######## design 1 ########
Figure 1. Cells coloured by class (design 1).
Bar = 50 um.
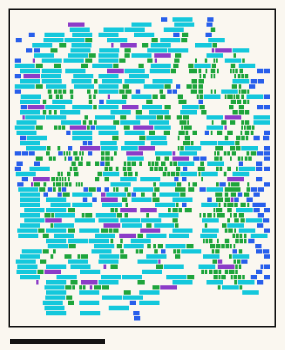

File: config.mk
export PLATFORM = sky130hd
export DESIGN_NAME = branch_trace_player
export DESIGN_NICKNAME = d
export VERILOG_FILES = /design/src/rtl/branch_pkg.sv /design/src/rtl/trace_mem.sv /design/src/rtl/branch_trace_player.sv
export SDC_FILE = /design/constraint.sdc
export NUM_CORES = 1
export LEC_CHECK = 0
export CAP_MARGIN = 30
export CORE_ASPECT_RATIO = 1.2
export CORE_MARGIN = 2
export CORE_UTILIZATION = 45
export DETAILED_ROUTE_END_ITERATION = 10
export SLEW_MARGIN = 20
export SYNTH_ARGS = -nofsm -noshare
export SYNTH_HDL_FRONTEND = slang
export SYNTH_SLANG_ARGS = --single-unit
File: constraint.sdc
create_clock -name clock -period 3.3 [get_ports clock]
set_clock_uncertainty 0.15 [all_clocks]
set_input_delay 0.66 -clock clock [delete_from_list [all_inputs] [get_ports clock]]
set_output_delay 0.66 -clock clock [all_outputs]
set_load 0.005 [all_outputs]
File: src/rtl/branch_pkg.sv
// Shared types for the branch trace player: FSM state encoding and trace entry layout.
package branch_pkg;

    localparam int unsigned PC_W_DEFAULT = 10;

    typedef enum logic [2:0] {
        IDLE,
        INIT,
        PHASE_A,
        PHASE_B,
        DONE
    } player_state_t;

    typedef struct packed {
        logic [PC_W_DEFAULT-1:0] pc;
        logic                    taken;
    } trace_entry_t;

endpackage

File: src/rtl/trace_mem.sv
// Trace storage: register file with synchronous write and asynchronous read.
// Not cleared by reset so a stored trace survives a predictor-side reset.
module trace_mem #(
    parameter int unsigned DEPTH = 16,
    parameter int unsigned WIDTH = 11,
    localparam int unsigned AW   = $clog2(DEPTH)
) (
    input  logic             clock,
    input  logic             we,
    input  logic [AW-1:0]    waddr,
    input  logic [WIDTH-1:0] wdata,
    input  logic [AW-1:0]    raddr,
    output logic [WIDTH-1:0] rdata
);

    logic [WIDTH-1:0] mem [DEPTH];

    always_ff @(posedge clock) begin
        if (we) begin
            mem[waddr] <= wdata;
        end
    end

    assign rdata = mem[raddr];

endmodule

File: src/rtl/branch_trace_player.sv
// Replays a stored branch trace into a predictor, one entry per predict/resolve
// slot pair, and keeps saturating hit/miss counts of the returned predictions.
module branch_trace_player
    import branch_pkg::*;
#(
    parameter int unsigned DEPTH      = 16,
    parameter int unsigned PC_W       = 10,
    parameter int unsigned CNT_W      = 16,
    parameter bit          SKIP_FIRST = 1'b1,
    localparam int unsigned AW        = $clog2(DEPTH)
) (
    input  logic             clock,
    input  logic             reset_n,
    input  logic             load_en,
    input  logic [AW-1:0]    load_addr,
    input  logic [PC_W-1:0]  load_pc,
    input  logic             load_taken,
    input  logic [AW:0]      trace_len,
    input  logic             start,
    output logic [PC_W-1:0]  PC,
    output logic             ActualBranch,
    input  logic             PredictedBranch,
    output logic             pred_reset,
    output logic             busy,
    output logic             done,
    output logic [CNT_W-1:0] hit_count,
    output logic [CNT_W-1:0] miss_count
);

    localparam logic [AW:0] DEPTH_V = DEPTH[AW:0];

    player_state_t    state_q, state_d;
    logic [AW-1:0]    idx_q;
    logic [AW:0]      len_q;
    logic [PC_W-1:0]  pc_q;
    logic             act_q;
    logic [CNT_W-1:0] hit_q, miss_q;

    logic             mem_we;
    logic [AW-1:0]    rd_addr;
    logic [PC_W:0]    rd_data;
    logic             last;
    logic             score;

    assign mem_we  = load_en && !busy && ({1'b0, load_addr} < DEPTH_V);
    // Read port addresses the entry the next PHASE_A will drive.
    assign rd_addr = (state_q == PHASE_B) ? idx_q + 1'b1 : '0;
    assign last    = ({1'b0, idx_q} == len_q - 1'b1);
    assign score   = (idx_q != '0) || !SKIP_FIRST;

    trace_mem #(
        .DEPTH (DEPTH),
        .WIDTH (PC_W + 1)
    ) u_mem (
        .clock (clock),
        .we    (mem_we),
        .waddr (load_addr),
        .wdata ({load_pc, load_taken}),
        .raddr (rd_addr),
        .rdata (rd_data)
    );

    always_ff @(posedge clock or negedge reset_n) begin
        if (!reset_n) begin
            state_q <= IDLE;
        end else begin
            state_q <= state_d;
        end
    end

    always_comb begin
        state_d    = state_q;
        busy       = 1'b0;
        done       = 1'b0;
        pred_reset = 1'b0;
        case (state_q)
            IDLE: begin
                if (start) begin
                    state_d = INIT;
                end
            end
            INIT: begin
                busy       = 1'b1;
                pred_reset = 1'b1;
                state_d    = (len_q == '0) ? DONE : PHASE_A;
            end
            PHASE_A: begin
                busy    = 1'b1;
                state_d = PHASE_B;
            end
            PHASE_B: begin
                busy    = 1'b1;
                state_d = last ? DONE : PHASE_A;
            end
            DONE: begin
                done    = 1'b1;
                state_d = IDLE;
            end
            default: state_d = IDLE;
        endcase
    end

    always_ff @(posedge clock or negedge reset_n) begin
        if (!reset_n) begin
            idx_q  <= '0;
            len_q  <= '0;
            pc_q   <= '0;
            act_q  <= '0;
            hit_q  <= '0;
            miss_q <= '0;
        end else begin
            case (state_q)
                IDLE: begin
                    if (start) begin
                        len_q  <= (trace_len > DEPTH_V) ? DEPTH_V : trace_len;
                        idx_q  <= '0;
                        hit_q  <= '0;
                        miss_q <= '0;
                    end
                end
                PHASE_B: begin
                    if (score) begin
                        if (PredictedBranch == act_q) begin
                            if (hit_q != '1) hit_q <= hit_q + 1'b1;
                        end else begin
                            if (miss_q != '1) miss_q <= miss_q + 1'b1;
                        end
                    end
                    if (!last) begin
                        idx_q <= idx_q + 1'b1;
                    end
                end
                default: ;
            endcase
            // Outputs are loaded only when entering PHASE_A, so they hold through PHASE_B, DONE and IDLE.
            if (state_d == PHASE_A) begin
                pc_q  <= rd_data[PC_W:1];
                act_q <= rd_data[0];
            end
        end
    end

    assign PC           = pc_q;
    assign ActualBranch = act_q;
    assign hit_count    = hit_q;
    assign miss_count   = miss_q;

endmodule
######## design 2 ########
===== src/rtl/bcd_serial_subtractor_if.sv =====
// Start/done handshake and operand/result bus of the digit-serial BCD subtractor.
// The controller drives the master side and the subtractor sits on the slave side.
interface bcd_serial_subtractor_if #(
  parameter int DIGITS = 4
);
  logic                  start;
  logic [4*DIGITS-1:0]   a;
  logic [4*DIGITS-1:0]   b;
  logic [4*DIGITS-1:0]   diff;
  logic                  neg;
  logic                  invalid;
  logic                  busy;
  logic                  done;

  modport master (
    output start, a, b,
    input  diff, neg, invalid, busy, done
  );

  modport slave (
    input  start, a, b,
    output diff, neg, invalid, busy, done
  );
endinterface


===== src/rtl/bcd_serial_subtractor.sv =====
// Digit-serial BCD subtractor: A - B one digit per clock, LSD first, by ten's-complement
// addition; a negative raw result is re-complemented in a second pass to give sign-magnitude.
module bcd_serial_subtractor #(
  parameter int DIGITS = 4
) (
  input  logic                     clk,
  input  logic                     rst_n,
  bcd_serial_subtractor_if.slave   bus
);

  localparam int W     = 4 * DIGITS;
  localparam int IDX_W = (DIGITS > 1) ? $clog2(DIGITS) : 1;
  localparam logic [IDX_W-1:0] IDX_LAST = IDX_W'(DIGITS - 1);
  localparam logic [IDX_W-1:0] IDX_ONE  = IDX_W'(1);

  typedef enum logic [1:0] {
    S_IDLE = 2'd0,
    S_SUB  = 2'd1,
    S_FIX  = 2'd2,
    S_DONE = 2'd3
  } state_t;

  state_t             r_state;
  state_t             w_next_state;
  logic [W-1:0]       r_a;
  logic [W-1:0]       r_b;
  logic [W-1:0]       r_raw;
  logic [IDX_W-1:0]   r_idx;
  logic               r_carry;
  logic [W-1:0]       r_diff;
  logic               r_neg;
  logic               r_invalid;
  logic               r_busy;
  logic               r_done;

  logic               w_bad;
  logic               w_last;
  logic [4:0]         w_digit;
  logic [3:0]         w_op_x;
  logic [3:0]         w_op_y;
  logic               w_busy_nxt;
  logic               w_done_nxt;
  logic [W-1:0]       w_res_diff;
  logic               w_res_neg;
  logic               w_res_inv;

  function automatic logic has_bad_digit(input logic [W-1:0] v);
    logic bad;
    bad = 1'b0;
    for (int k = 0; k < DIGITS; k++) begin
      bad = bad | (v[4*k +: 4] > 4'd9);
    end
    return bad;
  endfunction

  // {carry_out, digit} of x + (9 - y) + cin with BCD correction; FIX uses x = 0.
  function automatic logic [4:0] sub_digit(input logic [3:0] x, input logic [3:0] y,
                                           input logic cin);
    logic [4:0] s;
    logic [4:0] r;
    s = {1'b0, x} + {1'b0, 4'd9 - y} + {4'd0, cin};
    if (s > 5'd9) begin
      r    = s - 5'd10;
      r[4] = 1'b1;
    end else begin
      r    = s;
      r[4] = 1'b0;
    end
    return r;
  endfunction

  function automatic logic [W-1:0] shift_in(input logic [W-1:0] vec, input logic [3:0] d);
    logic [W-1:0] tmp;
    tmp           = vec >> 3'd4;
    tmp[W-1 -: 4] = d;
    return tmp;
  endfunction

  assign w_bad   = has_bad_digit(bus.a) | has_bad_digit(bus.b);
  assign w_last  = (r_idx == IDX_LAST);
  assign w_op_x  = (r_state == S_FIX) ? 4'd0 : r_a[3:0];
  assign w_op_y  = (r_state == S_FIX) ? r_raw[3:0] : r_b[3:0];
  assign w_digit = sub_digit(w_op_x, w_op_y, r_carry);

  // State register
  always_ff @(posedge clk or negedge rst_n) begin
    if (!rst_n) begin
      r_state <= S_IDLE;
    end else begin
      r_state <= w_next_state;
    end
  end

  // Next-state logic
  always_comb begin
    w_next_state = r_state;
    case (r_state)
      S_IDLE, S_DONE: begin
        if (bus.start) begin
          w_next_state = w_bad ? S_DONE : S_SUB;
        end else begin
          w_next_state = S_IDLE;
        end
      end
      S_SUB: begin
        if (w_last) begin
          w_next_state = w_digit[4] ? S_DONE : S_FIX;
        end else begin
          w_next_state = S_SUB;
        end
      end
      S_FIX: begin
        if (w_last) begin
          w_next_state = S_DONE;
        end else begin
          w_next_state = S_FIX;
        end
      end
      default: w_next_state = S_IDLE;
    endcase
  end

  // Output/result values to be registered on this edge
  always_comb begin
    w_busy_nxt = (w_next_state == S_SUB) || (w_next_state == S_FIX);
    w_done_nxt = (w_next_state == S_DONE);
    w_res_diff = r_diff;
    w_res_neg  = r_neg;
    w_res_inv  = r_invalid;
    case (r_state)
      S_IDLE, S_DONE: begin
        if (bus.start && w_bad) begin
          w_res_diff = {W{1'b0}};
          w_res_neg  = 1'b0;
          w_res_inv  = 1'b1;
        end else begin
          w_res_diff = r_diff;
        end
      end
      S_SUB: begin
        // Carry out of the top digit means A >= B, so the raw sum is already the magnitude.
        if (w_last && w_digit[4]) begin
          w_res_diff = shift_in(r_raw, w_digit[3:0]);
          w_res_neg  = 1'b0;
          w_res_inv  = 1'b0;
        end else begin
          w_res_diff = r_diff;
        end
      end
      S_FIX: begin
        if (w_last) begin
          w_res_diff = shift_in(r_raw, w_digit[3:0]);
          w_res_neg  = 1'b1;
          w_res_inv  = 1'b0;
        end else begin
          w_res_diff = r_diff;
        end
      end
      default: w_res_diff = r_diff;
    endcase
  end

  // Registered outputs
  always_ff @(posedge clk or negedge rst_n) begin
    if (!rst_n) begin
      r_diff    <= {W{1'b0}};
      r_neg     <= 1'b0;
      r_invalid <= 1'b0;
      r_busy    <= 1'b0;
      r_done    <= 1'b0;
    end else begin
      r_diff    <= w_res_diff;
      r_neg     <= w_res_neg;
      r_invalid <= w_res_inv;
      r_busy    <= w_busy_nxt;
      r_done    <= w_done_nxt;
    end
  end

  // Working registers: operands shift out LSD first, result digits shift in at the top
  always_ff @(posedge clk or negedge rst_n) begin
    if (!rst_n) begin
      r_a     <= {W{1'b0}};
      r_b     <= {W{1'b0}};
      r_raw   <= {W{1'b0}};
      r_idx   <= {IDX_W{1'b0}};
      r_carry <= 1'b0;
    end else begin
      case (r_state)
        S_IDLE, S_DONE: begin
          if (bus.start) begin
            r_a     <= bus.a;
            r_b     <= bus.b;
            r_raw   <= {W{1'b0}};
            r_idx   <= {IDX_W{1'b0}};
            r_carry <= 1'b1;
          end else begin
            r_carry <= r_carry;
          end
        end
        S_SUB: begin
          r_a   <= r_a >> 3'd4;
          r_b   <= r_b >> 3'd4;
          r_raw <= shift_in(r_raw, w_digit[3:0]);
          if (w_last) begin
            r_idx   <= {IDX_W{1'b0}};
            r_carry <= 1'b1;
          end else begin
            r_idx   <= r_idx + IDX_ONE;
            r_carry <= w_digit[4];
          end
        end
        S_FIX: begin
          r_raw   <= shift_in(r_raw, w_digit[3:0]);
          r_carry <= w_digit[4];
          if (w_last) begin
            r_idx <= {IDX_W{1'b0}};
          end else begin
            r_idx <= r_idx + IDX_ONE;
          end
        end
        default: begin
          r_idx <= {IDX_W{1'b0}};
        end
      endcase
    end
  end

  assign bus.diff    = r_diff;
  assign bus.neg     = r_neg;
  assign bus.invalid = r_invalid;
  assign bus.busy    = r_busy;
  assign bus.done    = r_done;

endmodule


===== src/flat_wrapper.sv =====
// flat-port wrapper written by rule: the top's interface ports become plain ports
module bcd_serial_subtractor_flat 
#(
  parameter int DIGITS = 4
)
  (clk, rst_n, bus_start, bus_a, bus_b, bus_diff, bus_neg, bus_invalid, bus_busy, bus_done);
  bcd_serial_subtractor_if #(.DIGITS(DIGITS)) bus_i ();
  input  logic clk;
  input  logic rst_n;
  input wire logic [$bits(bus_i.start)-1:0] bus_start;
  input wire logic [$bits(bus_i.a)-1:0] bus_a;
  input wire logic [$bits(bus_i.b)-1:0] bus_b;
  output wire logic [$bits(bus_i.diff)-1:0] bus_diff;
  output wire logic [$bits(bus_i.neg)-1:0] bus_neg;
  output wire logic [$bits(bus_i.invalid)-1:0] bus_invalid;
  output wire logic [$bits(bus_i.busy)-1:0] bus_busy;
  output wire logic [$bits(bus_i.done)-1:0] bus_done;
  assign bus_i.start = bus_start;
  assign bus_i.a = bus_a;
  assign bus_i.b = bus_b;
  assign bus_diff = bus_i.diff;
  assign bus_neg = bus_i.neg;
  assign bus_invalid = bus_i.invalid;
  assign bus_busy = bus_i.busy;
  assign bus_done = bus_i.done;
  bcd_serial_subtractor #(.DIGITS(DIGITS)) u_core (.clk(clk), .rst_n(rst_n), .bus(bus_i));
endmodule

===== config.mk =====
export PLATFORM = sky130hd
export DESIGN_NAME = bcd_serial_subtractor_flat
export DESIGN_NICKNAME = d
export VERILOG_FILES = /design/src/rtl/bcd_serial_subtractor_if.sv /design/src/rtl/bcd_serial_subtractor.sv /design/src/flat_wrapper.sv
export SDC_FILE = /design/constraint.sdc
export NUM_CORES = 1
export LEC_CHECK = 0
export ABC_AREA = 1
export CORE_UTILIZATION = 45
export CTS_BUF_LIST = sky130_fd_sc_hd__clkbuf_2 sky130_fd_sc_hd__clkbuf_4 sky130_fd_sc_hd__clkbuf_8
export DETAILED_ROUTE_END_ITERATION = 6
export PLACE_DENSITY = 0.66
export SYNTH_ARGS = -nofsm -noshare
export SYNTH_HDL_FRONTEND = slang
export SYNTH_SLANG_ARGS = --single-unit

===== constraint.sdc =====
create_clock -name clk -period 2.81 [get_ports clk]
set_input_delay 0.7025 -clock clk [delete_from_list [all_inputs] [get_ports clk]]
set_output_delay 0.7025 -clock clk [all_outputs]
set_load 0.05 [all_outputs]

######## design 3 ########
`config.mk`:
```
export PLATFORM = sky130hd
export DESIGN_NAME = mem_bus_arbiter
export DESIGN_NICKNAME = d
export VERILOG_FILES = /design/src/rtl/mem_bus_arbiter.sv
export SDC_FILE = /design/constraint.sdc
export NUM_CORES = 1
export LEC_CHECK = 0
export CORE_AREA = 8 8 113 115
export DETAILED_ROUTE_END_ITERATION = 8
export DIE_AREA = 0 0 121 123
export GPL_ROUTABILITY_DRIVEN = 0
export PLACE_DENSITY_LB_ADDON = 0.05
export SLEW_MARGIN = 30
export SYNTH_ARGS = -nofsm -noshare
export SYNTH_HDL_FRONTEND = slang
export SYNTH_SLANG_ARGS = --single-unit
```
`constraint.sdc`:
```
create_clock -name clk -period 1.7 [get_ports clk]
set_input_delay 0.255 -clock clk [delete_from_list [all_inputs] [get_ports clk]]
set_output_delay 0.255 -clock clk [all_outputs]
set_load 0.02 [all_outputs]
```
`src/rtl/mem_bus_arbiter.sv`:
```
// Two-master (bridge M0, core M1) to one-slave Wishbone arbiter with round robin and ack timeout.
// Define ARB_BRIDGE_LOCK_EN to let m0_lock_i keep the core off the bus while the bridge loads.
module mem_bus_arbiter #(
  parameter int unsigned DATA_WIDTH     = 32,
  parameter int unsigned ADDR_WIDTH     = 32,
  parameter int unsigned TIMEOUT_CYCLES = 16
) (
  input  logic                  clk,
  input  logic                  rst,
  input  logic                  m0_cyc_i,
  input  logic                  m0_stb_i,
  input  logic                  m0_we_i,
  input  logic [ADDR_WIDTH-1:0] m0_adr_i,
  input  logic [DATA_WIDTH-1:0] m0_dat_i,
  output logic [DATA_WIDTH-1:0] m0_dat_o,
  output logic                  m0_ack_o,
  output logic                  m0_err_o,
  input  logic                  m0_lock_i,
  input  logic                  m1_req_i,
  input  logic                  m1_we_i,
  input  logic [ADDR_WIDTH-1:0] m1_adr_i,
  input  logic [DATA_WIDTH-1:0] m1_dat_i,
  output logic [DATA_WIDTH-1:0] m1_dat_o,
  output logic                  m1_ack_o,
  output logic                  m1_err_o,
  output logic                  m1_stall_o,
  output logic                  s_cyc_o,
  output logic                  s_stb_o,
  output logic                  s_we_o,
  output logic [ADDR_WIDTH-1:0] s_adr_o,
  output logic [DATA_WIDTH-1:0] s_dat_o,
  input  logic [DATA_WIDTH-1:0] s_dat_i,
  input  logic                  s_ack_i
);

  localparam int unsigned CntW = $clog2(TIMEOUT_CYCLES);
  localparam logic [CntW-1:0] CntMax = CntW'(TIMEOUT_CYCLES - 1);

  typedef enum logic [1:0] {
    StIdle  = 2'd0,
    StGntM0 = 2'd1,
    StGntM1 = 2'd2
  } state_e;

  state_e          state_q, state_d;
  logic            last_m1_q, last_m1_d;  // 1: last grant went to M1
  logic [CntW-1:0] cnt_q, cnt_d;

  logic m0_req, gnt_m0, gnt_m1, gnt_req, timeout, m1_allowed;

  assign m0_req  = m0_cyc_i & m0_stb_i;
  assign gnt_m0  = (state_q == StGntM0);
  assign gnt_m1  = (state_q == StGntM1);
  assign gnt_req = (gnt_m0 & m0_req) | (gnt_m1 & m1_req_i);
  // An ack in the final wait cycle wins over the timeout.
  assign timeout = gnt_req & ~s_ack_i & (cnt_q == CntMax);

`ifdef ARB_BRIDGE_LOCK_EN
  assign m1_allowed = ~m0_lock_i;
`else
  logic unused_lock;
  assign unused_lock = m0_lock_i;
  assign m1_allowed  = 1'b1;
`endif

  always_ff @(posedge clk or posedge rst) begin
    if (rst) begin
      state_q   <= StIdle;
      last_m1_q <= 1'b0;
      cnt_q     <= '0;
    end else begin
      state_q   <= state_d;
      last_m1_q <= last_m1_d;
      cnt_q     <= cnt_d;
    end
  end

  always_comb begin
    state_d   = state_q;
    last_m1_d = last_m1_q;
    cnt_d     = cnt_q;
    unique case (state_q)
      StIdle: begin
        cnt_d = '0;
        if (m0_req && m1_req_i && m1_allowed) begin
          state_d = last_m1_q ? StGntM0 : StGntM1;
        end else if (m0_req) begin
          state_d = StGntM0;
        end else if (m1_req_i && m1_allowed) begin
          state_d = StGntM1;
        end
      end
      StGntM0, StGntM1: begin
        // Completion, abort (request dropped) and timeout all return to IDLE.
        if (!gnt_req || s_ack_i || timeout) begin
          state_d   = StIdle;
          cnt_d     = '0;
          last_m1_d = gnt_m1;
        end else begin
          cnt_d = cnt_q + CntW'(1);
        end
      end
      default: state_d = StIdle;
    endcase
  end

  always_comb begin
    s_cyc_o    = 1'b0;
    s_stb_o    = 1'b0;
    s_we_o     = 1'b0;
    s_adr_o    = '0;
    s_dat_o    = '0;
    m0_dat_o   = '0;
    m0_ack_o   = 1'b0;
    m0_err_o   = 1'b0;
    m1_dat_o   = '0;
    m1_ack_o   = 1'b0;
    m1_err_o   = 1'b0;
    if (gnt_m0) begin
      s_cyc_o  = 1'b1;
      s_stb_o  = 1'b1;
      s_we_o   = m0_we_i;
      s_adr_o  = m0_adr_i;
      s_dat_o  = m0_dat_i;
      m0_dat_o = s_dat_i;
      m0_ack_o = s_ack_i & m0_req;
      m0_err_o = timeout;
    end else if (gnt_m1) begin
      s_cyc_o  = 1'b1;
      s_stb_o  = 1'b1;
      s_we_o   = m1_we_i;
      s_adr_o  = m1_adr_i;
      s_dat_o  = m1_dat_i;
      m1_dat_o = s_dat_i;
      m1_ack_o = s_ack_i & m1_req_i;
      m1_err_o = timeout;
    end
    m1_stall_o = m1_req_i & ~(gnt_m1 & (s_ack_i | timeout));
  end

endmodule

```
######## design 4 ########
## config.mk

```make
export PLATFORM = sky130hd
export DESIGN_NAME = cv32e40px_x_result_writeback
export DESIGN_NICKNAME = d
export VERILOG_FILES = /design/src/rtl/cv32e40px_x_result_writeback.sv
export SDC_FILE = /design/constraint.sdc
export NUM_CORES = 1
export LEC_CHECK = 0
export ABC_CLOCK_PERIOD_IN_PS = 4200
export CORE_MARGIN = 2
export CORE_UTILIZATION = 30
export CTS_CLUSTER_SIZE = 20
export DETAILED_ROUTE_END_ITERATION = 8
export HOLD_SLACK_MARGIN = 0.05
export PLACE_DENSITY = 0.58
export SYNTH_ARGS = -nofsm -noshare
export SYNTH_HDL_FRONTEND = slang
export SYNTH_SLANG_ARGS = --single-unit
```

## constraint.sdc

```tcl
create_clock -name clk -period 4.2 [get_ports clk]
set_clock_uncertainty 0.15 [all_clocks]
set_input_delay 0.84 -clock clk [delete_from_list [all_inputs] [get_ports clk]]
set_output_delay 0.84 -clock clk [all_outputs]
set_load 0.05 [all_outputs]
```

## src/rtl/cv32e40px_x_result_writeback.sv

```systemverilog
// -----------------------------------------------------------------------------
// cv32e40px_x_result_writeback
//
// Purpose:
//   Buffers CORE-V-XIF coprocessor results in a small FIFO and drains them onto
//   register-file write port B. The port is yielded to the core whenever its
//   own port-B writer is active. Every entry that leaves the FIFO is reported
//   back to the scoreboard through a one-cycle retire pulse carrying its ID.
//
// Configuration macro:
//   CV32E40PX_XWB_SPLIT_EN - when defined, pair writes (we=11) are emitted as
//   two single-lane writes (rd, then rd+1) by a two-state split FSM, and
//   we_b_o[1] is always 0. When undefined, a pair issues in one cycle with
//   we_b_o=11.
//
// Ports:
//   clk, rst_n          clock, asynchronous active-low reset
//   x_result_valid_i    result offered
//   x_result_ready_o    result accepted when high together with valid
//   x_result_id_i       instruction ID
//   x_result_rd_i       destination register (base register for pairs)
//   x_result_data_i     lane 0 -> rd, lane 1 -> rd+1
//   x_result_we_i       lane write enables
//   core_wb_b_busy_i    core owns port B this cycle
//   waddr_b_o           register-file write address
//   wdata_b_o           register-file write data lanes
//   we_b_o              register-file write enables
//   retire_valid_o      one-cycle pulse: an entry was fully written
//   retire_id_o         ID of the retired entry
//   err_pair_o          one-cycle pulse: pair request with odd rd
// -----------------------------------------------------------------------------
module cv32e40px_x_result_writeback #(
    parameter int ADDR_WIDTH = 6,
    parameter int DATA_WIDTH = 32,
    parameter int ID_WIDTH   = 4,
    parameter int FIFO_DEPTH = 2
) (
    input  logic                    clk,
    input  logic                    rst_n,
    input  logic                    x_result_valid_i,
    output logic                    x_result_ready_o,
    input  logic [ID_WIDTH-1:0]     x_result_id_i,
    input  logic [ADDR_WIDTH-1:0]   x_result_rd_i,
    input  logic [2*DATA_WIDTH-1:0] x_result_data_i,
    input  logic [1:0]              x_result_we_i,
    input  logic                    core_wb_b_busy_i,
    output logic [ADDR_WIDTH-1:0]   waddr_b_o,
    output logic [2*DATA_WIDTH-1:0] wdata_b_o,
    output logic [1:0]              we_b_o,
    output logic                    retire_valid_o,
    output logic [ID_WIDTH-1:0]     retire_id_o,
    output logic                    err_pair_o
);

    localparam int              PTR_W   = $clog2(FIFO_DEPTH);
    localparam logic [PTR_W:0]  DEPTH_C = (PTR_W+1)'(FIFO_DEPTH);

    // FIFO storage (no reset needed: validity is tracked by count_q)
    logic [ID_WIDTH-1:0]     id_mem   [FIFO_DEPTH];
    logic [ADDR_WIDTH-1:0]   rd_mem   [FIFO_DEPTH];
    logic [2*DATA_WIDTH-1:0] data_mem [FIFO_DEPTH];
    logic [1:0]              we_mem   [FIFO_DEPTH];

    logic [PTR_W-1:0] wr_ptr_q, wr_ptr_d;
    logic [PTR_W-1:0] rd_ptr_q, rd_ptr_d;
    logic [PTR_W:0]   count_q, count_d;

    logic                retire_valid_q;
    logic [ID_WIDTH-1:0] retire_id_q;
    logic                err_pair_q;

    logic                    push;
    logic                    pop;
    logic                    empty;
    logic                    pair_illegal;
    logic [1:0]              we_masked;
    logic [ID_WIDTH-1:0]     head_id;
    logic [ADDR_WIDTH-1:0]   head_rd;
    logic [2*DATA_WIDTH-1:0] head_data;
    logic [1:0]              head_we;

    // Ready depends only on the registered count, so a full FIFO never
    // accepts even if the head pops in the same cycle.
    assign x_result_ready_o = (count_q < DEPTH_C);
    assign push             = x_result_valid_i & x_result_ready_o;
    assign empty            = (count_q == '0);

    // Enables are masked once at acceptance: an odd-based pair loses its
    // upper lane, and integer x0 never gets written.
    assign pair_illegal = x_result_we_i[1] & x_result_rd_i[0];
    assign we_masked[1] = x_result_we_i[1] & ~x_result_rd_i[0];
    assign we_masked[0] = x_result_we_i[0] & (x_result_rd_i != '0);

    assign head_id   = id_mem[rd_ptr_q];
    assign head_rd   = rd_mem[rd_ptr_q];
    assign head_data = data_mem[rd_ptr_q];
    assign head_we   = we_mem[rd_ptr_q];

    always_ff @(posedge clk) begin
        if (push) begin
            id_mem[wr_ptr_q]   <= x_result_id_i;
            rd_mem[wr_ptr_q]   <= x_result_rd_i;
            data_mem[wr_ptr_q] <= x_result_data_i;
            we_mem[wr_ptr_q]   <= we_masked;
        end
    end

    always_comb begin
        wr_ptr_d = wr_ptr_q;
        rd_ptr_d = rd_ptr_q;
        count_d  = count_q;
        if (push) begin
            wr_ptr_d = wr_ptr_q + PTR_W'(1);
        end
        if (pop) begin
            rd_ptr_d = rd_ptr_q + PTR_W'(1);
        end
        case ({push, pop})
            2'b10:   count_d = count_q + (PTR_W+1)'(1);
            2'b01:   count_d = count_q - (PTR_W+1)'(1);
            default: count_d = count_q;
        endcase
    end

    always_ff @(posedge clk or negedge rst_n) begin
        if (!rst_n) begin
            wr_ptr_q       <= '0;
            rd_ptr_q       <= '0;
            count_q        <= '0;
            retire_valid_q <= 1'b0;
            retire_id_q    <= '0;
            err_pair_q     <= 1'b0;
        end else begin
            wr_ptr_q       <= wr_ptr_d;
            rd_ptr_q       <= rd_ptr_d;
            count_q        <= count_d;
            retire_valid_q <= pop;
            if (pop) begin
                retire_id_q <= head_id;
            end
            err_pair_q     <= push & pair_illegal;
        end
    end

    assign retire_valid_o = retire_valid_q;
    assign retire_id_o    = retire_id_q;
    assign err_pair_o     = err_pair_q;

`ifdef CV32E40PX_XWB_SPLIT_EN
    typedef enum logic {ST_FIRST, ST_SECOND} state_t;
    state_t state_q, state_d;

    // State register
    always_ff @(posedge clk or negedge rst_n) begin
        if (!rst_n) begin
            state_q <= ST_FIRST;
        end else begin
            state_q <= state_d;
        end
    end

    // Next state: only a pair leaves FIRST, and only once its first write
    // actually reaches the port.
    always_comb begin
        state_d = state_q;
        case (state_q)
            ST_FIRST: begin
                if (!empty && (head_we == 2'b11) && !core_wb_b_busy_i) begin
                    state_d = ST_SECOND;
                end
            end
            ST_SECOND: begin
                if (!core_wb_b_busy_i) begin
                    state_d = ST_FIRST;
                end
            end
            default: state_d = ST_FIRST;
        endcase
    end

    // Outputs: every write goes out on lane 0. The upper register (rd+1)
    // is targeted by the second half of a pair and by lane-1-only entries.
    always_comb begin
        waddr_b_o = '0;
        wdata_b_o = '0;
        we_b_o    = 2'b00;
        pop       = 1'b0;
        if (!empty) begin
            if ((head_we == 2'b10) || ((head_we == 2'b11) && (state_q == ST_SECOND))) begin
                waddr_b_o                   = head_rd + ADDR_WIDTH'(1);
                wdata_b_o[DATA_WIDTH-1:0]   = head_data[2*DATA_WIDTH-1:DATA_WIDTH];
            end else begin
                waddr_b_o                   = head_rd;
                wdata_b_o[DATA_WIDTH-1:0]   = head_data[DATA_WIDTH-1:0];
            end
            if ((head_we != 2'b00) && !core_wb_b_busy_i) begin
                we_b_o = 2'b01;
            end
            pop = (head_we == 2'b00) ||
                  (!core_wb_b_busy_i && ((head_we != 2'b11) || (state_q == ST_SECOND)));
        end
    end
`else
    // Whole entry goes out in one cycle; entries with nothing left to write
    // drain without waiting for the port.
    always_comb begin
        waddr_b_o = '0;
        wdata_b_o = '0;
        we_b_o    = 2'b00;
        pop       = 1'b0;
        if (!empty) begin
            waddr_b_o = head_rd;
            wdata_b_o = head_data;
            if (!core_wb_b_busy_i) begin
                we_b_o = head_we;
            end
            pop = (head_we == 2'b00) || !core_wb_b_busy_i;
        end
    end
`endif

endmodule

```

Figure 2. Selected gate families (design 4).
Bar = 50 um.
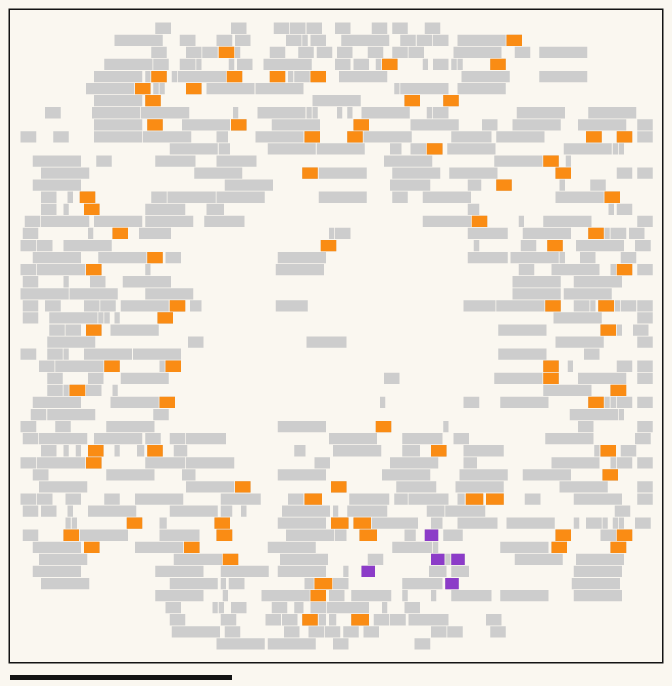
Key: multiplexers = orange [cells 80, most used mux2i_1, where spread over the die]; XOR/XNOR gates = purple [cells 5, most used xnor2_1]
Commonest Layout Cell: clkdlybuf4s50_1
Layout Cells excl Fill: 802

==> metrics.yaml, design 4 <==
run_status:
  status: "complete, no violations"
flow_run:
  cap_violations: 0
  warnings: 26
final_timing:
  slew_violations: 0
  hold_viol: 0
  setup_ws_ns: 0.394
  grt_setup_unrepaired: "false"
placed_design:
  dp_hpwl_um: 8630
  port_buffers: 158
  dp_slack_ns: 0.773
  gp_congestion: 0.714
cts:
  clockBufferDepth: 2
  cts.htree.levels: 4
  numCtsBuffers: 17
layout:
  design.seq.count: 162
  layout.nonclk_buf_share_pct: 19.4
  clk_share_pct: 6.45
  logic_gates: 171
  dominant_cells: "flip-flops and latches"
synth:
  yosys_cells: 351
  ys_sh_adder_pct: 0.204
  yosys_area_um2: 6130
  top_cells_by_area: "edfxtp_1, mux2i_1, nor2_1, dfrtp_1, mux2_2"
  aoi_share_pct: 0.735
  async_flop_share_pct: 6.17
  syn_inst: 351
drt:
  post_drt_wl_per_cell_um: 16.1
  wl_met3_um: 836
  num_vias: 3449
  vias_per_cell: 4.30
  ant_nets: 0
global_routing:
  busiest_layer: "met2"
  grtUsageMet3_pct: 4.53
floorplan:
  rows: 52
  die_w_um: 147
  die_h_um: 147
setup_path:
  cp.required_ns: 3.21
  end_kind: "output pin"
  path_buffers: 2
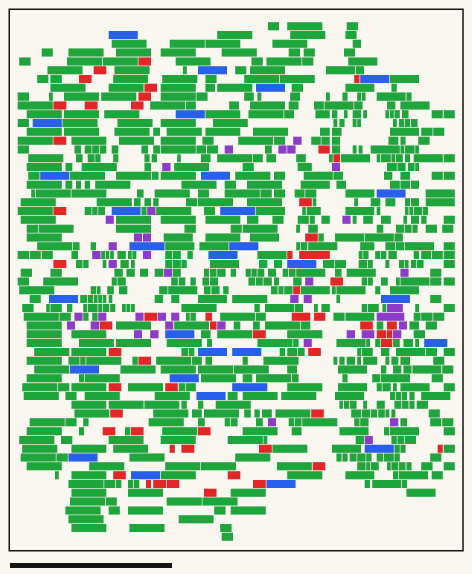
Figure 3: design 1, sizing map.
Bar = 50 um.
Key: drive 1 or less = green [cells 703, share 85%]; drive 6 and up = blue [cells 29, share 3.5%]; drive 2 = red [cells 54, share 6.5%]; drive 3 to 4 = purple [cells 41, share 5.0%]
area grow syn2layout: 19.5%
Non-CTS buffers: 108
setup ws final: 0.260 ns
Final Cell Area: 11900 um2

Notes on Figure 1 above:
Key: clock drivers and dummy loads = purple [cells 44, share of their area 6.8%]; flip-flops = cyan [cells 231, share of their area 58%]; other buffers and delay cells = blue [cells 108, share of their area 8.6%]; all other logic = green [cells 444, share of their area 27%]
core area: 21700 um2
Seq area share: 56.1%
Finished Core Util: 54.7%

==> metrics.yaml, design 1 <==
final_timing:
  setup_viol_count_final: 0
  period_used_pct: 92.1
  fin_setup_tns_ns: 0
  grt_setup_unrepaired: "false"
drt:
  wl_um: 24300
  wl_met3_um: 1390
  wl_met2_um: 12400
  vias_per_cell: 6.05
  dr.pass1.iters: 5
  drtIter0Drc: 431
synth:
  ys_warn_count: 0
  yosys_cells: 723
  yosys_area_um2: 9940
  aoi_share_pct: 13.5
setup_path:
  crit_end: "done"
  crit_chain: "nor2_1, and2_1, clkdlybuf4s50_1"
placed_design:
  dp_hpwl_um: 16200
layout:
  layout_top_cells: "edfxtp_1, clkdlybuf4s50_1, dfrtp_1"
global_routing:
  grt_use_met2_pct: 35.8
floorplan:
  dieArea_um2: 23300
run_status:
  status: "complete, no violations"
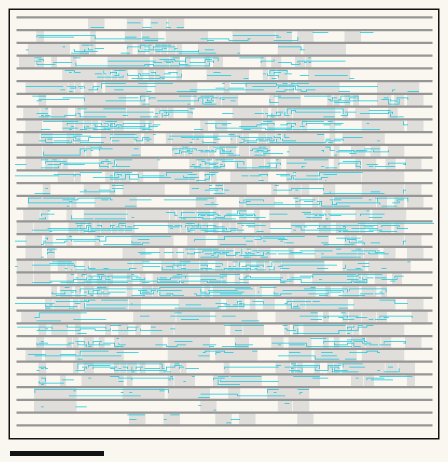
Figure 4: design 2, met1 routing.
Bar = 20 um. Supply wires on this layer in grey.
The longest straight run is 28.5 um. The layer carries 3490 um of wire. The wires run mostly horizontal. The layer holds 46% of the routed length.
Vias: 2874
GR Layer Usage met1: 24.3%
routed wire length: 7530 um

==> metrics.yaml, design 2 <==
global_routing:
  grt_pass1_wl_um: 12500
  grtUsageMet3_pct: 4.19
  grt_use_met2_pct: 31.9
synth:
  aoi_share_pct: 14.0
  ys_sh_mux_pct: 0
  top_cells_by_area: "dfrtp_1, nand2_1, a31oi_1, o21ai_2, nor2_1"
  most_common_cell: "nand2_1"
drt:
  drtIter0Drc: 84
  ant_nets: 0
  drc: 0
final_timing:
  setup_ws_ns: 0.163
  holdWs_ns: 0.377
  tightest_slew_ns: 0.631
  hold_viol: 0
layout:
  fin_nets: 521
  lay_top_count: "nand2_1"
  layout.nonclk_buf_share_pct: 16.0
placed_design:
  dp_cells: 560
  port_buffers: 54
floorplan:
  fp_util_pct: 46.5
  coreArea_um2: 7730
  nWellTaps: 102
  io_pins: 55
setup_path:
  rr_worst_depth: 14
  cp-startpoint: "u_core.r_state[0]$_DFF_PN0_"
  path_buffers: 2
run_status:
  status: "complete, no violations"
cts:
  clk_latency_ns: 0.34
  cts_tree: "yes"
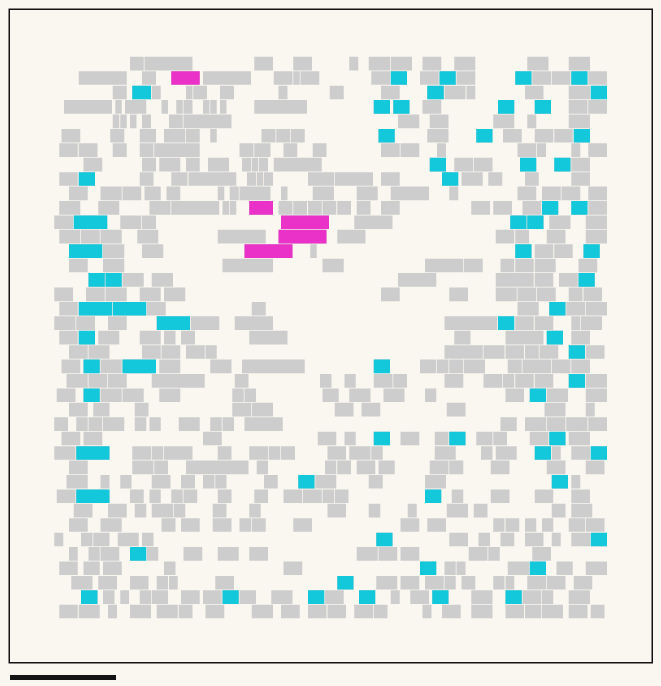
Figure 5: design 3, selected gate families.
Bar = 20 um.
Key: AND-OR and OR-AND gates = cyan [cells 66, most used a22o_1, where spread over the die]; adder and majority cells = magenta [cells 5, most used ha_4]
combinational share of cell area: 26.4%
Commonest Layout Cell: clkdlybuf4s50_1
Layout Cells excl Fill: 698

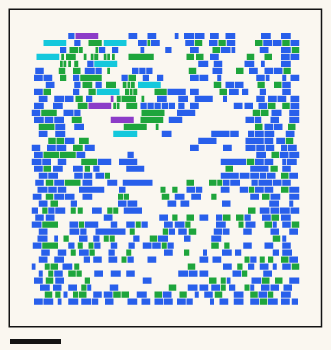
Figure 6: design 3, cells coloured by class.
Bar = 20 um.
Key: other buffers and delay cells = blue [cells 366, share of their area 68%]; flip-flops = cyan [cells 7, share of their area 3.2%]; clock drivers and dummy loads = purple [cells 4, share of their area 1.4%]; all other logic = green [cells 178, share of their area 28%]
row cnt: 39
Final Cell Area: 5640 um2
Finished Core Util: 50.9%

==> metrics.yaml, design 3 <==
layout:
  logic_gates: 173
  fin_nets: 730
  drive_above_1_share_pct: 43.8
drt:
  drtIter0Drc: 163
  drc: 0
synth:
  avgSynthCellArea_um2: 7.66
  top_logic_kind: "AND-OR/OR-AND gates"
  ys_warn_count: 0
  syn_inst: 209
final_timing:
  setup_ws_ns: -0.406
  setup_viol_count_final: 138
  tightest_slew_ns: 0.322
min_path:
  hold_path.class: "in -> async"
setup_path:
  path_class: "reg -> out"
  crit_end: "s_adr_o[16]"
  rr_worst_depth: 10
placed_design:
  place_area_um2: 5100
run_status:
  violations: "setup timing"
  status: "finished with violations"

==> gallery <==
Routing congestion map.
Plate I
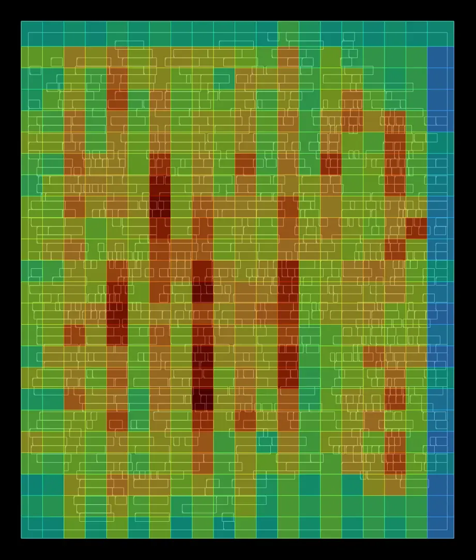
Plate II
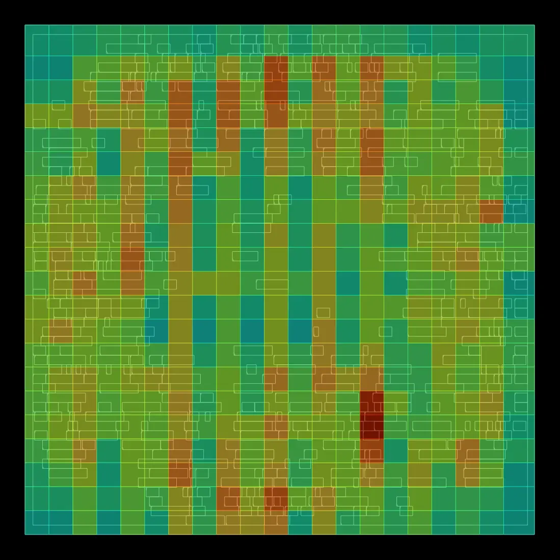
Plate III
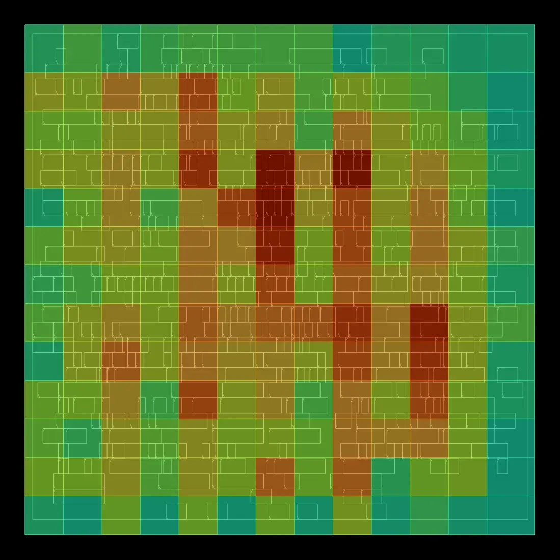
Plate IV
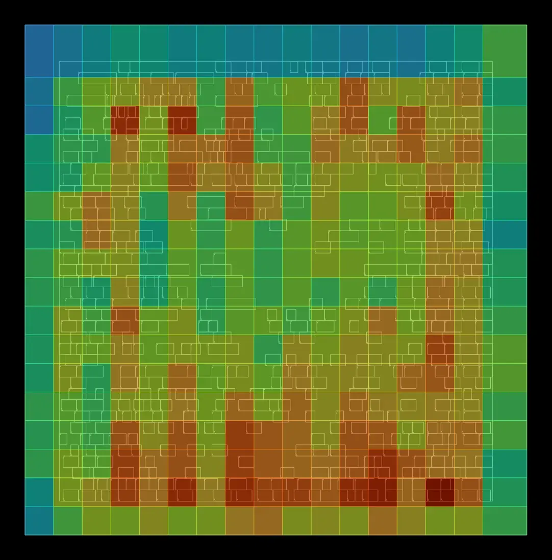
- Plate I = design 1
- Plate III = design 2
- Plate II = design 4
- Plate IV = design 3
Of these, least wire per cell: Plate III
Of these, lowest track usage: Plate II


######## design 5 ########
Figure 7. Routing congestion map (design 5).
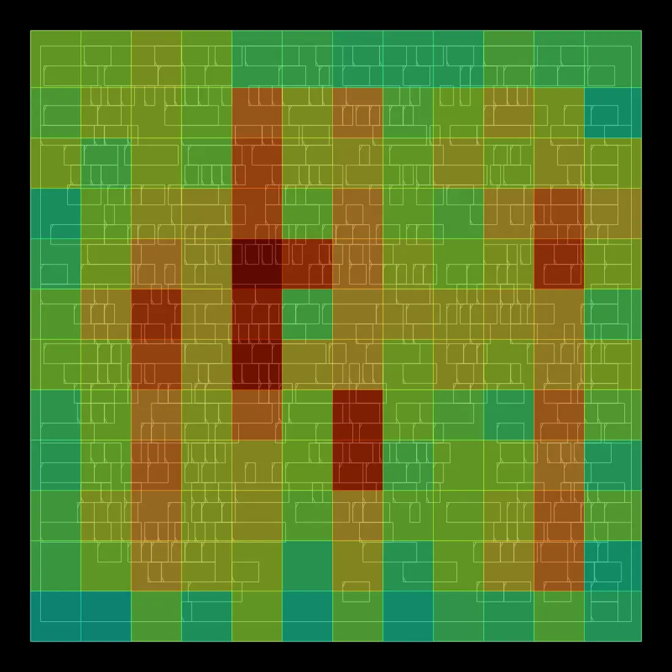

$ cat config.mk
export PLATFORM = sky130hd
export DESIGN_NAME = sha256_arbiter
export DESIGN_NICKNAME = d
export VERILOG_FILES = /design/src/rtl/sha256_arbiter.sv
export SDC_FILE = /design/constraint.sdc
export NUM_CORES = 1
export LEC_CHECK = 0
export CAP_MARGIN = 10
export CORE_UTILIZATION = 40
export DETAILED_ROUTE_END_ITERATION = 16
export GPL_TIMING_DRIVEN = 0
export PLACE_DENSITY_LB_ADDON = 0.12
export SYNTH_ARGS = -nofsm -noshare
export SYNTH_HDL_FRONTEND = slang
export SYNTH_SLANG_ARGS = --single-unit
$ cat constraint.sdc
create_clock -name clk -period 6.3 [get_ports clk]
set_input_delay 1.575 -clock clk [delete_from_list [all_inputs] [get_ports clk]]
set_output_delay 1.575 -clock clk [all_outputs]
set_load 0.03 [all_outputs]
$ cat src/rtl/sha256_arbiter.sv
// Round-robin sharing of one sha256 core: grant, start, load 64 beats, drain 26 digest beats, recycle the core.
// Latency: req_valid in IDLE -> core_start next cycle -> first req_ready the cycle after; rsp_* lag core_valid_out by 1.
// Backpressure: message load stalls on gaps in req_valid[gnt]; the response path has none (consumer takes every beat).
//
// Ports:
//   clk, rst_n                     clock, synchronous active-low reset
//   req_valid/req_data/req_ready   per-requester 10-bit message beat handshake (requester i on bits i*10 +: 10)
//   rsp_valid/rsp_data/rsp_id/rsp_last  digest beats tagged with the owning requester, last on beat 26
//   err_timeout                    one-cycle pulse when the digest watchdog expires
//   busy                           high whenever a job is in flight (state != IDLE)
//   core_*                         start/load/digest interface and local reset of the shared core
module sha256_arbiter #(
   parameter int NUM_REQ    = 4,
   parameter int MSG_BEATS  = 64,
   parameter int HASH_BEATS = 26,
   parameter int TIMEOUT    = 2048,
   parameter int IDW        = $clog2(NUM_REQ)
) (
   input  logic                    clk,
   input  logic                    rst_n,
   input  logic [NUM_REQ-1:0]      req_valid,
   input  logic [NUM_REQ*10-1:0]   req_data,
   output logic [NUM_REQ-1:0]      req_ready,
   output logic                    rsp_valid,
   output logic [9:0]              rsp_data,
   output logic [IDW-1:0]          rsp_id,
   output logic                    rsp_last,
   output logic                    err_timeout,
   output logic                    busy,
   output logic                    core_start,
   output logic                    core_valid_in,
   output logic [9:0]              core_message_in,
   input  logic [9:0]              core_hash_out,
   input  logic                    core_valid_out,
   output logic                    core_rst_n
);

   localparam int BCW = $clog2(MSG_BEATS + 1);
   localparam int OCW = $clog2(HASH_BEATS + 1);
   localparam int WDW = $clog2(TIMEOUT + 1);
   localparam logic [IDW:0] NREQ_W = (IDW+1)'(NUM_REQ);

   typedef enum logic [2:0] {ST_IDLE, ST_START, ST_LOAD, ST_DRAIN, ST_RECYCLE} state_t;

   state_t          r_state;
   logic [IDW-1:0]  r_gnt_id;
   logic [IDW-1:0]  r_rr_ptr;
   logic [BCW-1:0]  r_beat_cnt;
   logic [OCW-1:0]  r_out_cnt;
   logic [WDW-1:0]  r_wd_cnt;
   logic            r_rcy_cnt;
   logic            r_core_start;
   logic            r_rsp_valid;
   logic [9:0]      r_rsp_data;
   logic [IDW-1:0]  r_rsp_id;
   logic            r_rsp_last;
   logic            r_err_timeout;

   logic            w_any;
   logic [IDW-1:0]  w_pick;
   logic [IDW:0]    w_sum;
   logic            w_load;
   logic            w_gnt_vld;
   logic [9:0]      w_gnt_dat;
   logic            w_accept;

   // Scan downward from the farthest offset so the final overwrite is the
   // first requesting index at or above rr_ptr (with wrap).
   always_comb begin
      w_any  = 1'b0;
      w_pick = r_rr_ptr;
      w_sum  = '0;
      for (int k = NUM_REQ - 1; k >= 0; k--) begin
         w_sum = {1'b0, r_rr_ptr} + (IDW+1)'(k);
         if (w_sum >= NREQ_W) w_sum = w_sum - NREQ_W;
         if (req_valid[w_sum[IDW-1:0]]) begin
            w_any  = 1'b1;
            w_pick = w_sum[IDW-1:0];
         end
      end
   end

   // Granted requester's beat, selected with constant slice offsets.
   always_comb begin
      w_gnt_vld = 1'b0;
      w_gnt_dat = '0;
      for (int i = 0; i < NUM_REQ; i++) begin
         if (r_gnt_id == IDW'(i)) begin
            w_gnt_vld = req_valid[i];
            w_gnt_dat = req_data[i*10 +: 10];
         end
      end
   end

   assign w_load = (r_state == ST_LOAD);

   always_comb begin
      req_ready           = '0;
      req_ready[r_gnt_id] = w_load;
   end

   assign core_valid_in   = w_load & w_gnt_vld;
   assign core_message_in = w_load ? w_gnt_dat : 10'd0;
   assign w_accept        = core_valid_in;

   // Core is held in reset with the arbiter and during the 2-cycle recycle.
   assign core_rst_n  = rst_n & (r_state != ST_RECYCLE);
   assign busy        = (r_state != ST_IDLE);
   assign core_start  = r_core_start;
   assign rsp_valid   = r_rsp_valid;
   assign rsp_data    = r_rsp_data;
   assign rsp_id      = r_rsp_id;
   assign rsp_last    = r_rsp_last;
   assign err_timeout = r_err_timeout;

   always_ff @(posedge clk) begin
      if (!rst_n) begin
         r_state       <= ST_IDLE;
         r_gnt_id      <= '0;
         r_rr_ptr      <= '0;
         r_beat_cnt    <= '0;
         r_out_cnt     <= '0;
         r_wd_cnt      <= '0;
         r_rcy_cnt     <= 1'b0;
         r_core_start  <= 1'b0;
         r_rsp_valid   <= 1'b0;
         r_rsp_data    <= '0;
         r_rsp_id      <= '0;
         r_rsp_last    <= 1'b0;
         r_err_timeout <= 1'b0;
      end else begin
         r_core_start  <= 1'b0;
         r_rsp_valid   <= 1'b0;
         r_rsp_last    <= 1'b0;
         r_err_timeout <= 1'b0;
         case (r_state)
            ST_IDLE: begin
               if (w_any) begin
                  r_gnt_id     <= w_pick;
                  r_core_start <= 1'b1;
                  r_state      <= ST_START;
               end
            end
            ST_START: begin
               r_beat_cnt <= '0;
               r_state    <= ST_LOAD;
            end
            ST_LOAD: begin
               if (w_accept && (r_beat_cnt < BCW'(MSG_BEATS))) begin
                  r_beat_cnt <= r_beat_cnt + 1'b1;
                  if (r_beat_cnt == BCW'(MSG_BEATS - 1)) begin
                     r_out_cnt <= '0;
                     r_wd_cnt  <= '0;
                     r_state   <= ST_DRAIN;
                  end
               end
            end
            ST_DRAIN: begin
               if (core_valid_out) begin
                  r_rsp_valid <= 1'b1;
                  r_rsp_data  <= core_hash_out;
                  r_rsp_id    <= r_gnt_id;
                  r_wd_cnt    <= '0;
                  if (r_out_cnt < OCW'(HASH_BEATS)) r_out_cnt <= r_out_cnt + 1'b1;
                  if (r_out_cnt == OCW'(HASH_BEATS - 1)) begin
                     r_rsp_last <= 1'b1;
                     r_rcy_cnt  <= 1'b0;
                     r_state    <= ST_RECYCLE;
                  end
               end else if (r_wd_cnt == WDW'(TIMEOUT - 1)) begin
                  // TIMEOUT consecutive cycles without a digest beat
                  r_err_timeout <= 1'b1;
                  r_rcy_cnt     <= 1'b0;
                  r_state       <= ST_RECYCLE;
               end else begin
                  r_wd_cnt <= r_wd_cnt + 1'b1;
               end
            end
            ST_RECYCLE: begin
               if (r_rcy_cnt) begin
                  r_rr_ptr <= (r_gnt_id == IDW'(NUM_REQ - 1)) ? '0 : r_gnt_id + 1'b1;
                  r_state  <= ST_IDLE;
               end else begin
                  r_rcy_cnt <= 1'b1;
               end
            end
            default: r_state <= ST_IDLE;
         endcase
      end
   end

endmodule
######## design 6 ########
--- src/rtl/alu_exec_if.sv ---
// Valid/ready bundle between the ALU control/operand source and the execute stage,
// and between the execute stage and memory/writeback.
interface alu_exec_if #(
   parameter int WIDTH = 32
);
   logic             in_valid;
   logic             in_ready;
   logic [3:0]       ALUControlInput;
   logic [WIDTH-1:0] A;
   logic [WIDTH-1:0] B;
   logic             out_valid;
   logic             out_ready;
   logic [WIDTH-1:0] Result;
   logic             Zero;
   logic             Overflow;
   logic             Illegal;

   modport master (
      output in_valid, ALUControlInput, A, B, out_ready,
      input  in_ready, out_valid, Result, Zero, Overflow, Illegal
   );

   modport slave (
      input  in_valid, ALUControlInput, A, B, out_ready,
      output in_ready, out_valid, Result, Zero, Overflow, Illegal
   );
endinterface

--- src/rtl/alu_exec_stage.sv ---
// Registered ALU execute stage: one output register plus one skid register, so in_ready
// is a flop and never combinationally depends on out_ready.
//
//   state | meaning
//   EMPTY | nothing held; out_valid=0
//   ONE   | output register holds the oldest op
//   TWO   | output register and skid register both full; in_ready=0
module alu_exec_stage #(
   parameter int WIDTH = 32
) (
   input logic       clk,
   input logic       rst_n,
   alu_exec_if.slave bus
);
   typedef enum logic [1:0] {
      EMPTY = 2'd0,
      ONE   = 2'd1,
      TWO   = 2'd2
   } state_t;

   state_t           state_q;
   state_t           state_d;
   logic             in_ready_q;
   logic             in_fire;
   logic             out_fire;
   logic             load_out_in;
   logic             load_out_skid;
   logic             load_skid;

   logic [WIDTH-1:0] sum;
   logic [WIDTH-1:0] diff;
   logic [WIDTH-1:0] calc_res;
   logic             calc_ovf;
   logic             calc_ill;
   logic             calc_zero;

   logic [WIDTH-1:0] out_res_q;
   logic             out_zero_q;
   logic             out_ovf_q;
   logic             out_ill_q;
   logic [WIDTH-1:0] skid_res_q;
   logic             skid_zero_q;
   logic             skid_ovf_q;
   logic             skid_ill_q;

   assign in_fire  = bus.in_valid & in_ready_q;
   assign out_fire = (state_q != EMPTY) & bus.out_ready;

   assign sum  = bus.A + bus.B;
   assign diff = bus.A - bus.B;

   always_comb begin
      calc_res = '0;
      calc_ovf = 1'b0;
      calc_ill = 1'b0;
      case (bus.ALUControlInput)
         4'b0000: calc_res = bus.A & bus.B;
         4'b0001: calc_res = bus.A | bus.B;
         4'b0010: begin
            calc_res = sum;
            calc_ovf = (bus.A[WIDTH-1] == bus.B[WIDTH-1]) && (sum[WIDTH-1] != bus.A[WIDTH-1]);
         end
         4'b0110: begin
            calc_res = diff;
            calc_ovf = (bus.A[WIDTH-1] != bus.B[WIDTH-1]) && (diff[WIDTH-1] != bus.A[WIDTH-1]);
         end
         4'b0111: calc_res = {{(WIDTH-1){1'b0}}, ($signed(bus.A) < $signed(bus.B))};
         4'b1100: calc_res = ~(bus.A | bus.B);
         default: calc_ill = 1'b1;
      endcase
   end

   assign calc_zero = (calc_res == '0);

   always_comb begin
      state_d       = state_q;
      load_out_in   = 1'b0;
      load_out_skid = 1'b0;
      load_skid     = 1'b0;
      case (state_q)
         EMPTY: begin
            if (in_fire) begin
               state_d     = ONE;
               load_out_in = 1'b1;
            end
         end
         ONE: begin
            if (in_fire && out_fire) begin
               load_out_in = 1'b1;
            end else if (in_fire) begin
               state_d   = TWO;
               load_skid = 1'b1;
            end else if (out_fire) begin
               state_d = EMPTY;
            end
         end
         TWO: begin
            if (out_fire) begin
               state_d       = ONE;
               load_out_skid = 1'b1;
            end
         end
         default: state_d = EMPTY;
      endcase
   end

   always_ff @(posedge clk or negedge rst_n) begin
      if (!rst_n) begin
         state_q    <= EMPTY;
         in_ready_q <= 1'b1;
      end else begin
         state_q    <= state_d;
         in_ready_q <= (state_d != TWO);
      end
   end

   always_ff @(posedge clk or negedge rst_n) begin
      if (!rst_n) begin
         out_res_q   <= '0;
         out_zero_q  <= 1'b0;
         out_ovf_q   <= 1'b0;
         out_ill_q   <= 1'b0;
         skid_res_q  <= '0;
         skid_zero_q <= 1'b0;
         skid_ovf_q  <= 1'b0;
         skid_ill_q  <= 1'b0;
      end else begin
         if (load_out_in) begin
            out_res_q  <= calc_res;
            out_zero_q <= calc_zero;
            out_ovf_q  <= calc_ovf;
            out_ill_q  <= calc_ill;
         end else if (load_out_skid) begin
            out_res_q  <= skid_res_q;
            out_zero_q <= skid_zero_q;
            out_ovf_q  <= skid_ovf_q;
            out_ill_q  <= skid_ill_q;
         end
         if (load_skid) begin
            skid_res_q  <= calc_res;
            skid_zero_q <= calc_zero;
            skid_ovf_q  <= calc_ovf;
            skid_ill_q  <= calc_ill;
         end
      end
   end

   assign bus.in_ready  = in_ready_q;
   assign bus.out_valid = (state_q != EMPTY);
   assign bus.Result    = out_res_q;
   assign bus.Zero      = out_zero_q;
   assign bus.Overflow  = out_ovf_q;
   assign bus.Illegal   = out_ill_q;
endmodule

--- src/flat_wrapper.sv ---
// flat-port wrapper written by rule: the top's interface ports become plain ports
module alu_exec_stage_flat 
#(
   parameter int WIDTH = 32
)
  (clk, rst_n, bus_in_valid, bus_ALUControlInput, bus_A, bus_B, bus_out_ready, bus_in_ready, bus_out_valid, bus_Result, bus_Zero, bus_Overflow, bus_Illegal);
  alu_exec_if #(.WIDTH(WIDTH)) bus_i ();
  input logic clk;
  input logic rst_n;
  input wire logic [$bits(bus_i.in_valid)-1:0] bus_in_valid;
  input wire logic [$bits(bus_i.ALUControlInput)-1:0] bus_ALUControlInput;
  input wire logic [$bits(bus_i.A)-1:0] bus_A;
  input wire logic [$bits(bus_i.B)-1:0] bus_B;
  input wire logic [$bits(bus_i.out_ready)-1:0] bus_out_ready;
  output wire logic [$bits(bus_i.in_ready)-1:0] bus_in_ready;
  output wire logic [$bits(bus_i.out_valid)-1:0] bus_out_valid;
  output wire logic [$bits(bus_i.Result)-1:0] bus_Result;
  output wire logic [$bits(bus_i.Zero)-1:0] bus_Zero;
  output wire logic [$bits(bus_i.Overflow)-1:0] bus_Overflow;
  output wire logic [$bits(bus_i.Illegal)-1:0] bus_Illegal;
  assign bus_i.in_valid = bus_in_valid;
  assign bus_i.ALUControlInput = bus_ALUControlInput;
  assign bus_i.A = bus_A;
  assign bus_i.B = bus_B;
  assign bus_i.out_ready = bus_out_ready;
  assign bus_in_ready = bus_i.in_ready;
  assign bus_out_valid = bus_i.out_valid;
  assign bus_Result = bus_i.Result;
  assign bus_Zero = bus_i.Zero;
  assign bus_Overflow = bus_i.Overflow;
  assign bus_Illegal = bus_i.Illegal;
  alu_exec_stage #(.WIDTH(WIDTH)) u_core (.clk(clk), .rst_n(rst_n), .bus(bus_i));
endmodule
--- config.mk ---
export PLATFORM = sky130hd
export DESIGN_NAME = alu_exec_stage_flat
export DESIGN_NICKNAME = d
export VERILOG_FILES = /design/src/rtl/alu_exec_if.sv /design/src/rtl/alu_exec_stage.sv /design/src/flat_wrapper.sv
export SDC_FILE = /design/constraint.sdc
export NUM_CORES = 1
export LEC_CHECK = 0
export CAP_MARGIN = 10
export CELL_PAD_IN_SITES_DETAIL_PLACEMENT = 0
export CELL_PAD_IN_SITES_GLOBAL_PLACEMENT = 2
export CORE_MARGIN = 3
export CORE_UTILIZATION = 30
export DETAILED_ROUTE_END_ITERATION = 10
export PLACE_DENSITY = 0.79
export RECOVER_POWER = 100
export SETUP_SLACK_MARGIN = 0.2
export SLEW_MARGIN = 25
export SYNTH_ARGS = -nofsm -noshare
export SYNTH_HDL_FRONTEND = slang
export SYNTH_SLANG_ARGS = --single-unit
--- constraint.sdc ---
create_clock -name clk -period 1.8 [get_ports clk]
set_clock_uncertainty 0.15 [all_clocks]
set_input_delay 0.36 -clock clk [delete_from_list [all_inputs] [get_ports clk]]
set_output_delay 0.36 -clock clk [all_outputs]
set_load 0.05 [all_outputs]
Figure 8. Cells coloured by class (design 5).
Bar = 20 um.
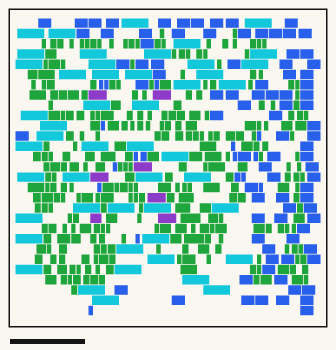
Key: clock drivers and dummy loads = purple [cells 7, share of their area 2.5%]; other buffers and delay cells = blue [cells 105, share of their area 26%]; flip-flops = cyan [cells 48, share of their area 26%]; all other logic = green [cells 290, share of their area 45%]
Finished Core Util: 58.6%
core area: 6390 um2

About Figure 7:
met2 usage: 37.5%
busiest metal layer after global routing: met2
post-DR wirelength/cell: 14.9 um
met3 global-route usage: 4.45%
GR Layer Usage met1: 29.2%

==> metrics.yaml, design 5 <==
run_status:
  status: "complete, no violations"
final_timing:
  fin_setup_tns_ns: 0
  tightest_slew_ns: 0.855
min_path:
  min_to: "rsp_data[4]$_SDFFE_PN0P_"
layout:
  seq_area_share_pct: 25.7
  logic_area_um2: 1610
  top_register: "r_wd_cnt"
  clk_share_pct: 2.44
  diodes: 0
  buffers_excl_clock: 105
drt:
  highest_layer: "met4"
global_routing:
  grt_max_degree: 15
floorplan:
  nWellTaps: 77
cts:
  cts.htree.levels: 2
setup_path:
  critPathLaunchType: "primary input"
pwr:
  p_per_area_nw_per_um2: 282
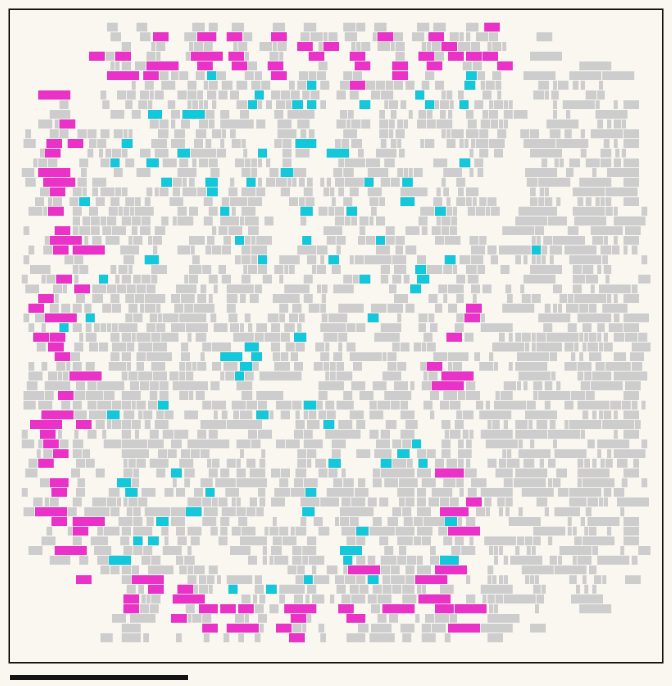
Figure 9: design 6, selected gate families.
Bar = 50 um.
Key: AND-OR and OR-AND gates = cyan [cells 87, most used a21o_1]; adder and majority cells = magenta [cells 108, most used ha_1, where spread over the die]
Layout Cells excl Fill: 2344
combinational share of cell area: 47.5%
Commonest Layout Cell: buf_4

==> metrics.yaml, design 6 <==
pwr:
  powerClk_mw: 1.80
  power_leader: "combinational cells"
  comb-power_mw: 8.18
  seq-power_mw: 2.74
  p_per_area_nw_per_um2: 714
global_routing:
  grt_use_met2_pct: 42.9
  grt_pass1_wl_um: 69000
layout:
  area.growth.synth_to_final_pct: 89.8
  dominant_cells: "logic gates"
  logic_area_um2: 8470
  logic_gates: 1027
  layout_top_cells: "buf_4, nand2_1, buf_6"
  layout.nonclk_buf_share_pct: 34.8
synth:
  syn_inst: 1293
  fp_nets: 1473
  ys_sh_adder_pct: 14.5
  ys_warn_count: 0
  most_common_cell: "nand2_1"
  async_flop_share_pct: 100
  yosys.area_share.simple_pct: 23.9
  synth_seq_share_pct: 19.5
placed_design:
  port_buffers: 108
  dp_cells: 2212
  dp_slack_ns: -2.67
run_status:
  status: "finished with violations"
  violations: "setup timing"
cts:
  clockBufferDepth: 2
  cts_hold_buf: 1
  numCtsBuffers: 9
  cts_tree: "yes"
final_timing:
  slew_violations: 0
  setup_viol_count_final: 68
  timing.fmax_mhz: 269
  setup_ws_ns: -1.91
  fin_setup_tns_ns: -73.50
drt:
  num_vias: 12400
  wl_um: 45000
  drc: 0
setup_path:
  crit_end: "u_core.skid_zero_q$_DFFE_PN0P_"
  cp_max_fo: 3
  crit_chain: "buf_6, buf_8, ha_4, fa_2, a21o_1, a21o_1, buf_6, buf_6, a41oi_4, o211a_4, mux2i_2, o2111ai_2, or3_1, nor4_1, and4b_1, nand4_1, o21ai_1"
floorplan:
  io_pins: 109

==> screenshots <==
Register map, names as in the netlist.
shot_01.png
Bar = 20 um.
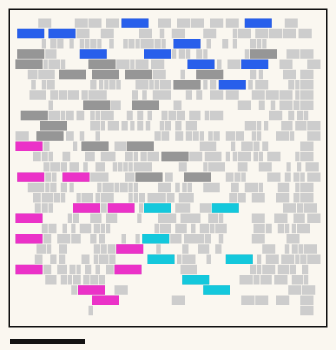
shot_02.png
Bar = 50 um.
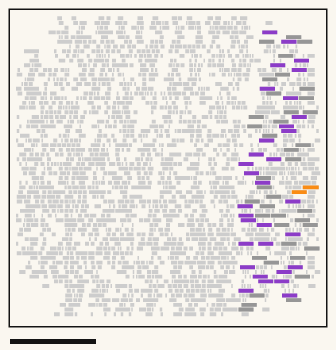
For design 6, see shot_02.png.
For design 5, see shot_01.png.
- most cells: shot_02.png
- most sequential cells: shot_02.png

Key to shot_02.png:
Key: `u_core.state_q` = orange [placed flops 2]; `u_core.skid_res_q` = purple [placed flops 32, where a column on the right]


######## design 7 ########
Figure 10. Register map, names as in the netlist (design 7).
Bar = 50 um.
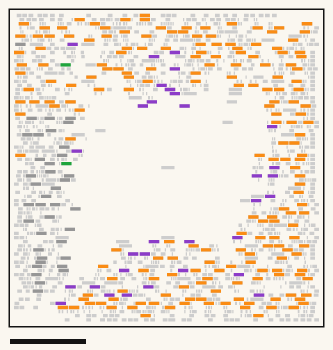

===== src/rtl/dmem_port_arbiter.sv =====
// ---------------------------------------------------------------------------
// dmem_port_arbiter
//
// Shares the single combinational data-memory read port between the scalar
// load path and the vector load path of the MEM stage. One requester wins per
// access; its address and access kind are latched and driven to the memory for
// one cycle (ACCESS), the returned data is registered at the end of that
// cycle, and the winner sees a one-cycle rvalid pulse in the following cycle
// (RESP). Requests still pending in RESP start the next access back-to-back,
// so the port sustains one access every two cycles.
//
// Ports:
//   clk_i           clock
//   rst_i           synchronous active-high reset
//   s_req_i         scalar read request (level)
//   s_addr_i        scalar read address
//   s_gnt_o         scalar request accepted, one-cycle pulse (ACCESS)
//   s_rvalid_o      scalar read data valid, one-cycle pulse (RESP)
//   s_rdata_o       scalar read data, mem_rd[SW-1:0], held until next capture
//   v_req_i         vector read request (level)
//   v_addr_i        vector read address
//   v_gnt_o         vector request accepted, one-cycle pulse (ACCESS)
//   v_rvalid_o      vector read data valid, one-cycle pulse (RESP)
//   v_rdata_o       vector read data, full mem_rd, held until next capture
//   mem_isVector_o  memory read mode: 1 = vector, 0 = scalar
//   mem_address_o   memory read address (passed through unmodified)
//   mem_rd_i        memory read data, combinational from mode/address
//   busy_o          an access is in progress (state is not IDLE)
//
// Parameters:
//   AW  address width
//   VW  vector read data width (memory read data width)
//   SW  scalar read data width
//   RR  1 = round-robin on simultaneous requests, 0 = fixed scalar priority
// ---------------------------------------------------------------------------
module dmem_port_arbiter #(
  parameter int AW = 32,
  parameter int VW = 192,
  parameter int SW = 32,
  parameter bit RR = 1'b1
) (
  input  logic          clk_i,
  input  logic          rst_i,

  input  logic          s_req_i,
  input  logic [AW-1:0] s_addr_i,
  output logic          s_gnt_o,
  output logic          s_rvalid_o,
  output logic [SW-1:0] s_rdata_o,

  input  logic          v_req_i,
  input  logic [AW-1:0] v_addr_i,
  output logic          v_gnt_o,
  output logic          v_rvalid_o,
  output logic [VW-1:0] v_rdata_o,

  output logic          mem_isVector_o,
  output logic [AW-1:0] mem_address_o,
  input  logic [VW-1:0] mem_rd_i,

  output logic          busy_o
);

  typedef enum logic [1:0] {
    IDLE   = 2'd0,
    ACCESS = 2'd1,
    RESP   = 2'd2
  } state_e;

  state_e        state_q,       state_d;
  logic          lastGrantVec_q, lastGrantVec_d;
  logic          kind_q,        kind_d;
  logic [AW-1:0] addr_q,        addr_d;
  logic          sGnt_q,        sGnt_d;
  logic          vGnt_q,        vGnt_d;
  logic          sRvalid_q,     sRvalid_d;
  logic          vRvalid_q,     vRvalid_d;
  logic [SW-1:0] sRdata_q,      sRdata_d;
  logic [VW-1:0] vRdata_q,      vRdata_d;

  logic          anyReq;
  logic          pickVec;

  // Winner selection. A lone requester always wins. On a tie, round-robin
  // hands the port to whoever did not get the previous grant; fixed priority
  // always favours the scalar path.
  always_comb begin
    anyReq  = s_req_i | v_req_i;
    pickVec = 1'b0;
    if (v_req_i && !s_req_i) begin
      pickVec = 1'b1;
    end else if (v_req_i && s_req_i) begin
      pickVec = RR ? ~lastGrantVec_q : 1'b0;
    end
  end

  // Next-state and output-register logic. Pulses (gnt, rvalid) default low so
  // they last exactly one cycle; everything else holds unless updated.
  // Requests are only looked at in IDLE and RESP, so anything that changes
  // on the request side during ACCESS has no effect on the access in flight.
  always_comb begin
    state_d        = state_q;
    lastGrantVec_d = lastGrantVec_q;
    kind_d         = kind_q;
    addr_d         = addr_q;
    sGnt_d         = 1'b0;
    vGnt_d         = 1'b0;
    sRvalid_d      = 1'b0;
    vRvalid_d      = 1'b0;
    sRdata_d       = sRdata_q;
    vRdata_d       = vRdata_q;

    unique case (state_q)
      IDLE, RESP: begin
        if (anyReq) begin
          state_d        = ACCESS;
          kind_d         = pickVec;
          addr_d         = pickVec ? v_addr_i : s_addr_i;
          lastGrantVec_d = pickVec;
          sGnt_d         = ~pickVec;
          vGnt_d         = pickVec;
        end else begin
          state_d = IDLE;
        end
      end

      ACCESS: begin
        // The memory port has been driven from the latched request for the
        // whole cycle, so its data is stable and captured at this edge.
        if (kind_q) begin
          vRdata_d  = mem_rd_i;
          vRvalid_d = 1'b1;
        end else begin
          sRdata_d  = mem_rd_i[SW-1:0];
          sRvalid_d = 1'b1;
        end
        state_d = RESP;
      end

      default: begin
        state_d = IDLE;
      end
    endcase
  end

  // State and output registers. Reset drops any access in flight: no rvalid
  // is produced and every output returns to zero. The last grant resets to
  // vector so the scalar path wins the first tie.
  always_ff @(posedge clk_i) begin
    if (rst_i) begin
      state_q        <= IDLE;
      lastGrantVec_q <= 1'b1;
      kind_q         <= 1'b0;
      addr_q         <= '0;
      sGnt_q         <= 1'b0;
      vGnt_q         <= 1'b0;
      sRvalid_q      <= 1'b0;
      vRvalid_q      <= 1'b0;
      sRdata_q       <= '0;
      vRdata_q       <= '0;
    end else begin
      state_q        <= state_d;
      lastGrantVec_q <= lastGrantVec_d;
      kind_q         <= kind_d;
      addr_q         <= addr_d;
      sGnt_q         <= sGnt_d;
      vGnt_q         <= vGnt_d;
      sRvalid_q      <= sRvalid_d;
      vRvalid_q      <= vRvalid_d;
      sRdata_q       <= sRdata_d;
      vRdata_q       <= vRdata_d;
    end
  end

  // Every output comes straight from a register, so the memory port and the
  // requesters never see combinational paths through the arbiter.
  assign s_gnt_o        = sGnt_q;
  assign v_gnt_o        = vGnt_q;
  assign s_rvalid_o     = sRvalid_q;
  assign v_rvalid_o     = vRvalid_q;
  assign s_rdata_o      = sRdata_q;
  assign v_rdata_o      = vRdata_q;
  assign mem_isVector_o = kind_q;
  assign mem_address_o  = addr_q;
  assign busy_o         = (state_q != IDLE);

endmodule


===== config.mk =====
export PLATFORM = sky130hd
export DESIGN_NAME = dmem_port_arbiter
export DESIGN_NICKNAME = d
export VERILOG_FILES = /design/src/rtl/dmem_port_arbiter.sv
export SDC_FILE = /design/constraint.sdc
export NUM_CORES = 1
export LEC_CHECK = 0
export CAP_MARGIN = 5
export CORE_AREA = 2 2 205 207
export CTS_CLUSTER_DIAMETER = 120
export CTS_CLUSTER_SIZE = 8
export DETAILED_ROUTE_END_ITERATION = 6
export DIE_AREA = 0 0 207 209
export PLACE_DENSITY_LB_ADDON = 0.25
export SYNTH_ARGS = -nofsm -noshare
export SYNTH_HDL_FRONTEND = slang
export SYNTH_SLANG_ARGS = --single-unit

===== constraint.sdc =====
create_clock -name clk_i -period 3.1 [get_ports clk_i]
set_clock_uncertainty 0.15 [all_clocks]
set_input_delay 0.62 -clock clk_i [delete_from_list [all_inputs] [get_ports clk_i]]
set_output_delay 0.62 -clock clk_i [all_outputs]
set_load 0.01 [all_outputs]

######## design 8 ########
===== src/rtl/pipeline_ctrl_sequencer.sv =====
// rtl/pipeline_ctrl_sequencer.sv - pipeline stall/flush/PC-select sequencer; optional counters via PIPE_PERF_CNT_EN
module pipeline_ctrl_sequencer #(
  parameter int BR_TIMEOUT = 8,
  parameter int CNT_W      = 16
) (
  input  logic             i_clk,
  input  logic             i_reset,
  input  logic             i_mem_busy,
  input  logic             i_load_use,
  input  logic             i_branch_id,
  input  logic             i_br_resolved,
  input  logic             i_br_taken,
  output logic             o_pc_en,
  output logic             o_pc_sel_target,
  output logic             o_if_id_en,
  output logic             o_if_id_flush,
  output logic             o_id_ex_flush,
  output logic             o_ex_mem_en,
  output logic [1:0]       o_ctrl_state,
  output logic             o_br_timeout_err
`ifdef PIPE_PERF_CNT_EN
  ,
  output logic [CNT_W-1:0] o_stall_cycles,
  output logic [CNT_W-1:0] o_flush_cycles
`endif
);

  localparam int CW = $clog2(BR_TIMEOUT + 1);
  localparam logic [CW-1:0] LP_CNT_LAST = CW'(BR_TIMEOUT - 1);

  typedef enum logic [1:0] {
    S_RUN      = 2'd0,
    S_BR_WAIT  = 2'd1,
    S_MEM_WAIT = 2'd2
  } state_t;

  state_t        r_state;
  state_t        r_ret_state;
  logic [CW-1:0] r_cnt;
  logic          r_err;

  state_t        w_state_nxt;
  state_t        w_ret_nxt;
  state_t        w_eval_state;
  logic [CW-1:0] w_cnt_nxt;
  logic          w_err_set;
  logic          w_pc_en;
  logic          w_pc_sel_target;
  logic          w_if_id_en;
  logic          w_if_id_flush;
  logic          w_id_ex_flush;
  logic          w_ex_mem_en;

  // State register, branch-wait counter and sticky timeout flag
  always_ff @(posedge i_clk) begin
    if (!i_reset) begin
      r_state     <= S_RUN;
      r_ret_state <= S_RUN;
      r_cnt       <= '0;
      r_err       <= 1'b0;
    end else begin
      r_state     <= w_state_nxt;
      r_ret_state <= w_ret_nxt;
      r_cnt       <= w_cnt_nxt;
      r_err       <= r_err | w_err_set;
    end
  end

  // Next-state and per-stage controls; leaving MEM_WAIT re-evaluates the saved state in the same cycle
  always_comb begin
    w_pc_en         = 1'b1;
    w_pc_sel_target = 1'b0;
    w_if_id_en      = 1'b1;
    w_if_id_flush   = 1'b0;
    w_id_ex_flush   = 1'b0;
    w_ex_mem_en     = 1'b1;
    w_state_nxt     = r_state;
    w_ret_nxt       = r_ret_state;
    w_cnt_nxt       = r_cnt;
    w_err_set       = 1'b0;
    w_eval_state    = r_state;

    if (r_state == S_MEM_WAIT && !i_mem_busy) begin
      w_eval_state = r_ret_state;
    end

    case (w_eval_state)
      S_RUN: begin
        w_state_nxt = S_RUN;
        if (i_mem_busy) begin
          w_pc_en     = 1'b0;
          w_if_id_en  = 1'b0;
          w_ex_mem_en = 1'b0;
          w_ret_nxt   = S_RUN;
          w_state_nxt = S_MEM_WAIT;
        end else if (i_load_use) begin
          // branch_id waits: the branch is still held in IF/ID
          w_pc_en       = 1'b0;
          w_if_id_en    = 1'b0;
          w_id_ex_flush = 1'b1;
        end else if (i_branch_id) begin
          w_pc_en       = 1'b0;
          w_if_id_flush = 1'b1;
          w_cnt_nxt     = '0;
          w_state_nxt   = S_BR_WAIT;
        end
      end
      S_BR_WAIT: begin
        w_state_nxt   = S_BR_WAIT;
        w_pc_en       = 1'b0;
        w_if_id_flush = 1'b1;
        if (i_mem_busy) begin
          // a resolve in this cycle is dropped; EX re-presents it after the freeze
          w_if_id_flush = 1'b0;
          w_if_id_en    = 1'b0;
          w_ex_mem_en   = 1'b0;
          w_ret_nxt     = S_BR_WAIT;
          w_state_nxt   = S_MEM_WAIT;
        end else if (i_br_resolved) begin
          w_pc_en         = 1'b1;
          w_pc_sel_target = i_br_taken;
          w_cnt_nxt       = '0;
          w_state_nxt     = S_RUN;
        end else if (r_cnt == LP_CNT_LAST) begin
          w_err_set   = 1'b1;
          w_pc_en     = 1'b1;
          w_cnt_nxt   = '0;
          w_state_nxt = S_RUN;
        end else begin
          w_cnt_nxt = r_cnt + CW'(1);
        end
      end
      S_MEM_WAIT: begin
        w_pc_en     = 1'b0;
        w_if_id_en  = 1'b0;
        w_ex_mem_en = 1'b0;
        w_state_nxt = S_MEM_WAIT;
      end
      default: begin
        w_state_nxt = S_RUN;
      end
    endcase

    if (!i_reset) begin
      w_pc_en         = 1'b0;
      w_pc_sel_target = 1'b0;
      w_if_id_en      = 1'b0;
      w_ex_mem_en     = 1'b0;
      w_if_id_flush   = 1'b1;
      w_id_ex_flush   = 1'b1;
    end
  end

  assign o_pc_en          = w_pc_en;
  assign o_pc_sel_target  = w_pc_sel_target;
  assign o_if_id_en       = w_if_id_en;
  assign o_if_id_flush    = w_if_id_flush;
  assign o_id_ex_flush    = w_id_ex_flush;
  assign o_ex_mem_en      = w_ex_mem_en;
  assign o_ctrl_state     = r_state;
  assign o_br_timeout_err = r_err;

`ifdef PIPE_PERF_CNT_EN
  logic [CNT_W-1:0] r_stall_cnt;
  logic [CNT_W-1:0] r_flush_cnt;

  // Saturating stall and flush cycle counters
  always_ff @(posedge i_clk) begin
    if (!i_reset) begin
      r_stall_cnt <= '0;
      r_flush_cnt <= '0;
    end else begin
      if (!w_pc_en && r_stall_cnt != '1) begin
        r_stall_cnt <= r_stall_cnt + CNT_W'(1);
      end
      if ((w_if_id_flush || w_id_ex_flush) && r_flush_cnt != '1) begin
        r_flush_cnt <= r_flush_cnt + CNT_W'(1);
      end
    end
  end

  assign o_stall_cycles = r_stall_cnt;
  assign o_flush_cycles = r_flush_cnt;
`else
  logic w_unused_cnt_w;
  assign w_unused_cnt_w = (CNT_W > 0);
`endif

endmodule


===== config.mk =====
export PLATFORM = sky130hd
export DESIGN_NAME = pipeline_ctrl_sequencer
export DESIGN_NICKNAME = d
export VERILOG_FILES = /design/src/rtl/pipeline_ctrl_sequencer.sv
export SDC_FILE = /design/constraint.sdc
export NUM_CORES = 1
export LEC_CHECK = 0
export CAP_MARGIN = 25
export CORE_AREA = 2 2 39 41
export CTS_CLUSTER_SIZE = 8
export DETAILED_ROUTE_END_ITERATION = 7
export DIE_AREA = 0 0 41 43
export HOLD_SLACK_MARGIN = 0.03
export PLACE_DENSITY = 0.77
export SKIP_CTS_REPAIR_TIMING = 1
export SLEW_MARGIN = 20
export SYNTH_ARGS = -nofsm -noshare
export SYNTH_HDL_FRONTEND = slang
export SYNTH_SLANG_ARGS = --single-unit

===== constraint.sdc =====
create_clock -name i_clk -period 1.7 [get_ports i_clk]
set_clock_uncertainty 0.15 [all_clocks]
set_input_delay 0.34 -clock i_clk [delete_from_list [all_inputs] [get_ports i_clk]]
set_output_delay 0.34 -clock i_clk [all_outputs]
set_load 0.05 [all_outputs]

Figure 11. Cells coloured by class (design 7).
Bar = 50 um.
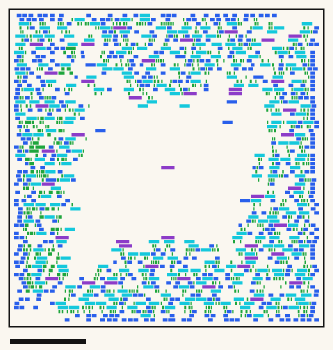
Key: all other logic = green [cells 820, share of their area 24%]; flip-flops = cyan [cells 264, share of their area 34%]; other buffers and delay cells = blue [cells 542, share of their area 35%]; clock drivers and dummy loads = purple [cells 41, share of their area 6.6%]
row cnt: 75
core area: 41300 um2
Final Cell Area: 16100 um2
Finished Core Util: 39.0%
Seq area share: 32.8%

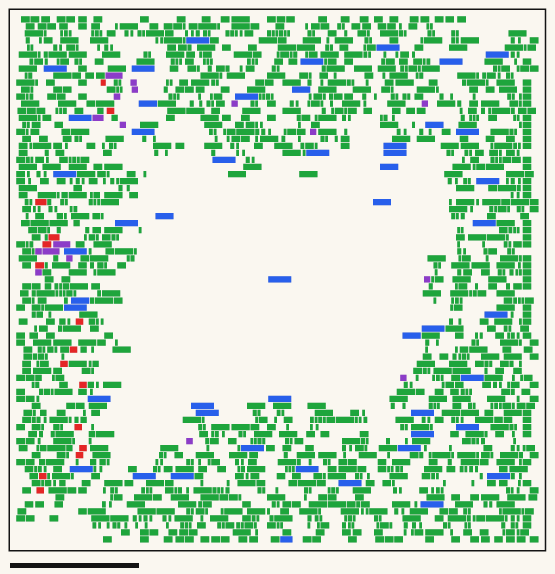
Figure 12: design 7, sizing map.
Bar = 50 um.
Key: drive 2 = red [cells 15, share 0.90%]; drive 3 to 4 = purple [cells 17, share 1.0%]; drive 1 or less = green [cells 1585, share 95%]; drive 6 and up = blue [cells 50, share 3.0%]
Non-CTS buffers: 542
area grow syn2layout: 71.0%
setup ws final: 0.473 ns

## Picture notes: Figure 10
Key: `s_rdata_o` = purple [placed flops 32, where spread over the die]; `v_rdata_o` = orange [placed flops 192, where spread over the die]; `state_q` = green [placed flops 2]
P_seq: 3.60 mW
register area: 5290 um2

==> metrics.yaml, design 7 <==
placed_design:
  dp_slack_ns: 0.656
  dp_cells: 2165
  dp_hpwl_um: 26000
synth:
  edf_count: 0
  largest_area_cell: "dfxtp_1"
  synth.top_cells.by_count: "nand2_1, dfxtp_1, a21oi_1, buf_2, nor2_1"
  yosys_cells: 1177
  yosys.area_share.simple_pct: 21.3
  synth_top_area_share_pct: 56.1
  syn_inst: 1177
setup_path:
  end_kind: "output pin"
  path_delay_family: "flip-flops"
  slowest_stage: "dfxtp_1"
  r2r_slack_ns: 0.91
  critPathLaunchType: "register"
cts:
  cts-resized-gates: 0
  cts_hold_buf: 0
pwr:
  power_frac_comb_pct: 12.8
  ir_drop_v: 0.000342
  comb-power_mw: 1.07
  swShare_pct: 23.4
  power_leader: "the clock network"
global_routing:
  use_met1_pct: 18.7
  antenna_found_initial: 0
  grt_pass1_vias: 9505
layout:
  layout.nonclk_buf_share_pct: 34.0
  nClkBuffers: 41
  layout_top_cells: "clkdlybuf4s50_1, nand2_1, dfxtp_1"
  logic_gates: 820
final_timing:
  min_period_ns: 2.63
  tightest_slew_ns: 1.03
min_path:
  min_to: "v_rdata_o[2]$_SDFFE_PP0P_"
drt:
  wl_um: 36700
  dr.pass1.iters: 5
  drtIter0Drc: 420
floorplan:
  nWellTaps: 539
  io_pins: 522
run_status:
  status: "complete, no violations"
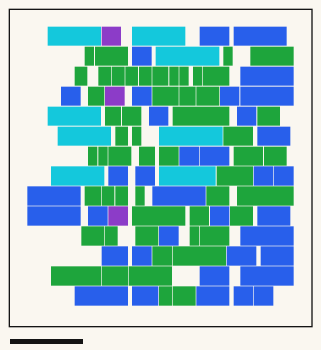
Figure 13: design 8, cells coloured by class.
Bar = 10 um.
Key: other buffers and delay cells = blue [cells 36, share of their area 39%]; all other logic = green [cells 54, share of their area 43%]; flip-flops = cyan [cells 8, share of their area 16%]; cells driving clock nets = purple [cells 3, share of their area 2.1%]
Final Cell Area: 1090 um2
Finished Core Util: 78.9%

==> metrics.yaml, design 8 <==
setup_path:
  cp.depth: 5
  crit_chain: "and2_4, nor4_4, o21ai_2, a21boi_4, buf_12"
  r2r_slack_ns: 0.12
floorplan:
  die_w_um: 41
  die_h_um: 43
  dieArea_um2: 1760
cts:
  numCtsBuffers: 3
  cts_root_buf: "clkbuf_4"
  cts.htree.levels: 1
placed_design:
  port_buffers: 15
  dp_cells: 112
synth:
  synth.top_cells.by_count: "nand2_1, a21oi_1, dfxtp_1, nand3_1"
  edf_count: 0
  yosys_area_um2: 523
  ys_sh_adder_pct: 2.39
  most_common_cell: "nand2_1"
final_timing:
  hold_viol: 0
  setup_ws_ns: -0.299
  setup_viol_count_final: 6
  min_period_ns: 2.00
  grt_setup_unrepaired: "true"
  slew_violations: 0
drt:
  drc: 0
  highest_layer: "met4"
  ant_nets: 0
  vias_per_cell: 5.34
  wl_met2_um: 914
layout:
  instances_no_fill: 117
  top_register: "r_cnt"
  area.growth.synth_to_final_pct: 109
pwr:
  p_clk_share_pct: 28.2
  comb-power_mw: 0.184
  power_leader: "registers"
  power.internal_mw: 0.363
min_path:
  worstHoldPathCells: 2
flow_run:
  cap_violations: 0
global_routing:
  busiest_layer: "met2"
  grtUsageMet3_pct: 3.14
  grt_max_degree: 11
run_status:
  status: "finished with violations"
  violations: "setup timing"

==> gallery <==
Selected gate families.
panel A
Bar = 50 um.
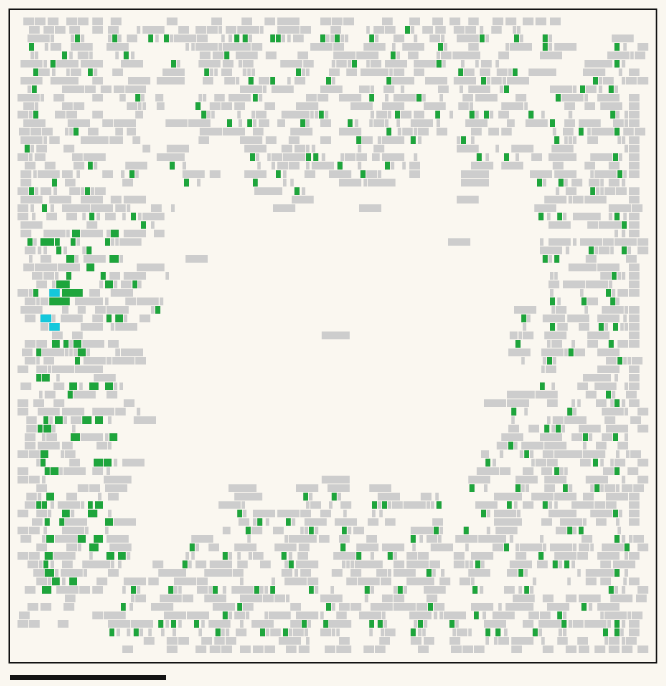
panel B
Bar = 10 um.
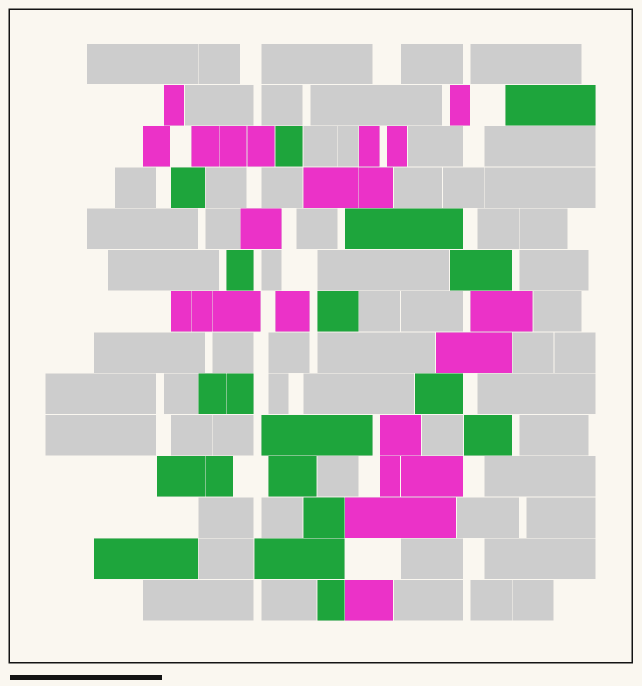
- largest die: panel A
- most cells: panel A
| picture | from |
|---|---|
| panel B | design 8 |
| panel A | design 7 |

Key to panel B:
Key: NAND gates = magenta [cells 22, most used nand2_1]; inverting AOI/OAI gates = green [cells 19, most used a21oi_1]


######## design 9 ########
Figure 14. Sizing map (design 9).
Bar = 20 um.
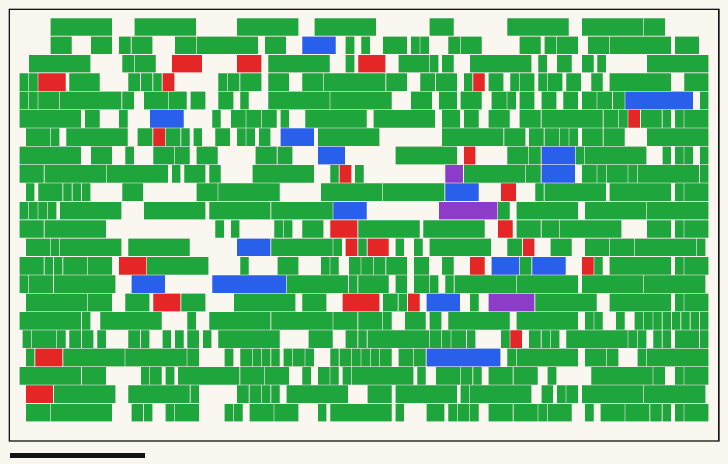

--- config.mk ---
export PLATFORM = sky130hd
export DESIGN_NAME = alu_op_issuer
export DESIGN_NICKNAME = d
export VERILOG_FILES = /design/src/rtl/alu_pkg.sv /design/src/rtl/alu_op_issuer.sv
export SDC_FILE = /design/constraint.sdc
export NUM_CORES = 1
export LEC_CHECK = 0
export CAP_MARGIN = 25
export CORE_ASPECT_RATIO = 0.6
export CORE_MARGIN = 1
export CORE_UTILIZATION = 64
export CTS_CLUSTER_SIZE = 25
export DETAILED_ROUTE_END_ITERATION = 8
export DONT_BUFFER_PORTS = 1
export GPL_ROUTABILITY_DRIVEN = 0
export GPL_TIMING_DRIVEN = 0
export HOLD_SLACK_MARGIN = 0.08
export PLACE_DENSITY = 0.8
export SLEW_MARGIN = 20
export SYNTH_ARGS = -nofsm -noshare
export SYNTH_HDL_FRONTEND = slang
export SYNTH_SLANG_ARGS = --single-unit
--- constraint.sdc ---
create_clock -name CLK -period 2.83 [get_ports CLK]
set_input_delay 0.283 -clock CLK [delete_from_list [all_inputs] [get_ports CLK]]
set_output_delay 0.283 -clock CLK [all_outputs]
set_load 0.02 [all_outputs]
--- src/rtl/alu_pkg.sv ---
// Shared definitions for the ALU operand/command issuer: command codes,
// response flag layout, issuer state encoding and small helpers.
package alu_pkg;

  localparam logic [3:0] CMD_ADD     = 4'd0;
  localparam logic [3:0] CMD_CMP     = 4'd8;
  localparam logic [3:0] CMD_INC_MUL = 4'd9;
  localparam logic [3:0] CMD_SHL_MUL = 4'd10;

  // Bit positions inside RSP_FLAGS = {ERR,L,E,G,OFLOW,COUT}
  localparam int FLAG_COUT  = 0;
  localparam int FLAG_OFLOW = 1;
  localparam int FLAG_G     = 2;
  localparam int FLAG_E     = 3;
  localparam int FLAG_L     = 4;
  localparam int FLAG_ERR   = 5;

  localparam logic [5:0] FLAGS_ILLEGAL = 6'b1 << FLAG_ERR;

  typedef enum logic [1:0] {
    IDLE = 2'd0,
    WAIT = 2'd1,
    RESP = 2'd2
  } state_t;

  function automatic logic is_mul(input logic mode, input logic [15:0] cmd);
    return mode && ((cmd == {12'd0, CMD_INC_MUL}) || (cmd == {12'd0, CMD_SHL_MUL}));
  endfunction

  function automatic logic [15:0] sat_inc(input logic [15:0] v);
    return (v == 16'hFFFF) ? v : v + 16'd1;
  endfunction

endpackage

--- src/rtl/alu_op_issuer.sv ---
// Issues one ALU operation at a time: latches a request onto the ALU inputs,
// waits the command-dependent latency, then returns result, flags and tag.
module alu_op_issuer
  import alu_pkg::*;
#(
  parameter int OP_WIDTH  = 8,
  parameter int CMD_WIDTH = 4,
  parameter int TAG_WIDTH = 4,
  parameter int ALU_LAT   = 1,
  parameter int MUL_LAT   = 2
) (
  input  logic                  CLK,
  input  logic                  RST,
  input  logic                  REQ_VALID,
  output logic                  REQ_READY,
  input  logic [OP_WIDTH-1:0]   REQ_OPA,
  input  logic [OP_WIDTH-1:0]   REQ_OPB,
  input  logic [CMD_WIDTH-1:0]  REQ_CMD,
  input  logic                  REQ_MODE,
  input  logic                  REQ_CIN,
  input  logic [1:0]            REQ_INP_VALID,
  input  logic [TAG_WIDTH-1:0]  REQ_TAG,
  output logic [OP_WIDTH-1:0]   OPA,
  output logic [OP_WIDTH-1:0]   OPB,
  output logic [CMD_WIDTH-1:0]  CMD,
  output logic                  MODE,
  output logic                  CIN,
  output logic                  CE,
  output logic [1:0]            INP_VALID,
  input  logic [2*OP_WIDTH-1:0] RES,
  input  logic                  COUT,
  input  logic                  OFLOW,
  input  logic                  G,
  input  logic                  E,
  input  logic                  L,
  input  logic                  ERR,
  output logic                  RSP_VALID,
  input  logic                  RSP_READY,
  output logic [2*OP_WIDTH-1:0] RSP_RES,
  output logic [5:0]            RSP_FLAGS,
  output logic [TAG_WIDTH-1:0]  RSP_TAG,
  output logic [15:0]           OP_COUNT,
  output logic [15:0]           ERR_COUNT
);

  localparam int MAX_LAT = (ALU_LAT > MUL_LAT) ? ALU_LAT : MUL_LAT;
  localparam int CNT_W   = (MAX_LAT < 2) ? 1 : $clog2(MAX_LAT + 1);

  state_t               state, next_state;
  logic [CNT_W-1:0]     cnt;
  logic [TAG_WIDTH-1:0] tag;
  logic                 mul_req;
  logic                 no_operands;

  assign mul_req     = is_mul(REQ_MODE, 16'(REQ_CMD));
  assign no_operands = (REQ_INP_VALID == 2'b00);
  assign REQ_READY   = (state == IDLE);

  always_ff @(posedge CLK or negedge RST) begin
    if (!RST) state <= IDLE;
    else      state <= next_state;
  end

  always_comb begin
    next_state = state;
    case (state)
      IDLE:    if (REQ_VALID) next_state = no_operands ? RESP : WAIT;
      WAIT:    if (cnt == '0) next_state = RESP;
      RESP:    if (RSP_READY) next_state = IDLE;
      default: next_state = IDLE;
    endcase
  end

  always_ff @(posedge CLK or negedge RST) begin
    if (!RST) begin
      OPA       <= '0;
      OPB       <= '0;
      CMD       <= '0;
      MODE      <= 1'b0;
      CIN       <= 1'b0;
      CE        <= 1'b0;
      INP_VALID <= 2'b00;
      cnt       <= '0;
      tag       <= '0;
      RSP_VALID <= 1'b0;
      RSP_RES   <= '0;
      RSP_FLAGS <= '0;
      RSP_TAG   <= '0;
      OP_COUNT  <= '0;
      ERR_COUNT <= '0;
    end else begin
      case (state)
        IDLE: begin
          if (REQ_VALID) begin
            tag <= REQ_TAG;
            // A request with no valid operands never reaches the ALU
            if (no_operands) begin
              RSP_RES   <= '0;
              RSP_FLAGS <= FLAGS_ILLEGAL;
              RSP_TAG   <= REQ_TAG;
              RSP_VALID <= 1'b1;
              ERR_COUNT <= sat_inc(ERR_COUNT);
            end else begin
              OPA       <= REQ_OPA;
              OPB       <= REQ_OPB;
              CMD       <= REQ_CMD;
              MODE      <= REQ_MODE;
              CIN       <= REQ_CIN;
              INP_VALID <= REQ_INP_VALID;
              CE        <= 1'b1;
              cnt       <= mul_req ? CNT_W'(MUL_LAT) : CNT_W'(ALU_LAT);
              OP_COUNT  <= sat_inc(OP_COUNT);
            end
          end
        end
        WAIT: begin
          if (cnt == '0) begin
            RSP_RES   <= RES;
            RSP_FLAGS <= {ERR, L, E, G, OFLOW, COUT};
            RSP_TAG   <= tag;
            RSP_VALID <= 1'b1;
            CE        <= 1'b0;
            INP_VALID <= 2'b00;
            if (ERR) ERR_COUNT <= sat_inc(ERR_COUNT);
          end else begin
            cnt <= cnt - 1'b1;
          end
        end
        RESP: begin
          if (RSP_READY) RSP_VALID <= 1'b0;
        end
        default: ;
      endcase
    end
  end

endmodule

######## design 10 ########
==> config.mk <==
export PLATFORM = sky130hd
export DESIGN_NAME = gray_addr_sched
export DESIGN_NICKNAME = d
export VERILOG_FILES = /design/src/rtl/gray_addr_sched.sv
export SDC_FILE = /design/constraint.sdc
export NUM_CORES = 1
export LEC_CHECK = 0
export ABC_AREA = 0
export ABC_CLOCK_PERIOD_IN_PS = 2800
export CAP_MARGIN = 20
export CORE_UTILIZATION = 40
export DETAILED_ROUTE_END_ITERATION = 12
export PLACE_DENSITY = 0.68
export SYNTH_ARGS = -nofsm -noshare
export SYNTH_HDL_FRONTEND = slang
export SYNTH_SLANG_ARGS = --single-unit
==> constraint.sdc <==
create_clock -name sys_clk -period 2.8 [get_ports sys_clk]
set_clock_uncertainty 0.1 [all_clocks]
set_input_delay 0.56 -clock sys_clk [delete_from_list [all_inputs] [get_ports sys_clk]]
set_output_delay 0.56 -clock sys_clk [all_outputs]
set_load 0.02 [all_outputs]
==> src/rtl/gray_addr_sched.sv <==
// gray_addr_sched: round-robin arbiter for two burst requesters driving a shared
// address generator that emits binary and Gray addresses over a valid/ready handshake.
module gray_addr_sched #(
    parameter int WIDTH = 8,
    parameter int LEN_W = 8
) (
    input  logic             sys_clk,
    input  logic             sys_rst_n,
    input  logic             req0,
    input  logic [WIDTH-1:0] base0,
    input  logic [LEN_W-1:0] len0,
    input  logic             req1,
    input  logic [WIDTH-1:0] base1,
    input  logic [LEN_W-1:0] len1,
    output logic             gnt0,
    output logic             gnt1,
    output logic             done0,
    output logic             done1,
    output logic [WIDTH-1:0] addr_bin,
    output logic [WIDTH-1:0] addr_gray,
    output logic             addr_vld,
    input  logic             addr_rdy,
    output logic             busy
);
    typedef enum logic [1:0] {IDLE, GRANT, BURST, DONE} state_t;

    state_t           state, state_nx;
    logic             sel, sel_nx, ptr, ptr_nx, win;
    logic [WIDTH-1:0] base_q, base_nx, bin_nx;
    logic [LEN_W-1:0] cnt, cnt_nx;
    logic             gnt0_nx, gnt1_nx, done0_nx, done1_nx, vld_nx;

    // ptr names the requester favoured when both ask at once
    assign win  = (req0 && req1) ? ptr : req1;
    assign busy = state != IDLE;

    always_comb begin
        state_nx = state;
        sel_nx   = sel;
        ptr_nx   = ptr;
        base_nx  = base_q;
        cnt_nx   = cnt;
        bin_nx   = addr_bin;
        vld_nx   = addr_vld;
        gnt0_nx  = 1'b0;
        gnt1_nx  = 1'b0;
        done0_nx = 1'b0;
        done1_nx = 1'b0;
        case (state)
            IDLE: if (req0 || req1) begin
                state_nx = GRANT;
                sel_nx   = win;
                base_nx  = win ? base1 : base0;
                cnt_nx   = win ? len1 : len0;
                gnt0_nx  = !win;
                gnt1_nx  = win;
            end
            GRANT: begin
                bin_nx   = base_q;
                vld_nx   = cnt != '0;
                state_nx = (cnt != '0) ? BURST : DONE;
            end
            BURST: if (addr_vld && addr_rdy) begin
                bin_nx = addr_bin + WIDTH'(1);
                cnt_nx = cnt - LEN_W'(1);
                if (cnt == LEN_W'(1)) begin
                    vld_nx   = 1'b0;
                    state_nx = DONE;
                end
            end
            default: begin
                done0_nx = !sel;
                done1_nx = sel;
                ptr_nx   = !sel;
                state_nx = IDLE;
            end
        endcase
    end

    always_ff @(posedge sys_clk or negedge sys_rst_n) begin
        if (!sys_rst_n) begin
            state     <= IDLE;
            sel       <= 1'b0;
            ptr       <= 1'b0;
            base_q    <= '0;
            cnt       <= '0;
            addr_bin  <= '0;
            addr_gray <= '0;
            addr_vld  <= 1'b0;
            gnt0      <= 1'b0;
            gnt1      <= 1'b0;
            done0     <= 1'b0;
            done1     <= 1'b0;
        end else begin
            state     <= state_nx;
            sel       <= sel_nx;
            ptr       <= ptr_nx;
            base_q    <= base_nx;
            cnt       <= cnt_nx;
            addr_bin  <= bin_nx;
            addr_gray <= bin_nx ^ (bin_nx >> 1);
            addr_vld  <= vld_nx;
            gnt0      <= gnt0_nx;
            gnt1      <= gnt1_nx;
            done0     <= done0_nx;
            done1     <= done1_nx;
        end
    end
endmodule

######## design 11 ########
===== src/rtl/alu_issue_ctrl_if.sv =====
// Handshake and ALU-side signal bundle for alu_issue_ctrl.
// master = request source / ALU / result consumer side, slave = issue controller.
interface alu_issue_ctrl_if #(
  parameter int unsigned DEPTH = 4
);
  localparam int unsigned CW = $clog2(DEPTH) + 1;

  logic          in_valid;
  logic          in_ready;
  logic [1:0]    in_sel;
  logic [1:0]    in_a;
  logic [1:0]    in_b;
  logic [1:0]    alu_a;
  logic [1:0]    alu_b;
  logic [1:0]    alu_sel;
  logic [3:0]    alu_y;
  logic          out_valid;
  logic          out_ready;
  logic [3:0]    out_y;
  logic [1:0]    out_sel;
  logic [CW-1:0] count;

  modport master (
    output in_valid, in_sel, in_a, in_b, alu_y, out_ready,
    input  in_ready, alu_a, alu_b, alu_sel, out_valid, out_y, out_sel, count
  );

  modport slave (
    input  in_valid, in_sel, in_a, in_b, alu_y, out_ready,
    output in_ready, alu_a, alu_b, alu_sel, out_valid, out_y, out_sel, count
  );
endinterface


===== src/rtl/alu_issue_ctrl.sv =====
// Issue stage for the 2-bit ALU: request FIFO, one-at-a-time issue to the
// combinational ALU, and a valid/ready result register.
module alu_issue_ctrl #(
  parameter int unsigned DEPTH = 4
) (
  input logic          clk,
  input logic          rst,
  alu_issue_ctrl_if.slave bus
);
  localparam int unsigned PW = $clog2(DEPTH);
  localparam int unsigned CW = PW + 1;

  typedef enum logic [1:0] {IDLE, EXEC, WAIT} state_t;

  state_t        state_q, state_d;
  logic [5:0]    mem_q [DEPTH];
  logic [5:0]    mem_d [DEPTH];
  logic [PW-1:0] wr_ptr_q, wr_ptr_d;
  logic [PW-1:0] rd_ptr_q, rd_ptr_d;
  logic [CW-1:0] count_q, count_d;
  logic          avail_q, avail_d;
  logic [1:0]    alu_a_q, alu_a_d;
  logic [1:0]    alu_b_q, alu_b_d;
  logic [1:0]    alu_sel_q, alu_sel_d;
  logic          out_valid_q, out_valid_d;
  logic [3:0]    out_y_q, out_y_d;
  logic [1:0]    out_sel_q, out_sel_d;

  logic in_ready;
  logic push;
  logic pop;
  logic capture;
  logic release_out;

  assign in_ready = (count_q < CW'(DEPTH));
  assign push     = bus.in_valid & in_ready;

  always_ff @(posedge clk) begin
    if (rst) begin
      state_q <= IDLE;
    end else begin
      state_q <= state_d;
    end
  end

  // avail_q is occupancy delayed by one cycle, so a push into an empty FIFO
  // is seen by the FSM one cycle later (no bypass).
  always_comb begin
    state_d = state_q;
    unique case (state_q)
      IDLE:    if (avail_q) state_d = EXEC;
      EXEC:    state_d = WAIT;
      WAIT:    if (bus.out_ready) state_d = avail_q ? EXEC : IDLE;
      default: state_d = IDLE;
    endcase
  end

  always_comb begin
    pop         = 1'b0;
    capture     = 1'b0;
    release_out = 1'b0;
    unique case (state_q)
      IDLE: pop = avail_q;
      EXEC: capture = 1'b1;
      WAIT: begin
        release_out = bus.out_ready;
        pop         = bus.out_ready & avail_q;
      end
      default: ;
    endcase
  end

  always_comb begin
    mem_d       = mem_q;
    wr_ptr_d    = wr_ptr_q;
    rd_ptr_d    = rd_ptr_q;
    alu_a_d     = alu_a_q;
    alu_b_d     = alu_b_q;
    alu_sel_d   = alu_sel_q;
    out_valid_d = out_valid_q;
    out_y_d     = out_y_q;
    out_sel_d   = out_sel_q;
    avail_d     = (count_q != '0);
    count_d     = count_q + CW'(push) - CW'(pop);
    if (push) begin
      mem_d[wr_ptr_q] = {bus.in_sel, bus.in_a, bus.in_b};
      wr_ptr_d        = wr_ptr_q + 1'b1;
    end
    if (pop) begin
      {alu_sel_d, alu_a_d, alu_b_d} = mem_q[rd_ptr_q];
      rd_ptr_d                      = rd_ptr_q + 1'b1;
    end
    if (capture) begin
      out_y_d     = bus.alu_y;
      out_sel_d   = alu_sel_q;
      out_valid_d = 1'b1;
    end else if (release_out) begin
      out_valid_d = 1'b0;
    end
  end

  always_ff @(posedge clk) begin
    mem_q <= mem_d;
  end

  always_ff @(posedge clk) begin
    if (rst) begin
      wr_ptr_q    <= '0;
      rd_ptr_q    <= '0;
      count_q     <= '0;
      avail_q     <= 1'b0;
      alu_a_q     <= '0;
      alu_b_q     <= '0;
      alu_sel_q   <= '0;
      out_valid_q <= 1'b0;
      out_y_q     <= '0;
      out_sel_q   <= '0;
    end else begin
      wr_ptr_q    <= wr_ptr_d;
      rd_ptr_q    <= rd_ptr_d;
      count_q     <= count_d;
      avail_q     <= avail_d;
      alu_a_q     <= alu_a_d;
      alu_b_q     <= alu_b_d;
      alu_sel_q   <= alu_sel_d;
      out_valid_q <= out_valid_d;
      out_y_q     <= out_y_d;
      out_sel_q   <= out_sel_d;
    end
  end

  assign bus.in_ready  = in_ready;
  assign bus.alu_a     = alu_a_q;
  assign bus.alu_b     = alu_b_q;
  assign bus.alu_sel   = alu_sel_q;
  assign bus.out_valid = out_valid_q;
  assign bus.out_y     = out_y_q;
  assign bus.out_sel   = out_sel_q;
  assign bus.count     = count_q;
endmodule


===== src/flat_wrapper.sv =====
// flat-port wrapper written by rule: the top's interface ports become plain ports
module alu_issue_ctrl_flat 
#(
  parameter int unsigned DEPTH = 4
)
  (clk, rst, bus_in_valid, bus_in_sel, bus_in_a, bus_in_b, bus_alu_y, bus_out_ready, bus_in_ready, bus_alu_a, bus_alu_b, bus_alu_sel, bus_out_valid, bus_out_y, bus_out_sel, bus_count);
  alu_issue_ctrl_if #(.DEPTH(DEPTH)) bus_i ();
  input logic clk;
  input logic rst;
  input wire logic [$bits(bus_i.in_valid)-1:0] bus_in_valid;
  input wire logic [$bits(bus_i.in_sel)-1:0] bus_in_sel;
  input wire logic [$bits(bus_i.in_a)-1:0] bus_in_a;
  input wire logic [$bits(bus_i.in_b)-1:0] bus_in_b;
  input wire logic [$bits(bus_i.alu_y)-1:0] bus_alu_y;
  input wire logic [$bits(bus_i.out_ready)-1:0] bus_out_ready;
  output wire logic [$bits(bus_i.in_ready)-1:0] bus_in_ready;
  output wire logic [$bits(bus_i.alu_a)-1:0] bus_alu_a;
  output wire logic [$bits(bus_i.alu_b)-1:0] bus_alu_b;
  output wire logic [$bits(bus_i.alu_sel)-1:0] bus_alu_sel;
  output wire logic [$bits(bus_i.out_valid)-1:0] bus_out_valid;
  output wire logic [$bits(bus_i.out_y)-1:0] bus_out_y;
  output wire logic [$bits(bus_i.out_sel)-1:0] bus_out_sel;
  output wire logic [$bits(bus_i.count)-1:0] bus_count;
  assign bus_i.in_valid = bus_in_valid;
  assign bus_i.in_sel = bus_in_sel;
  assign bus_i.in_a = bus_in_a;
  assign bus_i.in_b = bus_in_b;
  assign bus_i.alu_y = bus_alu_y;
  assign bus_i.out_ready = bus_out_ready;
  assign bus_in_ready = bus_i.in_ready;
  assign bus_alu_a = bus_i.alu_a;
  assign bus_alu_b = bus_i.alu_b;
  assign bus_alu_sel = bus_i.alu_sel;
  assign bus_out_valid = bus_i.out_valid;
  assign bus_out_y = bus_i.out_y;
  assign bus_out_sel = bus_i.out_sel;
  assign bus_count = bus_i.count;
  alu_issue_ctrl #(.DEPTH(DEPTH)) u_core (.clk(clk), .rst(rst), .bus(bus_i));
endmodule

===== config.mk =====
export PLATFORM = sky130hd
export DESIGN_NAME = alu_issue_ctrl_flat
export DESIGN_NICKNAME = d
export VERILOG_FILES = /design/src/rtl/alu_issue_ctrl_if.sv /design/src/rtl/alu_issue_ctrl.sv /design/src/flat_wrapper.sv
export SDC_FILE = /design/constraint.sdc
export NUM_CORES = 1
export LEC_CHECK = 0
export ABC_AREA = 0
export CAP_MARGIN = 30
export CORE_UTILIZATION = 47
export CTS_CLUSTER_DIAMETER = 100
export DETAILED_ROUTE_END_ITERATION = 10
export PLACE_DENSITY = 0.73
export SLEW_MARGIN = 20
export SYNTH_ARGS = -nofsm -noshare
export SYNTH_HDL_FRONTEND = slang
export SYNTH_SLANG_ARGS = --single-unit

===== constraint.sdc =====
create_clock -name clk -period 2.2 [get_ports clk]
set_input_delay 0.55 -clock clk [delete_from_list [all_inputs] [get_ports clk]]
set_output_delay 0.55 -clock clk [all_outputs]
set_load 0.01 [all_outputs]


==> screenshots <==
Cells coloured by class.
Bar = 20 um.
picture 1
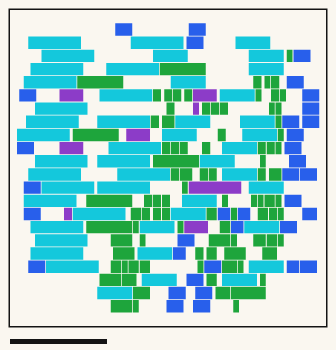
picture 2
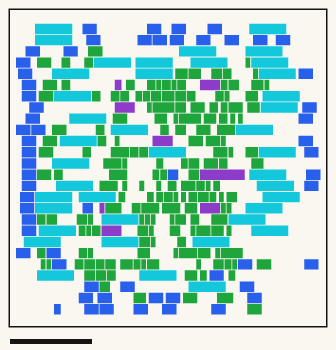
picture 3
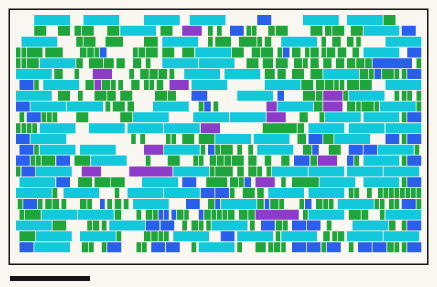
For design 11, see picture 1.
For design 9, see picture 3.
For design 10, see picture 2.
- smallest die: picture 1
- highest utilization: picture 3

Key to picture 3:
Key: all other logic = green [cells 296, share of their area 35%]; flip-flops = cyan [cells 92, share of their area 48%]; clock drivers and dummy loads = purple [cells 15, share of their area 4.7%]; other buffers and delay cells = blue [cells 65, share of their area 12%]

Figure 15. Routing congestion map (design 10).
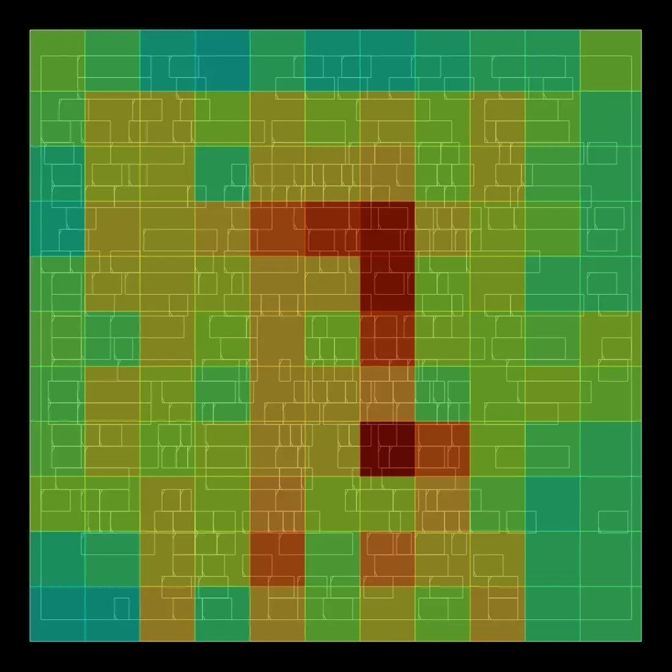
met2 usage: 29.7%
GR Util All Layers: 18.8%
met3 global-route usage: 4.29%
Finished Core Util: 56.8%
busiest metal layer after global routing: met2

==> metrics.yaml, design 10 <==
layout:
  nClkBuffers: 6
  seq_area_share_pct: 33.7
  buffers_excl_clock: 60
  diodes: 0
  dominant_cells: "logic gates"
  layout.nonclk_buf_share_pct: 19.9
  reg_top3: "addr_bin: 8 flops, base_q: 8 flops, cnt: 8 flops"
  design.seq.count: 40
drt:
  highest_layer: "met4"
  wl_met2_um: 2280
  drc: 0
  num_vias: 1921
  wl_met1_um: 2440
floorplan:
  fp_util_pct: 42.6
  nWellTaps: 70
  die_w_um: 76.7
  rows: 26
  die_h_um: 76.7
setup_path:
  path_class: "reg -> reg"
  cp-startpoint: "state[0]$_DFFE_PN0P_"
  reg2reg_to: "cnt[2]$_DFFE_PN0P_"
  slowest_stage: "nor3_2"
  path_delay_family: "simple AND/OR/NAND/NOR gates"
  rr_worst_depth: 6
  end_kind: "register"
  cp_max_fo: 12
synth:
  fp_nets: 262
  xor_share_pct: 2.75
  largest_area_cell: "dfrtp_1"
  edf_count: 0
  yosys_area_um2: 2230
cts:
  cts_tree: "yes"
  numCtsBuffers: 5
  cts_setup_buffers: 0
  cts.clk_slew.worst_paths_ns: 0.07
global_routing:
  antenna_found_initial: 0
  use_met1_pct: 25.9
  grt_pass1_vias: 1832
min_path:
  hold_path.class: "in -> async"
placed_design:
  dp_hpwl_um: 3800
final_timing:
  fin_setup_tns_ns: 0
  slew_headroom_pct: 43.1
  hold_viol: 0
  timing.fmax_mhz: 424
run_status:
  status: "complete, no violations"
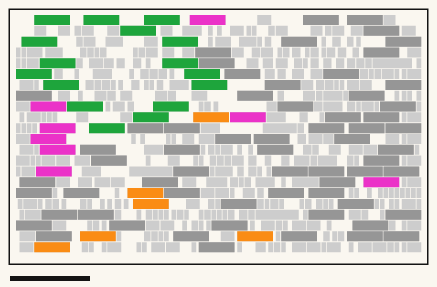
Figure 16: design 9, register map, names as in the netlist.
Bar = 20 um.
Key: `RSP_FLAGS` = orange [placed flops 6]; `OPB` = magenta [placed flops 8]; `ERR_COUNT` = green [placed flops 16]
Another 62 sequential cells are not coloured.
P_seq: 2.56 mW
register area: 2300 um2
Finished Core Util: 79.7%
Seq area share: 47.3%

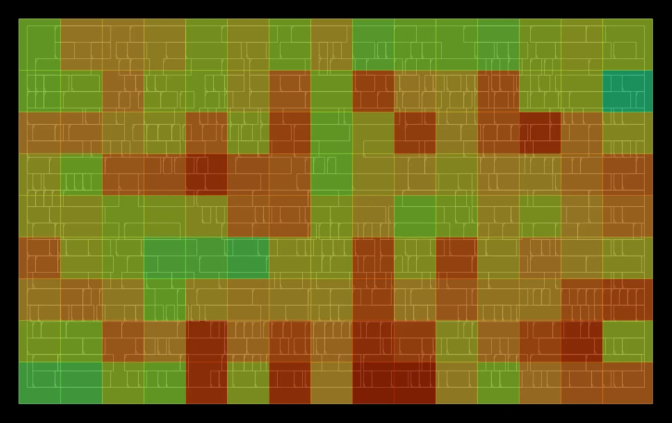
Figure 17: design 9, routing congestion map.
GR Util All Layers: 32.3%
met2 usage: 51.7%
busiest metal layer after global routing: met2

About Figure 14:
Key: drive 1 or less = green [cells 424, share 91%]; drive 2 = red [cells 25, share 5.3%]; drive 6 and up = blue [cells 16, share 3.4%]; drive 3 to 4 = purple [cells 3, share 0.64%]
Final Cell Area: 4870 um2
setup ws final: 0.693 ns

==> metrics.yaml, design 9 <==
synth:
  ys.flop_type: "dfrtp_1"
  async_flop_share_pct: 100
  avgSynthCellArea_um2: 9.98
  ys_sh_adder_pct: 0.924
  syn_area_um2: 4060
final_timing:
  fin_setup_tns_ns: 0
  min_period_ns: 2.14
cts:
  cts.sinks: 92
  cts-resized-gates: 0
  cts.clk_slew.worst_paths_ns: 0.09
  clockBufferDepth: 2
floorplan:
  dieArea_um2: 6680
  coreArea_um2: 6110
  die_w_um: 105
  fp_util_pct: 66.5
  rows: 22
pwr:
  ir_drop_v: 0.000612
placed_design:
  dp_cells: 491
  dp_hpwl_um: 6600
global_routing:
  use_met1_pct: 42.0
  antenna_found_initial: 0
layout:
  area.growth.synth_to_final_pct: 19.9
  fillCellCount: 388
  dominant_cells: "flip-flops and latches"
  instances_no_fill: 552
drt:
  wl_met1_um: 4230
  wl_met2_um: 4840
  ant_nets: 0
  num_vias: 3199
setup_path:
  end_kind: "register"
  path_buffers: 1
  cp.depth: 6
  critPathLaunchType: "register"
  crit_end: "ERR_COUNT[11]$_DFFE_PN0P_"
  crit_chain: "ha_1, and4_1, nor4bb_1, buf_2, nor4_1, xor2_1"
  slowest_delay_ns: 0.54
flow_run:
  cap_violations: 0
run_status:
  status: "complete, no violations"
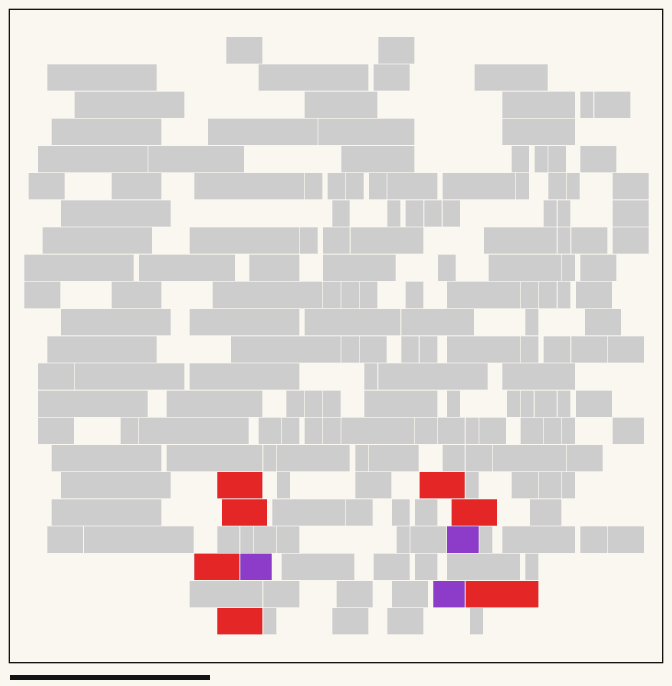
Figure 18: design 11, selected gate families.
Bar = 20 um.
Key: adder and majority cells = red [cells 7, most used ha_1]; XOR/XNOR gates = purple [cells 3, most used xnor2_1]
combinational share of cell area: 26.8%
Commonest Layout Cell: clkdlybuf4s50_1
Layout Cells excl Fill: 230

==> metrics.yaml, design 11 <==
synth:
  synth_seq_share_pct: 62.8
  ys.flop_type: "edfxtp_1"
layout:
  nNonClkInverters: 8
  logic_area_um2: 627
  stdcell_area_um2: 2340
pwr:
  p_clk_share_pct: 25.1
setup_path:
  cp.arrival_ns: 2.28
  crit_chain: "dlygate4sd2_1, nor2b_2, nor2_1, ha_1, inv_1, ha_1, inv_1, fa_1, xnor2_1, xnor2_1, nor2_1"
global_routing:
  use_met1_pct: 19.9
floorplan:
  dieArea_um2: 4260
  die_w_um: 65.2
run_status:
  status: "complete, no violations"
final_timing:
  slew_violations: 0
flow_run:
  cap_violations: 0
cts:
  cts_setup_buffers: 1

######## design 12 ########
## config.mk

```make
export PLATFORM = sky130hd
export DESIGN_NAME = mips_mem_arbiter
export DESIGN_NICKNAME = d
export VERILOG_FILES = /design/src/rtl/mips_mem_pkg.sv /design/src/rtl/mips_starve_ctr.sv /design/src/rtl/mips_mem_arbiter.sv
export SDC_FILE = /design/constraint.sdc
export NUM_CORES = 1
export LEC_CHECK = 0
export ABC_AREA = 1
export CAP_MARGIN = 20
export CORE_MARGIN = 5
export CORE_UTILIZATION = 39
export CTS_CLUSTER_DIAMETER = 120
export DETAILED_ROUTE_END_ITERATION = 6
export HOLD_SLACK_MARGIN = 0.02
export PLACE_DENSITY = 0.86
export REMOVE_ABC_BUFFERS = 1
export SLEW_MARGIN = 20
export SYNTH_ARGS = -nofsm -noshare
export SYNTH_HDL_FRONTEND = slang
export SYNTH_SLANG_ARGS = --single-unit
```

## constraint.sdc

```tcl
create_clock -name clk -period 2.45 [get_ports clk]
set_input_delay 0.3675 -clock clk [delete_from_list [all_inputs] [get_ports clk]]
set_output_delay 0.3675 -clock clk [all_outputs]
set_load 0.005 [all_outputs]
```

## src/rtl/mips_mem_pkg.sv

```systemverilog
// Shared definitions for the pipe_MIPS32 unified-memory arbiter.
//   - FSM state encodings for the access sequencer
//   - owner encoding for the access in flight
//   - default address/data widths
package mips_mem_pkg;

    localparam int DEF_ADDR_W = 10;
    localparam int DEF_DATA_W = 32;

    // Sequencer states (kept as plain constants for legacy tools).
    localparam logic [1:0] IDLE    = 2'd0;
    localparam logic [1:0] RD_WAIT = 2'd1;
    localparam logic [1:0] WR_DONE = 2'd2;

    // Which requester owns the access in flight.
    localparam logic OWN_IF = 1'b0;
    localparam logic OWN_LS = 1'b1;

endpackage

```

## src/rtl/mips_starve_ctr.sv

```systemverilog
// Saturating starvation counter for the fetch port.
//   clk, rst : clock, asynchronous active-low reset
//   inc      : count one lost arbitration (saturates at MAX_STARVE)
//   clr      : clear to zero (wins over inc)
//   at_max   : counter has reached MAX_STARVE
module mips_starve_ctr #(
    parameter int MAX_STARVE = 4
) (
    input  logic clk,
    input  logic rst,
    input  logic inc,
    input  logic clr,
    output logic at_max
);

    localparam int CNT_W = $clog2(MAX_STARVE + 1);

    logic [CNT_W-1:0] cnt;

    assign at_max = (cnt == CNT_W'(MAX_STARVE));

    // NOTE: sequential state is always written with non-blocking assignments
    // so every flop samples the pre-edge value of every other flop.
    always_ff @(posedge clk or negedge rst) begin
        if (!rst) begin
            cnt <= '0;
        end else if (clr) begin
            cnt <= '0;
        end else if (inc && !at_max) begin
            cnt <= cnt + 1'b1;
        end
    end

endmodule

```

## src/rtl/mips_mem_arbiter.sv

```systemverilog
// Single-port memory arbiter / access sequencer for pipe_MIPS32.
// Shares one unified memory between instruction fetch (IF) and load/store (LS),
// one access at a time, with a fixed read latency.
//   clk, rst              : clock, asynchronous active-low reset
//   if_req/if_addr        : fetch request (held until if_gnt)
//   if_gnt/if_valid       : grant pulse / fetch data valid pulse
//   if_rdata              : fetch data, meaningful with if_valid
//   if_flush              : branch taken, discard the outstanding fetch reply
//   ls_req/ls_we/ls_addr/ls_wdata : load/store request (held until ls_gnt)
//   ls_gnt/ls_valid       : grant pulse / load data or store-complete pulse
//   ls_rdata              : load data, meaningful with ls_valid
//   halt                  : block new grants
//   mem_en/mem_we/mem_addr/mem_wdata : registered memory strobe and command
//   mem_rdata             : memory read data, valid RD_LAT cycles after mem_en
module mips_mem_arbiter
    import mips_mem_pkg::*;
#(
    parameter int ADDR_W     = DEF_ADDR_W,
    parameter int DATA_W     = DEF_DATA_W,
    parameter int RD_LAT     = 2,
    parameter int MAX_STARVE = 4
) (
    input  logic              clk,
    input  logic              rst,
    input  logic              if_req,
    input  logic [ADDR_W-1:0] if_addr,
    output logic              if_gnt,
    output logic              if_valid,
    output logic [DATA_W-1:0] if_rdata,
    input  logic              if_flush,
    input  logic              ls_req,
    input  logic              ls_we,
    input  logic [ADDR_W-1:0] ls_addr,
    input  logic [DATA_W-1:0] ls_wdata,
    output logic              ls_gnt,
    output logic              ls_valid,
    output logic [DATA_W-1:0] ls_rdata,
    input  logic              halt,
    output logic              mem_en,
    output logic              mem_we,
    output logic [ADDR_W-1:0] mem_addr,
    output logic [DATA_W-1:0] mem_wdata,
    input  logic [DATA_W-1:0] mem_rdata
);

    localparam int LAT_W = 3;

    logic [1:0]       state;
    logic             owner;
    logic [LAT_W-1:0] lat_cnt;
    logic             drop;        // outstanding fetch reply is to be discarded
    logic             if_valid_q;

    logic decide;
    logic if_win;
    logic ls_win;
    logic starve_inc;
    logic starve_clr;
    logic starve_at_max;
    logic if_outstanding;

    // NOTE: every signal driven here gets a default first, so no path leaves
    // it unassigned and no latch is inferred.
    always_comb begin
        decide         = 1'b0;
        if_win         = 1'b0;
        ls_win         = 1'b0;
        starve_inc     = 1'b0;
        starve_clr     = 1'b0;
        if_outstanding = (state == RD_WAIT) && (owner == OWN_IF);
        if (state == IDLE) begin
            decide = !halt && (if_req || ls_req);
            // LS has priority unless IF has lost MAX_STARVE times in a row.
            if_win     = decide && if_req && (starve_at_max || !ls_req);
            ls_win     = decide && !if_win;
            starve_inc = decide && if_req && !if_win;
            starve_clr = if_win || !if_req;
        end
    end

    mips_starve_ctr #(
        .MAX_STARVE (MAX_STARVE)
    ) u_starve (
        .clk    (clk),
        .rst    (rst),
        .inc    (starve_inc),
        .clr    (starve_clr),
        .at_max (starve_at_max)
    );

    always_ff @(posedge clk or negedge rst) begin
        if (!rst) begin
            state      <= IDLE;
            owner      <= OWN_IF;
            lat_cnt    <= '0;
            drop       <= 1'b0;
            if_gnt     <= 1'b0;
            ls_gnt     <= 1'b0;
            if_valid_q <= 1'b0;
            ls_valid   <= 1'b0;
            mem_en     <= 1'b0;
            mem_we     <= 1'b0;
            mem_addr   <= '0;
            mem_wdata  <= '0;
        end else begin
            // Grants, strobes and valids are single-cycle pulses.
            if_gnt     <= 1'b0;
            ls_gnt     <= 1'b0;
            if_valid_q <= 1'b0;
            ls_valid   <= 1'b0;
            mem_en     <= 1'b0;
            mem_we     <= 1'b0;
            case (state)
                IDLE: begin
                    drop <= 1'b0;
                    if (if_win) begin
                        if_gnt   <= 1'b1;
                        mem_en   <= 1'b1;
                        mem_addr <= if_addr;
                        owner    <= OWN_IF;
                        lat_cnt  <= LAT_W'(RD_LAT);
                        state    <= RD_WAIT;
                    end else if (ls_win) begin
                        ls_gnt    <= 1'b1;
                        mem_en    <= 1'b1;
                        mem_we    <= ls_we;
                        mem_addr  <= ls_addr;
                        mem_wdata <= ls_wdata;
                        owner     <= OWN_LS;
                        lat_cnt   <= LAT_W'(RD_LAT);
                        state     <= ls_we ? WR_DONE : RD_WAIT;
                    end
                end
                RD_WAIT: begin
                    if (if_outstanding && if_flush) begin
                        drop <= 1'b1;
                    end
                    if (lat_cnt == '0) begin
                        state <= IDLE;
                    end else begin
                        lat_cnt <= lat_cnt - 1'b1;
                        // Raise valid for the cycle in which lat_cnt reads 0,
                        // which is the cycle mem_rdata carries the word.
                        if (lat_cnt == LAT_W'(1)) begin
                            if (owner == OWN_IF) begin
                                if_valid_q <= !(drop || if_flush);
                            end else begin
                                ls_valid <= 1'b1;
                            end
                        end
                    end
                end
                WR_DONE: begin
                    // First cycle after the grant raises ls_valid; the
                    // second returns to IDLE, giving one store per 3 cycles.
                    if (ls_valid) begin
                        state <= IDLE;
                    end else begin
                        ls_valid <= 1'b1;
                    end
                end
                default: state <= IDLE;
            endcase
        end
    end

    // A flush arriving in the valid cycle itself still cancels the reply.
    assign if_valid = if_valid_q && !if_flush;

    // Read data passes straight through from the memory, zeroed when idle.
    assign if_rdata = if_valid ? mem_rdata : '0;
    assign ls_rdata = ls_valid ? mem_rdata : '0;

endmodule

```

######## design 13 ########
--- config.mk ---
export PLATFORM = sky130hd
export DESIGN_NAME = rr_bus_arbiter_flat
export DESIGN_NICKNAME = d
export VERILOG_FILES = /design/src/rtl/rr_bus_arbiter_pkg.sv /design/src/rtl/rr_bus_arbiter_if.sv /design/src/rtl/rr_bus_arbiter_pick4.sv /design/src/rtl/rr_bus_arbiter_wmux.sv /design/src/rtl/rr_bus_arbiter.sv /design/src/flat_wrapper.sv
export SDC_FILE = /design/constraint.sdc
export NUM_CORES = 1
export LEC_CHECK = 0
export CAP_MARGIN = 15
export CORE_MARGIN = 5
export CORE_UTILIZATION = 41
export CTS_BUF_LIST = sky130_fd_sc_hd__clkbuf_4
export DETAILED_ROUTE_END_ITERATION = 7
export PLACE_DENSITY_LB_ADDON = 0.12
export SLEW_MARGIN = 0
export SYNTH_ARGS = -nofsm -noshare
export SYNTH_HDL_FRONTEND = slang
export SYNTH_SLANG_ARGS = --single-unit
--- constraint.sdc ---
create_clock -name clk -period 10.4 [get_ports clk]
set_input_delay 2.6 -clock clk [delete_from_list [all_inputs] [get_ports clk]]
set_output_delay 2.6 -clock clk [all_outputs]
set_load 0.05 [all_outputs]
--- src/rtl/rr_bus_arbiter_pkg.sv ---
`default_nettype none
// ============================================================================
// Module   : rr_bus_arbiter_pkg
// Purpose  : Shared constants and types for the round-robin write-back bus
//            arbiter: requester IDs, default widths and the output state.
// Ports    : none (package)
// Revision : 1.0 - initial release
// ============================================================================
package rr_bus_arbiter_pkg;

    localparam int DEF_WIDTH = 32;
    localparam int DEF_REQS  = 4;
    localparam int DEF_SRCW  = 2;

    // Requester IDs, also the word-select codes of the output mux
    localparam logic [DEF_SRCW-1:0] SRC_ALU = 2'd0;
    localparam logic [DEF_SRCW-1:0] SRC_SHF = 2'd1;
    localparam logic [DEF_SRCW-1:0] SRC_LD  = 2'd2;
    localparam logic [DEF_SRCW-1:0] SRC_STR = 2'd3;

    // Output register occupancy; FULL is exactly out_valid=1
    typedef enum logic [0:0] {
        ST_EMPTY = 1'b0,
        ST_FULL  = 1'b1
    } state_t;

endpackage : rr_bus_arbiter_pkg
`default_nettype wire

--- src/rtl/rr_bus_arbiter_if.sv ---
`default_nettype none
// ============================================================================
// Module   : rr_bus_arbiter_if
// Purpose  : Requester-side and downstream-side handshake bundle of the
//            arbiter.
// Ports    : req_valid/req_data/req_ready  - requester valid/ready channel
//            out_valid/out_data/out_src/out_ready - downstream channel
//            modport slave  : the arbiter's view
//            modport master : the environment's view (requesters + sink)
// Revision : 1.0 - initial release
// ============================================================================
interface rr_bus_arbiter_if
    import rr_bus_arbiter_pkg::*;
#(
    parameter int WIDTH = DEF_WIDTH,
    parameter int REQS  = DEF_REQS,
    parameter int SRCW  = DEF_SRCW
);
    logic [REQS-1:0]       req_valid;
    logic [WIDTH*REQS-1:0] req_data;
    logic [REQS-1:0]       req_ready;
    logic                  out_valid;
    logic [WIDTH-1:0]      out_data;
    logic [SRCW-1:0]       out_src;
    logic                  out_ready;

    modport slave (
        input  req_valid, req_data, out_ready,
        output req_ready, out_valid, out_data, out_src
    );

    modport master (
        output req_valid, req_data, out_ready,
        input  req_ready, out_valid, out_data, out_src
    );
endinterface : rr_bus_arbiter_if
`default_nettype wire

--- src/rtl/rr_bus_arbiter_pick4.sv ---
`default_nettype none
// ============================================================================
// Module   : rr_pick4
// Purpose  : Rotate-priority encoder: first set request scanning from ptr
//            upward, wrapping modulo 4.
// Ports    : req - request vector, ptr - highest-priority index,
//            gnt - one-hot grant, idx - grant index, any - some request set
// Revision : 1.0 - initial release
// ============================================================================
module rr_pick4 (
    input  wire logic [3:0] req,
    input  wire logic [1:0] ptr,
    output logic      [3:0] gnt,
    output logic      [1:0] idx,
    output logic            any
);
    logic [1:0] w_cand;

    // Scan from the lowest priority up so the highest-priority hit is the
    // last one written.
    always_comb begin
        idx    = ptr;
        w_cand = ptr;
        for (int k = 3; k >= 0; k--) begin
            w_cand = ptr + 2'(k);
            if (req[w_cand]) begin
                idx = w_cand;
            end
        end
        any = |req;
        gnt = any ? (4'b0001 << idx) : 4'b0000;
    end
endmodule : rr_pick4
`default_nettype wire

--- src/rtl/rr_bus_arbiter_wmux.sv ---
`default_nettype none
// ============================================================================
// Module   : rr_wmux4
// Purpose  : 4-input word mux built as AND-OR gating with decoded selects.
// Ports    : d0..d3 - input words, sel - word index, y - selected word
// Revision : 1.0 - initial release
// ============================================================================
module rr_wmux4
    import rr_bus_arbiter_pkg::*;
#(
    parameter int WIDTH = DEF_WIDTH
) (
    input  wire logic [WIDTH-1:0] d0,
    input  wire logic [WIDTH-1:0] d1,
    input  wire logic [WIDTH-1:0] d2,
    input  wire logic [WIDTH-1:0] d3,
    input  wire logic [1:0]       sel,
    output logic      [WIDTH-1:0] y
);
    assign y = ({WIDTH{sel == SRC_ALU}} & d0)
             | ({WIDTH{sel == SRC_SHF}} & d1)
             | ({WIDTH{sel == SRC_LD }} & d2)
             | ({WIDTH{sel == SRC_STR}} & d3);
endmodule : rr_wmux4
`default_nettype wire

--- src/rtl/rr_bus_arbiter.sv ---
`default_nettype none
// ============================================================================
// Module   : rr_bus_arbiter
// Purpose  : Round-robin arbiter sharing one registered write-back bus
//            between four valid/ready requesters, one word per cycle.
// Ports    : clk   - rising-edge clock
//            reset - asynchronous active-high reset
//            bus   - rr_bus_arbiter_if.slave (requester + downstream channels)
// Revision : 1.0 - initial release
// ============================================================================
module rr_bus_arbiter
    import rr_bus_arbiter_pkg::*;
#(
    parameter int WIDTH = DEF_WIDTH,
    parameter int SRCW  = DEF_SRCW
) (
    input  wire logic        clk,
    input  wire logic        reset,
    rr_bus_arbiter_if.slave  bus
);
    state_t           r_state;
    state_t           w_state_nxt;
    logic [1:0]       r_ptr;
    logic [WIDTH-1:0] r_out_data;
    logic [SRCW-1:0]  r_out_src;

    logic [3:0]       w_gnt;
    logic [1:0]       w_gidx;
    logic             w_any;
    logic             w_can_load;
    logic             w_load;
    logic [WIDTH-1:0] w_word;

    rr_pick4 u_pick (
        .req (bus.req_valid),
        .ptr (r_ptr),
        .gnt (w_gnt),
        .idx (w_gidx),
        .any (w_any)
    );

    rr_wmux4 #(.WIDTH(WIDTH)) u_wmux (
        .d0  (bus.req_data[WIDTH*0 +: WIDTH]),
        .d1  (bus.req_data[WIDTH*1 +: WIDTH]),
        .d2  (bus.req_data[WIDTH*2 +: WIDTH]),
        .d3  (bus.req_data[WIDTH*3 +: WIDTH]),
        .sel (w_gidx),
        .y   (w_word)
    );

    // out_ready only reaches req_ready; the registered outputs never see it
    // combinationally.
    assign w_can_load    = (r_state == ST_EMPTY) || bus.out_ready;
    assign w_load        = w_can_load && w_any;
    assign bus.req_ready = w_load ? w_gnt : 4'b0000;

    always_ff @(posedge clk or posedge reset) begin
        if (reset) begin
            r_state <= ST_EMPTY;
        end else begin
            r_state <= w_state_nxt;
        end
    end

    always_comb begin
        w_state_nxt = r_state;
        case (r_state)
            ST_EMPTY: if (w_load)        w_state_nxt = ST_FULL;
            ST_FULL:  if (w_load)        w_state_nxt = ST_FULL;
                      else if (bus.out_ready) w_state_nxt = ST_EMPTY;
            default:                     w_state_nxt = ST_EMPTY;
        endcase
    end

    // Data/source hold their last value on drain; only a capture changes them.
    always_ff @(posedge clk or posedge reset) begin
        if (reset) begin
            r_ptr      <= 2'd0;
            r_out_data <= '0;
            r_out_src  <= '0;
        end else if (w_load) begin
            r_ptr      <= w_gidx + 2'd1;
            r_out_data <= w_word;
            r_out_src  <= SRCW'(w_gidx);
        end
    end

    assign bus.out_valid = (r_state == ST_FULL);
    assign bus.out_data  = r_out_data;
    assign bus.out_src   = r_out_src;
endmodule : rr_bus_arbiter
`default_nettype wire

--- src/flat_wrapper.sv ---
// flat-port wrapper written by rule: the top's interface ports become plain ports
module rr_bus_arbiter_flat import rr_bus_arbiter_pkg::*;
#(
    parameter int WIDTH = DEF_WIDTH,
    parameter int SRCW  = DEF_SRCW
)
  (clk, reset, bus_req_valid, bus_req_data, bus_out_ready, bus_req_ready, bus_out_valid, bus_out_data, bus_out_src);
  rr_bus_arbiter_if #(.WIDTH(WIDTH), .SRCW(SRCW)) bus_i ();
  input  wire logic clk;
  input  wire logic reset;
  input wire logic [$bits(bus_i.req_valid)-1:0] bus_req_valid;
  input wire logic [$bits(bus_i.req_data)-1:0] bus_req_data;
  input wire logic [$bits(bus_i.out_ready)-1:0] bus_out_ready;
  output wire logic [$bits(bus_i.req_ready)-1:0] bus_req_ready;
  output wire logic [$bits(bus_i.out_valid)-1:0] bus_out_valid;
  output wire logic [$bits(bus_i.out_data)-1:0] bus_out_data;
  output wire logic [$bits(bus_i.out_src)-1:0] bus_out_src;
  assign bus_i.req_valid = bus_req_valid;
  assign bus_i.req_data = bus_req_data;
  assign bus_i.out_ready = bus_out_ready;
  assign bus_req_ready = bus_i.req_ready;
  assign bus_out_valid = bus_i.out_valid;
  assign bus_out_data = bus_i.out_data;
  assign bus_out_src = bus_i.out_src;
  rr_bus_arbiter #(.WIDTH(WIDTH), .SRCW(SRCW)) u_core (.clk(clk), .reset(reset), .bus(bus_i));
endmodule
Figure 19. Routing congestion map (design 12).
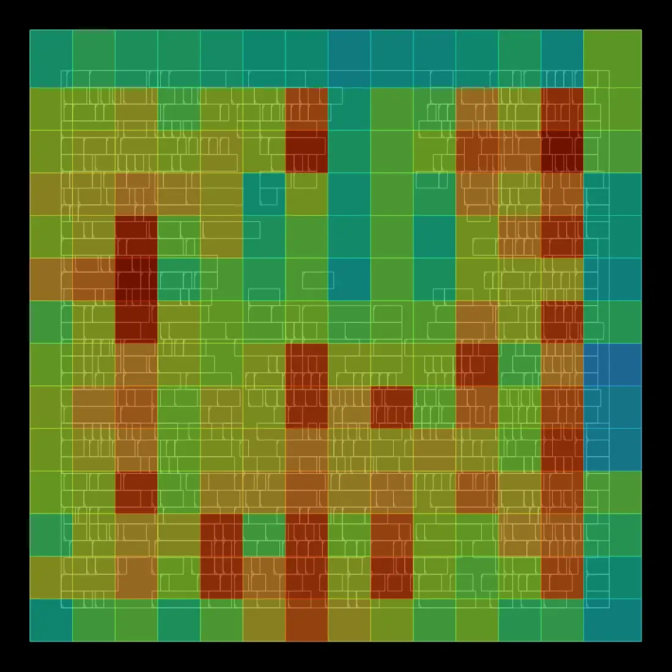
busiest metal layer after global routing: met2
Finished Core Util: 70.3%
post-DR wirelength/cell: 14.3 um
GR Layer Usage met1: 24.1%

==> metrics.yaml, design 12 <==
drt:
  wl_met3_um: 1210
  drtIter0Drc: 184
  highest_layer: "met4"
  dr.pass1.iters: 4
layout:
  area.growth.synth_to_final_pct: 75.7
  dominant_cells: "buffers"
  layout_top_cells: "clkdlybuf4s50_1, nand2_1, inv_1"
  buffers_excl_clock: 209
  design.seq.count: 58
global_routing:
  antenna_found_initial: 0
  grt_use_met2_pct: 37.8
  grt_pass1_vias: 3497
  grtUsageMet3_pct: 8.28
synth:
  synth_seq_share_pct: 46.9
  xor_share_pct: 0
  avgSynthCellArea_um2: 7.06
  yosys_cells: 438
  ys_warn_count: 0
  ys.flop_type: "dfrtp_1"
  largest_area_cell: "dfrtp_1"
cts:
  cts-resized-gates: 0
final_timing:
  slew_violations: 0
pwr:
  swShare_pct: 33.0
  p_seq_share_pct: 34.6
  power_frac_comb_pct: 44.1
  p_per_area_nw_per_um2: 844
  p_leak_nw: 2.87
setup_path:
  crit_end: "if_rdata[17]"
  slowest_stage: "clkdlybuf4s50_1"
  rr_worst_depth: 8
run_status:
  status: "complete, no violations"
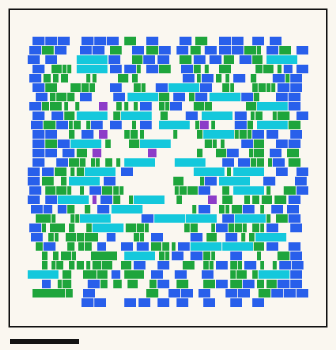
Figure 20: design 13, cells coloured by class.
Bar = 20 um.
Key: clock drivers and dummy loads = purple [cells 7, share of their area 1.1%]; flip-flops = cyan [cells 37, share of their area 22%]; all other logic = green [cells 238, share of their area 36%]; other buffers and delay cells = blue [cells 180, share of their area 42%]
core area: 6460 um2
Seq area share: 21.1%
row cnt: 29
Finished Core Util: 68.0%

==> metrics.yaml, design 13 <==
run_status:
  status: "complete, no violations"
synth:
  synth_flops: 37
  ys_sh_adder_pct: 0.909
  top_cells_by_area: "dfrtp_1, a22o_2, a221oi_1, a31oi_1, a21oi_1"
  aoi_share_pct: 39.7
  yosys_cells: 308
layout:
  drive_above_1_share_pct: 11.3
  comb_area_share_pct: 34.6
  fillCellCount: 577
cts:
  cts.sinks: 37
  clk_latency_ns: 0.34
  cts.htree.levels: 2
setup_path:
  cp-startpoint: "bus_req_valid[2]"
drt:
  wl_met2_um: 5140
  wl_met3_um: 1020
  post_drt_wl_per_cell_um: 19.2
pwr:
  power.internal_mw: 0.463
  swShare_pct: 49.1
min_path:
  hp-start: "u_core.bus.out_src[1]$_DFFE_PP0P_"
final_timing:
  min_period_ns: 8.02
  setup_ws_ns: 2.38
  timing.fmax_mhz: 125
  hold_viol: 0
  grt_setup_unrepaired: "false"

######## design 14 ########
Figure 21. Sizing map (design 14).
Bar = 50 um.
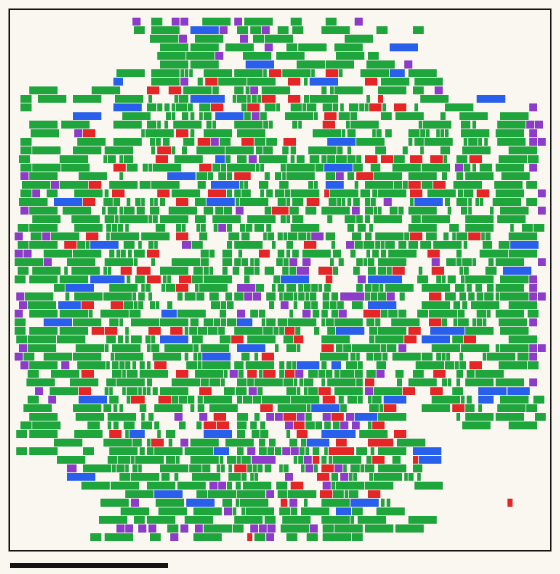

==> src/rtl/urv_irq_ctrl_pkg.sv <==
// rtl/urv_irq_ctrl_pkg.sv - shared register map, TCTRL layout and claim helpers for urv_irq_ctrl
package urv_irq_ctrl_pkg;

    localparam logic [2:0] IRQC_REG_PENDING = 3'd0;
    localparam logic [2:0] IRQC_REG_ENABLE  = 3'd1;
    localparam logic [2:0] IRQC_REG_EDGE    = 3'd2;
    localparam logic [2:0] IRQC_REG_CLAIM   = 3'd3;
    localparam logic [2:0] IRQC_REG_TCNT    = 3'd4;
    localparam logic [2:0] IRQC_REG_TCMP    = 3'd5;
    localparam logic [2:0] IRQC_REG_TCTRL   = 3'd6;

    localparam int IRQC_TCTRL_RUN        = 0;
    localparam int IRQC_TCTRL_AUTORELOAD = 1;

    typedef struct packed {
        logic autoreload;
        logic run;
    } irqc_tctrl_t;

    // Index+1 of the lowest set bit, 0 when nothing is set.
    function automatic logic [31:0] irqc_claim_id(input logic [31:0] v);
        logic [31:0] id;
        id = '0;
        for (int i = 31; i >= 0; i--) begin
            if (v[i]) id = 32'(i + 1);
        end
        return id;
    endfunction

    function automatic logic [31:0] irqc_lowest_bit(input logic [31:0] v);
        return v & (~v + 32'd1);
    endfunction

endpackage

==> src/rtl/urv_irq_timer.sv <==
// rtl/urv_irq_timer.sv - TCNT/TCMP/TCTRL timer with one-cycle compare tick
module urv_irq_timer
    import urv_irq_ctrl_pkg::*;
(
    input  logic        clk_i,
    input  logic        rst_i,
    input  logic        tcnt_we_i,
    input  logic        tcmp_we_i,
    input  logic        tctrl_we_i,
    input  logic [31:0] wdata_i,
    output logic [31:0] tcnt_o,
    output logic [31:0] tcmp_o,
    output logic [1:0]  tctrl_o,
    output logic        tick_o
);

    logic [31:0] tcnt_q, tcnt_d;
    logic [31:0] tcmp_q, tcmp_d;
    irqc_tctrl_t tctrl_q, tctrl_d;
    logic        tick_q, tick_d;
    logic        hit;

    always_comb begin
        hit    = tctrl_q.run && (tcnt_q == tcmp_q);
        tick_d = hit;

        tcnt_d = tcnt_q;
        if (tcnt_we_i) begin
            tcnt_d = wdata_i;
        end else if (tctrl_q.run) begin
            tcnt_d = (hit && tctrl_q.autoreload) ? 32'd0 : tcnt_q + 32'd1;
        end

        tcmp_d = tcmp_we_i ? wdata_i : tcmp_q;

        tctrl_d = tctrl_q;
        if (tctrl_we_i) begin
            tctrl_d.run        = wdata_i[IRQC_TCTRL_RUN];
            tctrl_d.autoreload = wdata_i[IRQC_TCTRL_AUTORELOAD];
        end
    end

    always_ff @(posedge clk_i or negedge rst_i) begin
        if (!rst_i) begin
            tcnt_q  <= '0;
            tcmp_q  <= '0;
            tctrl_q <= '0;
            tick_q  <= 1'b0;
        end else begin
            tcnt_q  <= tcnt_d;
            tcmp_q  <= tcmp_d;
            tctrl_q <= tctrl_d;
            tick_q  <= tick_d;
        end
    end

    assign tcnt_o  = tcnt_q;
    assign tcmp_o  = tcmp_q;
    assign tctrl_o = tctrl_q;
    assign tick_o  = tick_q;

endmodule

==> src/rtl/urv_irq_ctrl.sv <==
// rtl/urv_irq_ctrl.sv - interrupt source controller feeding exp_irq_i/exp_tick_i of the exception unit
module urv_irq_ctrl
    import urv_irq_ctrl_pkg::*;
#(
    parameter int N_IRQ       = 32,
    parameter int SYNC_STAGES = 2
) (
    input  logic             clk_i,
    input  logic             rst_i,
    input  logic [N_IRQ-1:0] irq_i,
    input  logic [2:0]       bus_addr_i,
    input  logic [31:0]      bus_wdata_i,
    input  logic             bus_we_i,
    input  logic             bus_re_i,
    output logic [31:0]      bus_rdata_o,
    output logic             bus_ready_o,
    output logic [31:0]      exp_irq_o,
    output logic             exp_tick_o
);

    localparam logic [31:0] IRQ_MASK = (N_IRQ >= 32) ? 32'hFFFF_FFFF
                                                     : ((32'd1 << N_IRQ) - 32'd1);

    logic [N_IRQ-1:0] sync_q [SYNC_STAGES];
    logic [N_IRQ-1:0] sync_d [SYNC_STAGES];
    logic [N_IRQ-1:0] irq_dly_q, irq_dly_d;

    logic [31:0] pending_q, pending_d;
    logic [31:0] enable_q, enable_d;
    logic [31:0] trig_edge_q, trig_edge_d;
    logic [31:0] exp_irq_q, exp_irq_d;
    logic [31:0] rdata_q, rdata_d;
    logic        ready_q, ready_d;

    logic [31:0] irq_sync, irq_prev, irq_rise;
    logic [31:0] active, claim_id, claim_clr, w1c_clr;
    logic [31:0] tcnt, tcmp;
    logic [1:0]  tctrl;
    logic        tick;

    always_comb begin
        sync_d[0] = irq_i;
        for (int i = 1; i < SYNC_STAGES; i++) begin
            sync_d[i] = sync_q[i-1];
        end
        irq_dly_d = sync_q[SYNC_STAGES-1];

        irq_sync = '0;
        irq_prev = '0;
        irq_sync[N_IRQ-1:0] = sync_q[SYNC_STAGES-1];
        irq_prev[N_IRQ-1:0] = irq_dly_q;
        irq_rise = irq_sync & ~irq_prev;
    end

    always_comb begin
        active    = pending_q & enable_q;
        claim_id  = irqc_claim_id(active);
        claim_clr = '0;
        if (bus_re_i && bus_addr_i == IRQC_REG_CLAIM) begin
            claim_clr = irqc_lowest_bit(active) & trig_edge_q;
        end
        w1c_clr = (bus_we_i && bus_addr_i == IRQC_REG_PENDING) ? bus_wdata_i : 32'd0;

        // Edge lines: a new rising edge beats any clear in the same cycle.
        // Level lines simply mirror the synchronised input.
        pending_d = ((((pending_q & ~(w1c_clr | claim_clr)) | irq_rise) & trig_edge_q)
                    | (irq_sync & ~trig_edge_q)) & IRQ_MASK;

        enable_d    = enable_q;
        trig_edge_d = trig_edge_q;
        if (bus_we_i && bus_addr_i == IRQC_REG_ENABLE) enable_d    = bus_wdata_i & IRQ_MASK;
        if (bus_we_i && bus_addr_i == IRQC_REG_EDGE)   trig_edge_d = bus_wdata_i & IRQ_MASK;

        exp_irq_d = active;
        ready_d   = bus_re_i | bus_we_i;

        rdata_d = '0;
        if (bus_re_i) begin
            case (bus_addr_i)
                IRQC_REG_PENDING: rdata_d = pending_q;
                IRQC_REG_ENABLE:  rdata_d = enable_q;
                IRQC_REG_EDGE:    rdata_d = trig_edge_q;
                IRQC_REG_CLAIM:   rdata_d = claim_id;
                IRQC_REG_TCNT:    rdata_d = tcnt;
                IRQC_REG_TCMP:    rdata_d = tcmp;
                IRQC_REG_TCTRL:   rdata_d = {30'd0, tctrl};
                default:          rdata_d = '0;
            endcase
        end
    end

    always_ff @(posedge clk_i or negedge rst_i) begin
        if (!rst_i) begin
            for (int i = 0; i < SYNC_STAGES; i++) begin
                sync_q[i] <= '0;
            end
            irq_dly_q   <= '0;
            pending_q   <= '0;
            enable_q    <= '0;
            trig_edge_q <= '0;
            exp_irq_q   <= '0;
            rdata_q     <= '0;
            ready_q     <= 1'b0;
        end else begin
            for (int i = 0; i < SYNC_STAGES; i++) begin
                sync_q[i] <= sync_d[i];
            end
            irq_dly_q   <= irq_dly_d;
            pending_q   <= pending_d;
            enable_q    <= enable_d;
            trig_edge_q <= trig_edge_d;
            exp_irq_q   <= exp_irq_d;
            rdata_q     <= rdata_d;
            ready_q     <= ready_d;
        end
    end

    urv_irq_timer u_timer (
        .clk_i      (clk_i),
        .rst_i      (rst_i),
        .tcnt_we_i  (bus_we_i && bus_addr_i == IRQC_REG_TCNT),
        .tcmp_we_i  (bus_we_i && bus_addr_i == IRQC_REG_TCMP),
        .tctrl_we_i (bus_we_i && bus_addr_i == IRQC_REG_TCTRL),
        .wdata_i    (bus_wdata_i),
        .tcnt_o     (tcnt),
        .tcmp_o     (tcmp),
        .tctrl_o    (tctrl),
        .tick_o     (tick)
    );

    assign bus_rdata_o = rdata_q;
    assign bus_ready_o = ready_q;
    assign exp_irq_o   = exp_irq_q;
    assign exp_tick_o  = tick;

endmodule

==> config.mk <==
export PLATFORM = sky130hd
export DESIGN_NAME = urv_irq_ctrl
export DESIGN_NICKNAME = d
export VERILOG_FILES = /design/src/rtl/urv_irq_ctrl_pkg.sv /design/src/rtl/urv_irq_timer.sv /design/src/rtl/urv_irq_ctrl.sv
export SDC_FILE = /design/constraint.sdc
export NUM_CORES = 1
export LEC_CHECK = 0
export CORE_MARGIN = 1
export CORE_UTILIZATION = 50
export DETAILED_ROUTE_END_ITERATION = 16
export GPL_ROUTABILITY_DRIVEN = 0
export PLACE_DENSITY = 0.75
export RECOVER_POWER = 50
export SLEW_MARGIN = 15
export SYNTH_ARGS = -nofsm -noshare
export SYNTH_HDL_FRONTEND = slang
export SYNTH_HIERARCHICAL = 1
export SYNTH_SLANG_ARGS = --single-unit
==> constraint.sdc <==
create_clock -name clk_i -period 2.9 [get_ports clk_i]
set_input_delay 0.58 -clock clk_i [delete_from_list [all_inputs] [get_ports clk_i]]
set_output_delay 0.58 -clock clk_i [all_outputs]
set_load 0.1 [all_outputs]
######## design 15 ########
### config.mk
export PLATFORM = sky130hd
export DESIGN_NAME = fifo_burst_reader
export DESIGN_NICKNAME = d
export VERILOG_FILES = /design/src/rtl/fifo_burst_reader.sv
export SDC_FILE = /design/constraint.sdc
export NUM_CORES = 1
export LEC_CHECK = 0
export CELL_PAD_IN_SITES_DETAIL_PLACEMENT = 0
export CELL_PAD_IN_SITES_GLOBAL_PLACEMENT = 1
export CORE_AREA = 2 2 75 95
export DETAILED_ROUTE_END_ITERATION = 8
export DIE_AREA = 0 0 77 97
export PLACE_DENSITY_LB_ADDON = 0.1
export SLEW_MARGIN = 20
export SYNTH_ARGS = -nofsm -noshare
export SYNTH_HDL_FRONTEND = slang
export SYNTH_SLANG_ARGS = --single-unit
### constraint.sdc
create_clock -name clk -period 5.2 [get_ports clk]
set_input_delay 0.52 -clock clk [delete_from_list [all_inputs] [get_ports clk]]
set_output_delay 0.52 -clock clk [all_outputs]
set_load 0.02 [all_outputs]
### src/rtl/fifo_burst_reader.sv
// Read-side controller for fifo_unit: drains the FIFO in fixed-length bursts
// into a registered valid/ready stream, with a flush path for short residual bursts.
module fifo_burst_reader #(
  parameter int ADDR_WIDTH = 3,
  parameter int DATA_WIDTH = 8,
  parameter int BURST_LEN  = 4
) (
  input  logic                  clk,
  input  logic                  reset,
  output logic                  f_rd,
  input  logic [DATA_WIDTH-1:0] f_r_data,
  input  logic                  f_empty,
  input  logic                  f_full,
  input  logic [ADDR_WIDTH-1:0] f_wr_ptr,
  input  logic [ADDR_WIDTH-1:0] f_rd_ptr,
  input  logic                  enable,
  input  logic                  flush,
  output logic [DATA_WIDTH-1:0] m_data,
  output logic                  m_valid,
  output logic                  m_last,
  input  logic                  m_ready,
  output logic                  busy,
  output logic [ADDR_WIDTH:0]   level,
  output logic [15:0]           burst_cnt
);

  typedef enum logic {
    IDLE,
    BURST
  } state_t;

  localparam logic [ADDR_WIDTH:0] DEPTH = (ADDR_WIDTH+1)'(2 ** ADDR_WIDTH);
  localparam logic [ADDR_WIDTH:0] BLEN  = (ADDR_WIDTH+1)'(BURST_LEN);
  localparam logic [ADDR_WIDTH:0] ONE   = (ADDR_WIDTH+1)'(1);

  state_t                state;
  logic [ADDR_WIDTH:0]   rem;
  logic                  flush_pend;
  logic [ADDR_WIDTH-1:0] ptr_diff;
  logic                  pop;

  // Equal pointers are ambiguous between empty and full; f_full disambiguates.
  assign ptr_diff = f_wr_ptr - f_rd_ptr;
  assign level    = f_full ? DEPTH : {1'b0, ptr_diff};

  assign pop  = (state == BURST) && !f_empty && (!m_valid || m_ready) && !reset;
  assign f_rd = pop;

  always_ff @(posedge clk) begin
    if (reset) begin
      state      <= IDLE;
      rem        <= '0;
      flush_pend <= 1'b0;
      busy       <= 1'b0;
      m_data     <= '0;
      m_valid    <= 1'b0;
      m_last     <= 1'b0;
      burst_cnt  <= '0;
    end else begin
      if (pop) begin
        m_data  <= f_r_data;
        m_valid <= 1'b1;
        m_last  <= (rem == ONE);
      end else if (m_valid && m_ready) begin
        m_valid <= 1'b0;
        m_last  <= 1'b0;
      end

      if (m_valid && m_ready && m_last) begin
        burst_cnt <= burst_cnt + 16'd1;
      end

      // A normal burst wins over a pending flush; the flush stays pending.
      case (state)
        IDLE: begin
          if (enable && (level >= BLEN)) begin
            state <= BURST;
            busy  <= 1'b1;
            rem   <= BLEN;
          end else if (flush_pend) begin
            flush_pend <= 1'b0;
            if (level != '0) begin
              state <= BURST;
              busy  <= 1'b1;
              rem   <= level;
            end
          end
        end
        BURST: begin
          if (pop) begin
            rem <= rem - ONE;
            if (rem == ONE) begin
              state <= IDLE;
              busy  <= 1'b0;
            end
          end
        end
        default: begin
          state <= IDLE;
          busy  <= 1'b0;
        end
      endcase

      // Placed last so a pulse arriving while an older request is consumed is kept.
      if (flush) begin
        flush_pend <= 1'b1;
      end
    end
  end

endmodule

######## design 16 ########
$ cat src/rtl/spi_arb_pkg.sv
// Shared types and defaults for the two-sensor SPI bus arbiter.
package spi_arb_pkg;

  localparam int unsigned NUM_REQ            = 2;
  localparam int unsigned DEF_GAP_CYCLES     = 4;
  localparam int unsigned DEF_TIMEOUT_CYCLES = 3000;

  typedef enum logic [1:0] {
    StIdle,
    StOwn,
    StDrain,
    StGap
  } arb_state_e;

endpackage

$ cat src/rtl/spi_arb_rr_pick.sv
// Combinational round-robin pick between two requesters; the one not served last wins a tie.
module spi_arb_rr_pick
  import spi_arb_pkg::*;
(
  input  logic [NUM_REQ-1:0] req,
  input  logic               last,
  output logic [NUM_REQ-1:0] pick
);

  always_comb begin
    pick = '0;
    case (req)
      2'b01:   pick = 2'b01;
      2'b10:   pick = 2'b10;
      2'b11:   pick = last ? 2'b01 : 2'b10;
      default: pick = '0;
    endcase
  end

endmodule

$ cat src/rtl/spi_bus_arbiter.sv
// Shares one spi_master between two sensor controllers with CS drain and inter-transaction gap.
// Optional grant timeout is enabled by defining SPI_ARB_TIMEOUT_EN.
module spi_bus_arbiter
  import spi_arb_pkg::*;
#(
  parameter int unsigned GAP_CYCLES     = DEF_GAP_CYCLES,
  parameter int unsigned TIMEOUT_CYCLES = DEF_TIMEOUT_CYCLES
) (
  input  logic                 clk,
  input  logic                 rst,
  input  logic [NUM_REQ-1:0]   req,
  output logic [NUM_REQ-1:0]   gnt,
  input  logic [NUM_REQ-1:0]   start,
  input  logic [NUM_REQ-1:0]   tx_valid,
  input  logic [8*NUM_REQ-1:0] tx_data,
  output logic [NUM_REQ-1:0]   tx_ready,
  output logic [NUM_REQ-1:0]   rx_valid,
  output logic [NUM_REQ-1:0]   busy,
  output logic [7:0]           rx_data,
  output logic                 m_start,
  output logic                 m_tx_valid,
  output logic [7:0]           m_tx_data,
  input  logic                 m_tx_ready,
  input  logic                 m_rx_valid,
  input  logic                 m_busy,
  input  logic [7:0]           m_rx_data,
  output logic [NUM_REQ-1:0]   cs_n,
  output logic                 timeout_err
);

  localparam int unsigned GapW = (GAP_CYCLES > 1) ? $clog2(GAP_CYCLES) : 1;

  arb_state_e          state_q, state_d;
  logic [NUM_REQ-1:0]  gnt_q, gnt_d;
  logic [NUM_REQ-1:0]  cs_n_q, cs_n_d;
  logic                last_q, last_d;
  logic [GapW-1:0]     gap_cnt_q, gap_cnt_d;
  logic [NUM_REQ-1:0]  pick;

`ifdef SPI_ARB_TIMEOUT_EN
  localparam int unsigned ToW = (TIMEOUT_CYCLES > 1) ? $clog2(TIMEOUT_CYCLES) : 1;

  logic [ToW-1:0] to_cnt_q, to_cnt_d;
  logic           to_err_q, to_err_d;
`endif

  spi_arb_rr_pick u_rr_pick (
    .req  (req),
    .last (last_q),
    .pick (pick)
  );

  always_comb begin
    state_d   = state_q;
    gnt_d     = gnt_q;
    cs_n_d    = cs_n_q;
    last_d    = last_q;
    gap_cnt_d = gap_cnt_q;
`ifdef SPI_ARB_TIMEOUT_EN
    to_cnt_d  = to_cnt_q;
    to_err_d  = 1'b0;
`endif
    unique case (state_q)
      StIdle: begin
        if (|req) begin
          state_d = StOwn;
          gnt_d   = pick;
          cs_n_d  = ~pick;
          last_d  = pick[1];
`ifdef SPI_ARB_TIMEOUT_EN
          to_cnt_d = '0;
`endif
        end
      end
      StOwn: begin
        if (!(|(req & gnt_q))) begin
          state_d = StDrain;
          gnt_d   = '0;
        end
`ifdef SPI_ARB_TIMEOUT_EN
        else if (to_cnt_q == ToW'(TIMEOUT_CYCLES - 1)) begin
          state_d  = StDrain;
          gnt_d    = '0;
          to_err_d = 1'b1;
        end else begin
          to_cnt_d = to_cnt_q + ToW'(1);
        end
`endif
      end
      StDrain: begin
        // Chip select must stay low until the master has finished shifting.
        if (!m_busy) begin
          cs_n_d    = '1;
          gap_cnt_d = '0;
          state_d   = (GAP_CYCLES == 0) ? StIdle : StGap;
        end
      end
      StGap: begin
        if (gap_cnt_q == GapW'(GAP_CYCLES - 1)) begin
          state_d = StIdle;
        end else begin
          gap_cnt_d = gap_cnt_q + GapW'(1);
        end
      end
      default: begin
        state_d = StIdle;
        gnt_d   = '0;
        cs_n_d  = '1;
      end
    endcase
  end

  always_ff @(posedge clk or posedge rst) begin
    if (rst) begin
      state_q   <= StIdle;
      gnt_q     <= '0;
      cs_n_q    <= '1;
      last_q    <= 1'b1;
      gap_cnt_q <= '0;
    end else begin
      state_q   <= state_d;
      gnt_q     <= gnt_d;
      cs_n_q    <= cs_n_d;
      last_q    <= last_d;
      gap_cnt_q <= gap_cnt_d;
    end
  end

`ifdef SPI_ARB_TIMEOUT_EN
  always_ff @(posedge clk or posedge rst) begin
    if (rst) begin
      to_cnt_q <= '0;
      to_err_q <= 1'b0;
    end else begin
      to_cnt_q <= to_cnt_d;
      to_err_q <= to_err_d;
    end
  end

  assign timeout_err = to_err_q;
`else
  assign timeout_err = 1'b0;

  // Timeout depth has no effect in this build; this empty block only references it.
  if (TIMEOUT_CYCLES == 0) begin : g_timeout_unused
  end
`endif

  // gnt_q is non-zero only in StOwn, so master controls are zero in every other state.
  assign gnt        = gnt_q;
  assign cs_n       = cs_n_q;
  assign rx_data    = m_rx_data;
  assign m_start    = |(start & gnt_q);
  assign m_tx_valid = |(tx_valid & gnt_q);
  assign tx_ready   = gnt_q & {NUM_REQ{m_tx_ready}};
  assign rx_valid   = gnt_q & {NUM_REQ{m_rx_valid}};
  assign busy       = ~gnt_q | {NUM_REQ{m_busy}};

  always_comb begin
    m_tx_data = '0;
    unique case (gnt_q)
      2'b01:   m_tx_data = tx_data[7:0];
      2'b10:   m_tx_data = tx_data[15:8];
      default: m_tx_data = '0;
    endcase
  end

endmodule
$ cat config.mk
export PLATFORM = sky130hd
export DESIGN_NAME = spi_bus_arbiter
export DESIGN_NICKNAME = d
export VERILOG_FILES = /design/src/rtl/spi_arb_pkg.sv /design/src/rtl/spi_arb_rr_pick.sv /design/src/rtl/spi_bus_arbiter.sv
export SDC_FILE = /design/constraint.sdc
export NUM_CORES = 1
export LEC_CHECK = 0
export ABC_CLOCK_PERIOD_IN_PS = 5110
export CAP_MARGIN = 5
export CORE_ASPECT_RATIO = 1.1
export CORE_MARGIN = 1
export CORE_UTILIZATION = 38
export CTS_CLUSTER_DIAMETER = 100
export DETAILED_ROUTE_END_ITERATION = 12
export PLACE_DENSITY = 0.85
export SLEW_MARGIN = 10
export SYNTH_ARGS = -nofsm -noshare
export SYNTH_HDL_FRONTEND = slang
export SYNTH_SLANG_ARGS = --single-unit
$ cat constraint.sdc
create_clock -name clk -period 5.11 [get_ports clk]
set_input_delay 0.511 -clock clk [delete_from_list [all_inputs] [get_ports clk]]
set_output_delay 0.511 -clock clk [all_outputs]
set_load 0.05 [all_outputs]
Figure 22. Sizing map (design 15).
Bar = 20 um.
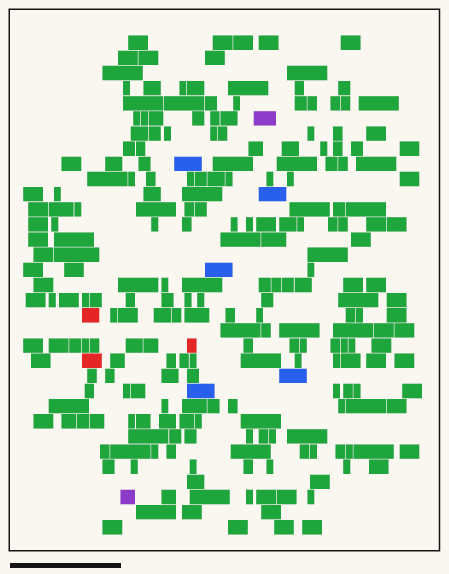
Key: drive 6 and up = blue [cells 5, share 2.0%]; drive 2 = red [cells 3, share 1.2%]; drive 3 to 4 = purple [cells 2, share 0.82%]; drive 1 or less = green [cells 235, share 96%]
Final Cell Area: 2270 um2
setup ws final: 1.57 ns
area grow syn2layout: 42.3%
Non-CTS buffers: 53

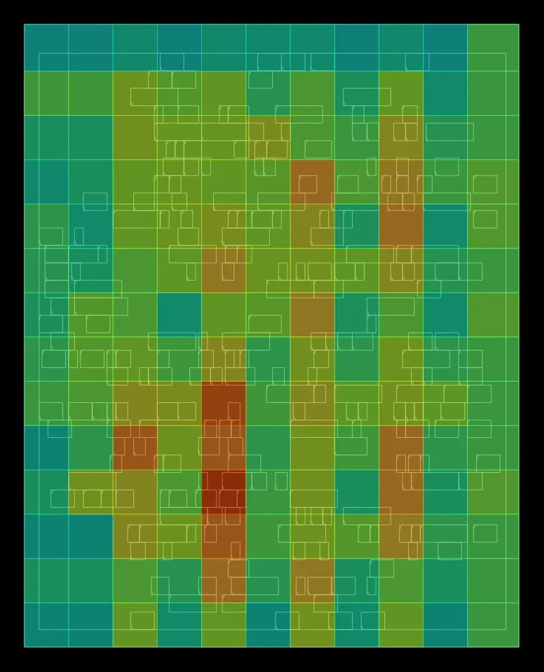
Figure 23: design 15, routing congestion map.
busiest metal layer after global routing: met2
GR Layer Usage met1: 14.0%
met2 usage: 17.1%
post-DR wirelength/cell: 12.1 um

==> metrics.yaml, design 15 <==
synth:
  ys_warn_count: 0
  syn_inst: 194
setup_path:
  critPathLaunchType: "primary input"
  path_delay_family: "buffers and inverters"
  rr_worst_depth: 5
pwr:
  powerClk_mw: 0.180
  p_per_area_nw_per_um2: 233
cts:
  cts_hold_buf: 0
  cts_setup_buffers: 0
floorplan:
  nWellTaps: 87
final_timing:
  tightest_slew_ns: 0.444
drt:
  ant_nets: 0
  wl_met3_um: 256
run_status:
  status: "complete, no violations"
layout:
  post-route-util_pct: 34.8
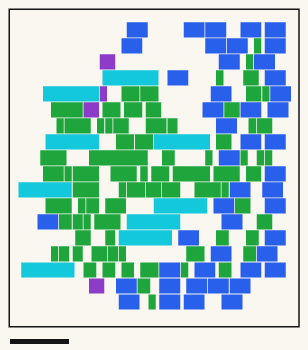
Figure 24: design 16, cells coloured by class.
Bar = 10 um.
Key: clock drivers and dummy loads = purple [cells 4, share of their area 2.0%]; flip-flops = cyan [cells 9, share of their area 18%]; all other logic = green [cells 78, share of their area 45%]; other buffers and delay cells = blue [cells 46, share of their area 36%]
Seq area share: 17.2%
Final Cell Area: 1330 um2
Finished Core Util: 58.5%
row cnt: 18
core area: 2270 um2

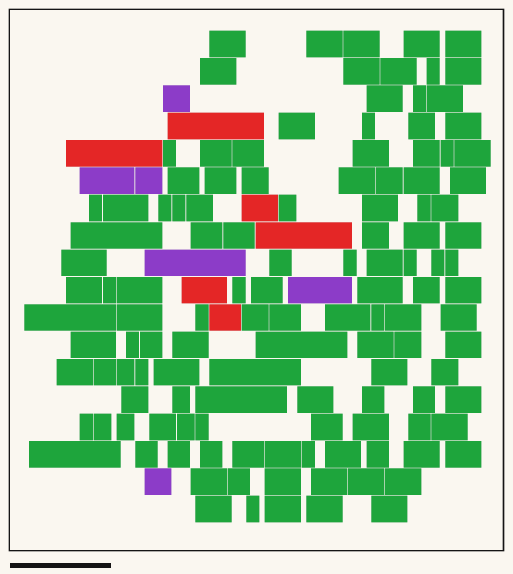
Figure 25: design 16, sizing map.
Bar = 10 um.
Key: drive 3 to 4 = purple [cells 6, share 4.4%]; drive 2 = red [cells 6, share 4.4%]; drive 1 or less = green [cells 125, share 91%]
setup ws final: 2.31 ns
area grow syn2layout: 44.2%
Non-CTS buffers: 46

==> metrics.yaml, design 16 <==
drt:
  drtIter0Drc: 6
  wl_um: 2160
  ant_nets: 0
  dr.pass1.iters: 4
  wl_met1_um: 950
cts:
  cts.clk_slew.worst_paths_ns: 0.07
  clk_latency_ns: 0.27
  cts-resized-gates: 0
  cts_setup_buffers: 0
  cts.htree.levels: 1
global_routing:
  grt_use_met2_pct: 31.0
  grt_usage_pct: 17.0
final_timing:
  period_used_pct: 54.8
  slew_violations: 0
setup_path:
  path_buffers: 2
  cp.depth: 4
  path_class: "reg -> out"
  critPathLaunchType: "register"
  slowest_stage: "clkdlybuf4s50_1"
  cp.arrival_ns: 2.29
  path_delay_family: "buffers and inverters"
synth:
  synth_flops: 9
  xor_share_pct: 0
  synth.top_cells.by_count: "nor2_1, buf_4, a22oi_1, ha_1"
  avgSynthCellArea_um2: 8.96
  aoi_share_pct: 30.2
  ys_sh_mux_pct: 2.71
pwr:
  p_per_area_nw_per_um2: 545
  power_leader: "combinational cells"
  p_clk_share_pct: 8.1
  ir_drop_v: 0.000276
  p_seq_share_pct: 20.5
  power_frac_comb_pct: 71.4
floorplan:
  fp_util_pct: 40.6
  die_w_um: 49
layout:
  nNonClkInverters: 6
  design.seq.count: 9
  regArea_um2: 229
  logic_area_um2: 556
  comb_area_share_pct: 41.7
run_status:
  status: "complete, no violations"
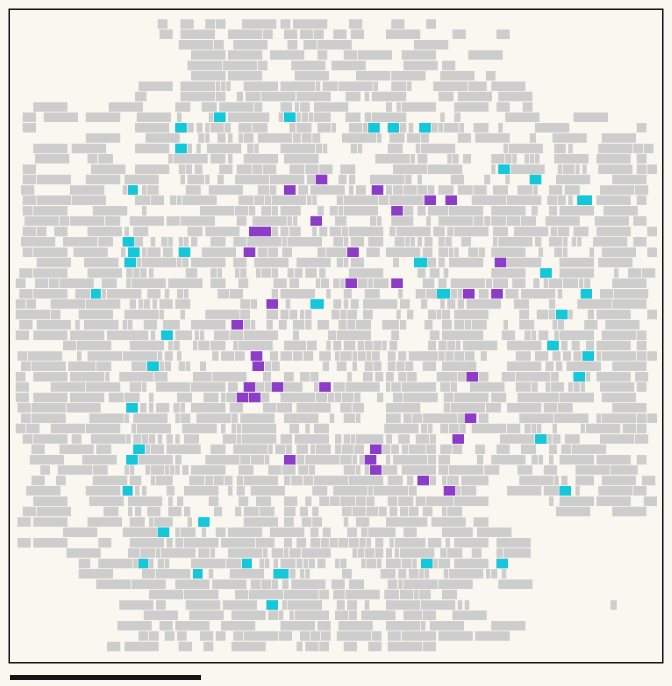
Figure 26: design 14, selected gate families.
Bar = 50 um.
Key: AND-OR and OR-AND gates = cyan [cells 42, most used a22o_1, where spread over the die]; XOR/XNOR gates = purple [cells 33, most used xor2_1, where centre]
Layout Cells excl Fill: 1822
Commonest Layout Cell: dfrtp_1
combinational share of cell area: 33.0%

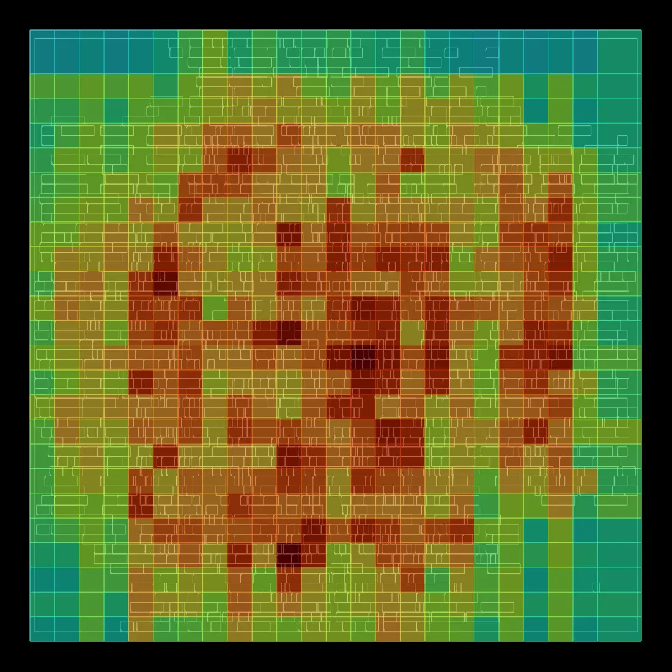
Figure 27: design 14, routing congestion map.
met2 usage: 42.8%
met3 global-route usage: 5.71%

About Figure 21:
Key: drive 2 = red [cells 126, share 8.7%]; drive 1 or less = green [cells 1133, share 79%]; drive 3 to 4 = purple [cells 125, share 8.7%]; drive 6 and up = blue [cells 59, share 4.1%]
Final Cell Area: 17400 um2
Non-CTS buffers: 195

==> metrics.yaml, design 14 <==
setup_path:
  slowest_stage: "or4_4"
  r2r_slack_ns: 0.24
  path_common_cell: "or4_4"
  cp.required_ns: 3.29
run_status:
  status: "finished with violations"
  violations: "capacitance limit, slew limit"
final_timing:
  tightest_slew_ns: 2.24
  slew_violations: 76
  setup_ws_ns: 0.240
pwr:
  comb-power_mw: 4.03
global_routing:
  overflow: 0
  grt_max_degree: 86
  grt_usage_pct: 27.5
synth:
  top_logic_kind: "simple AND/OR/NAND/NOR gates"
  ys_warn_count: 6
min_path:
  worstHoldPathCells: 0
cts:
  numCtsBuffers: 35
  cts.clk_slew.worst_paths_ns: 0.06
drt:
  num_vias: 11100
flow_run:
  cap_violations: 1
layout:
  nClkBuffers: 47

######## design 17 ########
Figure 28. Register map, names as in the netlist (design 17).
Bar = 20 um.
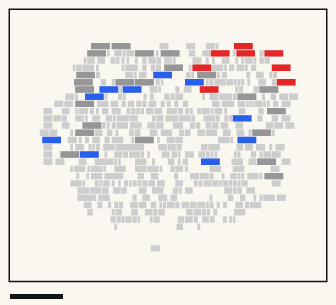

## config.mk

```make
export PLATFORM = sky130hd
export DESIGN_NAME = ctl_pwm_fade_10b
export DESIGN_NICKNAME = d
export VERILOG_FILES = /design/src/rtl/ctl_pwm_fade_10b.sv
export SDC_FILE = /design/constraint.sdc
export NUM_CORES = 1
export LEC_CHECK = 0
export CAP_MARGIN = 30
export CORE_AREA = 10 10 109 92
export CTS_CLUSTER_DIAMETER = 60
export DETAILED_ROUTE_END_ITERATION = 8
export DIE_AREA = 0 0 119 102
export PLACE_DENSITY = 0.7
export SLEW_MARGIN = 20
export SYNTH_ARGS = -nofsm -noshare
export SYNTH_HDL_FRONTEND = slang
export SYNTH_SLANG_ARGS = --single-unit
```

## constraint.sdc

```tcl
create_clock -name i_clk -period 14.3 [get_ports i_clk]
set_clock_uncertainty 0.05 [all_clocks]
set_input_delay 2.86 -clock i_clk [delete_from_list [all_inputs] [get_ports i_clk]]
set_output_delay 2.86 -clock i_clk [all_outputs]
set_load 0.1 [all_outputs]
```

## src/rtl/ctl_pwm_fade_10b.sv

```systemverilog
// ctl_pwm_fade_10b: slews a 10-bit duty value toward an accepted target, updating only at PWM period ends.
// Optional macro PWM_FADE_RETARGET_EN allows a new target to be accepted mid-ramp. Rev 1.0
`default_nettype none

module ctl_pwm_fade_10b #(
   parameter int STEP     = 1,
   parameter int STEP_DIV = 1
) (
   input  logic       i_clk,
   input  logic       i_rst,
   input  logic [9:0] i_tgt,
   input  logic       i_tgt_valid,
   output logic       o_tgt_ready,
   output logic [9:0] o_val,
   output logic       o_busy,
   output logic       o_done
);

   localparam logic [9:0] STEP_V = 10'(STEP);
   localparam logic [7:0] DIV_M1 = 8'(STEP_DIV - 1);

   typedef enum logic [0:0] {
      IDLE = 1'b0,
      RAMP = 1'b1
   } state_t;

   state_t      state, state_nx;
   logic [9:0]  p_cnt;
   logic [7:0]  d_cnt, d_cnt_nx;
   logic [9:0]  tgt, tgt_nx;
   logic [9:0]  val, val_nx;
   logic        busy, busy_nx;
   logic        done, done_nx;

   logic        xfer;
   logic        period_end;
   logic        up;
   logic [10:0] diff;
   logic [9:0]  stp;
   logic [9:0]  stepped;

`ifdef PWM_FADE_RETARGET_EN
   assign o_tgt_ready = ~i_rst;
`else
   assign o_tgt_ready = (state == IDLE) & ~i_rst;
`endif

   assign xfer       = i_tgt_valid & o_tgt_ready;
   assign period_end = (p_cnt == 10'd1023);

   // Step is clamped to the remaining distance, so the value can neither overshoot nor wrap.
   assign up      = (tgt > val);
   assign diff    = up ? ({1'b0, tgt} - {1'b0, val}) : ({1'b0, val} - {1'b0, tgt});
   assign stp     = ({1'b0, STEP_V} > diff) ? diff[9:0] : STEP_V;
   assign stepped = up ? (val + stp) : (val - stp);

   always_ff @(posedge i_clk) begin
      if (i_rst) begin
         state <= IDLE;
         p_cnt <= 10'd0;
         d_cnt <= 8'd0;
         tgt   <= 10'd0;
         val   <= 10'd0;
         busy  <= 1'b0;
         done  <= 1'b0;
      end else begin
         state <= state_nx;
         p_cnt <= p_cnt + 10'd1;
         d_cnt <= d_cnt_nx;
         tgt   <= tgt_nx;
         val   <= val_nx;
         busy  <= busy_nx;
         done  <= done_nx;
      end
   end

   always_comb begin
      state_nx = state;
      d_cnt_nx = d_cnt;
      tgt_nx   = tgt;
      val_nx   = val;
      busy_nx  = busy;
      done_nx  = 1'b0;
      case (state)
         IDLE: begin
            if (xfer) begin
               d_cnt_nx = 8'd0;
               if (i_tgt == val) begin
                  done_nx = 1'b1;
               end else begin
                  tgt_nx   = i_tgt;
                  state_nx = RAMP;
                  busy_nx  = 1'b1;
               end
            end
         end
         RAMP: begin
`ifdef PWM_FADE_RETARGET_EN
            // A new target wins over a coincident step event.
            if (xfer) begin
               tgt_nx   = i_tgt;
               d_cnt_nx = 8'd0;
               if (i_tgt == val) begin
                  state_nx = IDLE;
                  busy_nx  = 1'b0;
                  done_nx  = 1'b1;
               end
            end else
`endif
            if (period_end) begin
               if (d_cnt == DIV_M1) begin
                  d_cnt_nx = 8'd0;
                  val_nx   = stepped;
                  if (stepped == tgt) begin
                     state_nx = IDLE;
                     busy_nx  = 1'b0;
                     done_nx  = 1'b1;
                  end
               end else begin
                  d_cnt_nx = d_cnt + 8'd1;
               end
            end
         end
         default: begin
            state_nx = IDLE;
            busy_nx  = 1'b0;
         end
      endcase
   end

   assign o_val  = val;
   assign o_busy = busy;
   assign o_done = done;

endmodule

`default_nettype wire

```

######## design 18 ########
--- config.mk ---
export PLATFORM = sky130hd
export DESIGN_NAME = sat_counter
export DESIGN_NICKNAME = d
export VERILOG_FILES = /design/src/rtl/tff_follow_checker_sat_counter.sv
export SDC_FILE = /design/constraint.sdc
export NUM_CORES = 1
export LEC_CHECK = 0
export CORE_MARGIN = 5
export CORE_UTILIZATION = 52
export DETAILED_ROUTE_END_ITERATION = 16
export PLACE_DENSITY = 0.82
export SETUP_SLACK_MARGIN = 0.15
export SLEW_MARGIN = 5
export SYNTH_ARGS = -nofsm -noshare
export SYNTH_HDL_FRONTEND = slang
export SYNTH_SLANG_ARGS = --single-unit
--- constraint.sdc ---
create_clock -name clk -period 2.7 [get_ports clk]
set_input_delay 0.54 -clock clk [delete_from_list [all_inputs] [get_ports clk]]
set_output_delay 0.54 -clock clk [all_outputs]
set_load 0.02 [all_outputs]
--- src/rtl/tff_follow_checker_sat_counter.sv ---
// Saturating up-counter with synchronous clear; a clear and an increment in the same cycle load 1.
// Latency: value updates on the clock edge after inc/clr.
// Backpressure: none; the counter sticks at all-ones instead of wrapping.
module sat_counter #(
    parameter int W = 16
) (
    input  logic         clk,
    input  logic         rst,
    input  logic         inc,
    input  logic         clr,
    output logic [W-1:0] value
);

    localparam logic [W-1:0] ONE = {{(W-1){1'b0}}, 1'b1};

    always_ff @(posedge clk or posedge rst) begin
        if (rst) begin
            value <= '0;
        end else if (clr) begin
            // A restart can coincide with the first counted cycle.
            value <= inc ? ONE : '0;
        end else if (inc && (value != '1)) begin
            value <= value + ONE;
        end
    end

endmodule

######## design 19 ########
--- config.mk ---
export PLATFORM = sky130hd
export DESIGN_NAME = divider_32by16_seq
export DESIGN_NICKNAME = d
export VERILOG_FILES = /design/src/rtl/divider_32by16_seq.sv
export SDC_FILE = /design/constraint.sdc
export NUM_CORES = 1
export LEC_CHECK = 0
export ABC_AREA = 1
export ABC_CLOCK_PERIOD_IN_PS = 2000
export CAP_MARGIN = 25
export CORE_MARGIN = 4
export CORE_UTILIZATION = 54
export DETAILED_ROUTE_END_ITERATION = 10
export GPL_ROUTABILITY_DRIVEN = 0
export PLACE_DENSITY_LB_ADDON = 0.12
export SLEW_MARGIN = 20
export SYNTH_ARGS = -nofsm -noshare
export SYNTH_HDL_FRONTEND = slang
export SYNTH_SLANG_ARGS = --single-unit
--- constraint.sdc ---
create_clock -name clk -period 2 [get_ports clk]
set_input_delay 0.4 -clock clk [delete_from_list [all_inputs] [get_ports clk]]
set_output_delay 0.4 -clock clk [all_outputs]
set_load 0.01 [all_outputs]
--- src/rtl/divider_32by16_seq.sv ---
// divider_32by16_seq
// Unsigned restoring divider, 32-bit dividend by 16-bit divisor.
// Produces one quotient bit per clock behind a start/done handshake.
// Feeding a 16x16 multiplier's product and operand B back in recovers
// operand A with a zero remainder.
//
//   state  | meaning
//   -------+------------------------------------------------------------
//   S_IDLE | waiting for start; a zero divisor is answered from here
//   S_CALC | 32 shift/subtract iterations, one quotient bit per edge

module divider_32by16_seq (
   input  logic        clk,
   input  logic        rst,
   input  logic        start,
   input  logic [31:0] dividend,
   input  logic [15:0] divisor,
   output logic        busy,
   output logic        done,
   output logic [31:0] quotient,
   output logic [15:0] remainder,
   output logic        div_by_zero
);

   typedef enum logic {S_IDLE, S_CALC} state_t;

   state_t      state;
   logic [4:0]  count;
   logic [15:0] dvs_q;
   logic [31:0] shreg;
   logic [16:0] prem;

   logic [16:0] prem_sh;
   logic [16:0] diff;
   logic        q_bit;
   logic [16:0] prem_nxt;
   logic [31:0] shreg_nxt;

   // One restoring iteration: shift in the next dividend bit, trial-subtract
   // the divisor, and keep the difference only if it did not go negative.
   // prem[16] is always zero in practice, but if it were set the shifted
   // value would exceed any 16-bit divisor, so it forces a 1 quotient bit.
   always_comb begin
      prem_sh   = {prem[15:0], shreg[31]};
      diff      = prem_sh - {1'b0, dvs_q};
      q_bit     = prem[16] | (prem_sh >= {1'b0, dvs_q});
      prem_nxt  = q_bit ? diff : prem_sh;
      shreg_nxt = {shreg[30:0], q_bit};
   end

   // Control FSM with registered outputs; result registers only change on
   // completion or on the divide-by-zero shortcut.
   always_ff @(posedge clk) begin
      if (rst) begin
         state       <= S_IDLE;
         count       <= '0;
         dvs_q       <= '0;
         shreg       <= '0;
         prem        <= '0;
         busy        <= 1'b0;
         done        <= 1'b0;
         quotient    <= '0;
         remainder   <= '0;
         div_by_zero <= 1'b0;
      end else begin
         done <= 1'b0;
         case (state)
            S_IDLE: begin
               if (start) begin
                  if (divisor != 16'd0) begin
                     dvs_q <= divisor;
                     shreg <= dividend;
                     prem  <= '0;
                     count <= '0;
                     busy  <= 1'b1;
                     state <= S_CALC;
                  end else begin
                     quotient    <= 32'hFFFF_FFFF;
                     remainder   <= dividend[15:0];
                     div_by_zero <= 1'b1;
                     done        <= 1'b1;
                  end
               end
            end
            S_CALC: begin
               shreg <= shreg_nxt;
               prem  <= prem_nxt;
               count <= count + 5'd1;
               if (count == 5'd31) begin
                  quotient    <= shreg_nxt;
                  remainder   <= prem_nxt[15:0];
                  div_by_zero <= 1'b0;
                  done        <= 1'b1;
                  busy        <= 1'b0;
                  state       <= S_IDLE;
               end
            end
            default: state <= S_IDLE;
         endcase
      end
   end

endmodule

Figure 29. Register map, names as in the netlist (design 19).
Bar = 20 um.
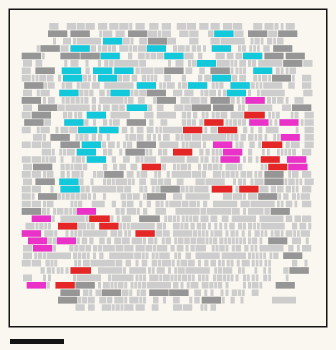
Key: `remainder` = magenta [placed flops 16]; `prem` = red [placed flops 17]; `shreg` = cyan [placed flops 32]
Another 57 sequential cells are not coloured.
register area: 2450 um2
Finished Core Util: 77.5%
P_seq: 2.86 mW

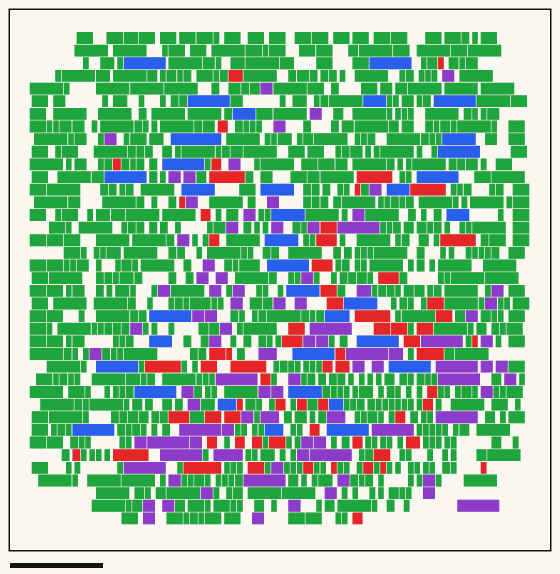
Figure 30: design 19, sizing map.
Bar = 20 um.
Key: drive 6 and up = blue [cells 35, share 3.3%]; drive 1 or less = green [cells 867, share 82%]; drive 2 = red [cells 67, share 6.3%]; drive 3 to 4 = purple [cells 91, share 8.6%]
Final Cell Area: 8850 um2
setup ws final: 0.0120 ns

==> metrics.yaml, design 19 <==
final_timing:
  grt_setup_unrepaired: "true"
  slew_violations: 0
  skew_ns: 0.00858
  tightest_slew_ns: 0.381
  hold_viol: 0
floorplan:
  nWellTaps: 143
  io_pins: 102
placed_design:
  dp_cells: 1167
layout:
  clk_share_pct: 6.59
  diodes: 0
  fin_nets: 1118
  buffers_excl_clock: 176
  reg_top3: "quotient: 32 flops, shreg: 32 flops, prem: 17 flops"
  comb_area_share_pct: 37.0
  layout_top_cells: "inv_1, nand2_1, dfxtp_1"
synth:
  yosys_cells: 897
  syn_inst: 897
  async_flop_share_pct: 0
  yosysUniqueCellTypes: 38
  xor_share_pct: 0.970
global_routing:
  grt_use_met2_pct: 41.7
  grt_usage_pct: 27.7
  overflow: 0
cts:
  cts_root_buf: "clkbuf_16"
  clk_latency_ns: 0.43
  cts_tree: "yes"
  clockBufferDepth: 2
  cts.htree.levels: 4
drt:
  dr.pass1.iters: 5
  wl_met1_um: 8400
  drtIter0Drc: 541
  wl_met3_um: 1700
  ant_nets: 0
pwr:
  power_leader: "combinational cells"
  p_per_area_nw_per_um2: 1320
setup_path:
  path_common_cell: "nand2_1"
  path_class: "reg -> reg"
  path_buffers: 3
  crit_end: "remainder[5]$_SDFFE_PP0P_"
  rr_worst_depth: 14
  slowest_delay_ns: 0.32
  reg2reg_to: "remainder[5]$_SDFFE_PP0P_"
run_status:
  status: "complete, no violations"
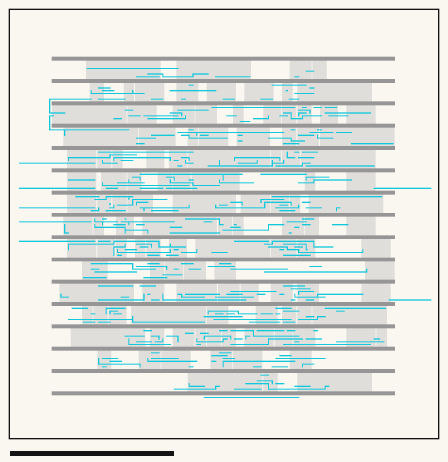
Figure 31: design 18, met1 routing.
Bar = 20 um. Supply wires on this layer in grey.
The layer carries 929 um of wire. 112 nets have wire on it. The longest straight run is 13.3 um.
routed wire length: 2210 um
GR Layer Usage met1: 22.2%

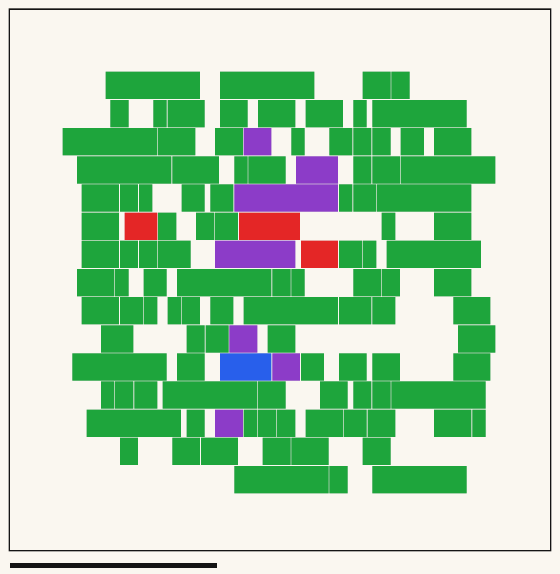
Figure 32: design 18, sizing map.
Bar = 20 um.
Key: drive 2 = red [cells 3, share 2.5%]; drive 1 or less = green [cells 107, share 91%]; drive 3 to 4 = purple [cells 7, share 5.9%]; drive 6 and up = blue [cells 1, share 0.85%]
setup ws final: 0.715 ns
area grow syn2layout: 27.9%
Final Cell Area: 1180 um2
Non-CTS buffers: 20

==> metrics.yaml, design 18 <==
synth:
  ys_warn_count: 0
  xor_share_pct: 0.947
  syn_inst: 96
  syn_area_um2: 925
  edf_count: 0
  ys_sh_mux_pct: 1.08
  synth_seq_share_pct: 43.3
global_routing:
  busiest_layer: "met2"
placed_design:
  dp_cells: 139
  gp_congestion: 0.785
min_path:
  hp-start: "value[0]$_DFFE_PP0P_"
drt:
  wl_met3_um: 93
  wl_met1_um: 929
  drc: 0
cts:
  cts_hold_buf: 0
  clockBufferDepth: 2
  cts.clk_slew.worst_paths_ns: 0.10
  numCtsBuffers: 3
layout:
  top_register: "value"
  layout_top_cells: "clkdlybuf4s50_1, dfrtp_1, a21oi_1"
  dominant_cells: "logic gates"
  logic_gates: 74
  regArea_um2: 400
setup_path:
  path_delay_family: "buffers and inverters"
  cp_max_fo: 7
  crit_chain: "clkdlybuf4s50_1"
  slowest_delay_ns: 0.66
pwr:
  seq-power_mw: 0.249
  comb-power_mw: 0.0468
  p_per_area_nw_per_um2: 388
  p_switching_mw: 0.112
final_timing:
  slew_headroom_pct: 57.4
floorplan:
  rows: 15
flow_run:
  warnings: 26
run_status:
  status: "complete, no violations"
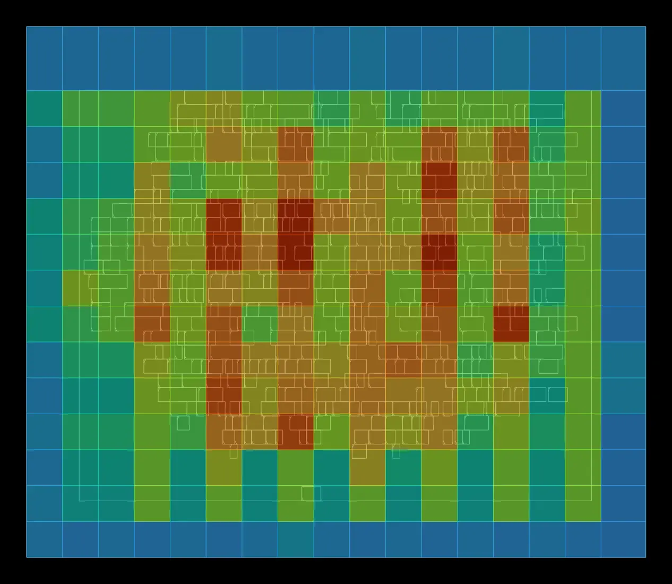
Figure 33: design 17, routing congestion map.
met3 global-route usage: 3.75%
GR Util All Layers: 13.5%
Finished Core Util: 49.9%

About Figure 28:
Key: `d_cnt` = red [placed flops 8, where upper right]; `o_val` = blue [placed flops 10]
Seq area share: 21.2%
register area: 821 um2
P_seq: 0.120 mW

==> metrics.yaml, design 17 <==
pwr:
  p_switching_mw: 0.113
  p_per_area_nw_per_um2: 86.0
  fin_total_pwr_mw: 0.333
cts:
  cts_root_buf: "clkbuf_8"
  cts.htree.levels: 2
  clockBufferDepth: 2
synth:
  top_logic_kind: "simple AND/OR/NAND/NOR gates"
  synth.top_cells.by_count: "nor2_1, dfxtp_1, ha_1, a21oi_1, inv_1"
placed_design:
  place_area_um2: 3770
  port_buffers: 25
global_routing:
  use_met1_pct: 19.5
  grt_pass1_vias: 2763
flow_run:
  warnings: 37
drt:
  drtIter0Drc: 191
  wl_met1_um: 4280
  wl_um: 8180
floorplan:
  die_h_um: 102
layout:
  instances_no_fill: 564
  logic_gates: 352
final_timing:
  min_period_ns: 7.78
  hold_viol: 0
run_status:
  status: "complete, no violations"
setup_path:
  path_delay_family: "buffers and inverters"
min_path:
  hp-start: "p_cnt[0]$_SDFF_PP0_"

######## design 20 ########
<file path="config.mk">
export PLATFORM = sky130hd
export DESIGN_NAME = seg_serial_rx
export DESIGN_NICKNAME = d
export VERILOG_FILES = /design/src/rtl/seg_pkg.sv /design/src/rtl/seg_glyph_dec.sv /design/src/rtl/seg_serial_rx.sv
export SDC_FILE = /design/constraint.sdc
export NUM_CORES = 1
export LEC_CHECK = 0
export ABC_AREA = 1
export CORE_MARGIN = 2
export CORE_UTILIZATION = 30
export CTS_BUF_LIST = sky130_fd_sc_hd__clkbuf_8 sky130_fd_sc_hd__clkbuf_16
export CTS_CLUSTER_SIZE = 40
export DETAILED_ROUTE_END_ITERATION = 12
export PLACE_DENSITY = 0.51
export SYNTH_ARGS = -nofsm -noshare
export SYNTH_HDL_FRONTEND = slang
export SYNTH_HIERARCHICAL = 1
export SYNTH_SLANG_ARGS = --single-unit
</file>
<file path="constraint.sdc">
create_clock -name clk -period 2.3 [get_ports clk]
set_clock_uncertainty 0.05 [all_clocks]
set_input_delay 0.46 -clock clk [delete_from_list [all_inputs] [get_ports clk]]
set_output_delay 0.46 -clock clk [all_outputs]
set_load 0.02 [all_outputs]
</file>
<file path="src/rtl/seg_pkg.sv">
// Shared seven-segment definitions for the serial segment link (rx and tx).
// Byte layout on the wire is {dp,g,f,e,d,c,b,a}, active-low (0 = lit).
package seg_pkg;

  // Bit positions of each segment inside a wire byte
  localparam int SEG_A  = 0;
  localparam int SEG_B  = 1;
  localparam int SEG_C  = 2;
  localparam int SEG_D  = 3;
  localparam int SEG_E  = 4;
  localparam int SEG_F  = 5;
  localparam int SEG_G  = 6;
  localparam int SEG_DP = 7;

  // Active-high gfedcba glyphs; entry k is the glyph for hex digit k.
  // Packed array literal lists index 15 first.
  localparam logic [15:0][6:0] GLYPH_TABLE = {
    7'h71, 7'h79, 7'h5E, 7'h39, 7'h7C, 7'h77, 7'h6F, 7'h7F,
    7'h07, 7'h7D, 7'h6D, 7'h66, 7'h4F, 7'h5B, 7'h06, 7'h3F
  };

  // Wire byte (active-low) for a hex digit with an optional decimal point
  function automatic logic [7:0] glyph_encode(input logic [3:0] nib, input logic dp);
    return ~{dp, GLYPH_TABLE[nib]};
  endfunction

endpackage

</file>
<file path="src/rtl/seg_glyph_dec.sv">
// Decodes one active-low segment byte to a hex nibble; dp is ignored.
// Non-matching bytes give nibble 0 with ok low.
module seg_glyph_dec
  import seg_pkg::*;
(
  input  logic [7:0] seg_byte,
  output logic [3:0] nibble,
  output logic       ok
);

  logic [7:0] lit;

  // Invert to active-high and drop dp so only gfedcba take part in matching
  assign lit = ~seg_byte & ~(8'h01 << SEG_DP);

  // Search the glyph table; entries are unique so at most one hit
  always_comb begin
    nibble = 4'h0;
    ok     = 1'b0;
    for (int k = 0; k < 16; k++) begin
      if (lit == {1'b0, GLYPH_TABLE[k[3:0]]}) begin
        nibble = k[3:0];
        ok     = 1'b1;
      end
    end
  end

endmodule

</file>
<file path="src/rtl/seg_serial_rx.sv">
// Receiver for a serial seven-segment frame: synchronizes the asynchronous
// shift-clock/clear/latch/data lines, shifts bits in MSB first, and on the
// latch strobe captures the frame and its decoded hex digits.
//
// Output handshake: frame_valid is a valid-only strobe (no ready). It is high
// for exactly one clk cycle, in the same cycle frame/hexs/digit_ok first show
// the new frame; those outputs then hold until the next good latch.
module seg_serial_rx
  import seg_pkg::*;
#(
  parameter int NUM_DIGITS  = 8,
  parameter int SYNC_STAGES = 2
) (
  input  logic                    clk,
  input  logic                    rstn,
  input  logic                    seg_clk,
  input  logic                    seg_clrn,
  input  logic                    seg_pen,
  input  logic                    seg_sout,
  output logic [8*NUM_DIGITS-1:0] frame,
  output logic [4*NUM_DIGITS-1:0] hexs,
  output logic [NUM_DIGITS-1:0]   digit_ok,
  output logic                    frame_valid,
  output logic                    frame_err
);

  localparam int FW    = 8 * NUM_DIGITS;
  localparam int CNT_W = $clog2(FW + 2);
  localparam logic [CNT_W-1:0] CNT_FULL = CNT_W'(FW);
  localparam logic [CNT_W-1:0] CNT_MAX  = CNT_W'(FW + 1);

  // Synchronizer lanes: bit 0 seg_clk, 1 seg_clrn, 2 seg_pen, 3 seg_sout
  logic [3:0] sync_q [SYNC_STAGES];
  logic       clk_s, clrn_s, pen_s, sout_s;
  logic       clk_prev, pen_prev;
  logic       clk_rise, pen_rise;

  logic [FW-1:0]         shift_q, shift_next;
  logic [CNT_W-1:0]      cnt_q, cnt_next;
  logic [4*NUM_DIGITS-1:0] dec_hexs;
  logic [NUM_DIGITS-1:0]   dec_ok;
  logic                    latch_good;

  // Multi-stage synchronizer for all four serial-side inputs
  always_ff @(posedge clk or negedge rstn) begin
    if (!rstn) begin
      for (int s = 0; s < SYNC_STAGES; s++) sync_q[s] <= 4'b0000;
    end else begin
      sync_q[0] <= {seg_sout, seg_pen, seg_clrn, seg_clk};
      for (int s = 1; s < SYNC_STAGES; s++) sync_q[s] <= sync_q[s-1];
    end
  end

  assign clk_s  = sync_q[SYNC_STAGES-1][0];
  assign clrn_s = sync_q[SYNC_STAGES-1][1];
  assign pen_s  = sync_q[SYNC_STAGES-1][2];
  assign sout_s = sync_q[SYNC_STAGES-1][3];

  // Previous synchronized levels for rising-edge detection; tracked even
  // during clear so an edge seen while cleared is not replayed afterwards
  always_ff @(posedge clk or negedge rstn) begin
    if (!rstn) begin
      clk_prev <= 1'b0;
      pen_prev <= 1'b0;
    end else begin
      clk_prev <= clk_s;
      pen_prev <= pen_s;
    end
  end

  assign clk_rise = clk_s & ~clk_prev;
  assign pen_rise = pen_s & ~pen_prev;

  // Shift is applied before the latch looks at the count, so a coincident
  // last bit and latch strobe still forms a complete frame
  always_comb begin
    shift_next = shift_q;
    cnt_next   = cnt_q;
    if (clk_rise) begin
      shift_next = {shift_q[FW-2:0], sout_s};
      if (cnt_q != CNT_MAX) cnt_next = cnt_q + 1'b1;
    end
  end

  assign latch_good = pen_rise && (cnt_next == CNT_FULL);

  // Decode the post-shift image so hexs lands in the same cycle as frame
  for (genvar i = 0; i < NUM_DIGITS; i++) begin : g_dec
    seg_glyph_dec u_dec (
      .seg_byte (shift_next[8*i +: 8]),
      .nibble   (dec_hexs[4*i +: 4]),
      .ok       (dec_ok[i])
    );
  end

  // Shift register and bit counter; clear wins over shift and latch
  always_ff @(posedge clk or negedge rstn) begin
    if (!rstn) begin
      shift_q <= '0;
      cnt_q   <= '0;
    end else if (!clrn_s) begin
      shift_q <= '0;
      cnt_q   <= '0;
    end else begin
      shift_q <= shift_next;
      cnt_q   <= pen_rise ? '0 : cnt_next;
    end
  end

  // Output latch: capture on a good strobe, flag a bad bit count otherwise
  always_ff @(posedge clk or negedge rstn) begin
    if (!rstn) begin
      frame       <= '1;
      hexs        <= '0;
      digit_ok    <= '0;
      frame_valid <= 1'b0;
      frame_err   <= 1'b0;
    end else begin
      frame_valid <= 1'b0;
      if (clrn_s && pen_rise) begin
        if (latch_good) begin
          frame       <= shift_next;
          hexs        <= dec_hexs;
          digit_ok    <= dec_ok;
          frame_valid <= 1'b1;
          frame_err   <= 1'b0;
        end else begin
          frame_err   <= 1'b1;
        end
      end
    end
  end

endmodule

</file>
######## design 21 ########
## src/rtl/route_requester_if.sv

```systemverilog
// Handshake bundle between an input-port requester, its flit FIFO, the switch
// controller and the crossbar. The requester side uses the master modport.
interface route_requester_if #(
  parameter int DATA_WIDTH    = 32,
  parameter int REQUEST_WIDTH = 3
) ();
  logic [DATA_WIDTH-1:0]    fifoData;
  logic                     fifoEmpty;
  logic                     fifoRdEn;
  logic                     routeReserveRequestValid;
  logic [REQUEST_WIDTH-1:0] routeReserveRequest;
  logic                     routeRelieve;
  logic                     routeReserveStatus;
  logic                     portReserved;
  logic [DATA_WIDTH-1:0]    outData;
  logic                     outValid;
  logic                     outReady;

  modport master (
    input  fifoData, fifoEmpty, routeReserveStatus, portReserved, outReady,
    output fifoRdEn, routeReserveRequestValid, routeReserveRequest, routeRelieve,
           outData, outValid
  );

  modport slave (
    output fifoData, fifoEmpty, routeReserveStatus, portReserved, outReady,
    input  fifoRdEn, routeReserveRequestValid, routeReserveRequest, routeRelieve,
           outData, outValid
  );
endinterface

```

## src/rtl/route_requester.sv

```systemverilog
// Per-input requester: XY-routes each head flit, holds a reservation until
// granted, forwards the packet through the crossbar and releases the path.
module route_requester #(
  parameter int DATA_WIDTH    = 32,
  parameter int COORD_WIDTH   = 2,
  parameter int REQUEST_WIDTH = 3,
  parameter int X_ID          = 0,
  parameter int Y_ID          = 0,
  parameter int LOCAL_PORT    = 0,
  parameter int EAST_PORT     = 1,
  parameter int WEST_PORT     = 2,
  parameter int NORTH_PORT    = 3,
  parameter int SOUTH_PORT    = 4
) (
  input  logic                i_clk,
  input  logic                i_rst_n,
  route_requester_if.master   io_route,
  output logic [15:0]         o_packetCount,
  output logic                o_protocolError
);

  typedef enum logic [1:0] {IDLE, REQUEST, FORWARD, RELIEVE} state_t;

  localparam logic [COORD_WIDTH-1:0] LP_X = COORD_WIDTH'(X_ID);
  localparam logic [COORD_WIDTH-1:0] LP_Y = COORD_WIDTH'(Y_ID);

  state_t                   r_state;
  state_t                   w_nextState;
  logic [REQUEST_WIDTH-1:0] r_request;
  logic                     r_firstFlit;
  logic [15:0]              r_packetCount;
  logic                     r_protocolError;

  logic [1:0]               w_flitType;
  logic                     w_isHead;
  logic                     w_isTail;
  logic [COORD_WIDTH-1:0]   w_destX;
  logic [COORD_WIDTH-1:0]   w_destY;
  logic [REQUEST_WIDTH-1:0] w_route;
  logic                     w_outValid;
  logic                     w_pop;
  logic                     w_discard;

  assign w_flitType = io_route.fifoData[DATA_WIDTH-1:DATA_WIDTH-2];
  assign w_isHead   = w_flitType[0];
  assign w_isTail   = w_flitType[1];
  assign w_destX    = io_route.fifoData[COORD_WIDTH-1:0];
  assign w_destY    = io_route.fifoData[2*COORD_WIDTH-1:COORD_WIDTH];

  // X is resolved completely before Y, which keeps the mesh deadlock-free.
  always_comb begin
    w_route = REQUEST_WIDTH'(LOCAL_PORT);
    if (w_destX > LP_X)      w_route = REQUEST_WIDTH'(EAST_PORT);
    else if (w_destX < LP_X) w_route = REQUEST_WIDTH'(WEST_PORT);
    else if (w_destY > LP_Y) w_route = REQUEST_WIDTH'(NORTH_PORT);
    else if (w_destY < LP_Y) w_route = REQUEST_WIDTH'(SOUTH_PORT);
  end

  assign w_outValid = (r_state == FORWARD) & io_route.portReserved & ~io_route.fifoEmpty;
  assign w_pop      = w_outValid & io_route.outReady;
  // Gated by reset so a stray body flit is never popped while the router is held in reset.
  assign w_discard  = (r_state == IDLE) & i_rst_n & ~io_route.fifoEmpty & ~w_isHead;

  always_ff @(posedge i_clk or negedge i_rst_n) begin
    if (!i_rst_n) r_state <= IDLE;
    else          r_state <= w_nextState;
  end

  always_comb begin
    w_nextState = r_state;
    case (r_state)
      IDLE:    if (!io_route.fifoEmpty && w_isHead) w_nextState = REQUEST;
      REQUEST: if (io_route.routeReserveStatus)     w_nextState = FORWARD;
      FORWARD: if (w_pop && w_isTail)               w_nextState = RELIEVE;
      RELIEVE: w_nextState = IDLE;
      default: w_nextState = IDLE;
    endcase
  end

  always_comb begin
    io_route.routeReserveRequestValid = (r_state == REQUEST) || (r_state == FORWARD);
    io_route.routeReserveRequest      = r_request;
    io_route.routeRelieve             = (r_state == RELIEVE);
    io_route.outValid                 = w_outValid;
    io_route.outData                  = (r_state == FORWARD) ? io_route.fifoData : '0;
    io_route.fifoRdEn                 = w_pop | w_discard;
  end

  // The head flit itself is the first pop in FORWARD; only later heads are malformed.
  always_ff @(posedge i_clk or negedge i_rst_n) begin
    if (!i_rst_n) begin
      r_request       <= '0;
      r_firstFlit     <= 1'b1;
      r_packetCount   <= '0;
      r_protocolError <= 1'b0;
    end else begin
      if (r_state == IDLE && w_nextState == REQUEST) r_request <= w_route;
      if (r_state != FORWARD) r_firstFlit <= 1'b1;
      else if (w_pop)         r_firstFlit <= 1'b0;
      if (r_state == RELIEVE) r_packetCount <= r_packetCount + 16'd1;
      if (w_discard || (w_pop && w_flitType == 2'b01 && !r_firstFlit))
        r_protocolError <= 1'b1;
    end
  end

  assign o_packetCount   = r_packetCount;
  assign o_protocolError = r_protocolError;

endmodule
```

## src/flat_wrapper.sv

```systemverilog
// flat-port wrapper written by rule: the top's interface ports become plain ports
module route_requester_flat 
#(
  parameter int DATA_WIDTH    = 32,
  parameter int COORD_WIDTH   = 2,
  parameter int REQUEST_WIDTH = 3,
  parameter int X_ID          = 0,
  parameter int Y_ID          = 0,
  parameter int LOCAL_PORT    = 0,
  parameter int EAST_PORT     = 1,
  parameter int WEST_PORT     = 2,
  parameter int NORTH_PORT    = 3,
  parameter int SOUTH_PORT    = 4
)
  (i_clk, i_rst_n, o_packetCount, o_protocolError, io_route_fifoData, io_route_fifoEmpty, io_route_routeReserveStatus, io_route_portReserved, io_route_outReady, io_route_fifoRdEn, io_route_routeReserveRequestValid, io_route_routeReserveRequest, io_route_routeRelieve, io_route_outData, io_route_outValid);
  route_requester_if #(.DATA_WIDTH(DATA_WIDTH), .REQUEST_WIDTH(REQUEST_WIDTH)) io_route_i ();
  input  logic i_clk;
  input  logic i_rst_n;
  output logic [15:0] o_packetCount;
  output logic o_protocolError;
  input wire logic [$bits(io_route_i.fifoData)-1:0] io_route_fifoData;
  input wire logic [$bits(io_route_i.fifoEmpty)-1:0] io_route_fifoEmpty;
  input wire logic [$bits(io_route_i.routeReserveStatus)-1:0] io_route_routeReserveStatus;
  input wire logic [$bits(io_route_i.portReserved)-1:0] io_route_portReserved;
  input wire logic [$bits(io_route_i.outReady)-1:0] io_route_outReady;
  output wire logic [$bits(io_route_i.fifoRdEn)-1:0] io_route_fifoRdEn;
  output wire logic [$bits(io_route_i.routeReserveRequestValid)-1:0] io_route_routeReserveRequestValid;
  output wire logic [$bits(io_route_i.routeReserveRequest)-1:0] io_route_routeReserveRequest;
  output wire logic [$bits(io_route_i.routeRelieve)-1:0] io_route_routeRelieve;
  output wire logic [$bits(io_route_i.outData)-1:0] io_route_outData;
  output wire logic [$bits(io_route_i.outValid)-1:0] io_route_outValid;
  assign io_route_i.fifoData = io_route_fifoData;
  assign io_route_i.fifoEmpty = io_route_fifoEmpty;
  assign io_route_i.routeReserveStatus = io_route_routeReserveStatus;
  assign io_route_i.portReserved = io_route_portReserved;
  assign io_route_i.outReady = io_route_outReady;
  assign io_route_fifoRdEn = io_route_i.fifoRdEn;
  assign io_route_routeReserveRequestValid = io_route_i.routeReserveRequestValid;
  assign io_route_routeReserveRequest = io_route_i.routeReserveRequest;
  assign io_route_routeRelieve = io_route_i.routeRelieve;
  assign io_route_outData = io_route_i.outData;
  assign io_route_outValid = io_route_i.outValid;
  route_requester #(.DATA_WIDTH(DATA_WIDTH), .COORD_WIDTH(COORD_WIDTH), .REQUEST_WIDTH(REQUEST_WIDTH), .X_ID(X_ID), .Y_ID(Y_ID), .LOCAL_PORT(LOCAL_PORT), .EAST_PORT(EAST_PORT), .WEST_PORT(WEST_PORT), .NORTH_PORT(NORTH_PORT), .SOUTH_PORT(SOUTH_PORT)) u_core (.i_clk(i_clk), .i_rst_n(i_rst_n), .io_route(io_route_i), .o_packetCount(o_packetCount), .o_protocolError(o_protocolError));
endmodule
```

## config.mk

```make
export PLATFORM = sky130hd
export DESIGN_NAME = route_requester_flat
export DESIGN_NICKNAME = d
export VERILOG_FILES = /design/src/rtl/route_requester_if.sv /design/src/rtl/route_requester.sv /design/src/flat_wrapper.sv
export SDC_FILE = /design/constraint.sdc
export NUM_CORES = 1
export LEC_CHECK = 0
export CORE_ASPECT_RATIO = 1.25
export CORE_MARGIN = 1.5
export CORE_UTILIZATION = 32
export CTS_CLUSTER_SIZE = 20
export DETAILED_ROUTE_END_ITERATION = 8
export PLACE_DENSITY = 0.77
export SETUP_SLACK_MARGIN = 0.5
export SYNTH_ARGS = -nofsm -noshare
export SYNTH_HDL_FRONTEND = slang
export SYNTH_SLANG_ARGS = --single-unit
export TNS_END_PERCENT = 20
```

## constraint.sdc

```tcl
create_clock -name i_clk -period 1.7 [get_ports i_clk]
set_clock_uncertainty 0.05 [all_clocks]
set_input_delay 0.255 -clock i_clk [delete_from_list [all_inputs] [get_ports i_clk]]
set_output_delay 0.255 -clock i_clk [all_outputs]
set_load 0.01 [all_outputs]
```

Figure 34. Cells coloured by class (design 21).
Bar = 20 um.
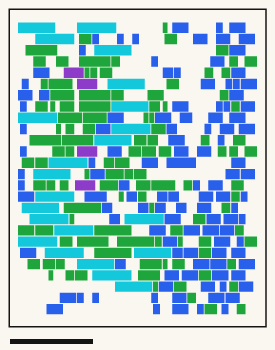
Key: other buffers and delay cells = blue [cells 114, share of their area 38%]; flip-flops = cyan [cells 22, share of their area 21%]; clock drivers and dummy loads = purple [cells 4, share of their area 2.1%]; all other logic = green [cells 109, share of their area 39%]
Final Cell Area: 2710 um2
Seq area share: 20.8%
Finished Core Util: 66.2%

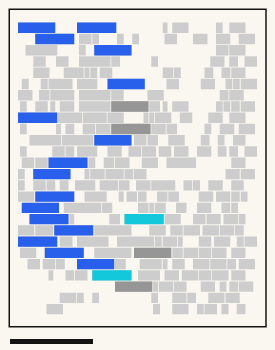
Figure 35: design 21, register map, names as in the netlist.
Bar = 20 um.
Key: `u_core.r_state` = cyan [placed flops 2]; `u_core.o_packetCount` = blue [placed flops 16]
Another 4 sequential cells are not coloured.
P_seq: 0.712 mW
register area: 566 um2

==> metrics.yaml, design 21 <==
run_status:
  status: "finished with violations"
  violations: "setup timing"
synth:
  top_logic_kind: "simple AND/OR/NAND/NOR gates"
  most_common_cell: "and2_1"
  edf_count: 0
layout:
  logic_gates: 105
  nNonClkInverters: 4
  logic_area_um2: 1010
placed_design:
  gp_congestion: 0.746
pwr:
  power_leader: "combinational cells"
  p_leak_nw: 1.43
cts:
  cts.htree.levels: 1
  numCtsBuffers: 3
  cts_tree: "yes"
final_timing:
  setup_ws_ns: -0.00817
  slew_violations: 0
  holdWs_ns: 0.352
  setup_viol_count_final: 1
  fin_setup_tns_ns: -0.00817
drt:
  wl_met3_um: 522
  wl_met2_um: 2180
  dr.pass1.iters: 4
global_routing:
  use_met1_pct: 20.0
setup_path:
  r2r-start: "u_core.r_state[0]$_DFF_PN0_"
  path_class: "reg -> out"
floorplan:
  nWellTaps: 56
min_path:
  hold_path.class: "in -> async"
flow_run:
  cap_violations: 0
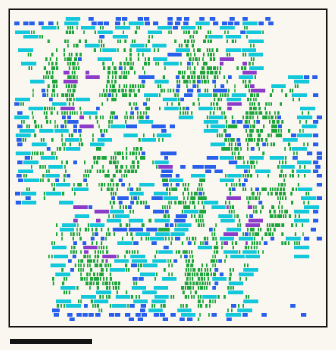
Figure 36: design 20, cells coloured by class.
Bar = 50 um.
Key: flip-flops = cyan [cells 187, share of their area 35%]; all other logic = green [cells 1270, share of their area 43%]; clock drivers and dummy loads = purple [cells 32, share of their area 4.0%]; other buffers and delay cells = blue [cells 233, share of their area 18%]
row cnt: 68
Final Cell Area: 14000 um2
Finished Core Util: 40.5%

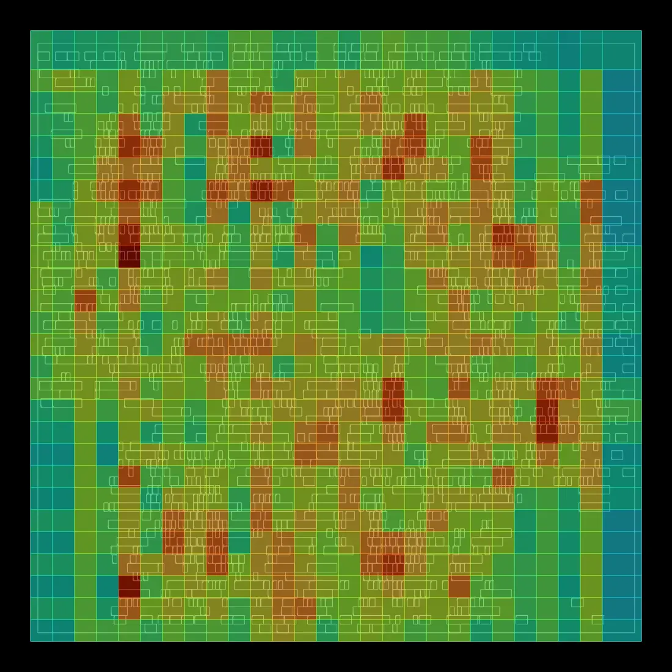
Figure 37: design 20, routing congestion map.
met3 global-route usage: 2.21%
GR Layer Usage met1: 21.5%

==> metrics.yaml, design 20 <==
run_status:
  status: "complete, no violations"
layout:
  reg_top3: "frame: 64 flops, shift_q: 64 flops, hexs: 32 flops"
  logic_gates: 1017
  dominant_cells: "logic gates"
  design.seq.count: 187
drt:
  highest_layer: "met4"
  num_vias: 9946
  ant_nets: 0
synth:
  syn_inst: 1511
  async_flop_share_pct: 100
  yosys_area_um2: 10600
  ys_sh_adder_pct: 0.237
  xor_share_pct: 0.0829
  most_common_cell: "nand2_1"
  ys_sh_mux_pct: 0
  synth.top_cells.by_count: "nand2_1, inv_1, nor2_1, nand3_1, dfrtp_1"
  aoi_share_pct: 5.33
global_routing:
  grt_pass1_wl_um: 48200
setup_path:
  path_delay_family: "simple AND/OR/NAND/NOR gates"
  reg2reg_to: "hexs[1]$_DFFE_PN0P_"
  r2r_slack_ns: 0.09
  r2r-start: "clk_prev$_DFF_PN0_"
pwr:
  power.internal_mw: 4.81
  p_seq_share_pct: 51.5
  ir_drop_v: 0.000527
final_timing:
  timing.fmax_mhz: 452
  setup_viol_count_final: 0
  setup_ws_ns: 0.0856
cts:
  cts-resized-gates: 6
floorplan:
  io_pins: 112
placed_design:
  dp_hpwl_um: 20300

==> screenshots <==
Selected gate families.
(a)
Bar = 50 um.
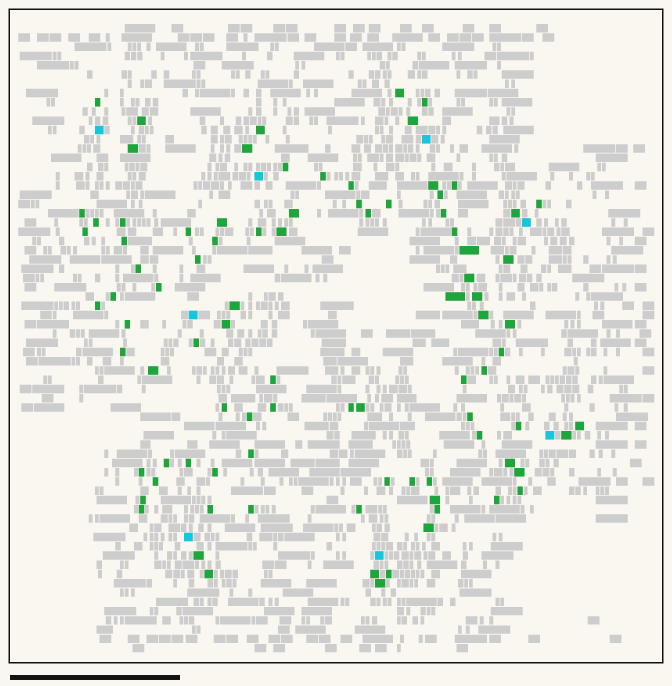
(b)
Bar = 20 um.
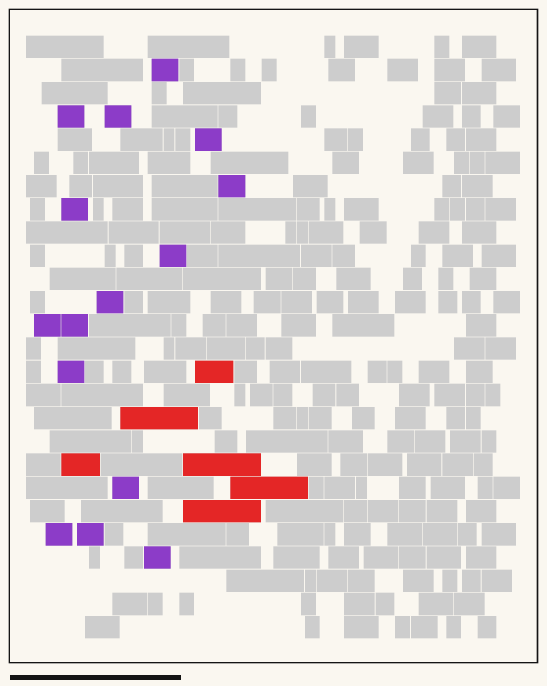
(b) -> design 21
(a) -> design 20
The one with the largest die is (a).

Key to (b):
Key: adder and majority cells = red [cells 6, most used ha_4]; XOR/XNOR gates = purple [cells 15, most used xor2_1]


######## design 22 ########
Figure 38. Selected gate families (design 22).
Bar = 50 um.
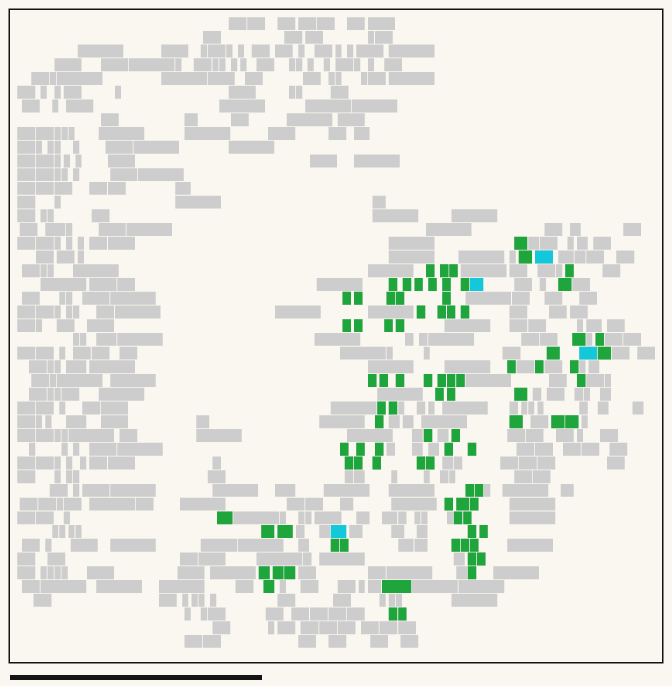

**src/rtl/rg_wb_arbiter_pkg.sv**
```systemverilog
// rtl/rg_wb_arbiter_pkg.sv - shared widths for the register-file writeback arbiter
package rg_wb_arbiter_pkg;
  localparam int REG_LENGTH_IN_INST = 5;
  localparam int INST_BUS_LENGTH    = 32;
  localparam int REG_NUMBER         = 32;
endpackage

```
**src/rtl/rg_wb_arbiter_if.sv**
```systemverilog
// rtl/rg_wb_arbiter_if.sv - valid/ready writeback request channel (one per source)
interface rg_wb_arbiter_if
  import rg_wb_arbiter_pkg::*;
#(
  parameter int ADDR_W = REG_LENGTH_IN_INST,
  parameter int DATA_W = INST_BUS_LENGTH
);
  logic              valid;
  logic              ready;
  logic [ADDR_W-1:0] dst;
  logic [DATA_W-1:0] data;

  modport master (output valid, dst, data, input ready);
  modport slave  (input valid, dst, data, output ready);
endinterface

```
**src/rtl/rg_wb_arbiter_rr_arb2.sv**
```systemverilog
// rtl/rg_wb_arbiter_rr_arb2.sv - 2-way arbiter; round-robin, or B-priority with RG_WB_FIXED_PRIO_EN
module rr_arb2 (
  input  logic       clk_i,
  input  logic       rst_n_i,
  input  logic [1:0] req_i,
  output logic [1:0] gnt_o
);
`ifdef RG_WB_FIXED_PRIO_EN
  always_comb begin
    gnt_o = 2'b00;
    if (req_i[1])      gnt_o = 2'b10;
    else if (req_i[0]) gnt_o = 2'b01;
  end
`else
  // prio_b_q=1 means B wins the next tie; reset favours A
  logic prio_b_q, prio_b_d;

  always_ff @(posedge clk_i or negedge rst_n_i) begin
    if (!rst_n_i) prio_b_q <= 1'b0;
    else          prio_b_q <= prio_b_d;
  end

  always_comb begin
    gnt_o = req_i;
    if (req_i == 2'b11) gnt_o = prio_b_q ? 2'b10 : 2'b01;
  end

  always_comb begin
    prio_b_d = prio_b_q;
    if (|gnt_o) prio_b_d = gnt_o[0];
  end
`endif
endmodule

```
**src/rtl/rg_wb_arbiter.sv**
```systemverilog
// rtl/rg_wb_arbiter.sv - register-file write-port arbiter with pending-write scoreboard
// Optional: RG_WB_FIXED_PRIO_EN selects fixed B priority in rr_arb2.
module rg_wb_arbiter
  import rg_wb_arbiter_pkg::*;
#(
  parameter int ADDR_W = REG_LENGTH_IN_INST,
  parameter int DATA_W = INST_BUS_LENGTH,
  parameter int NREG   = REG_NUMBER
) (
  input  logic              clk_i,
  input  logic              rst_n_i,
  rg_wb_arbiter_if.slave    a_if,
  rg_wb_arbiter_if.slave    b_if,
  input  logic              mark_i,
  input  logic [ADDR_W-1:0] mark_reg_i,
  input  logic [ADDR_W-1:0] q1_reg_i,
  input  logic [ADDR_W-1:0] q2_reg_i,
  output logic              busy1_o,
  output logic              busy2_o,
  output logic              regWrite_o,
  output logic [ADDR_W-1:0] reg3_o,
  output logic [DATA_W-1:0] data3_o
);
  if (NREG != 2**ADDR_W) begin : g_bad_nreg
    $error("NREG must equal 2**ADDR_W");
  end

  logic [1:0]        gnt;
  logic [ADDR_W-1:0] win_reg;
  logic [DATA_W-1:0] win_data;
  logic              we_q, we_d;
  logic [ADDR_W-1:0] reg3_q, reg3_d;
  logic [DATA_W-1:0] data3_q, data3_d;
  logic [NREG-1:0]   busy_q, busy_d;

  rr_arb2 u_arb (
    .clk_i   (clk_i),
    .rst_n_i (rst_n_i),
    .req_i   ({b_if.valid, a_if.valid}),
    .gnt_o   (gnt)
  );

  assign a_if.ready = gnt[0];
  assign b_if.ready = gnt[1];
  assign win_reg    = gnt[1] ? b_if.dst  : a_if.dst;
  assign win_data   = gnt[1] ? b_if.data : a_if.data;

  // Writes to reg 0 are consumed but never reach the register file
  always_comb begin
    we_d    = (|gnt) && (win_reg != '0);
    reg3_d  = we_d ? win_reg  : reg3_q;
    data3_d = we_d ? win_data : data3_q;
  end

  // Clear first so a same-cycle mark of the same register wins
  always_comb begin
    busy_d = busy_q;
    if (gnt[1]) busy_d[b_if.dst] = 1'b0;
    if (mark_i && (mark_reg_i != '0)) busy_d[mark_reg_i] = 1'b1;
  end

  always_ff @(posedge clk_i or negedge rst_n_i) begin
    if (!rst_n_i) begin
      we_q    <= 1'b0;
      reg3_q  <= '0;
      data3_q <= '0;
      busy_q  <= '0;
    end else begin
      we_q    <= we_d;
      reg3_q  <= reg3_d;
      data3_q <= data3_d;
      busy_q  <= busy_d;
    end
  end

  assign regWrite_o = we_q;
  assign reg3_o     = reg3_q;
  assign data3_o    = data3_q;
  assign busy1_o    = busy_q[q1_reg_i];
  assign busy2_o    = busy_q[q2_reg_i];
endmodule

```
**src/flat_wrapper.sv**
```systemverilog
// flat-port wrapper written by rule: the top's interface ports become plain ports
module rg_wb_arbiter_flat import rg_wb_arbiter_pkg::*;
#(
  parameter int ADDR_W = REG_LENGTH_IN_INST,
  parameter int DATA_W = INST_BUS_LENGTH,
  parameter int NREG   = REG_NUMBER
)
  (clk_i, rst_n_i, mark_i, mark_reg_i, q1_reg_i, q2_reg_i, busy1_o, busy2_o, regWrite_o, reg3_o, data3_o, a_if_valid, a_if_dst, a_if_data, a_if_ready, b_if_valid, b_if_dst, b_if_data, b_if_ready);
  rg_wb_arbiter_if #(.ADDR_W(ADDR_W), .DATA_W(DATA_W)) a_if_i ();
  rg_wb_arbiter_if #(.ADDR_W(ADDR_W), .DATA_W(DATA_W)) b_if_i ();
  input  logic clk_i;
  input  logic rst_n_i;
  input  logic mark_i;
  input  logic [ADDR_W-1:0] mark_reg_i;
  input  logic [ADDR_W-1:0] q1_reg_i;
  input  logic [ADDR_W-1:0] q2_reg_i;
  output logic busy1_o;
  output logic busy2_o;
  output logic regWrite_o;
  output logic [ADDR_W-1:0] reg3_o;
  output logic [DATA_W-1:0] data3_o;
  input wire logic [$bits(a_if_i.valid)-1:0] a_if_valid;
  input wire logic [$bits(a_if_i.dst)-1:0] a_if_dst;
  input wire logic [$bits(a_if_i.data)-1:0] a_if_data;
  output wire logic [$bits(a_if_i.ready)-1:0] a_if_ready;
  input wire logic [$bits(b_if_i.valid)-1:0] b_if_valid;
  input wire logic [$bits(b_if_i.dst)-1:0] b_if_dst;
  input wire logic [$bits(b_if_i.data)-1:0] b_if_data;
  output wire logic [$bits(b_if_i.ready)-1:0] b_if_ready;
  assign a_if_i.valid = a_if_valid;
  assign a_if_i.dst = a_if_dst;
  assign a_if_i.data = a_if_data;
  assign a_if_ready = a_if_i.ready;
  assign b_if_i.valid = b_if_valid;
  assign b_if_i.dst = b_if_dst;
  assign b_if_i.data = b_if_data;
  assign b_if_ready = b_if_i.ready;
  rg_wb_arbiter #(.ADDR_W(ADDR_W), .DATA_W(DATA_W), .NREG(NREG)) u_core (.clk_i(clk_i), .rst_n_i(rst_n_i), .a_if(a_if_i), .b_if(b_if_i), .mark_i(mark_i), .mark_reg_i(mark_reg_i), .q1_reg_i(q1_reg_i), .q2_reg_i(q2_reg_i), .busy1_o(busy1_o), .busy2_o(busy2_o), .regWrite_o(regWrite_o), .reg3_o(reg3_o), .data3_o(data3_o));
endmodule
```
**config.mk**
```make
export PLATFORM = sky130hd
export DESIGN_NAME = rg_wb_arbiter_flat
export DESIGN_NICKNAME = d
export VERILOG_FILES = /design/src/rtl/rg_wb_arbiter_pkg.sv /design/src/rtl/rg_wb_arbiter_if.sv /design/src/rtl/rg_wb_arbiter_rr_arb2.sv /design/src/rtl/rg_wb_arbiter.sv /design/src/flat_wrapper.sv
export SDC_FILE = /design/constraint.sdc
export NUM_CORES = 1
export LEC_CHECK = 0
export CAP_MARGIN = 25
export CORE_UTILIZATION = 25
export DETAILED_ROUTE_END_ITERATION = 7
export SYNTH_ARGS = -nofsm -noshare
export SYNTH_HDL_FRONTEND = slang
export SYNTH_SLANG_ARGS = --single-unit
export TNS_END_PERCENT = 50
```
**constraint.sdc**
```tcl
create_clock -name clk_i -period 6.27 [get_ports clk_i]
set_clock_uncertainty 0.2 [all_clocks]
set_input_delay 1.254 -clock clk_i [delete_from_list [all_inputs] [get_ports clk_i]]
set_output_delay 1.254 -clock clk_i [all_outputs]
set_load 0.01 [all_outputs]
```
######## design 23 ########
===== config.mk =====
export PLATFORM = sky130hd
export DESIGN_NAME = nibble_serial_cmp
export DESIGN_NICKNAME = d
export VERILOG_FILES = /design/src/rtl/nibble_serial_cmp.sv
export SDC_FILE = /design/constraint.sdc
export NUM_CORES = 1
export LEC_CHECK = 0
export CELL_PAD_IN_SITES_DETAIL_PLACEMENT = 1
export CELL_PAD_IN_SITES_GLOBAL_PLACEMENT = 2
export CORE_UTILIZATION = 26
export DETAILED_ROUTE_END_ITERATION = 8
export PLACE_DENSITY = 0.83
export SLEW_MARGIN = 5
export SYNTH_ARGS = -nofsm -noshare
export SYNTH_HDL_FRONTEND = slang
export SYNTH_SLANG_ARGS = --single-unit

===== constraint.sdc =====
create_clock -name CLK -period 4.2 [get_ports CLK]
set_input_delay 0.42 -clock CLK [delete_from_list [all_inputs] [get_ports CLK]]
set_output_delay 0.42 -clock CLK [all_outputs]
set_load 0.01 [all_outputs]

===== src/rtl/nibble_serial_cmp.sv =====
// Serial magnitude comparator: walks two operands one nibble per beat and produces a
// 74HC85-compatible A>B / A<B / A=B result, seeded from a lower-order cascade stage.
module nibble_serial_cmp #(
  parameter int MAX_NIBBLES = 16,
  parameter bit MSB_FIRST   = 1'b0
) (
  input  logic       CLK,
  input  logic       RSTN,
  input  logic       IN_VALID,
  output logic       IN_READY,
  input  logic       IN_LAST,
  input  logic [3:0] A,
  input  logic [3:0] B,
  input  logic       IAGB,
  input  logic       IASB,
  input  logic       IAEB,
  output logic       OUT_VALID,
  input  logic       OUT_READY,
  output logic       QAGB,
  output logic       QASB,
  output logic       QAEB,
  output logic       OVF
);

  localparam int CNT_W = (MAX_NIBBLES < 1) ? 1 : $clog2(MAX_NIBBLES + 1);
  localparam logic [CNT_W-1:0] CNT_MAX = CNT_W'(MAX_NIBBLES);

  typedef enum logic {ACC, HOLD} state_t;

  state_t           state, state_nxt;
  logic             armed;
  logic [CNT_W-1:0] cnt, cnt_nxt;
  logic [2:0]       run, run_nxt;
  logic             resolved, resolved_nxt;
  logic             ovf, ovf_nxt;
  logic             accept, first, full;
  logic [2:0]       base;
  logic             base_resolved;

  // Cascade seed mapped to {gt, lt, eq} output form; IAEB dominates, otherwise
  // each output is the inverse of the opposite seed bit.
  function automatic logic [2:0] seed_decode(input logic gt, input logic lt, input logic eq);
    if (eq)
      return 3'b001;
    return {~lt, ~gt, 1'b0};
  endfunction

  function automatic logic [CNT_W-1:0] sat_inc(input logic [CNT_W-1:0] c);
    return (c == CNT_MAX) ? c : c + CNT_W'(1);
  endfunction

  always_ff @(posedge CLK) begin
    if (!RSTN) begin
      state    <= ACC;
      armed    <= 1'b0;
      cnt      <= '0;
      run      <= 3'b001;
      resolved <= 1'b0;
      ovf      <= 1'b0;
    end else begin
      state    <= state_nxt;
      armed    <= 1'b1;
      cnt      <= cnt_nxt;
      run      <= run_nxt;
      resolved <= resolved_nxt;
      ovf      <= ovf_nxt;
    end
  end

  always_comb begin
    state_nxt     = state;
    cnt_nxt       = cnt;
    run_nxt       = run;
    resolved_nxt  = resolved;
    ovf_nxt       = ovf;
    IN_READY      = (state == ACC) && armed;
    OUT_VALID     = (state == HOLD);
    accept        = IN_VALID && IN_READY;
    first         = (cnt == '0);
    full          = (cnt == CNT_MAX);
    // The first beat of an operand starts from the seed rather than leftover state.
    base          = first ? seed_decode(IAGB, IASB, IAEB) : run;
    base_resolved = first ? 1'b0 : resolved;

    case (state)
      ACC: begin
        if (accept) begin
          cnt_nxt      = sat_inc(cnt);
          run_nxt      = base;
          resolved_nxt = base_resolved;
          if (full) begin
            ovf_nxt = 1'b1;
          end else if ((A != B) && !(MSB_FIRST && base_resolved)) begin
            run_nxt      = (A > B) ? 3'b100 : 3'b010;
            resolved_nxt = 1'b1;
          end
          if (IN_LAST)
            state_nxt = HOLD;
        end
      end
      HOLD: begin
        if (OUT_READY) begin
          state_nxt    = ACC;
          cnt_nxt      = '0;
          ovf_nxt      = 1'b0;
          resolved_nxt = 1'b0;
        end
      end
      default: state_nxt = ACC;
    endcase
  end

  assign QAGB = run[2];
  assign QASB = run[1];
  assign QAEB = run[0];
  assign OVF  = ovf;

endmodule


######## design 24 ########
`src/rtl/serial_add_ctrl.sv`:
```
// Bit-serial adder controller: drives one external full-adder cell LSB first,
// one bit per clock, behind a start/busy/done handshake.
module serial_add_ctrl #(
    parameter int WIDTH = 4
) (
    input  logic             clk,
    input  logic             rst,
    input  logic             start,
    input  logic [WIDTH-1:0] A,
    input  logic [WIDTH-1:0] B,
    input  logic             Cin,
    output logic             busy,
    output logic             done,
    output logic [WIDTH-1:0] Sum,
    output logic             Cout,
    output logic             Ovf,
    output logic             fa_A,
    output logic             fa_B,
    output logic             fa_C,
    input  logic             fa_Sum,
    input  logic             fa_Carry
);

    localparam int CNT_W = $clog2(WIDTH) + 1;
    localparam logic [CNT_W-1:0] LAST = CNT_W'(WIDTH - 1);

    typedef enum logic [1:0] {
        IDLE = 2'd0,
        RUN  = 2'd1,
        DONE = 2'd2
    } state_t;

    state_t           state;
    logic [WIDTH-1:0] a_sh;
    logic [WIDTH-1:0] b_sh;
    logic [WIDTH-1:0] s_sh;
    logic             c_reg;
    logic [CNT_W-1:0] cnt;
    logic [WIDTH-1:0] s_next;

    // Shifting through a WIDTH+1 concatenation keeps WIDTH=1 legal.
    assign s_next = WIDTH'({fa_Sum, s_sh} >> 1);

    assign busy = (state == RUN);
    assign done = (state == DONE);
    assign fa_A = busy & a_sh[0];
    assign fa_B = busy & b_sh[0];
    assign fa_C = busy & c_reg;

    always_ff @(posedge clk or posedge rst) begin
        if (rst) begin
            state <= IDLE;
            a_sh  <= '0;
            b_sh  <= '0;
            s_sh  <= '0;
            c_reg <= 1'b0;
            cnt   <= '0;
            Sum   <= '0;
            Cout  <= 1'b0;
            Ovf   <= 1'b0;
        end else begin
            case (state)
                IDLE: begin
                    if (start) begin
                        a_sh  <= A;
                        b_sh  <= B;
                        c_reg <= Cin;
                        cnt   <= '0;
                        s_sh  <= '0;
                        state <= RUN;
                    end
                end
                RUN: begin
                    a_sh  <= a_sh >> 1;
                    b_sh  <= b_sh >> 1;
                    s_sh  <= s_next;
                    c_reg <= fa_Carry;
                    cnt   <= cnt + CNT_W'(1);
                    if (cnt == LAST) begin
                        // c_reg still holds the carry into the MSB here.
                        Sum   <= s_next;
                        Cout  <= fa_Carry;
                        Ovf   <= c_reg ^ fa_Carry;
                        state <= DONE;
                    end
                end
                DONE:    state <= IDLE;
                default: state <= IDLE;
            endcase
        end
    end

endmodule

```
`config.mk`:
```
export PLATFORM = sky130hd
export DESIGN_NAME = serial_add_ctrl
export DESIGN_NICKNAME = d
export VERILOG_FILES = /design/src/rtl/serial_add_ctrl.sv
export SDC_FILE = /design/constraint.sdc
export NUM_CORES = 1
export LEC_CHECK = 0
export CAP_MARGIN = 10
export CORE_MARGIN = 2
export CORE_UTILIZATION = 35
export CTS_BUF_LIST = sky130_fd_sc_hd__clkbuf_4
export DETAILED_ROUTE_END_ITERATION = 16
export PLACE_DENSITY = 0.65
export SLEW_MARGIN = 20
export SYNTH_ARGS = -nofsm -noshare
export SYNTH_HDL_FRONTEND = slang
export SYNTH_SLANG_ARGS = --single-unit
```
`constraint.sdc`:
```
create_clock -name clk -period 1.28 [get_ports clk]
set_input_delay 0.32 -clock clk [delete_from_list [all_inputs] [get_ports clk]]
set_output_delay 0.32 -clock clk [all_outputs]
set_load 0.02 [all_outputs]
```
Figure 39. Sizing map (design 23).
Bar = 20 um.
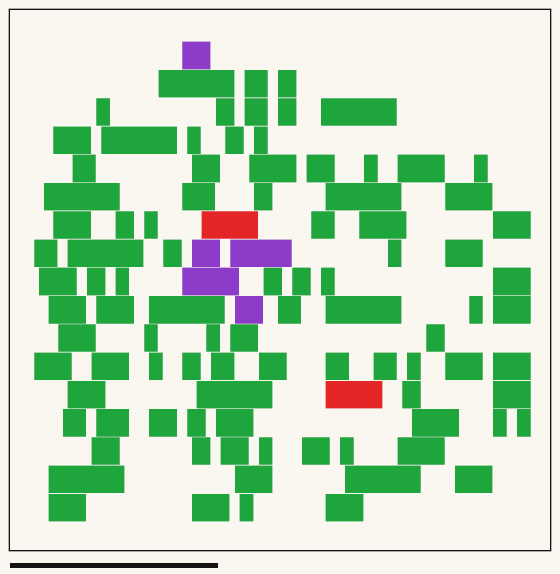
Key: drive 1 or less = green [cells 93, share 93%]; drive 2 = red [cells 2, share 2.0%]; drive 3 to 4 = purple [cells 5, share 5.0%]
setup ws final: 2.33 ns
Final Cell Area: 921 um2

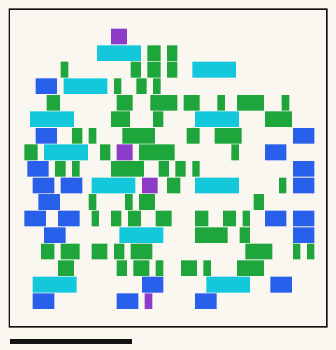
Figure 40: design 23, cells coloured by class.
Bar = 20 um.
Key: clock drivers and dummy loads = purple [cells 4, share of their area 3.0%]; other buffers and delay cells = blue [cells 21, share of their area 24%]; flip-flops = cyan [cells 11, share of their area 25%]; all other logic = green [cells 64, share of their area 48%]
row cnt: 17
Seq area share: 23.9%
core area: 2280 um2
Finished Core Util: 40.5%

==> metrics.yaml, design 23 <==
run_status:
  status: "complete, no violations"
layout:
  design.seq.count: 11
  nClkBuffers: 4
  nNonClkInverters: 8
  reg_top3: "cnt: 5 flops, run: 3 flops"
cts:
  cts.sinks: 11
  cts.htree.levels: 1
  cts-resized-gates: 0
setup_path:
  reg2reg_to: "cnt[3]$_SDFFE_PN0P_"
  slowest_stage: "clkdlybuf4s50_1"
  cp_max_fo: 3
  cp.depth: 7
  critPathLaunchType: "primary input"
drt:
  dr.pass1.iters: 3
  wl_met1_um: 830
  wl_met3_um: 86
pwr:
  ir_drop_v: 0.000111
  p_switching_mw: 0.0656
synth:
  largest_area_cell: "dfxtp_1"
  yosysUniqueCellTypes: 28
min_path:
  worstHoldPathCells: 2
global_routing:
  antenna_found_initial: 0
final_timing:
  slew_headroom_pct: 68.8
  min_period_ns: 1.87
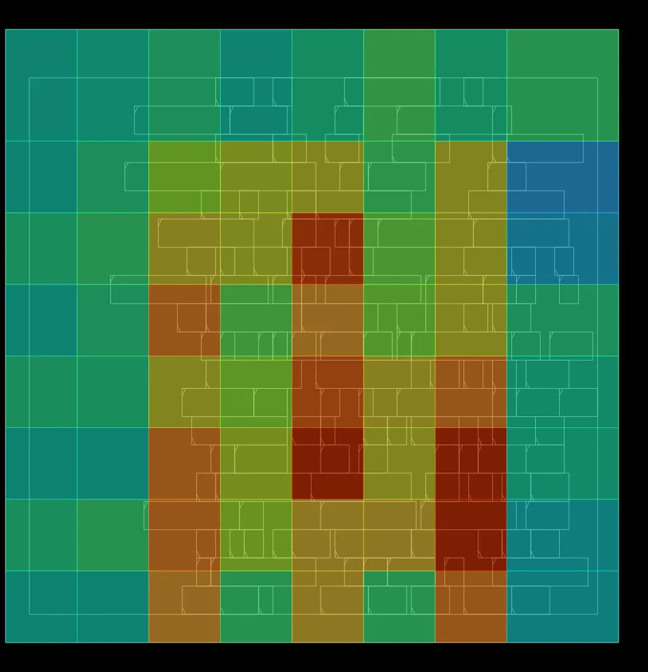
Figure 41: design 24, routing congestion map.
met3 global-route usage: 1.53%
post-DR wirelength/cell: 13.6 um
Finished Core Util: 54.7%

==> metrics.yaml, design 24 <==
final_timing:
  min_period_ns: 1.45
  setup_ws_ns: -0.166
  setup_viol_count_final: 11
setup_path:
  cp_max_fo: 6
pwr:
  p_seq_share_pct: 34.6
  ir_drop_v: 0.000777
  fin_total_pwr_mw: 3.73
synth:
  yosys.area_share.simple_pct: 10.1
  edf_count: 0
  top_cells_by_area: "dfrtp_1, mux2_4, o22ai_1, a21oi_1, a22o_1"
  avgSynthCellArea_um2: 11.5
cts:
  cts_hold_buf: 0
  cts.clk_slew.worst_paths_ns: 0.12
  cts.htree.levels: 1
layout:
  nNonClkInverters: 7
run_status:
  violations: "setup timing"
  status: "finished with violations"
drt:
  wl_um: 2230
global_routing:
  grt_pass1_wl_um: 4020
placed_design:
  dp_hpwl_um: 1580
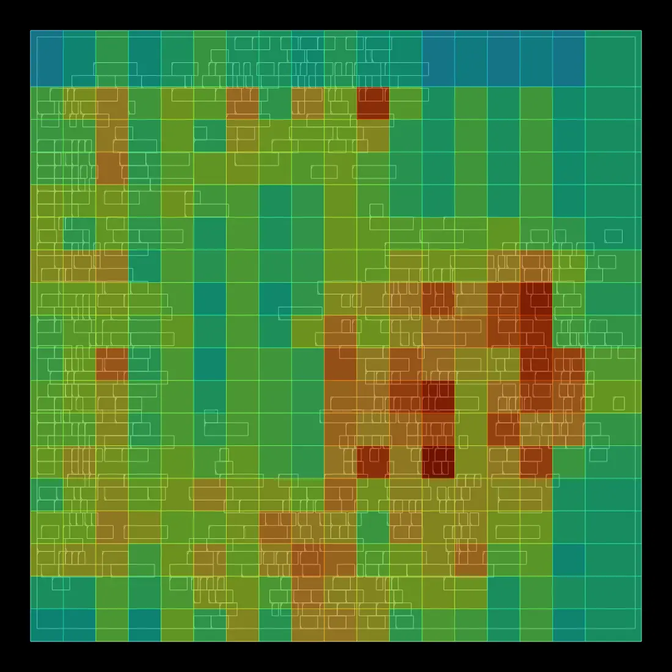
Figure 42: design 22, routing congestion map.
Finished Core Util: 37.0%
busiest metal layer after global routing: met2
met3 global-route usage: 4.17%
GR Util All Layers: 15.1%

## Picture notes: Figure 38
Key: AND-OR and OR-AND gates = cyan [cells 4, most used a311o_1, where middle right]; inverting AOI/OAI gates = green [cells 89, most used o21ai_0]
Layout Cells excl Fill: 778
combinational share of cell area: 36.6%
Commonest Layout Cell: clkdlybuf4s50_1

==> metrics.yaml, design 22 <==
run_status:
  status: "complete, no violations"
synth:
  top_cells_by_area: "dfrtp_1, nand2_1, mux2_4, mux2i_1, o21ai_0"
  synth.top_cells.by_count: "nand2_1, dfrtp_1, o21ai_0, mux2i_1, mux2_4"
  async_flop_share_pct: 100
  syn_inst: 431
  top_logic_kind: "multiplexers"
  xor_share_pct: 0
setup_path:
  cp.depth: 7
cts:
  clockBufferDepth: 2
  clk_latency_ns: 0.33
drt:
  post_drt_wl_per_cell_um: 15.4
  dr.pass1.iters: 4
placed_design:
  dp_slack_ns: 1.13
floorplan:
  rows: 46
  die_w_um: 129

==> notes/layouts.md <==
Pictures saved along the way, in no particular order.

Register map, names as in the netlist.
image #1
Bar = 20 um.
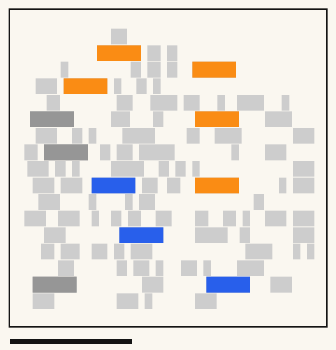
image #2
Bar = 20 um.
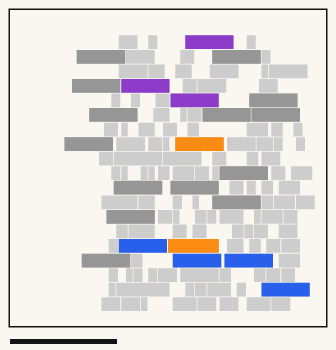
image #3
Bar = 50 um.
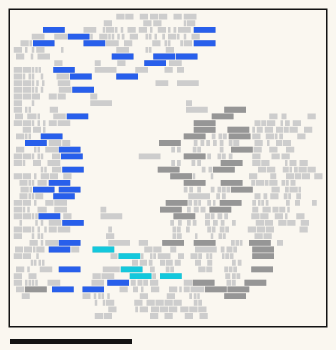
design 23 -> image #1
design 22 -> image #3
design 24 -> image #2
Of these, smallest die: image #1
Of these, largest die: image #3


######## design 25 ########
Figure 43. Selected gate families (design 25).
Bar = 50 um.
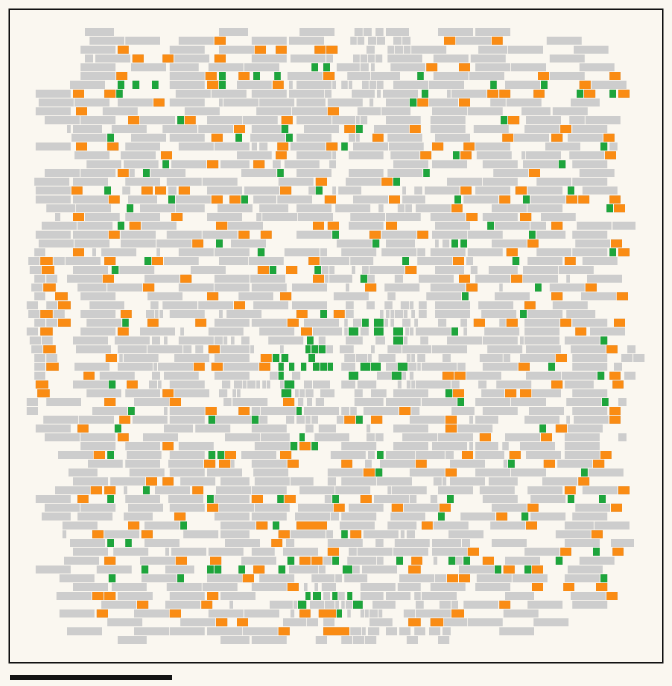

## config.mk

```make
export PLATFORM = sky130hd
export DESIGN_NAME = ks_memory
export DESIGN_NICKNAME = d
export VERILOG_FILES = /design/src/rtl/k_and_s_pkg.sv /design/src/rtl/ks_mem_array.sv /design/src/rtl/ks_memory.sv
export SDC_FILE = /design/constraint.sdc
export NUM_CORES = 1
export LEC_CHECK = 0
export CAP_MARGIN = 10
export CORE_MARGIN = 5
export CORE_UTILIZATION = 57
export DETAILED_ROUTE_END_ITERATION = 12
export PLACE_DENSITY_LB_ADDON = 0.12
export SETUP_SLACK_MARGIN = 0.4
export SLEW_MARGIN = 30
export SYNTH_ARGS = -nofsm -noshare
export SYNTH_HDL_FRONTEND = slang
export SYNTH_SLANG_ARGS = --single-unit
export TNS_END_PERCENT = 100
```

## constraint.sdc

```tcl
create_clock -name clk -period 4.25 [get_ports clk]
set_input_delay 0.85 -clock clk [delete_from_list [all_inputs] [get_ports clk]]
set_output_delay 0.85 -clock clk [all_outputs]
set_load 0.1 [all_outputs]
```

## src/rtl/k_and_s_pkg.sv

```systemverilog
// Shared types and default sizes for the ks_memory program/data RAM.
package k_and_s_pkg;
    localparam int KS_DATA_W = 16;
    localparam int KS_ADDR_W = 5;

    typedef enum logic {
        S_LOAD = 1'b0,
        S_RUN  = 1'b1
    } ks_mem_state_t;
endpackage

```

## src/rtl/ks_mem_array.sv

```systemverilog
// Single-port synchronous RAM: registered read, write-enable, read-before-write.
module ks_mem_array #(
    parameter int DATA_W = 16,
    parameter int ADDR_W = 5
) (
    input  logic              clk,
    input  logic              we,
    input  logic [ADDR_W-1:0] addr,
    input  logic [DATA_W-1:0] wdata,
    output logic [DATA_W-1:0] rdata
);
    logic [DATA_W-1:0] mem [2**ADDR_W];

    // The read samples the old contents even when the same word is written.
    always_ff @(posedge clk) begin
        if (we) mem[addr] <= wdata;
        rdata <= mem[addr];
    end
endmodule

```

## src/rtl/ks_memory.sv

```systemverilog
// Processor memory with a streaming program loader; the CPU is held off
// while the loader fills all 2**ADDR_W words.
module ks_memory
    import k_and_s_pkg::*;
#(
    parameter int DATA_W = KS_DATA_W,
    parameter int ADDR_W = KS_ADDR_W
) (
    input  logic              clk,
    input  logic              rst_n,
    input  logic [ADDR_W-1:0] ram_addr,
    input  logic [DATA_W-1:0] wr_data,
    input  logic              write_enable,
    output logic [DATA_W-1:0] rd_data,
    input  logic              load_start,
    input  logic              load_valid,
    input  logic [DATA_W-1:0] load_data,
    output logic              load_ready,
    output logic              cpu_hold,
    output logic              load_done
);
    ks_mem_state_t     state;
    logic [ADDR_W-1:0] load_ptr;
    logic              rd_vld;
    logic              mem_we;
    logic [ADDR_W-1:0] mem_addr;
    logic [DATA_W-1:0] mem_wdata;
    logic [DATA_W-1:0] mem_rdata;

    // The loader owns the RAM port while loading; reset blocks any write.
    always_comb begin
        mem_addr  = ram_addr;
        mem_wdata = wr_data;
        mem_we    = write_enable;
        if (state == S_LOAD) begin
            mem_addr  = load_ptr;
            mem_wdata = load_data;
            mem_we    = load_valid;
        end
        mem_we = mem_we & rst_n;
    end

    ks_mem_array #(.DATA_W(DATA_W), .ADDR_W(ADDR_W)) u_array (
        .clk   (clk),
        .we    (mem_we),
        .addr  (mem_addr),
        .wdata (mem_wdata),
        .rdata (mem_rdata)
    );

    always_ff @(posedge clk) begin
        if (!rst_n) begin
            state     <= S_LOAD;
            load_ptr  <= '0;
            load_done <= 1'b0;
            rd_vld    <= 1'b0;
        end else begin
            load_done <= 1'b0;
            rd_vld    <= (state == S_RUN);
            if (state == S_LOAD) begin
                if (load_valid) begin
                    load_ptr <= load_ptr + 1'b1;
                    if (load_ptr == '1) begin
                        state     <= S_RUN;
                        load_done <= 1'b1;
                    end
                end
            end else if (load_start) begin
                state    <= S_LOAD;
                load_ptr <= '0;
            end
        end
    end

    // Read data is only meaningful once the registered read came from a run-mode address.
    assign rd_data    = (state == S_RUN && rd_vld) ? mem_rdata : '0;
    assign load_ready = (state == S_LOAD);
    assign cpu_hold   = (state == S_LOAD);
endmodule

```

######## design 26 ########
## config.mk

```make
export PLATFORM = sky130hd
export DESIGN_NAME = reg_rename_file
export DESIGN_NICKNAME = d
export VERILOG_FILES = /design/src/rtl/reg_rename_file_pkg.sv /design/src/rtl/reg_rename_read_port.sv /design/src/rtl/reg_rename_file.sv
export SDC_FILE = /design/constraint.sdc
export NUM_CORES = 2
export LEC_CHECK = 0
export CORE_ASPECT_RATIO = 1.5
export CORE_MARGIN = 2
export CORE_UTILIZATION = 30
export CTS_CLUSTER_SIZE = 14
export DETAILED_ROUTE_END_ITERATION = 16
export HOLD_SLACK_MARGIN = 0.02
export PLACE_DENSITY_LB_ADDON = 0.3
export SYNTH_ARGS = -nofsm -noshare
export SYNTH_HDL_FRONTEND = slang
export SYNTH_SLANG_ARGS = --single-unit
```

## constraint.sdc

```tcl
create_clock -name clk -period 9.9 [get_ports clk]
set_input_delay 1.485 -clock clk [delete_from_list [all_inputs] [get_ports clk]]
set_output_delay 1.485 -clock clk [all_outputs]
set_load 0.05 [all_outputs]
```

## src/rtl/reg_rename_file_pkg.sv

```systemverilog
// Shared widths and encodings for the architectural register file and its rename tags.
package reg_rename_file_pkg;

  localparam int unsigned XLEN       = 32;
  localparam int unsigned REG_ADDR_W = 5;
  localparam int unsigned ROB_ID_W   = 5;
  localparam int unsigned NUM_REGS   = 32;

  // Must match the ROB's "no pending producer" encoding; real ROB ids are 0..15.
  localparam logic [ROB_ID_W-1:0] NON_DEP = ROB_ID_W'(16);

endpackage

```

## src/rtl/reg_rename_read_port.sv

```systemverilog
// One source-operand lookup: value plus pending-producer tag, with x0 forcing.
// Optional same-cycle commit forwarding when REG_RENAME_FILE_BYPASS_EN is defined.
module reg_rename_read_port
  import reg_rename_file_pkg::*;
(
  input  logic [REG_ADDR_W-1:0] rs,
  input  logic [XLEN-1:0]       vals [NUM_REGS],
  input  logic [ROB_ID_W-1:0]   tags [NUM_REGS],
  input  logic                  rdy,
  input  logic                  commit_en,
  input  logic [REG_ADDR_W-1:0] commit_rd,
  input  logic [XLEN-1:0]       commit_val,
  input  logic [ROB_ID_W-1:0]   commit_id,
  output logic [XLEN-1:0]       v,
  output logic [ROB_ID_W-1:0]   q
);

`ifndef REG_RENAME_FILE_BYPASS_EN
  logic unused_commit;
  assign unused_commit = ^{rdy, commit_en, commit_rd, commit_val, commit_id};
`endif

  always_comb begin
    v = vals[rs];
    q = tags[rs];
`ifdef REG_RENAME_FILE_BYPASS_EN
    // Forward only a commit from the producer this register is still waiting on.
    if (rdy && commit_en && (rs == commit_rd) && (tags[rs] == commit_id)) begin
      v = commit_val;
      q = NON_DEP;
    end
`endif
    if (rs == '0) begin
      v = '0;
      q = NON_DEP;
    end
  end

endmodule

```

## src/rtl/reg_rename_file.sv

```systemverilog
// Architectural register file with per-register rename tags and two lookup ports.
// Define REG_RENAME_FILE_BYPASS_EN to forward same-cycle commits to the lookups.
module reg_rename_file
  import reg_rename_file_pkg::*;
(
  input  logic                  clk,
  input  logic                  rst,
  input  logic                  rdy,
  input  logic                  flush,
  input  logic                  commit_en,
  input  logic [REG_ADDR_W-1:0] commit_rd,
  input  logic [XLEN-1:0]       commit_val,
  input  logic [ROB_ID_W-1:0]   commit_id,
  input  logic                  rename_en,
  input  logic [REG_ADDR_W-1:0] rename_rd,
  input  logic [ROB_ID_W-1:0]   rename_id,
  input  logic [REG_ADDR_W-1:0] rs1,
  input  logic [REG_ADDR_W-1:0] rs2,
  output logic [XLEN-1:0]       Vj,
  output logic [XLEN-1:0]       Vk,
  output logic [ROB_ID_W-1:0]   Qj,
  output logic [ROB_ID_W-1:0]   Qk
);

  logic [XLEN-1:0]     vals [NUM_REGS];
  logic [ROB_ID_W-1:0] tags [NUM_REGS];

  // Later assignments win: rename overrides the commit's tag clear, flush overrides both.
  always_ff @(posedge clk or negedge rst) begin
    if (!rst) begin
      for (int i = 0; i < NUM_REGS; i++) begin
        vals[i] <= '0;
        tags[i] <= NON_DEP;
      end
    end else if (rdy) begin
      if (commit_en && (commit_rd != '0)) begin
        vals[commit_rd] <= commit_val;
        if (tags[commit_rd] == commit_id) tags[commit_rd] <= NON_DEP;
      end
      if (flush) begin
        for (int i = 0; i < NUM_REGS; i++) tags[i] <= NON_DEP;
      end else if (rename_en && (rename_rd != '0)) begin
        tags[rename_rd] <= rename_id;
      end
    end
  end

  reg_rename_read_port u_port_j (
    .rs(rs1), .vals(vals), .tags(tags), .rdy(rdy),
    .commit_en(commit_en), .commit_rd(commit_rd),
    .commit_val(commit_val), .commit_id(commit_id),
    .v(Vj), .q(Qj)
  );

  reg_rename_read_port u_port_k (
    .rs(rs2), .vals(vals), .tags(tags), .rdy(rdy),
    .commit_en(commit_en), .commit_rd(commit_rd),
    .commit_val(commit_val), .commit_id(commit_id),
    .v(Vk), .q(Qk)
  );

endmodule
```

Figure 44. Sizing map (design 25).
Bar = 50 um.
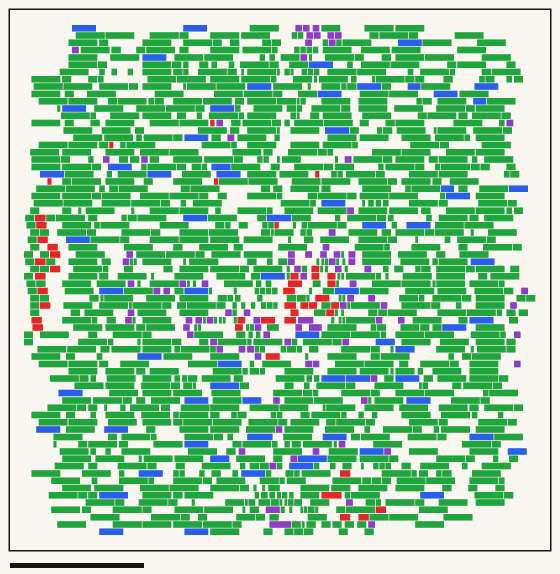
Key: drive 2 = red [cells 42, share 3.1%]; drive 3 to 4 = purple [cells 88, share 6.6%]; drive 6 and up = blue [cells 67, share 5.0%]; drive 1 or less = green [cells 1143, share 85%]
setup ws final: 0.659 ns
Non-CTS buffers: 133

## Picture notes: Figure 43
Key: multiplexers = orange [cells 277, most used mux2i_1, where spread over the die]; inverting AOI/OAI gates = green [cells 156, most used o22ai_1, where spread over the die]
Layout Cells excl Fill: 1808
combinational share of cell area: 19.5%

==> metrics.yaml, design 25 <==
run_status:
  status: "complete, no violations"
cts:
  clk_latency_ns: 0.57
  cts_setup_buffers: 0
  numCtsBuffers: 52
global_routing:
  overflow: 0
  grt_pass1_vias: 10800
placed_design:
  dp_cells: 1713
flow_run:
  cap_violations: 0
  warnings: 26
layout:
  clk_share_pct: 6.72
  stdcell_area_um2: 23900
pwr:
  ir_drop_v: 0.000385
  p_leak_nw: 7.81
  swShare_pct: 20.0
  power.internal_mw: 8.51
synth:
  avgSynthCellArea_um2: 17.9
  synth_flops: 536
  yosys_area_um2: 20900
  synth.top_cells.by_count: "edfxtp_1, mux2i_1, o22ai_1, nor2_1, nor4_1"
floorplan:
  die_w_um: 201
  dieArea_um2: 40500
drt:
  num_vias: 11200
  drc: 0
final_timing:
  timing.fmax_mhz: 278
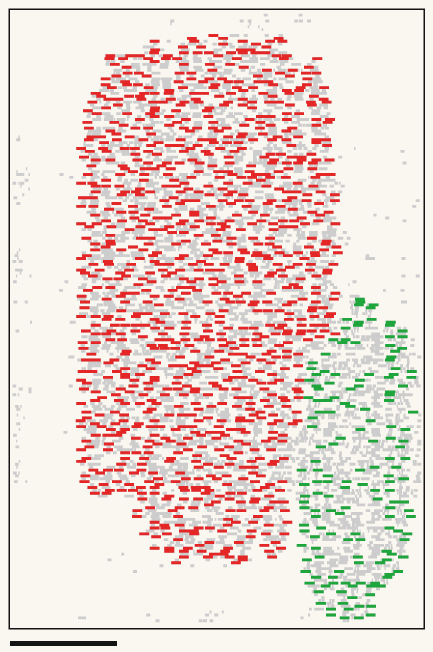
Figure 45: design 26, register map, names as in the netlist.
Bar = 100 um.
Key: `vals` = red [placed flops 1024]; `tags` = green [placed flops 160]
Seq area share: 39.7%
register area: 29700 um2
P_seq: 6.01 mW
Finished Core Util: 33.9%

==> metrics.yaml, design 26 <==
layout:
  fillCellCount: 21400
  layout.nonclk_buf_share_pct: 3.01
  nNonClkInverters: 3
  stdcell_area_um2: 74700
  buffers_excl_clock: 225
  design.seq.count: 1184
  diodes: 5
placed_design:
  dp_hpwl_um: 127000
  dp_cells: 7254
synth:
  avgSynthCellArea_um2: 14.2
  ys.flop_type: "dfrtp_1"
  yosys.area_share.simple_pct: 4.88
  most_common_cell: "dfrtp_1"
  synth_seq_share_pct: 44.7
  synth.top_cells.by_count: "dfrtp_1, mux2_2, mux4_2, clkbuf_1, nor2_1"
setup_path:
  cp-startpoint: "rs2[3]"
  path_buffers: 4
  cp.required_ns: 8.42
  critPathLaunchType: "primary input"
global_routing:
  overflow: 0
  grt_max_degree: 182
cts:
  cts_root_buf: "clkbuf_16"
  cts_hold_buf: 0
drt:
  vias_per_cell: 5.75
  drtIter0Drc: 3395
final_timing:
  slew_violations: 0
floorplan:
  die_w_um: 388
  fp_util_pct: 30.1
pwr:
  ir_drop_v: 0.000175
  p_leak_nw: 31.2
  power_frac_comb_pct: 19.3
  p_per_area_nw_per_um2: 182
  p_clk_share_pct: 36.5
min_path:
  min_to: "vals[993]$_DFFE_PN0P_"
run_status:
  status: "complete, no violations"


## Gallery

Register map, names as in the netlist.
panel A
Bar = 20 um.
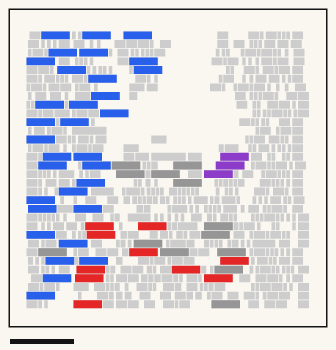
panel B
Bar = 50 um.
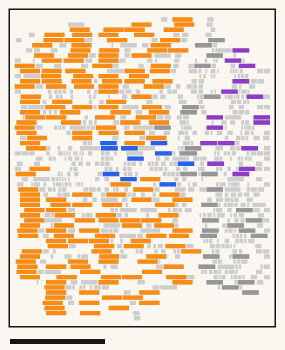
panel C
Bar = 20 um.
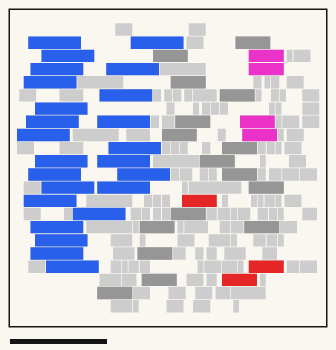
panel D
Bar = 20 um.
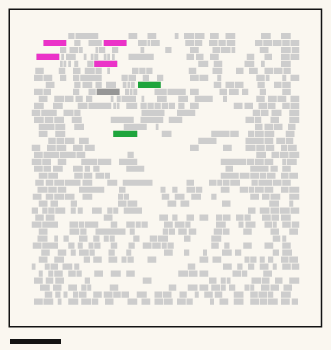
panel E
Bar = 50 um.
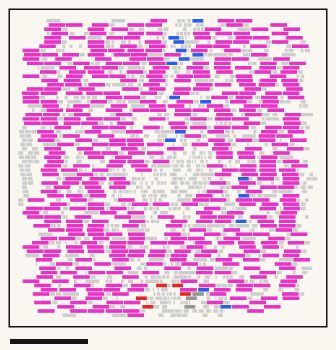
panel F
Bar = 20 um.
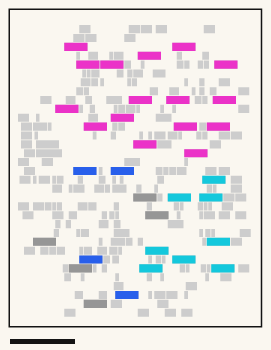
- panel E = design 25
- panel D = design 3
- panel F = design 15
- panel C = design 11
- panel A = design 12
- panel B = design 1

Key to panel E:
Key: `u_array.rdata` = blue [placed flops 16]; `load_ptr` = red [placed flops 5, where bottom centre]; `u_array.mem` = magenta [placed flops 512, where spread over the die]
Another 3 sequential cells are not coloured.


==> gallery <==
Routing congestion map.
picture 1
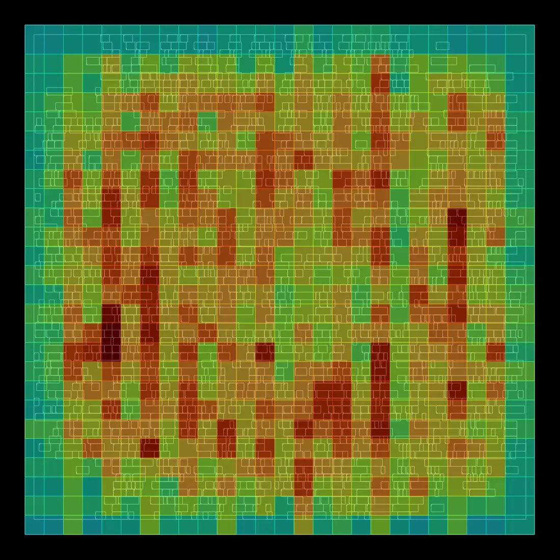
picture 2
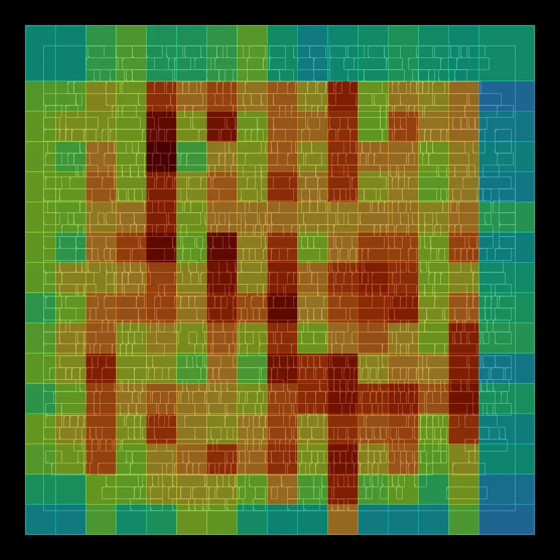
picture 3
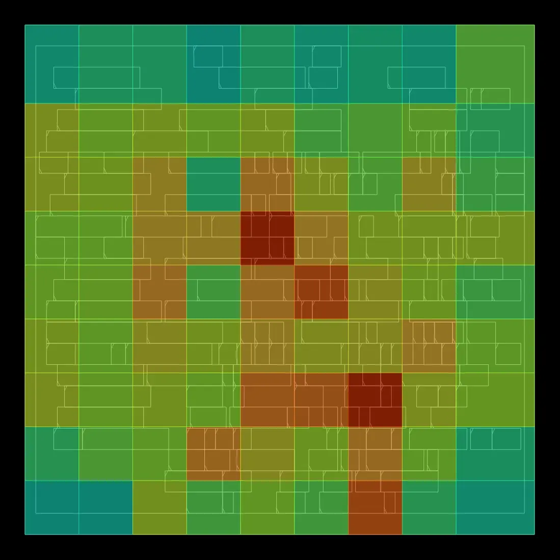
picture 4
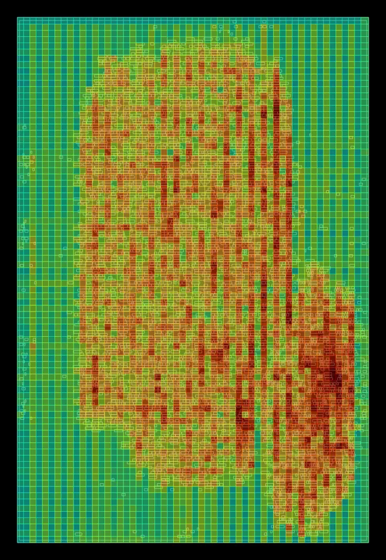
picture 5
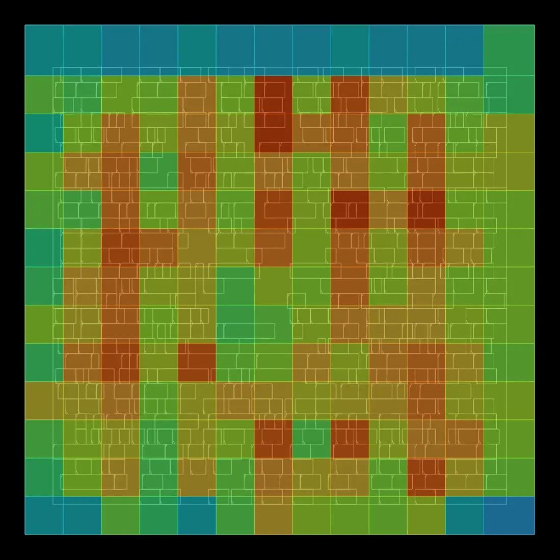
picture 6
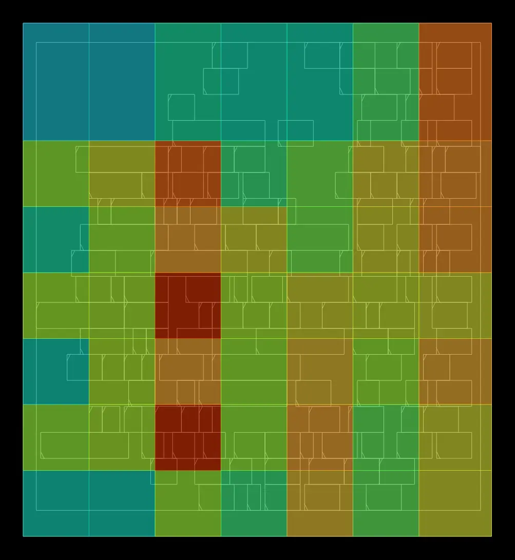
picture 5 -> design 13
picture 2 -> design 19
picture 1 -> design 6
picture 4 -> design 26
picture 6 -> design 16
picture 3 -> design 11

Power and IR drop assume default switching activity.
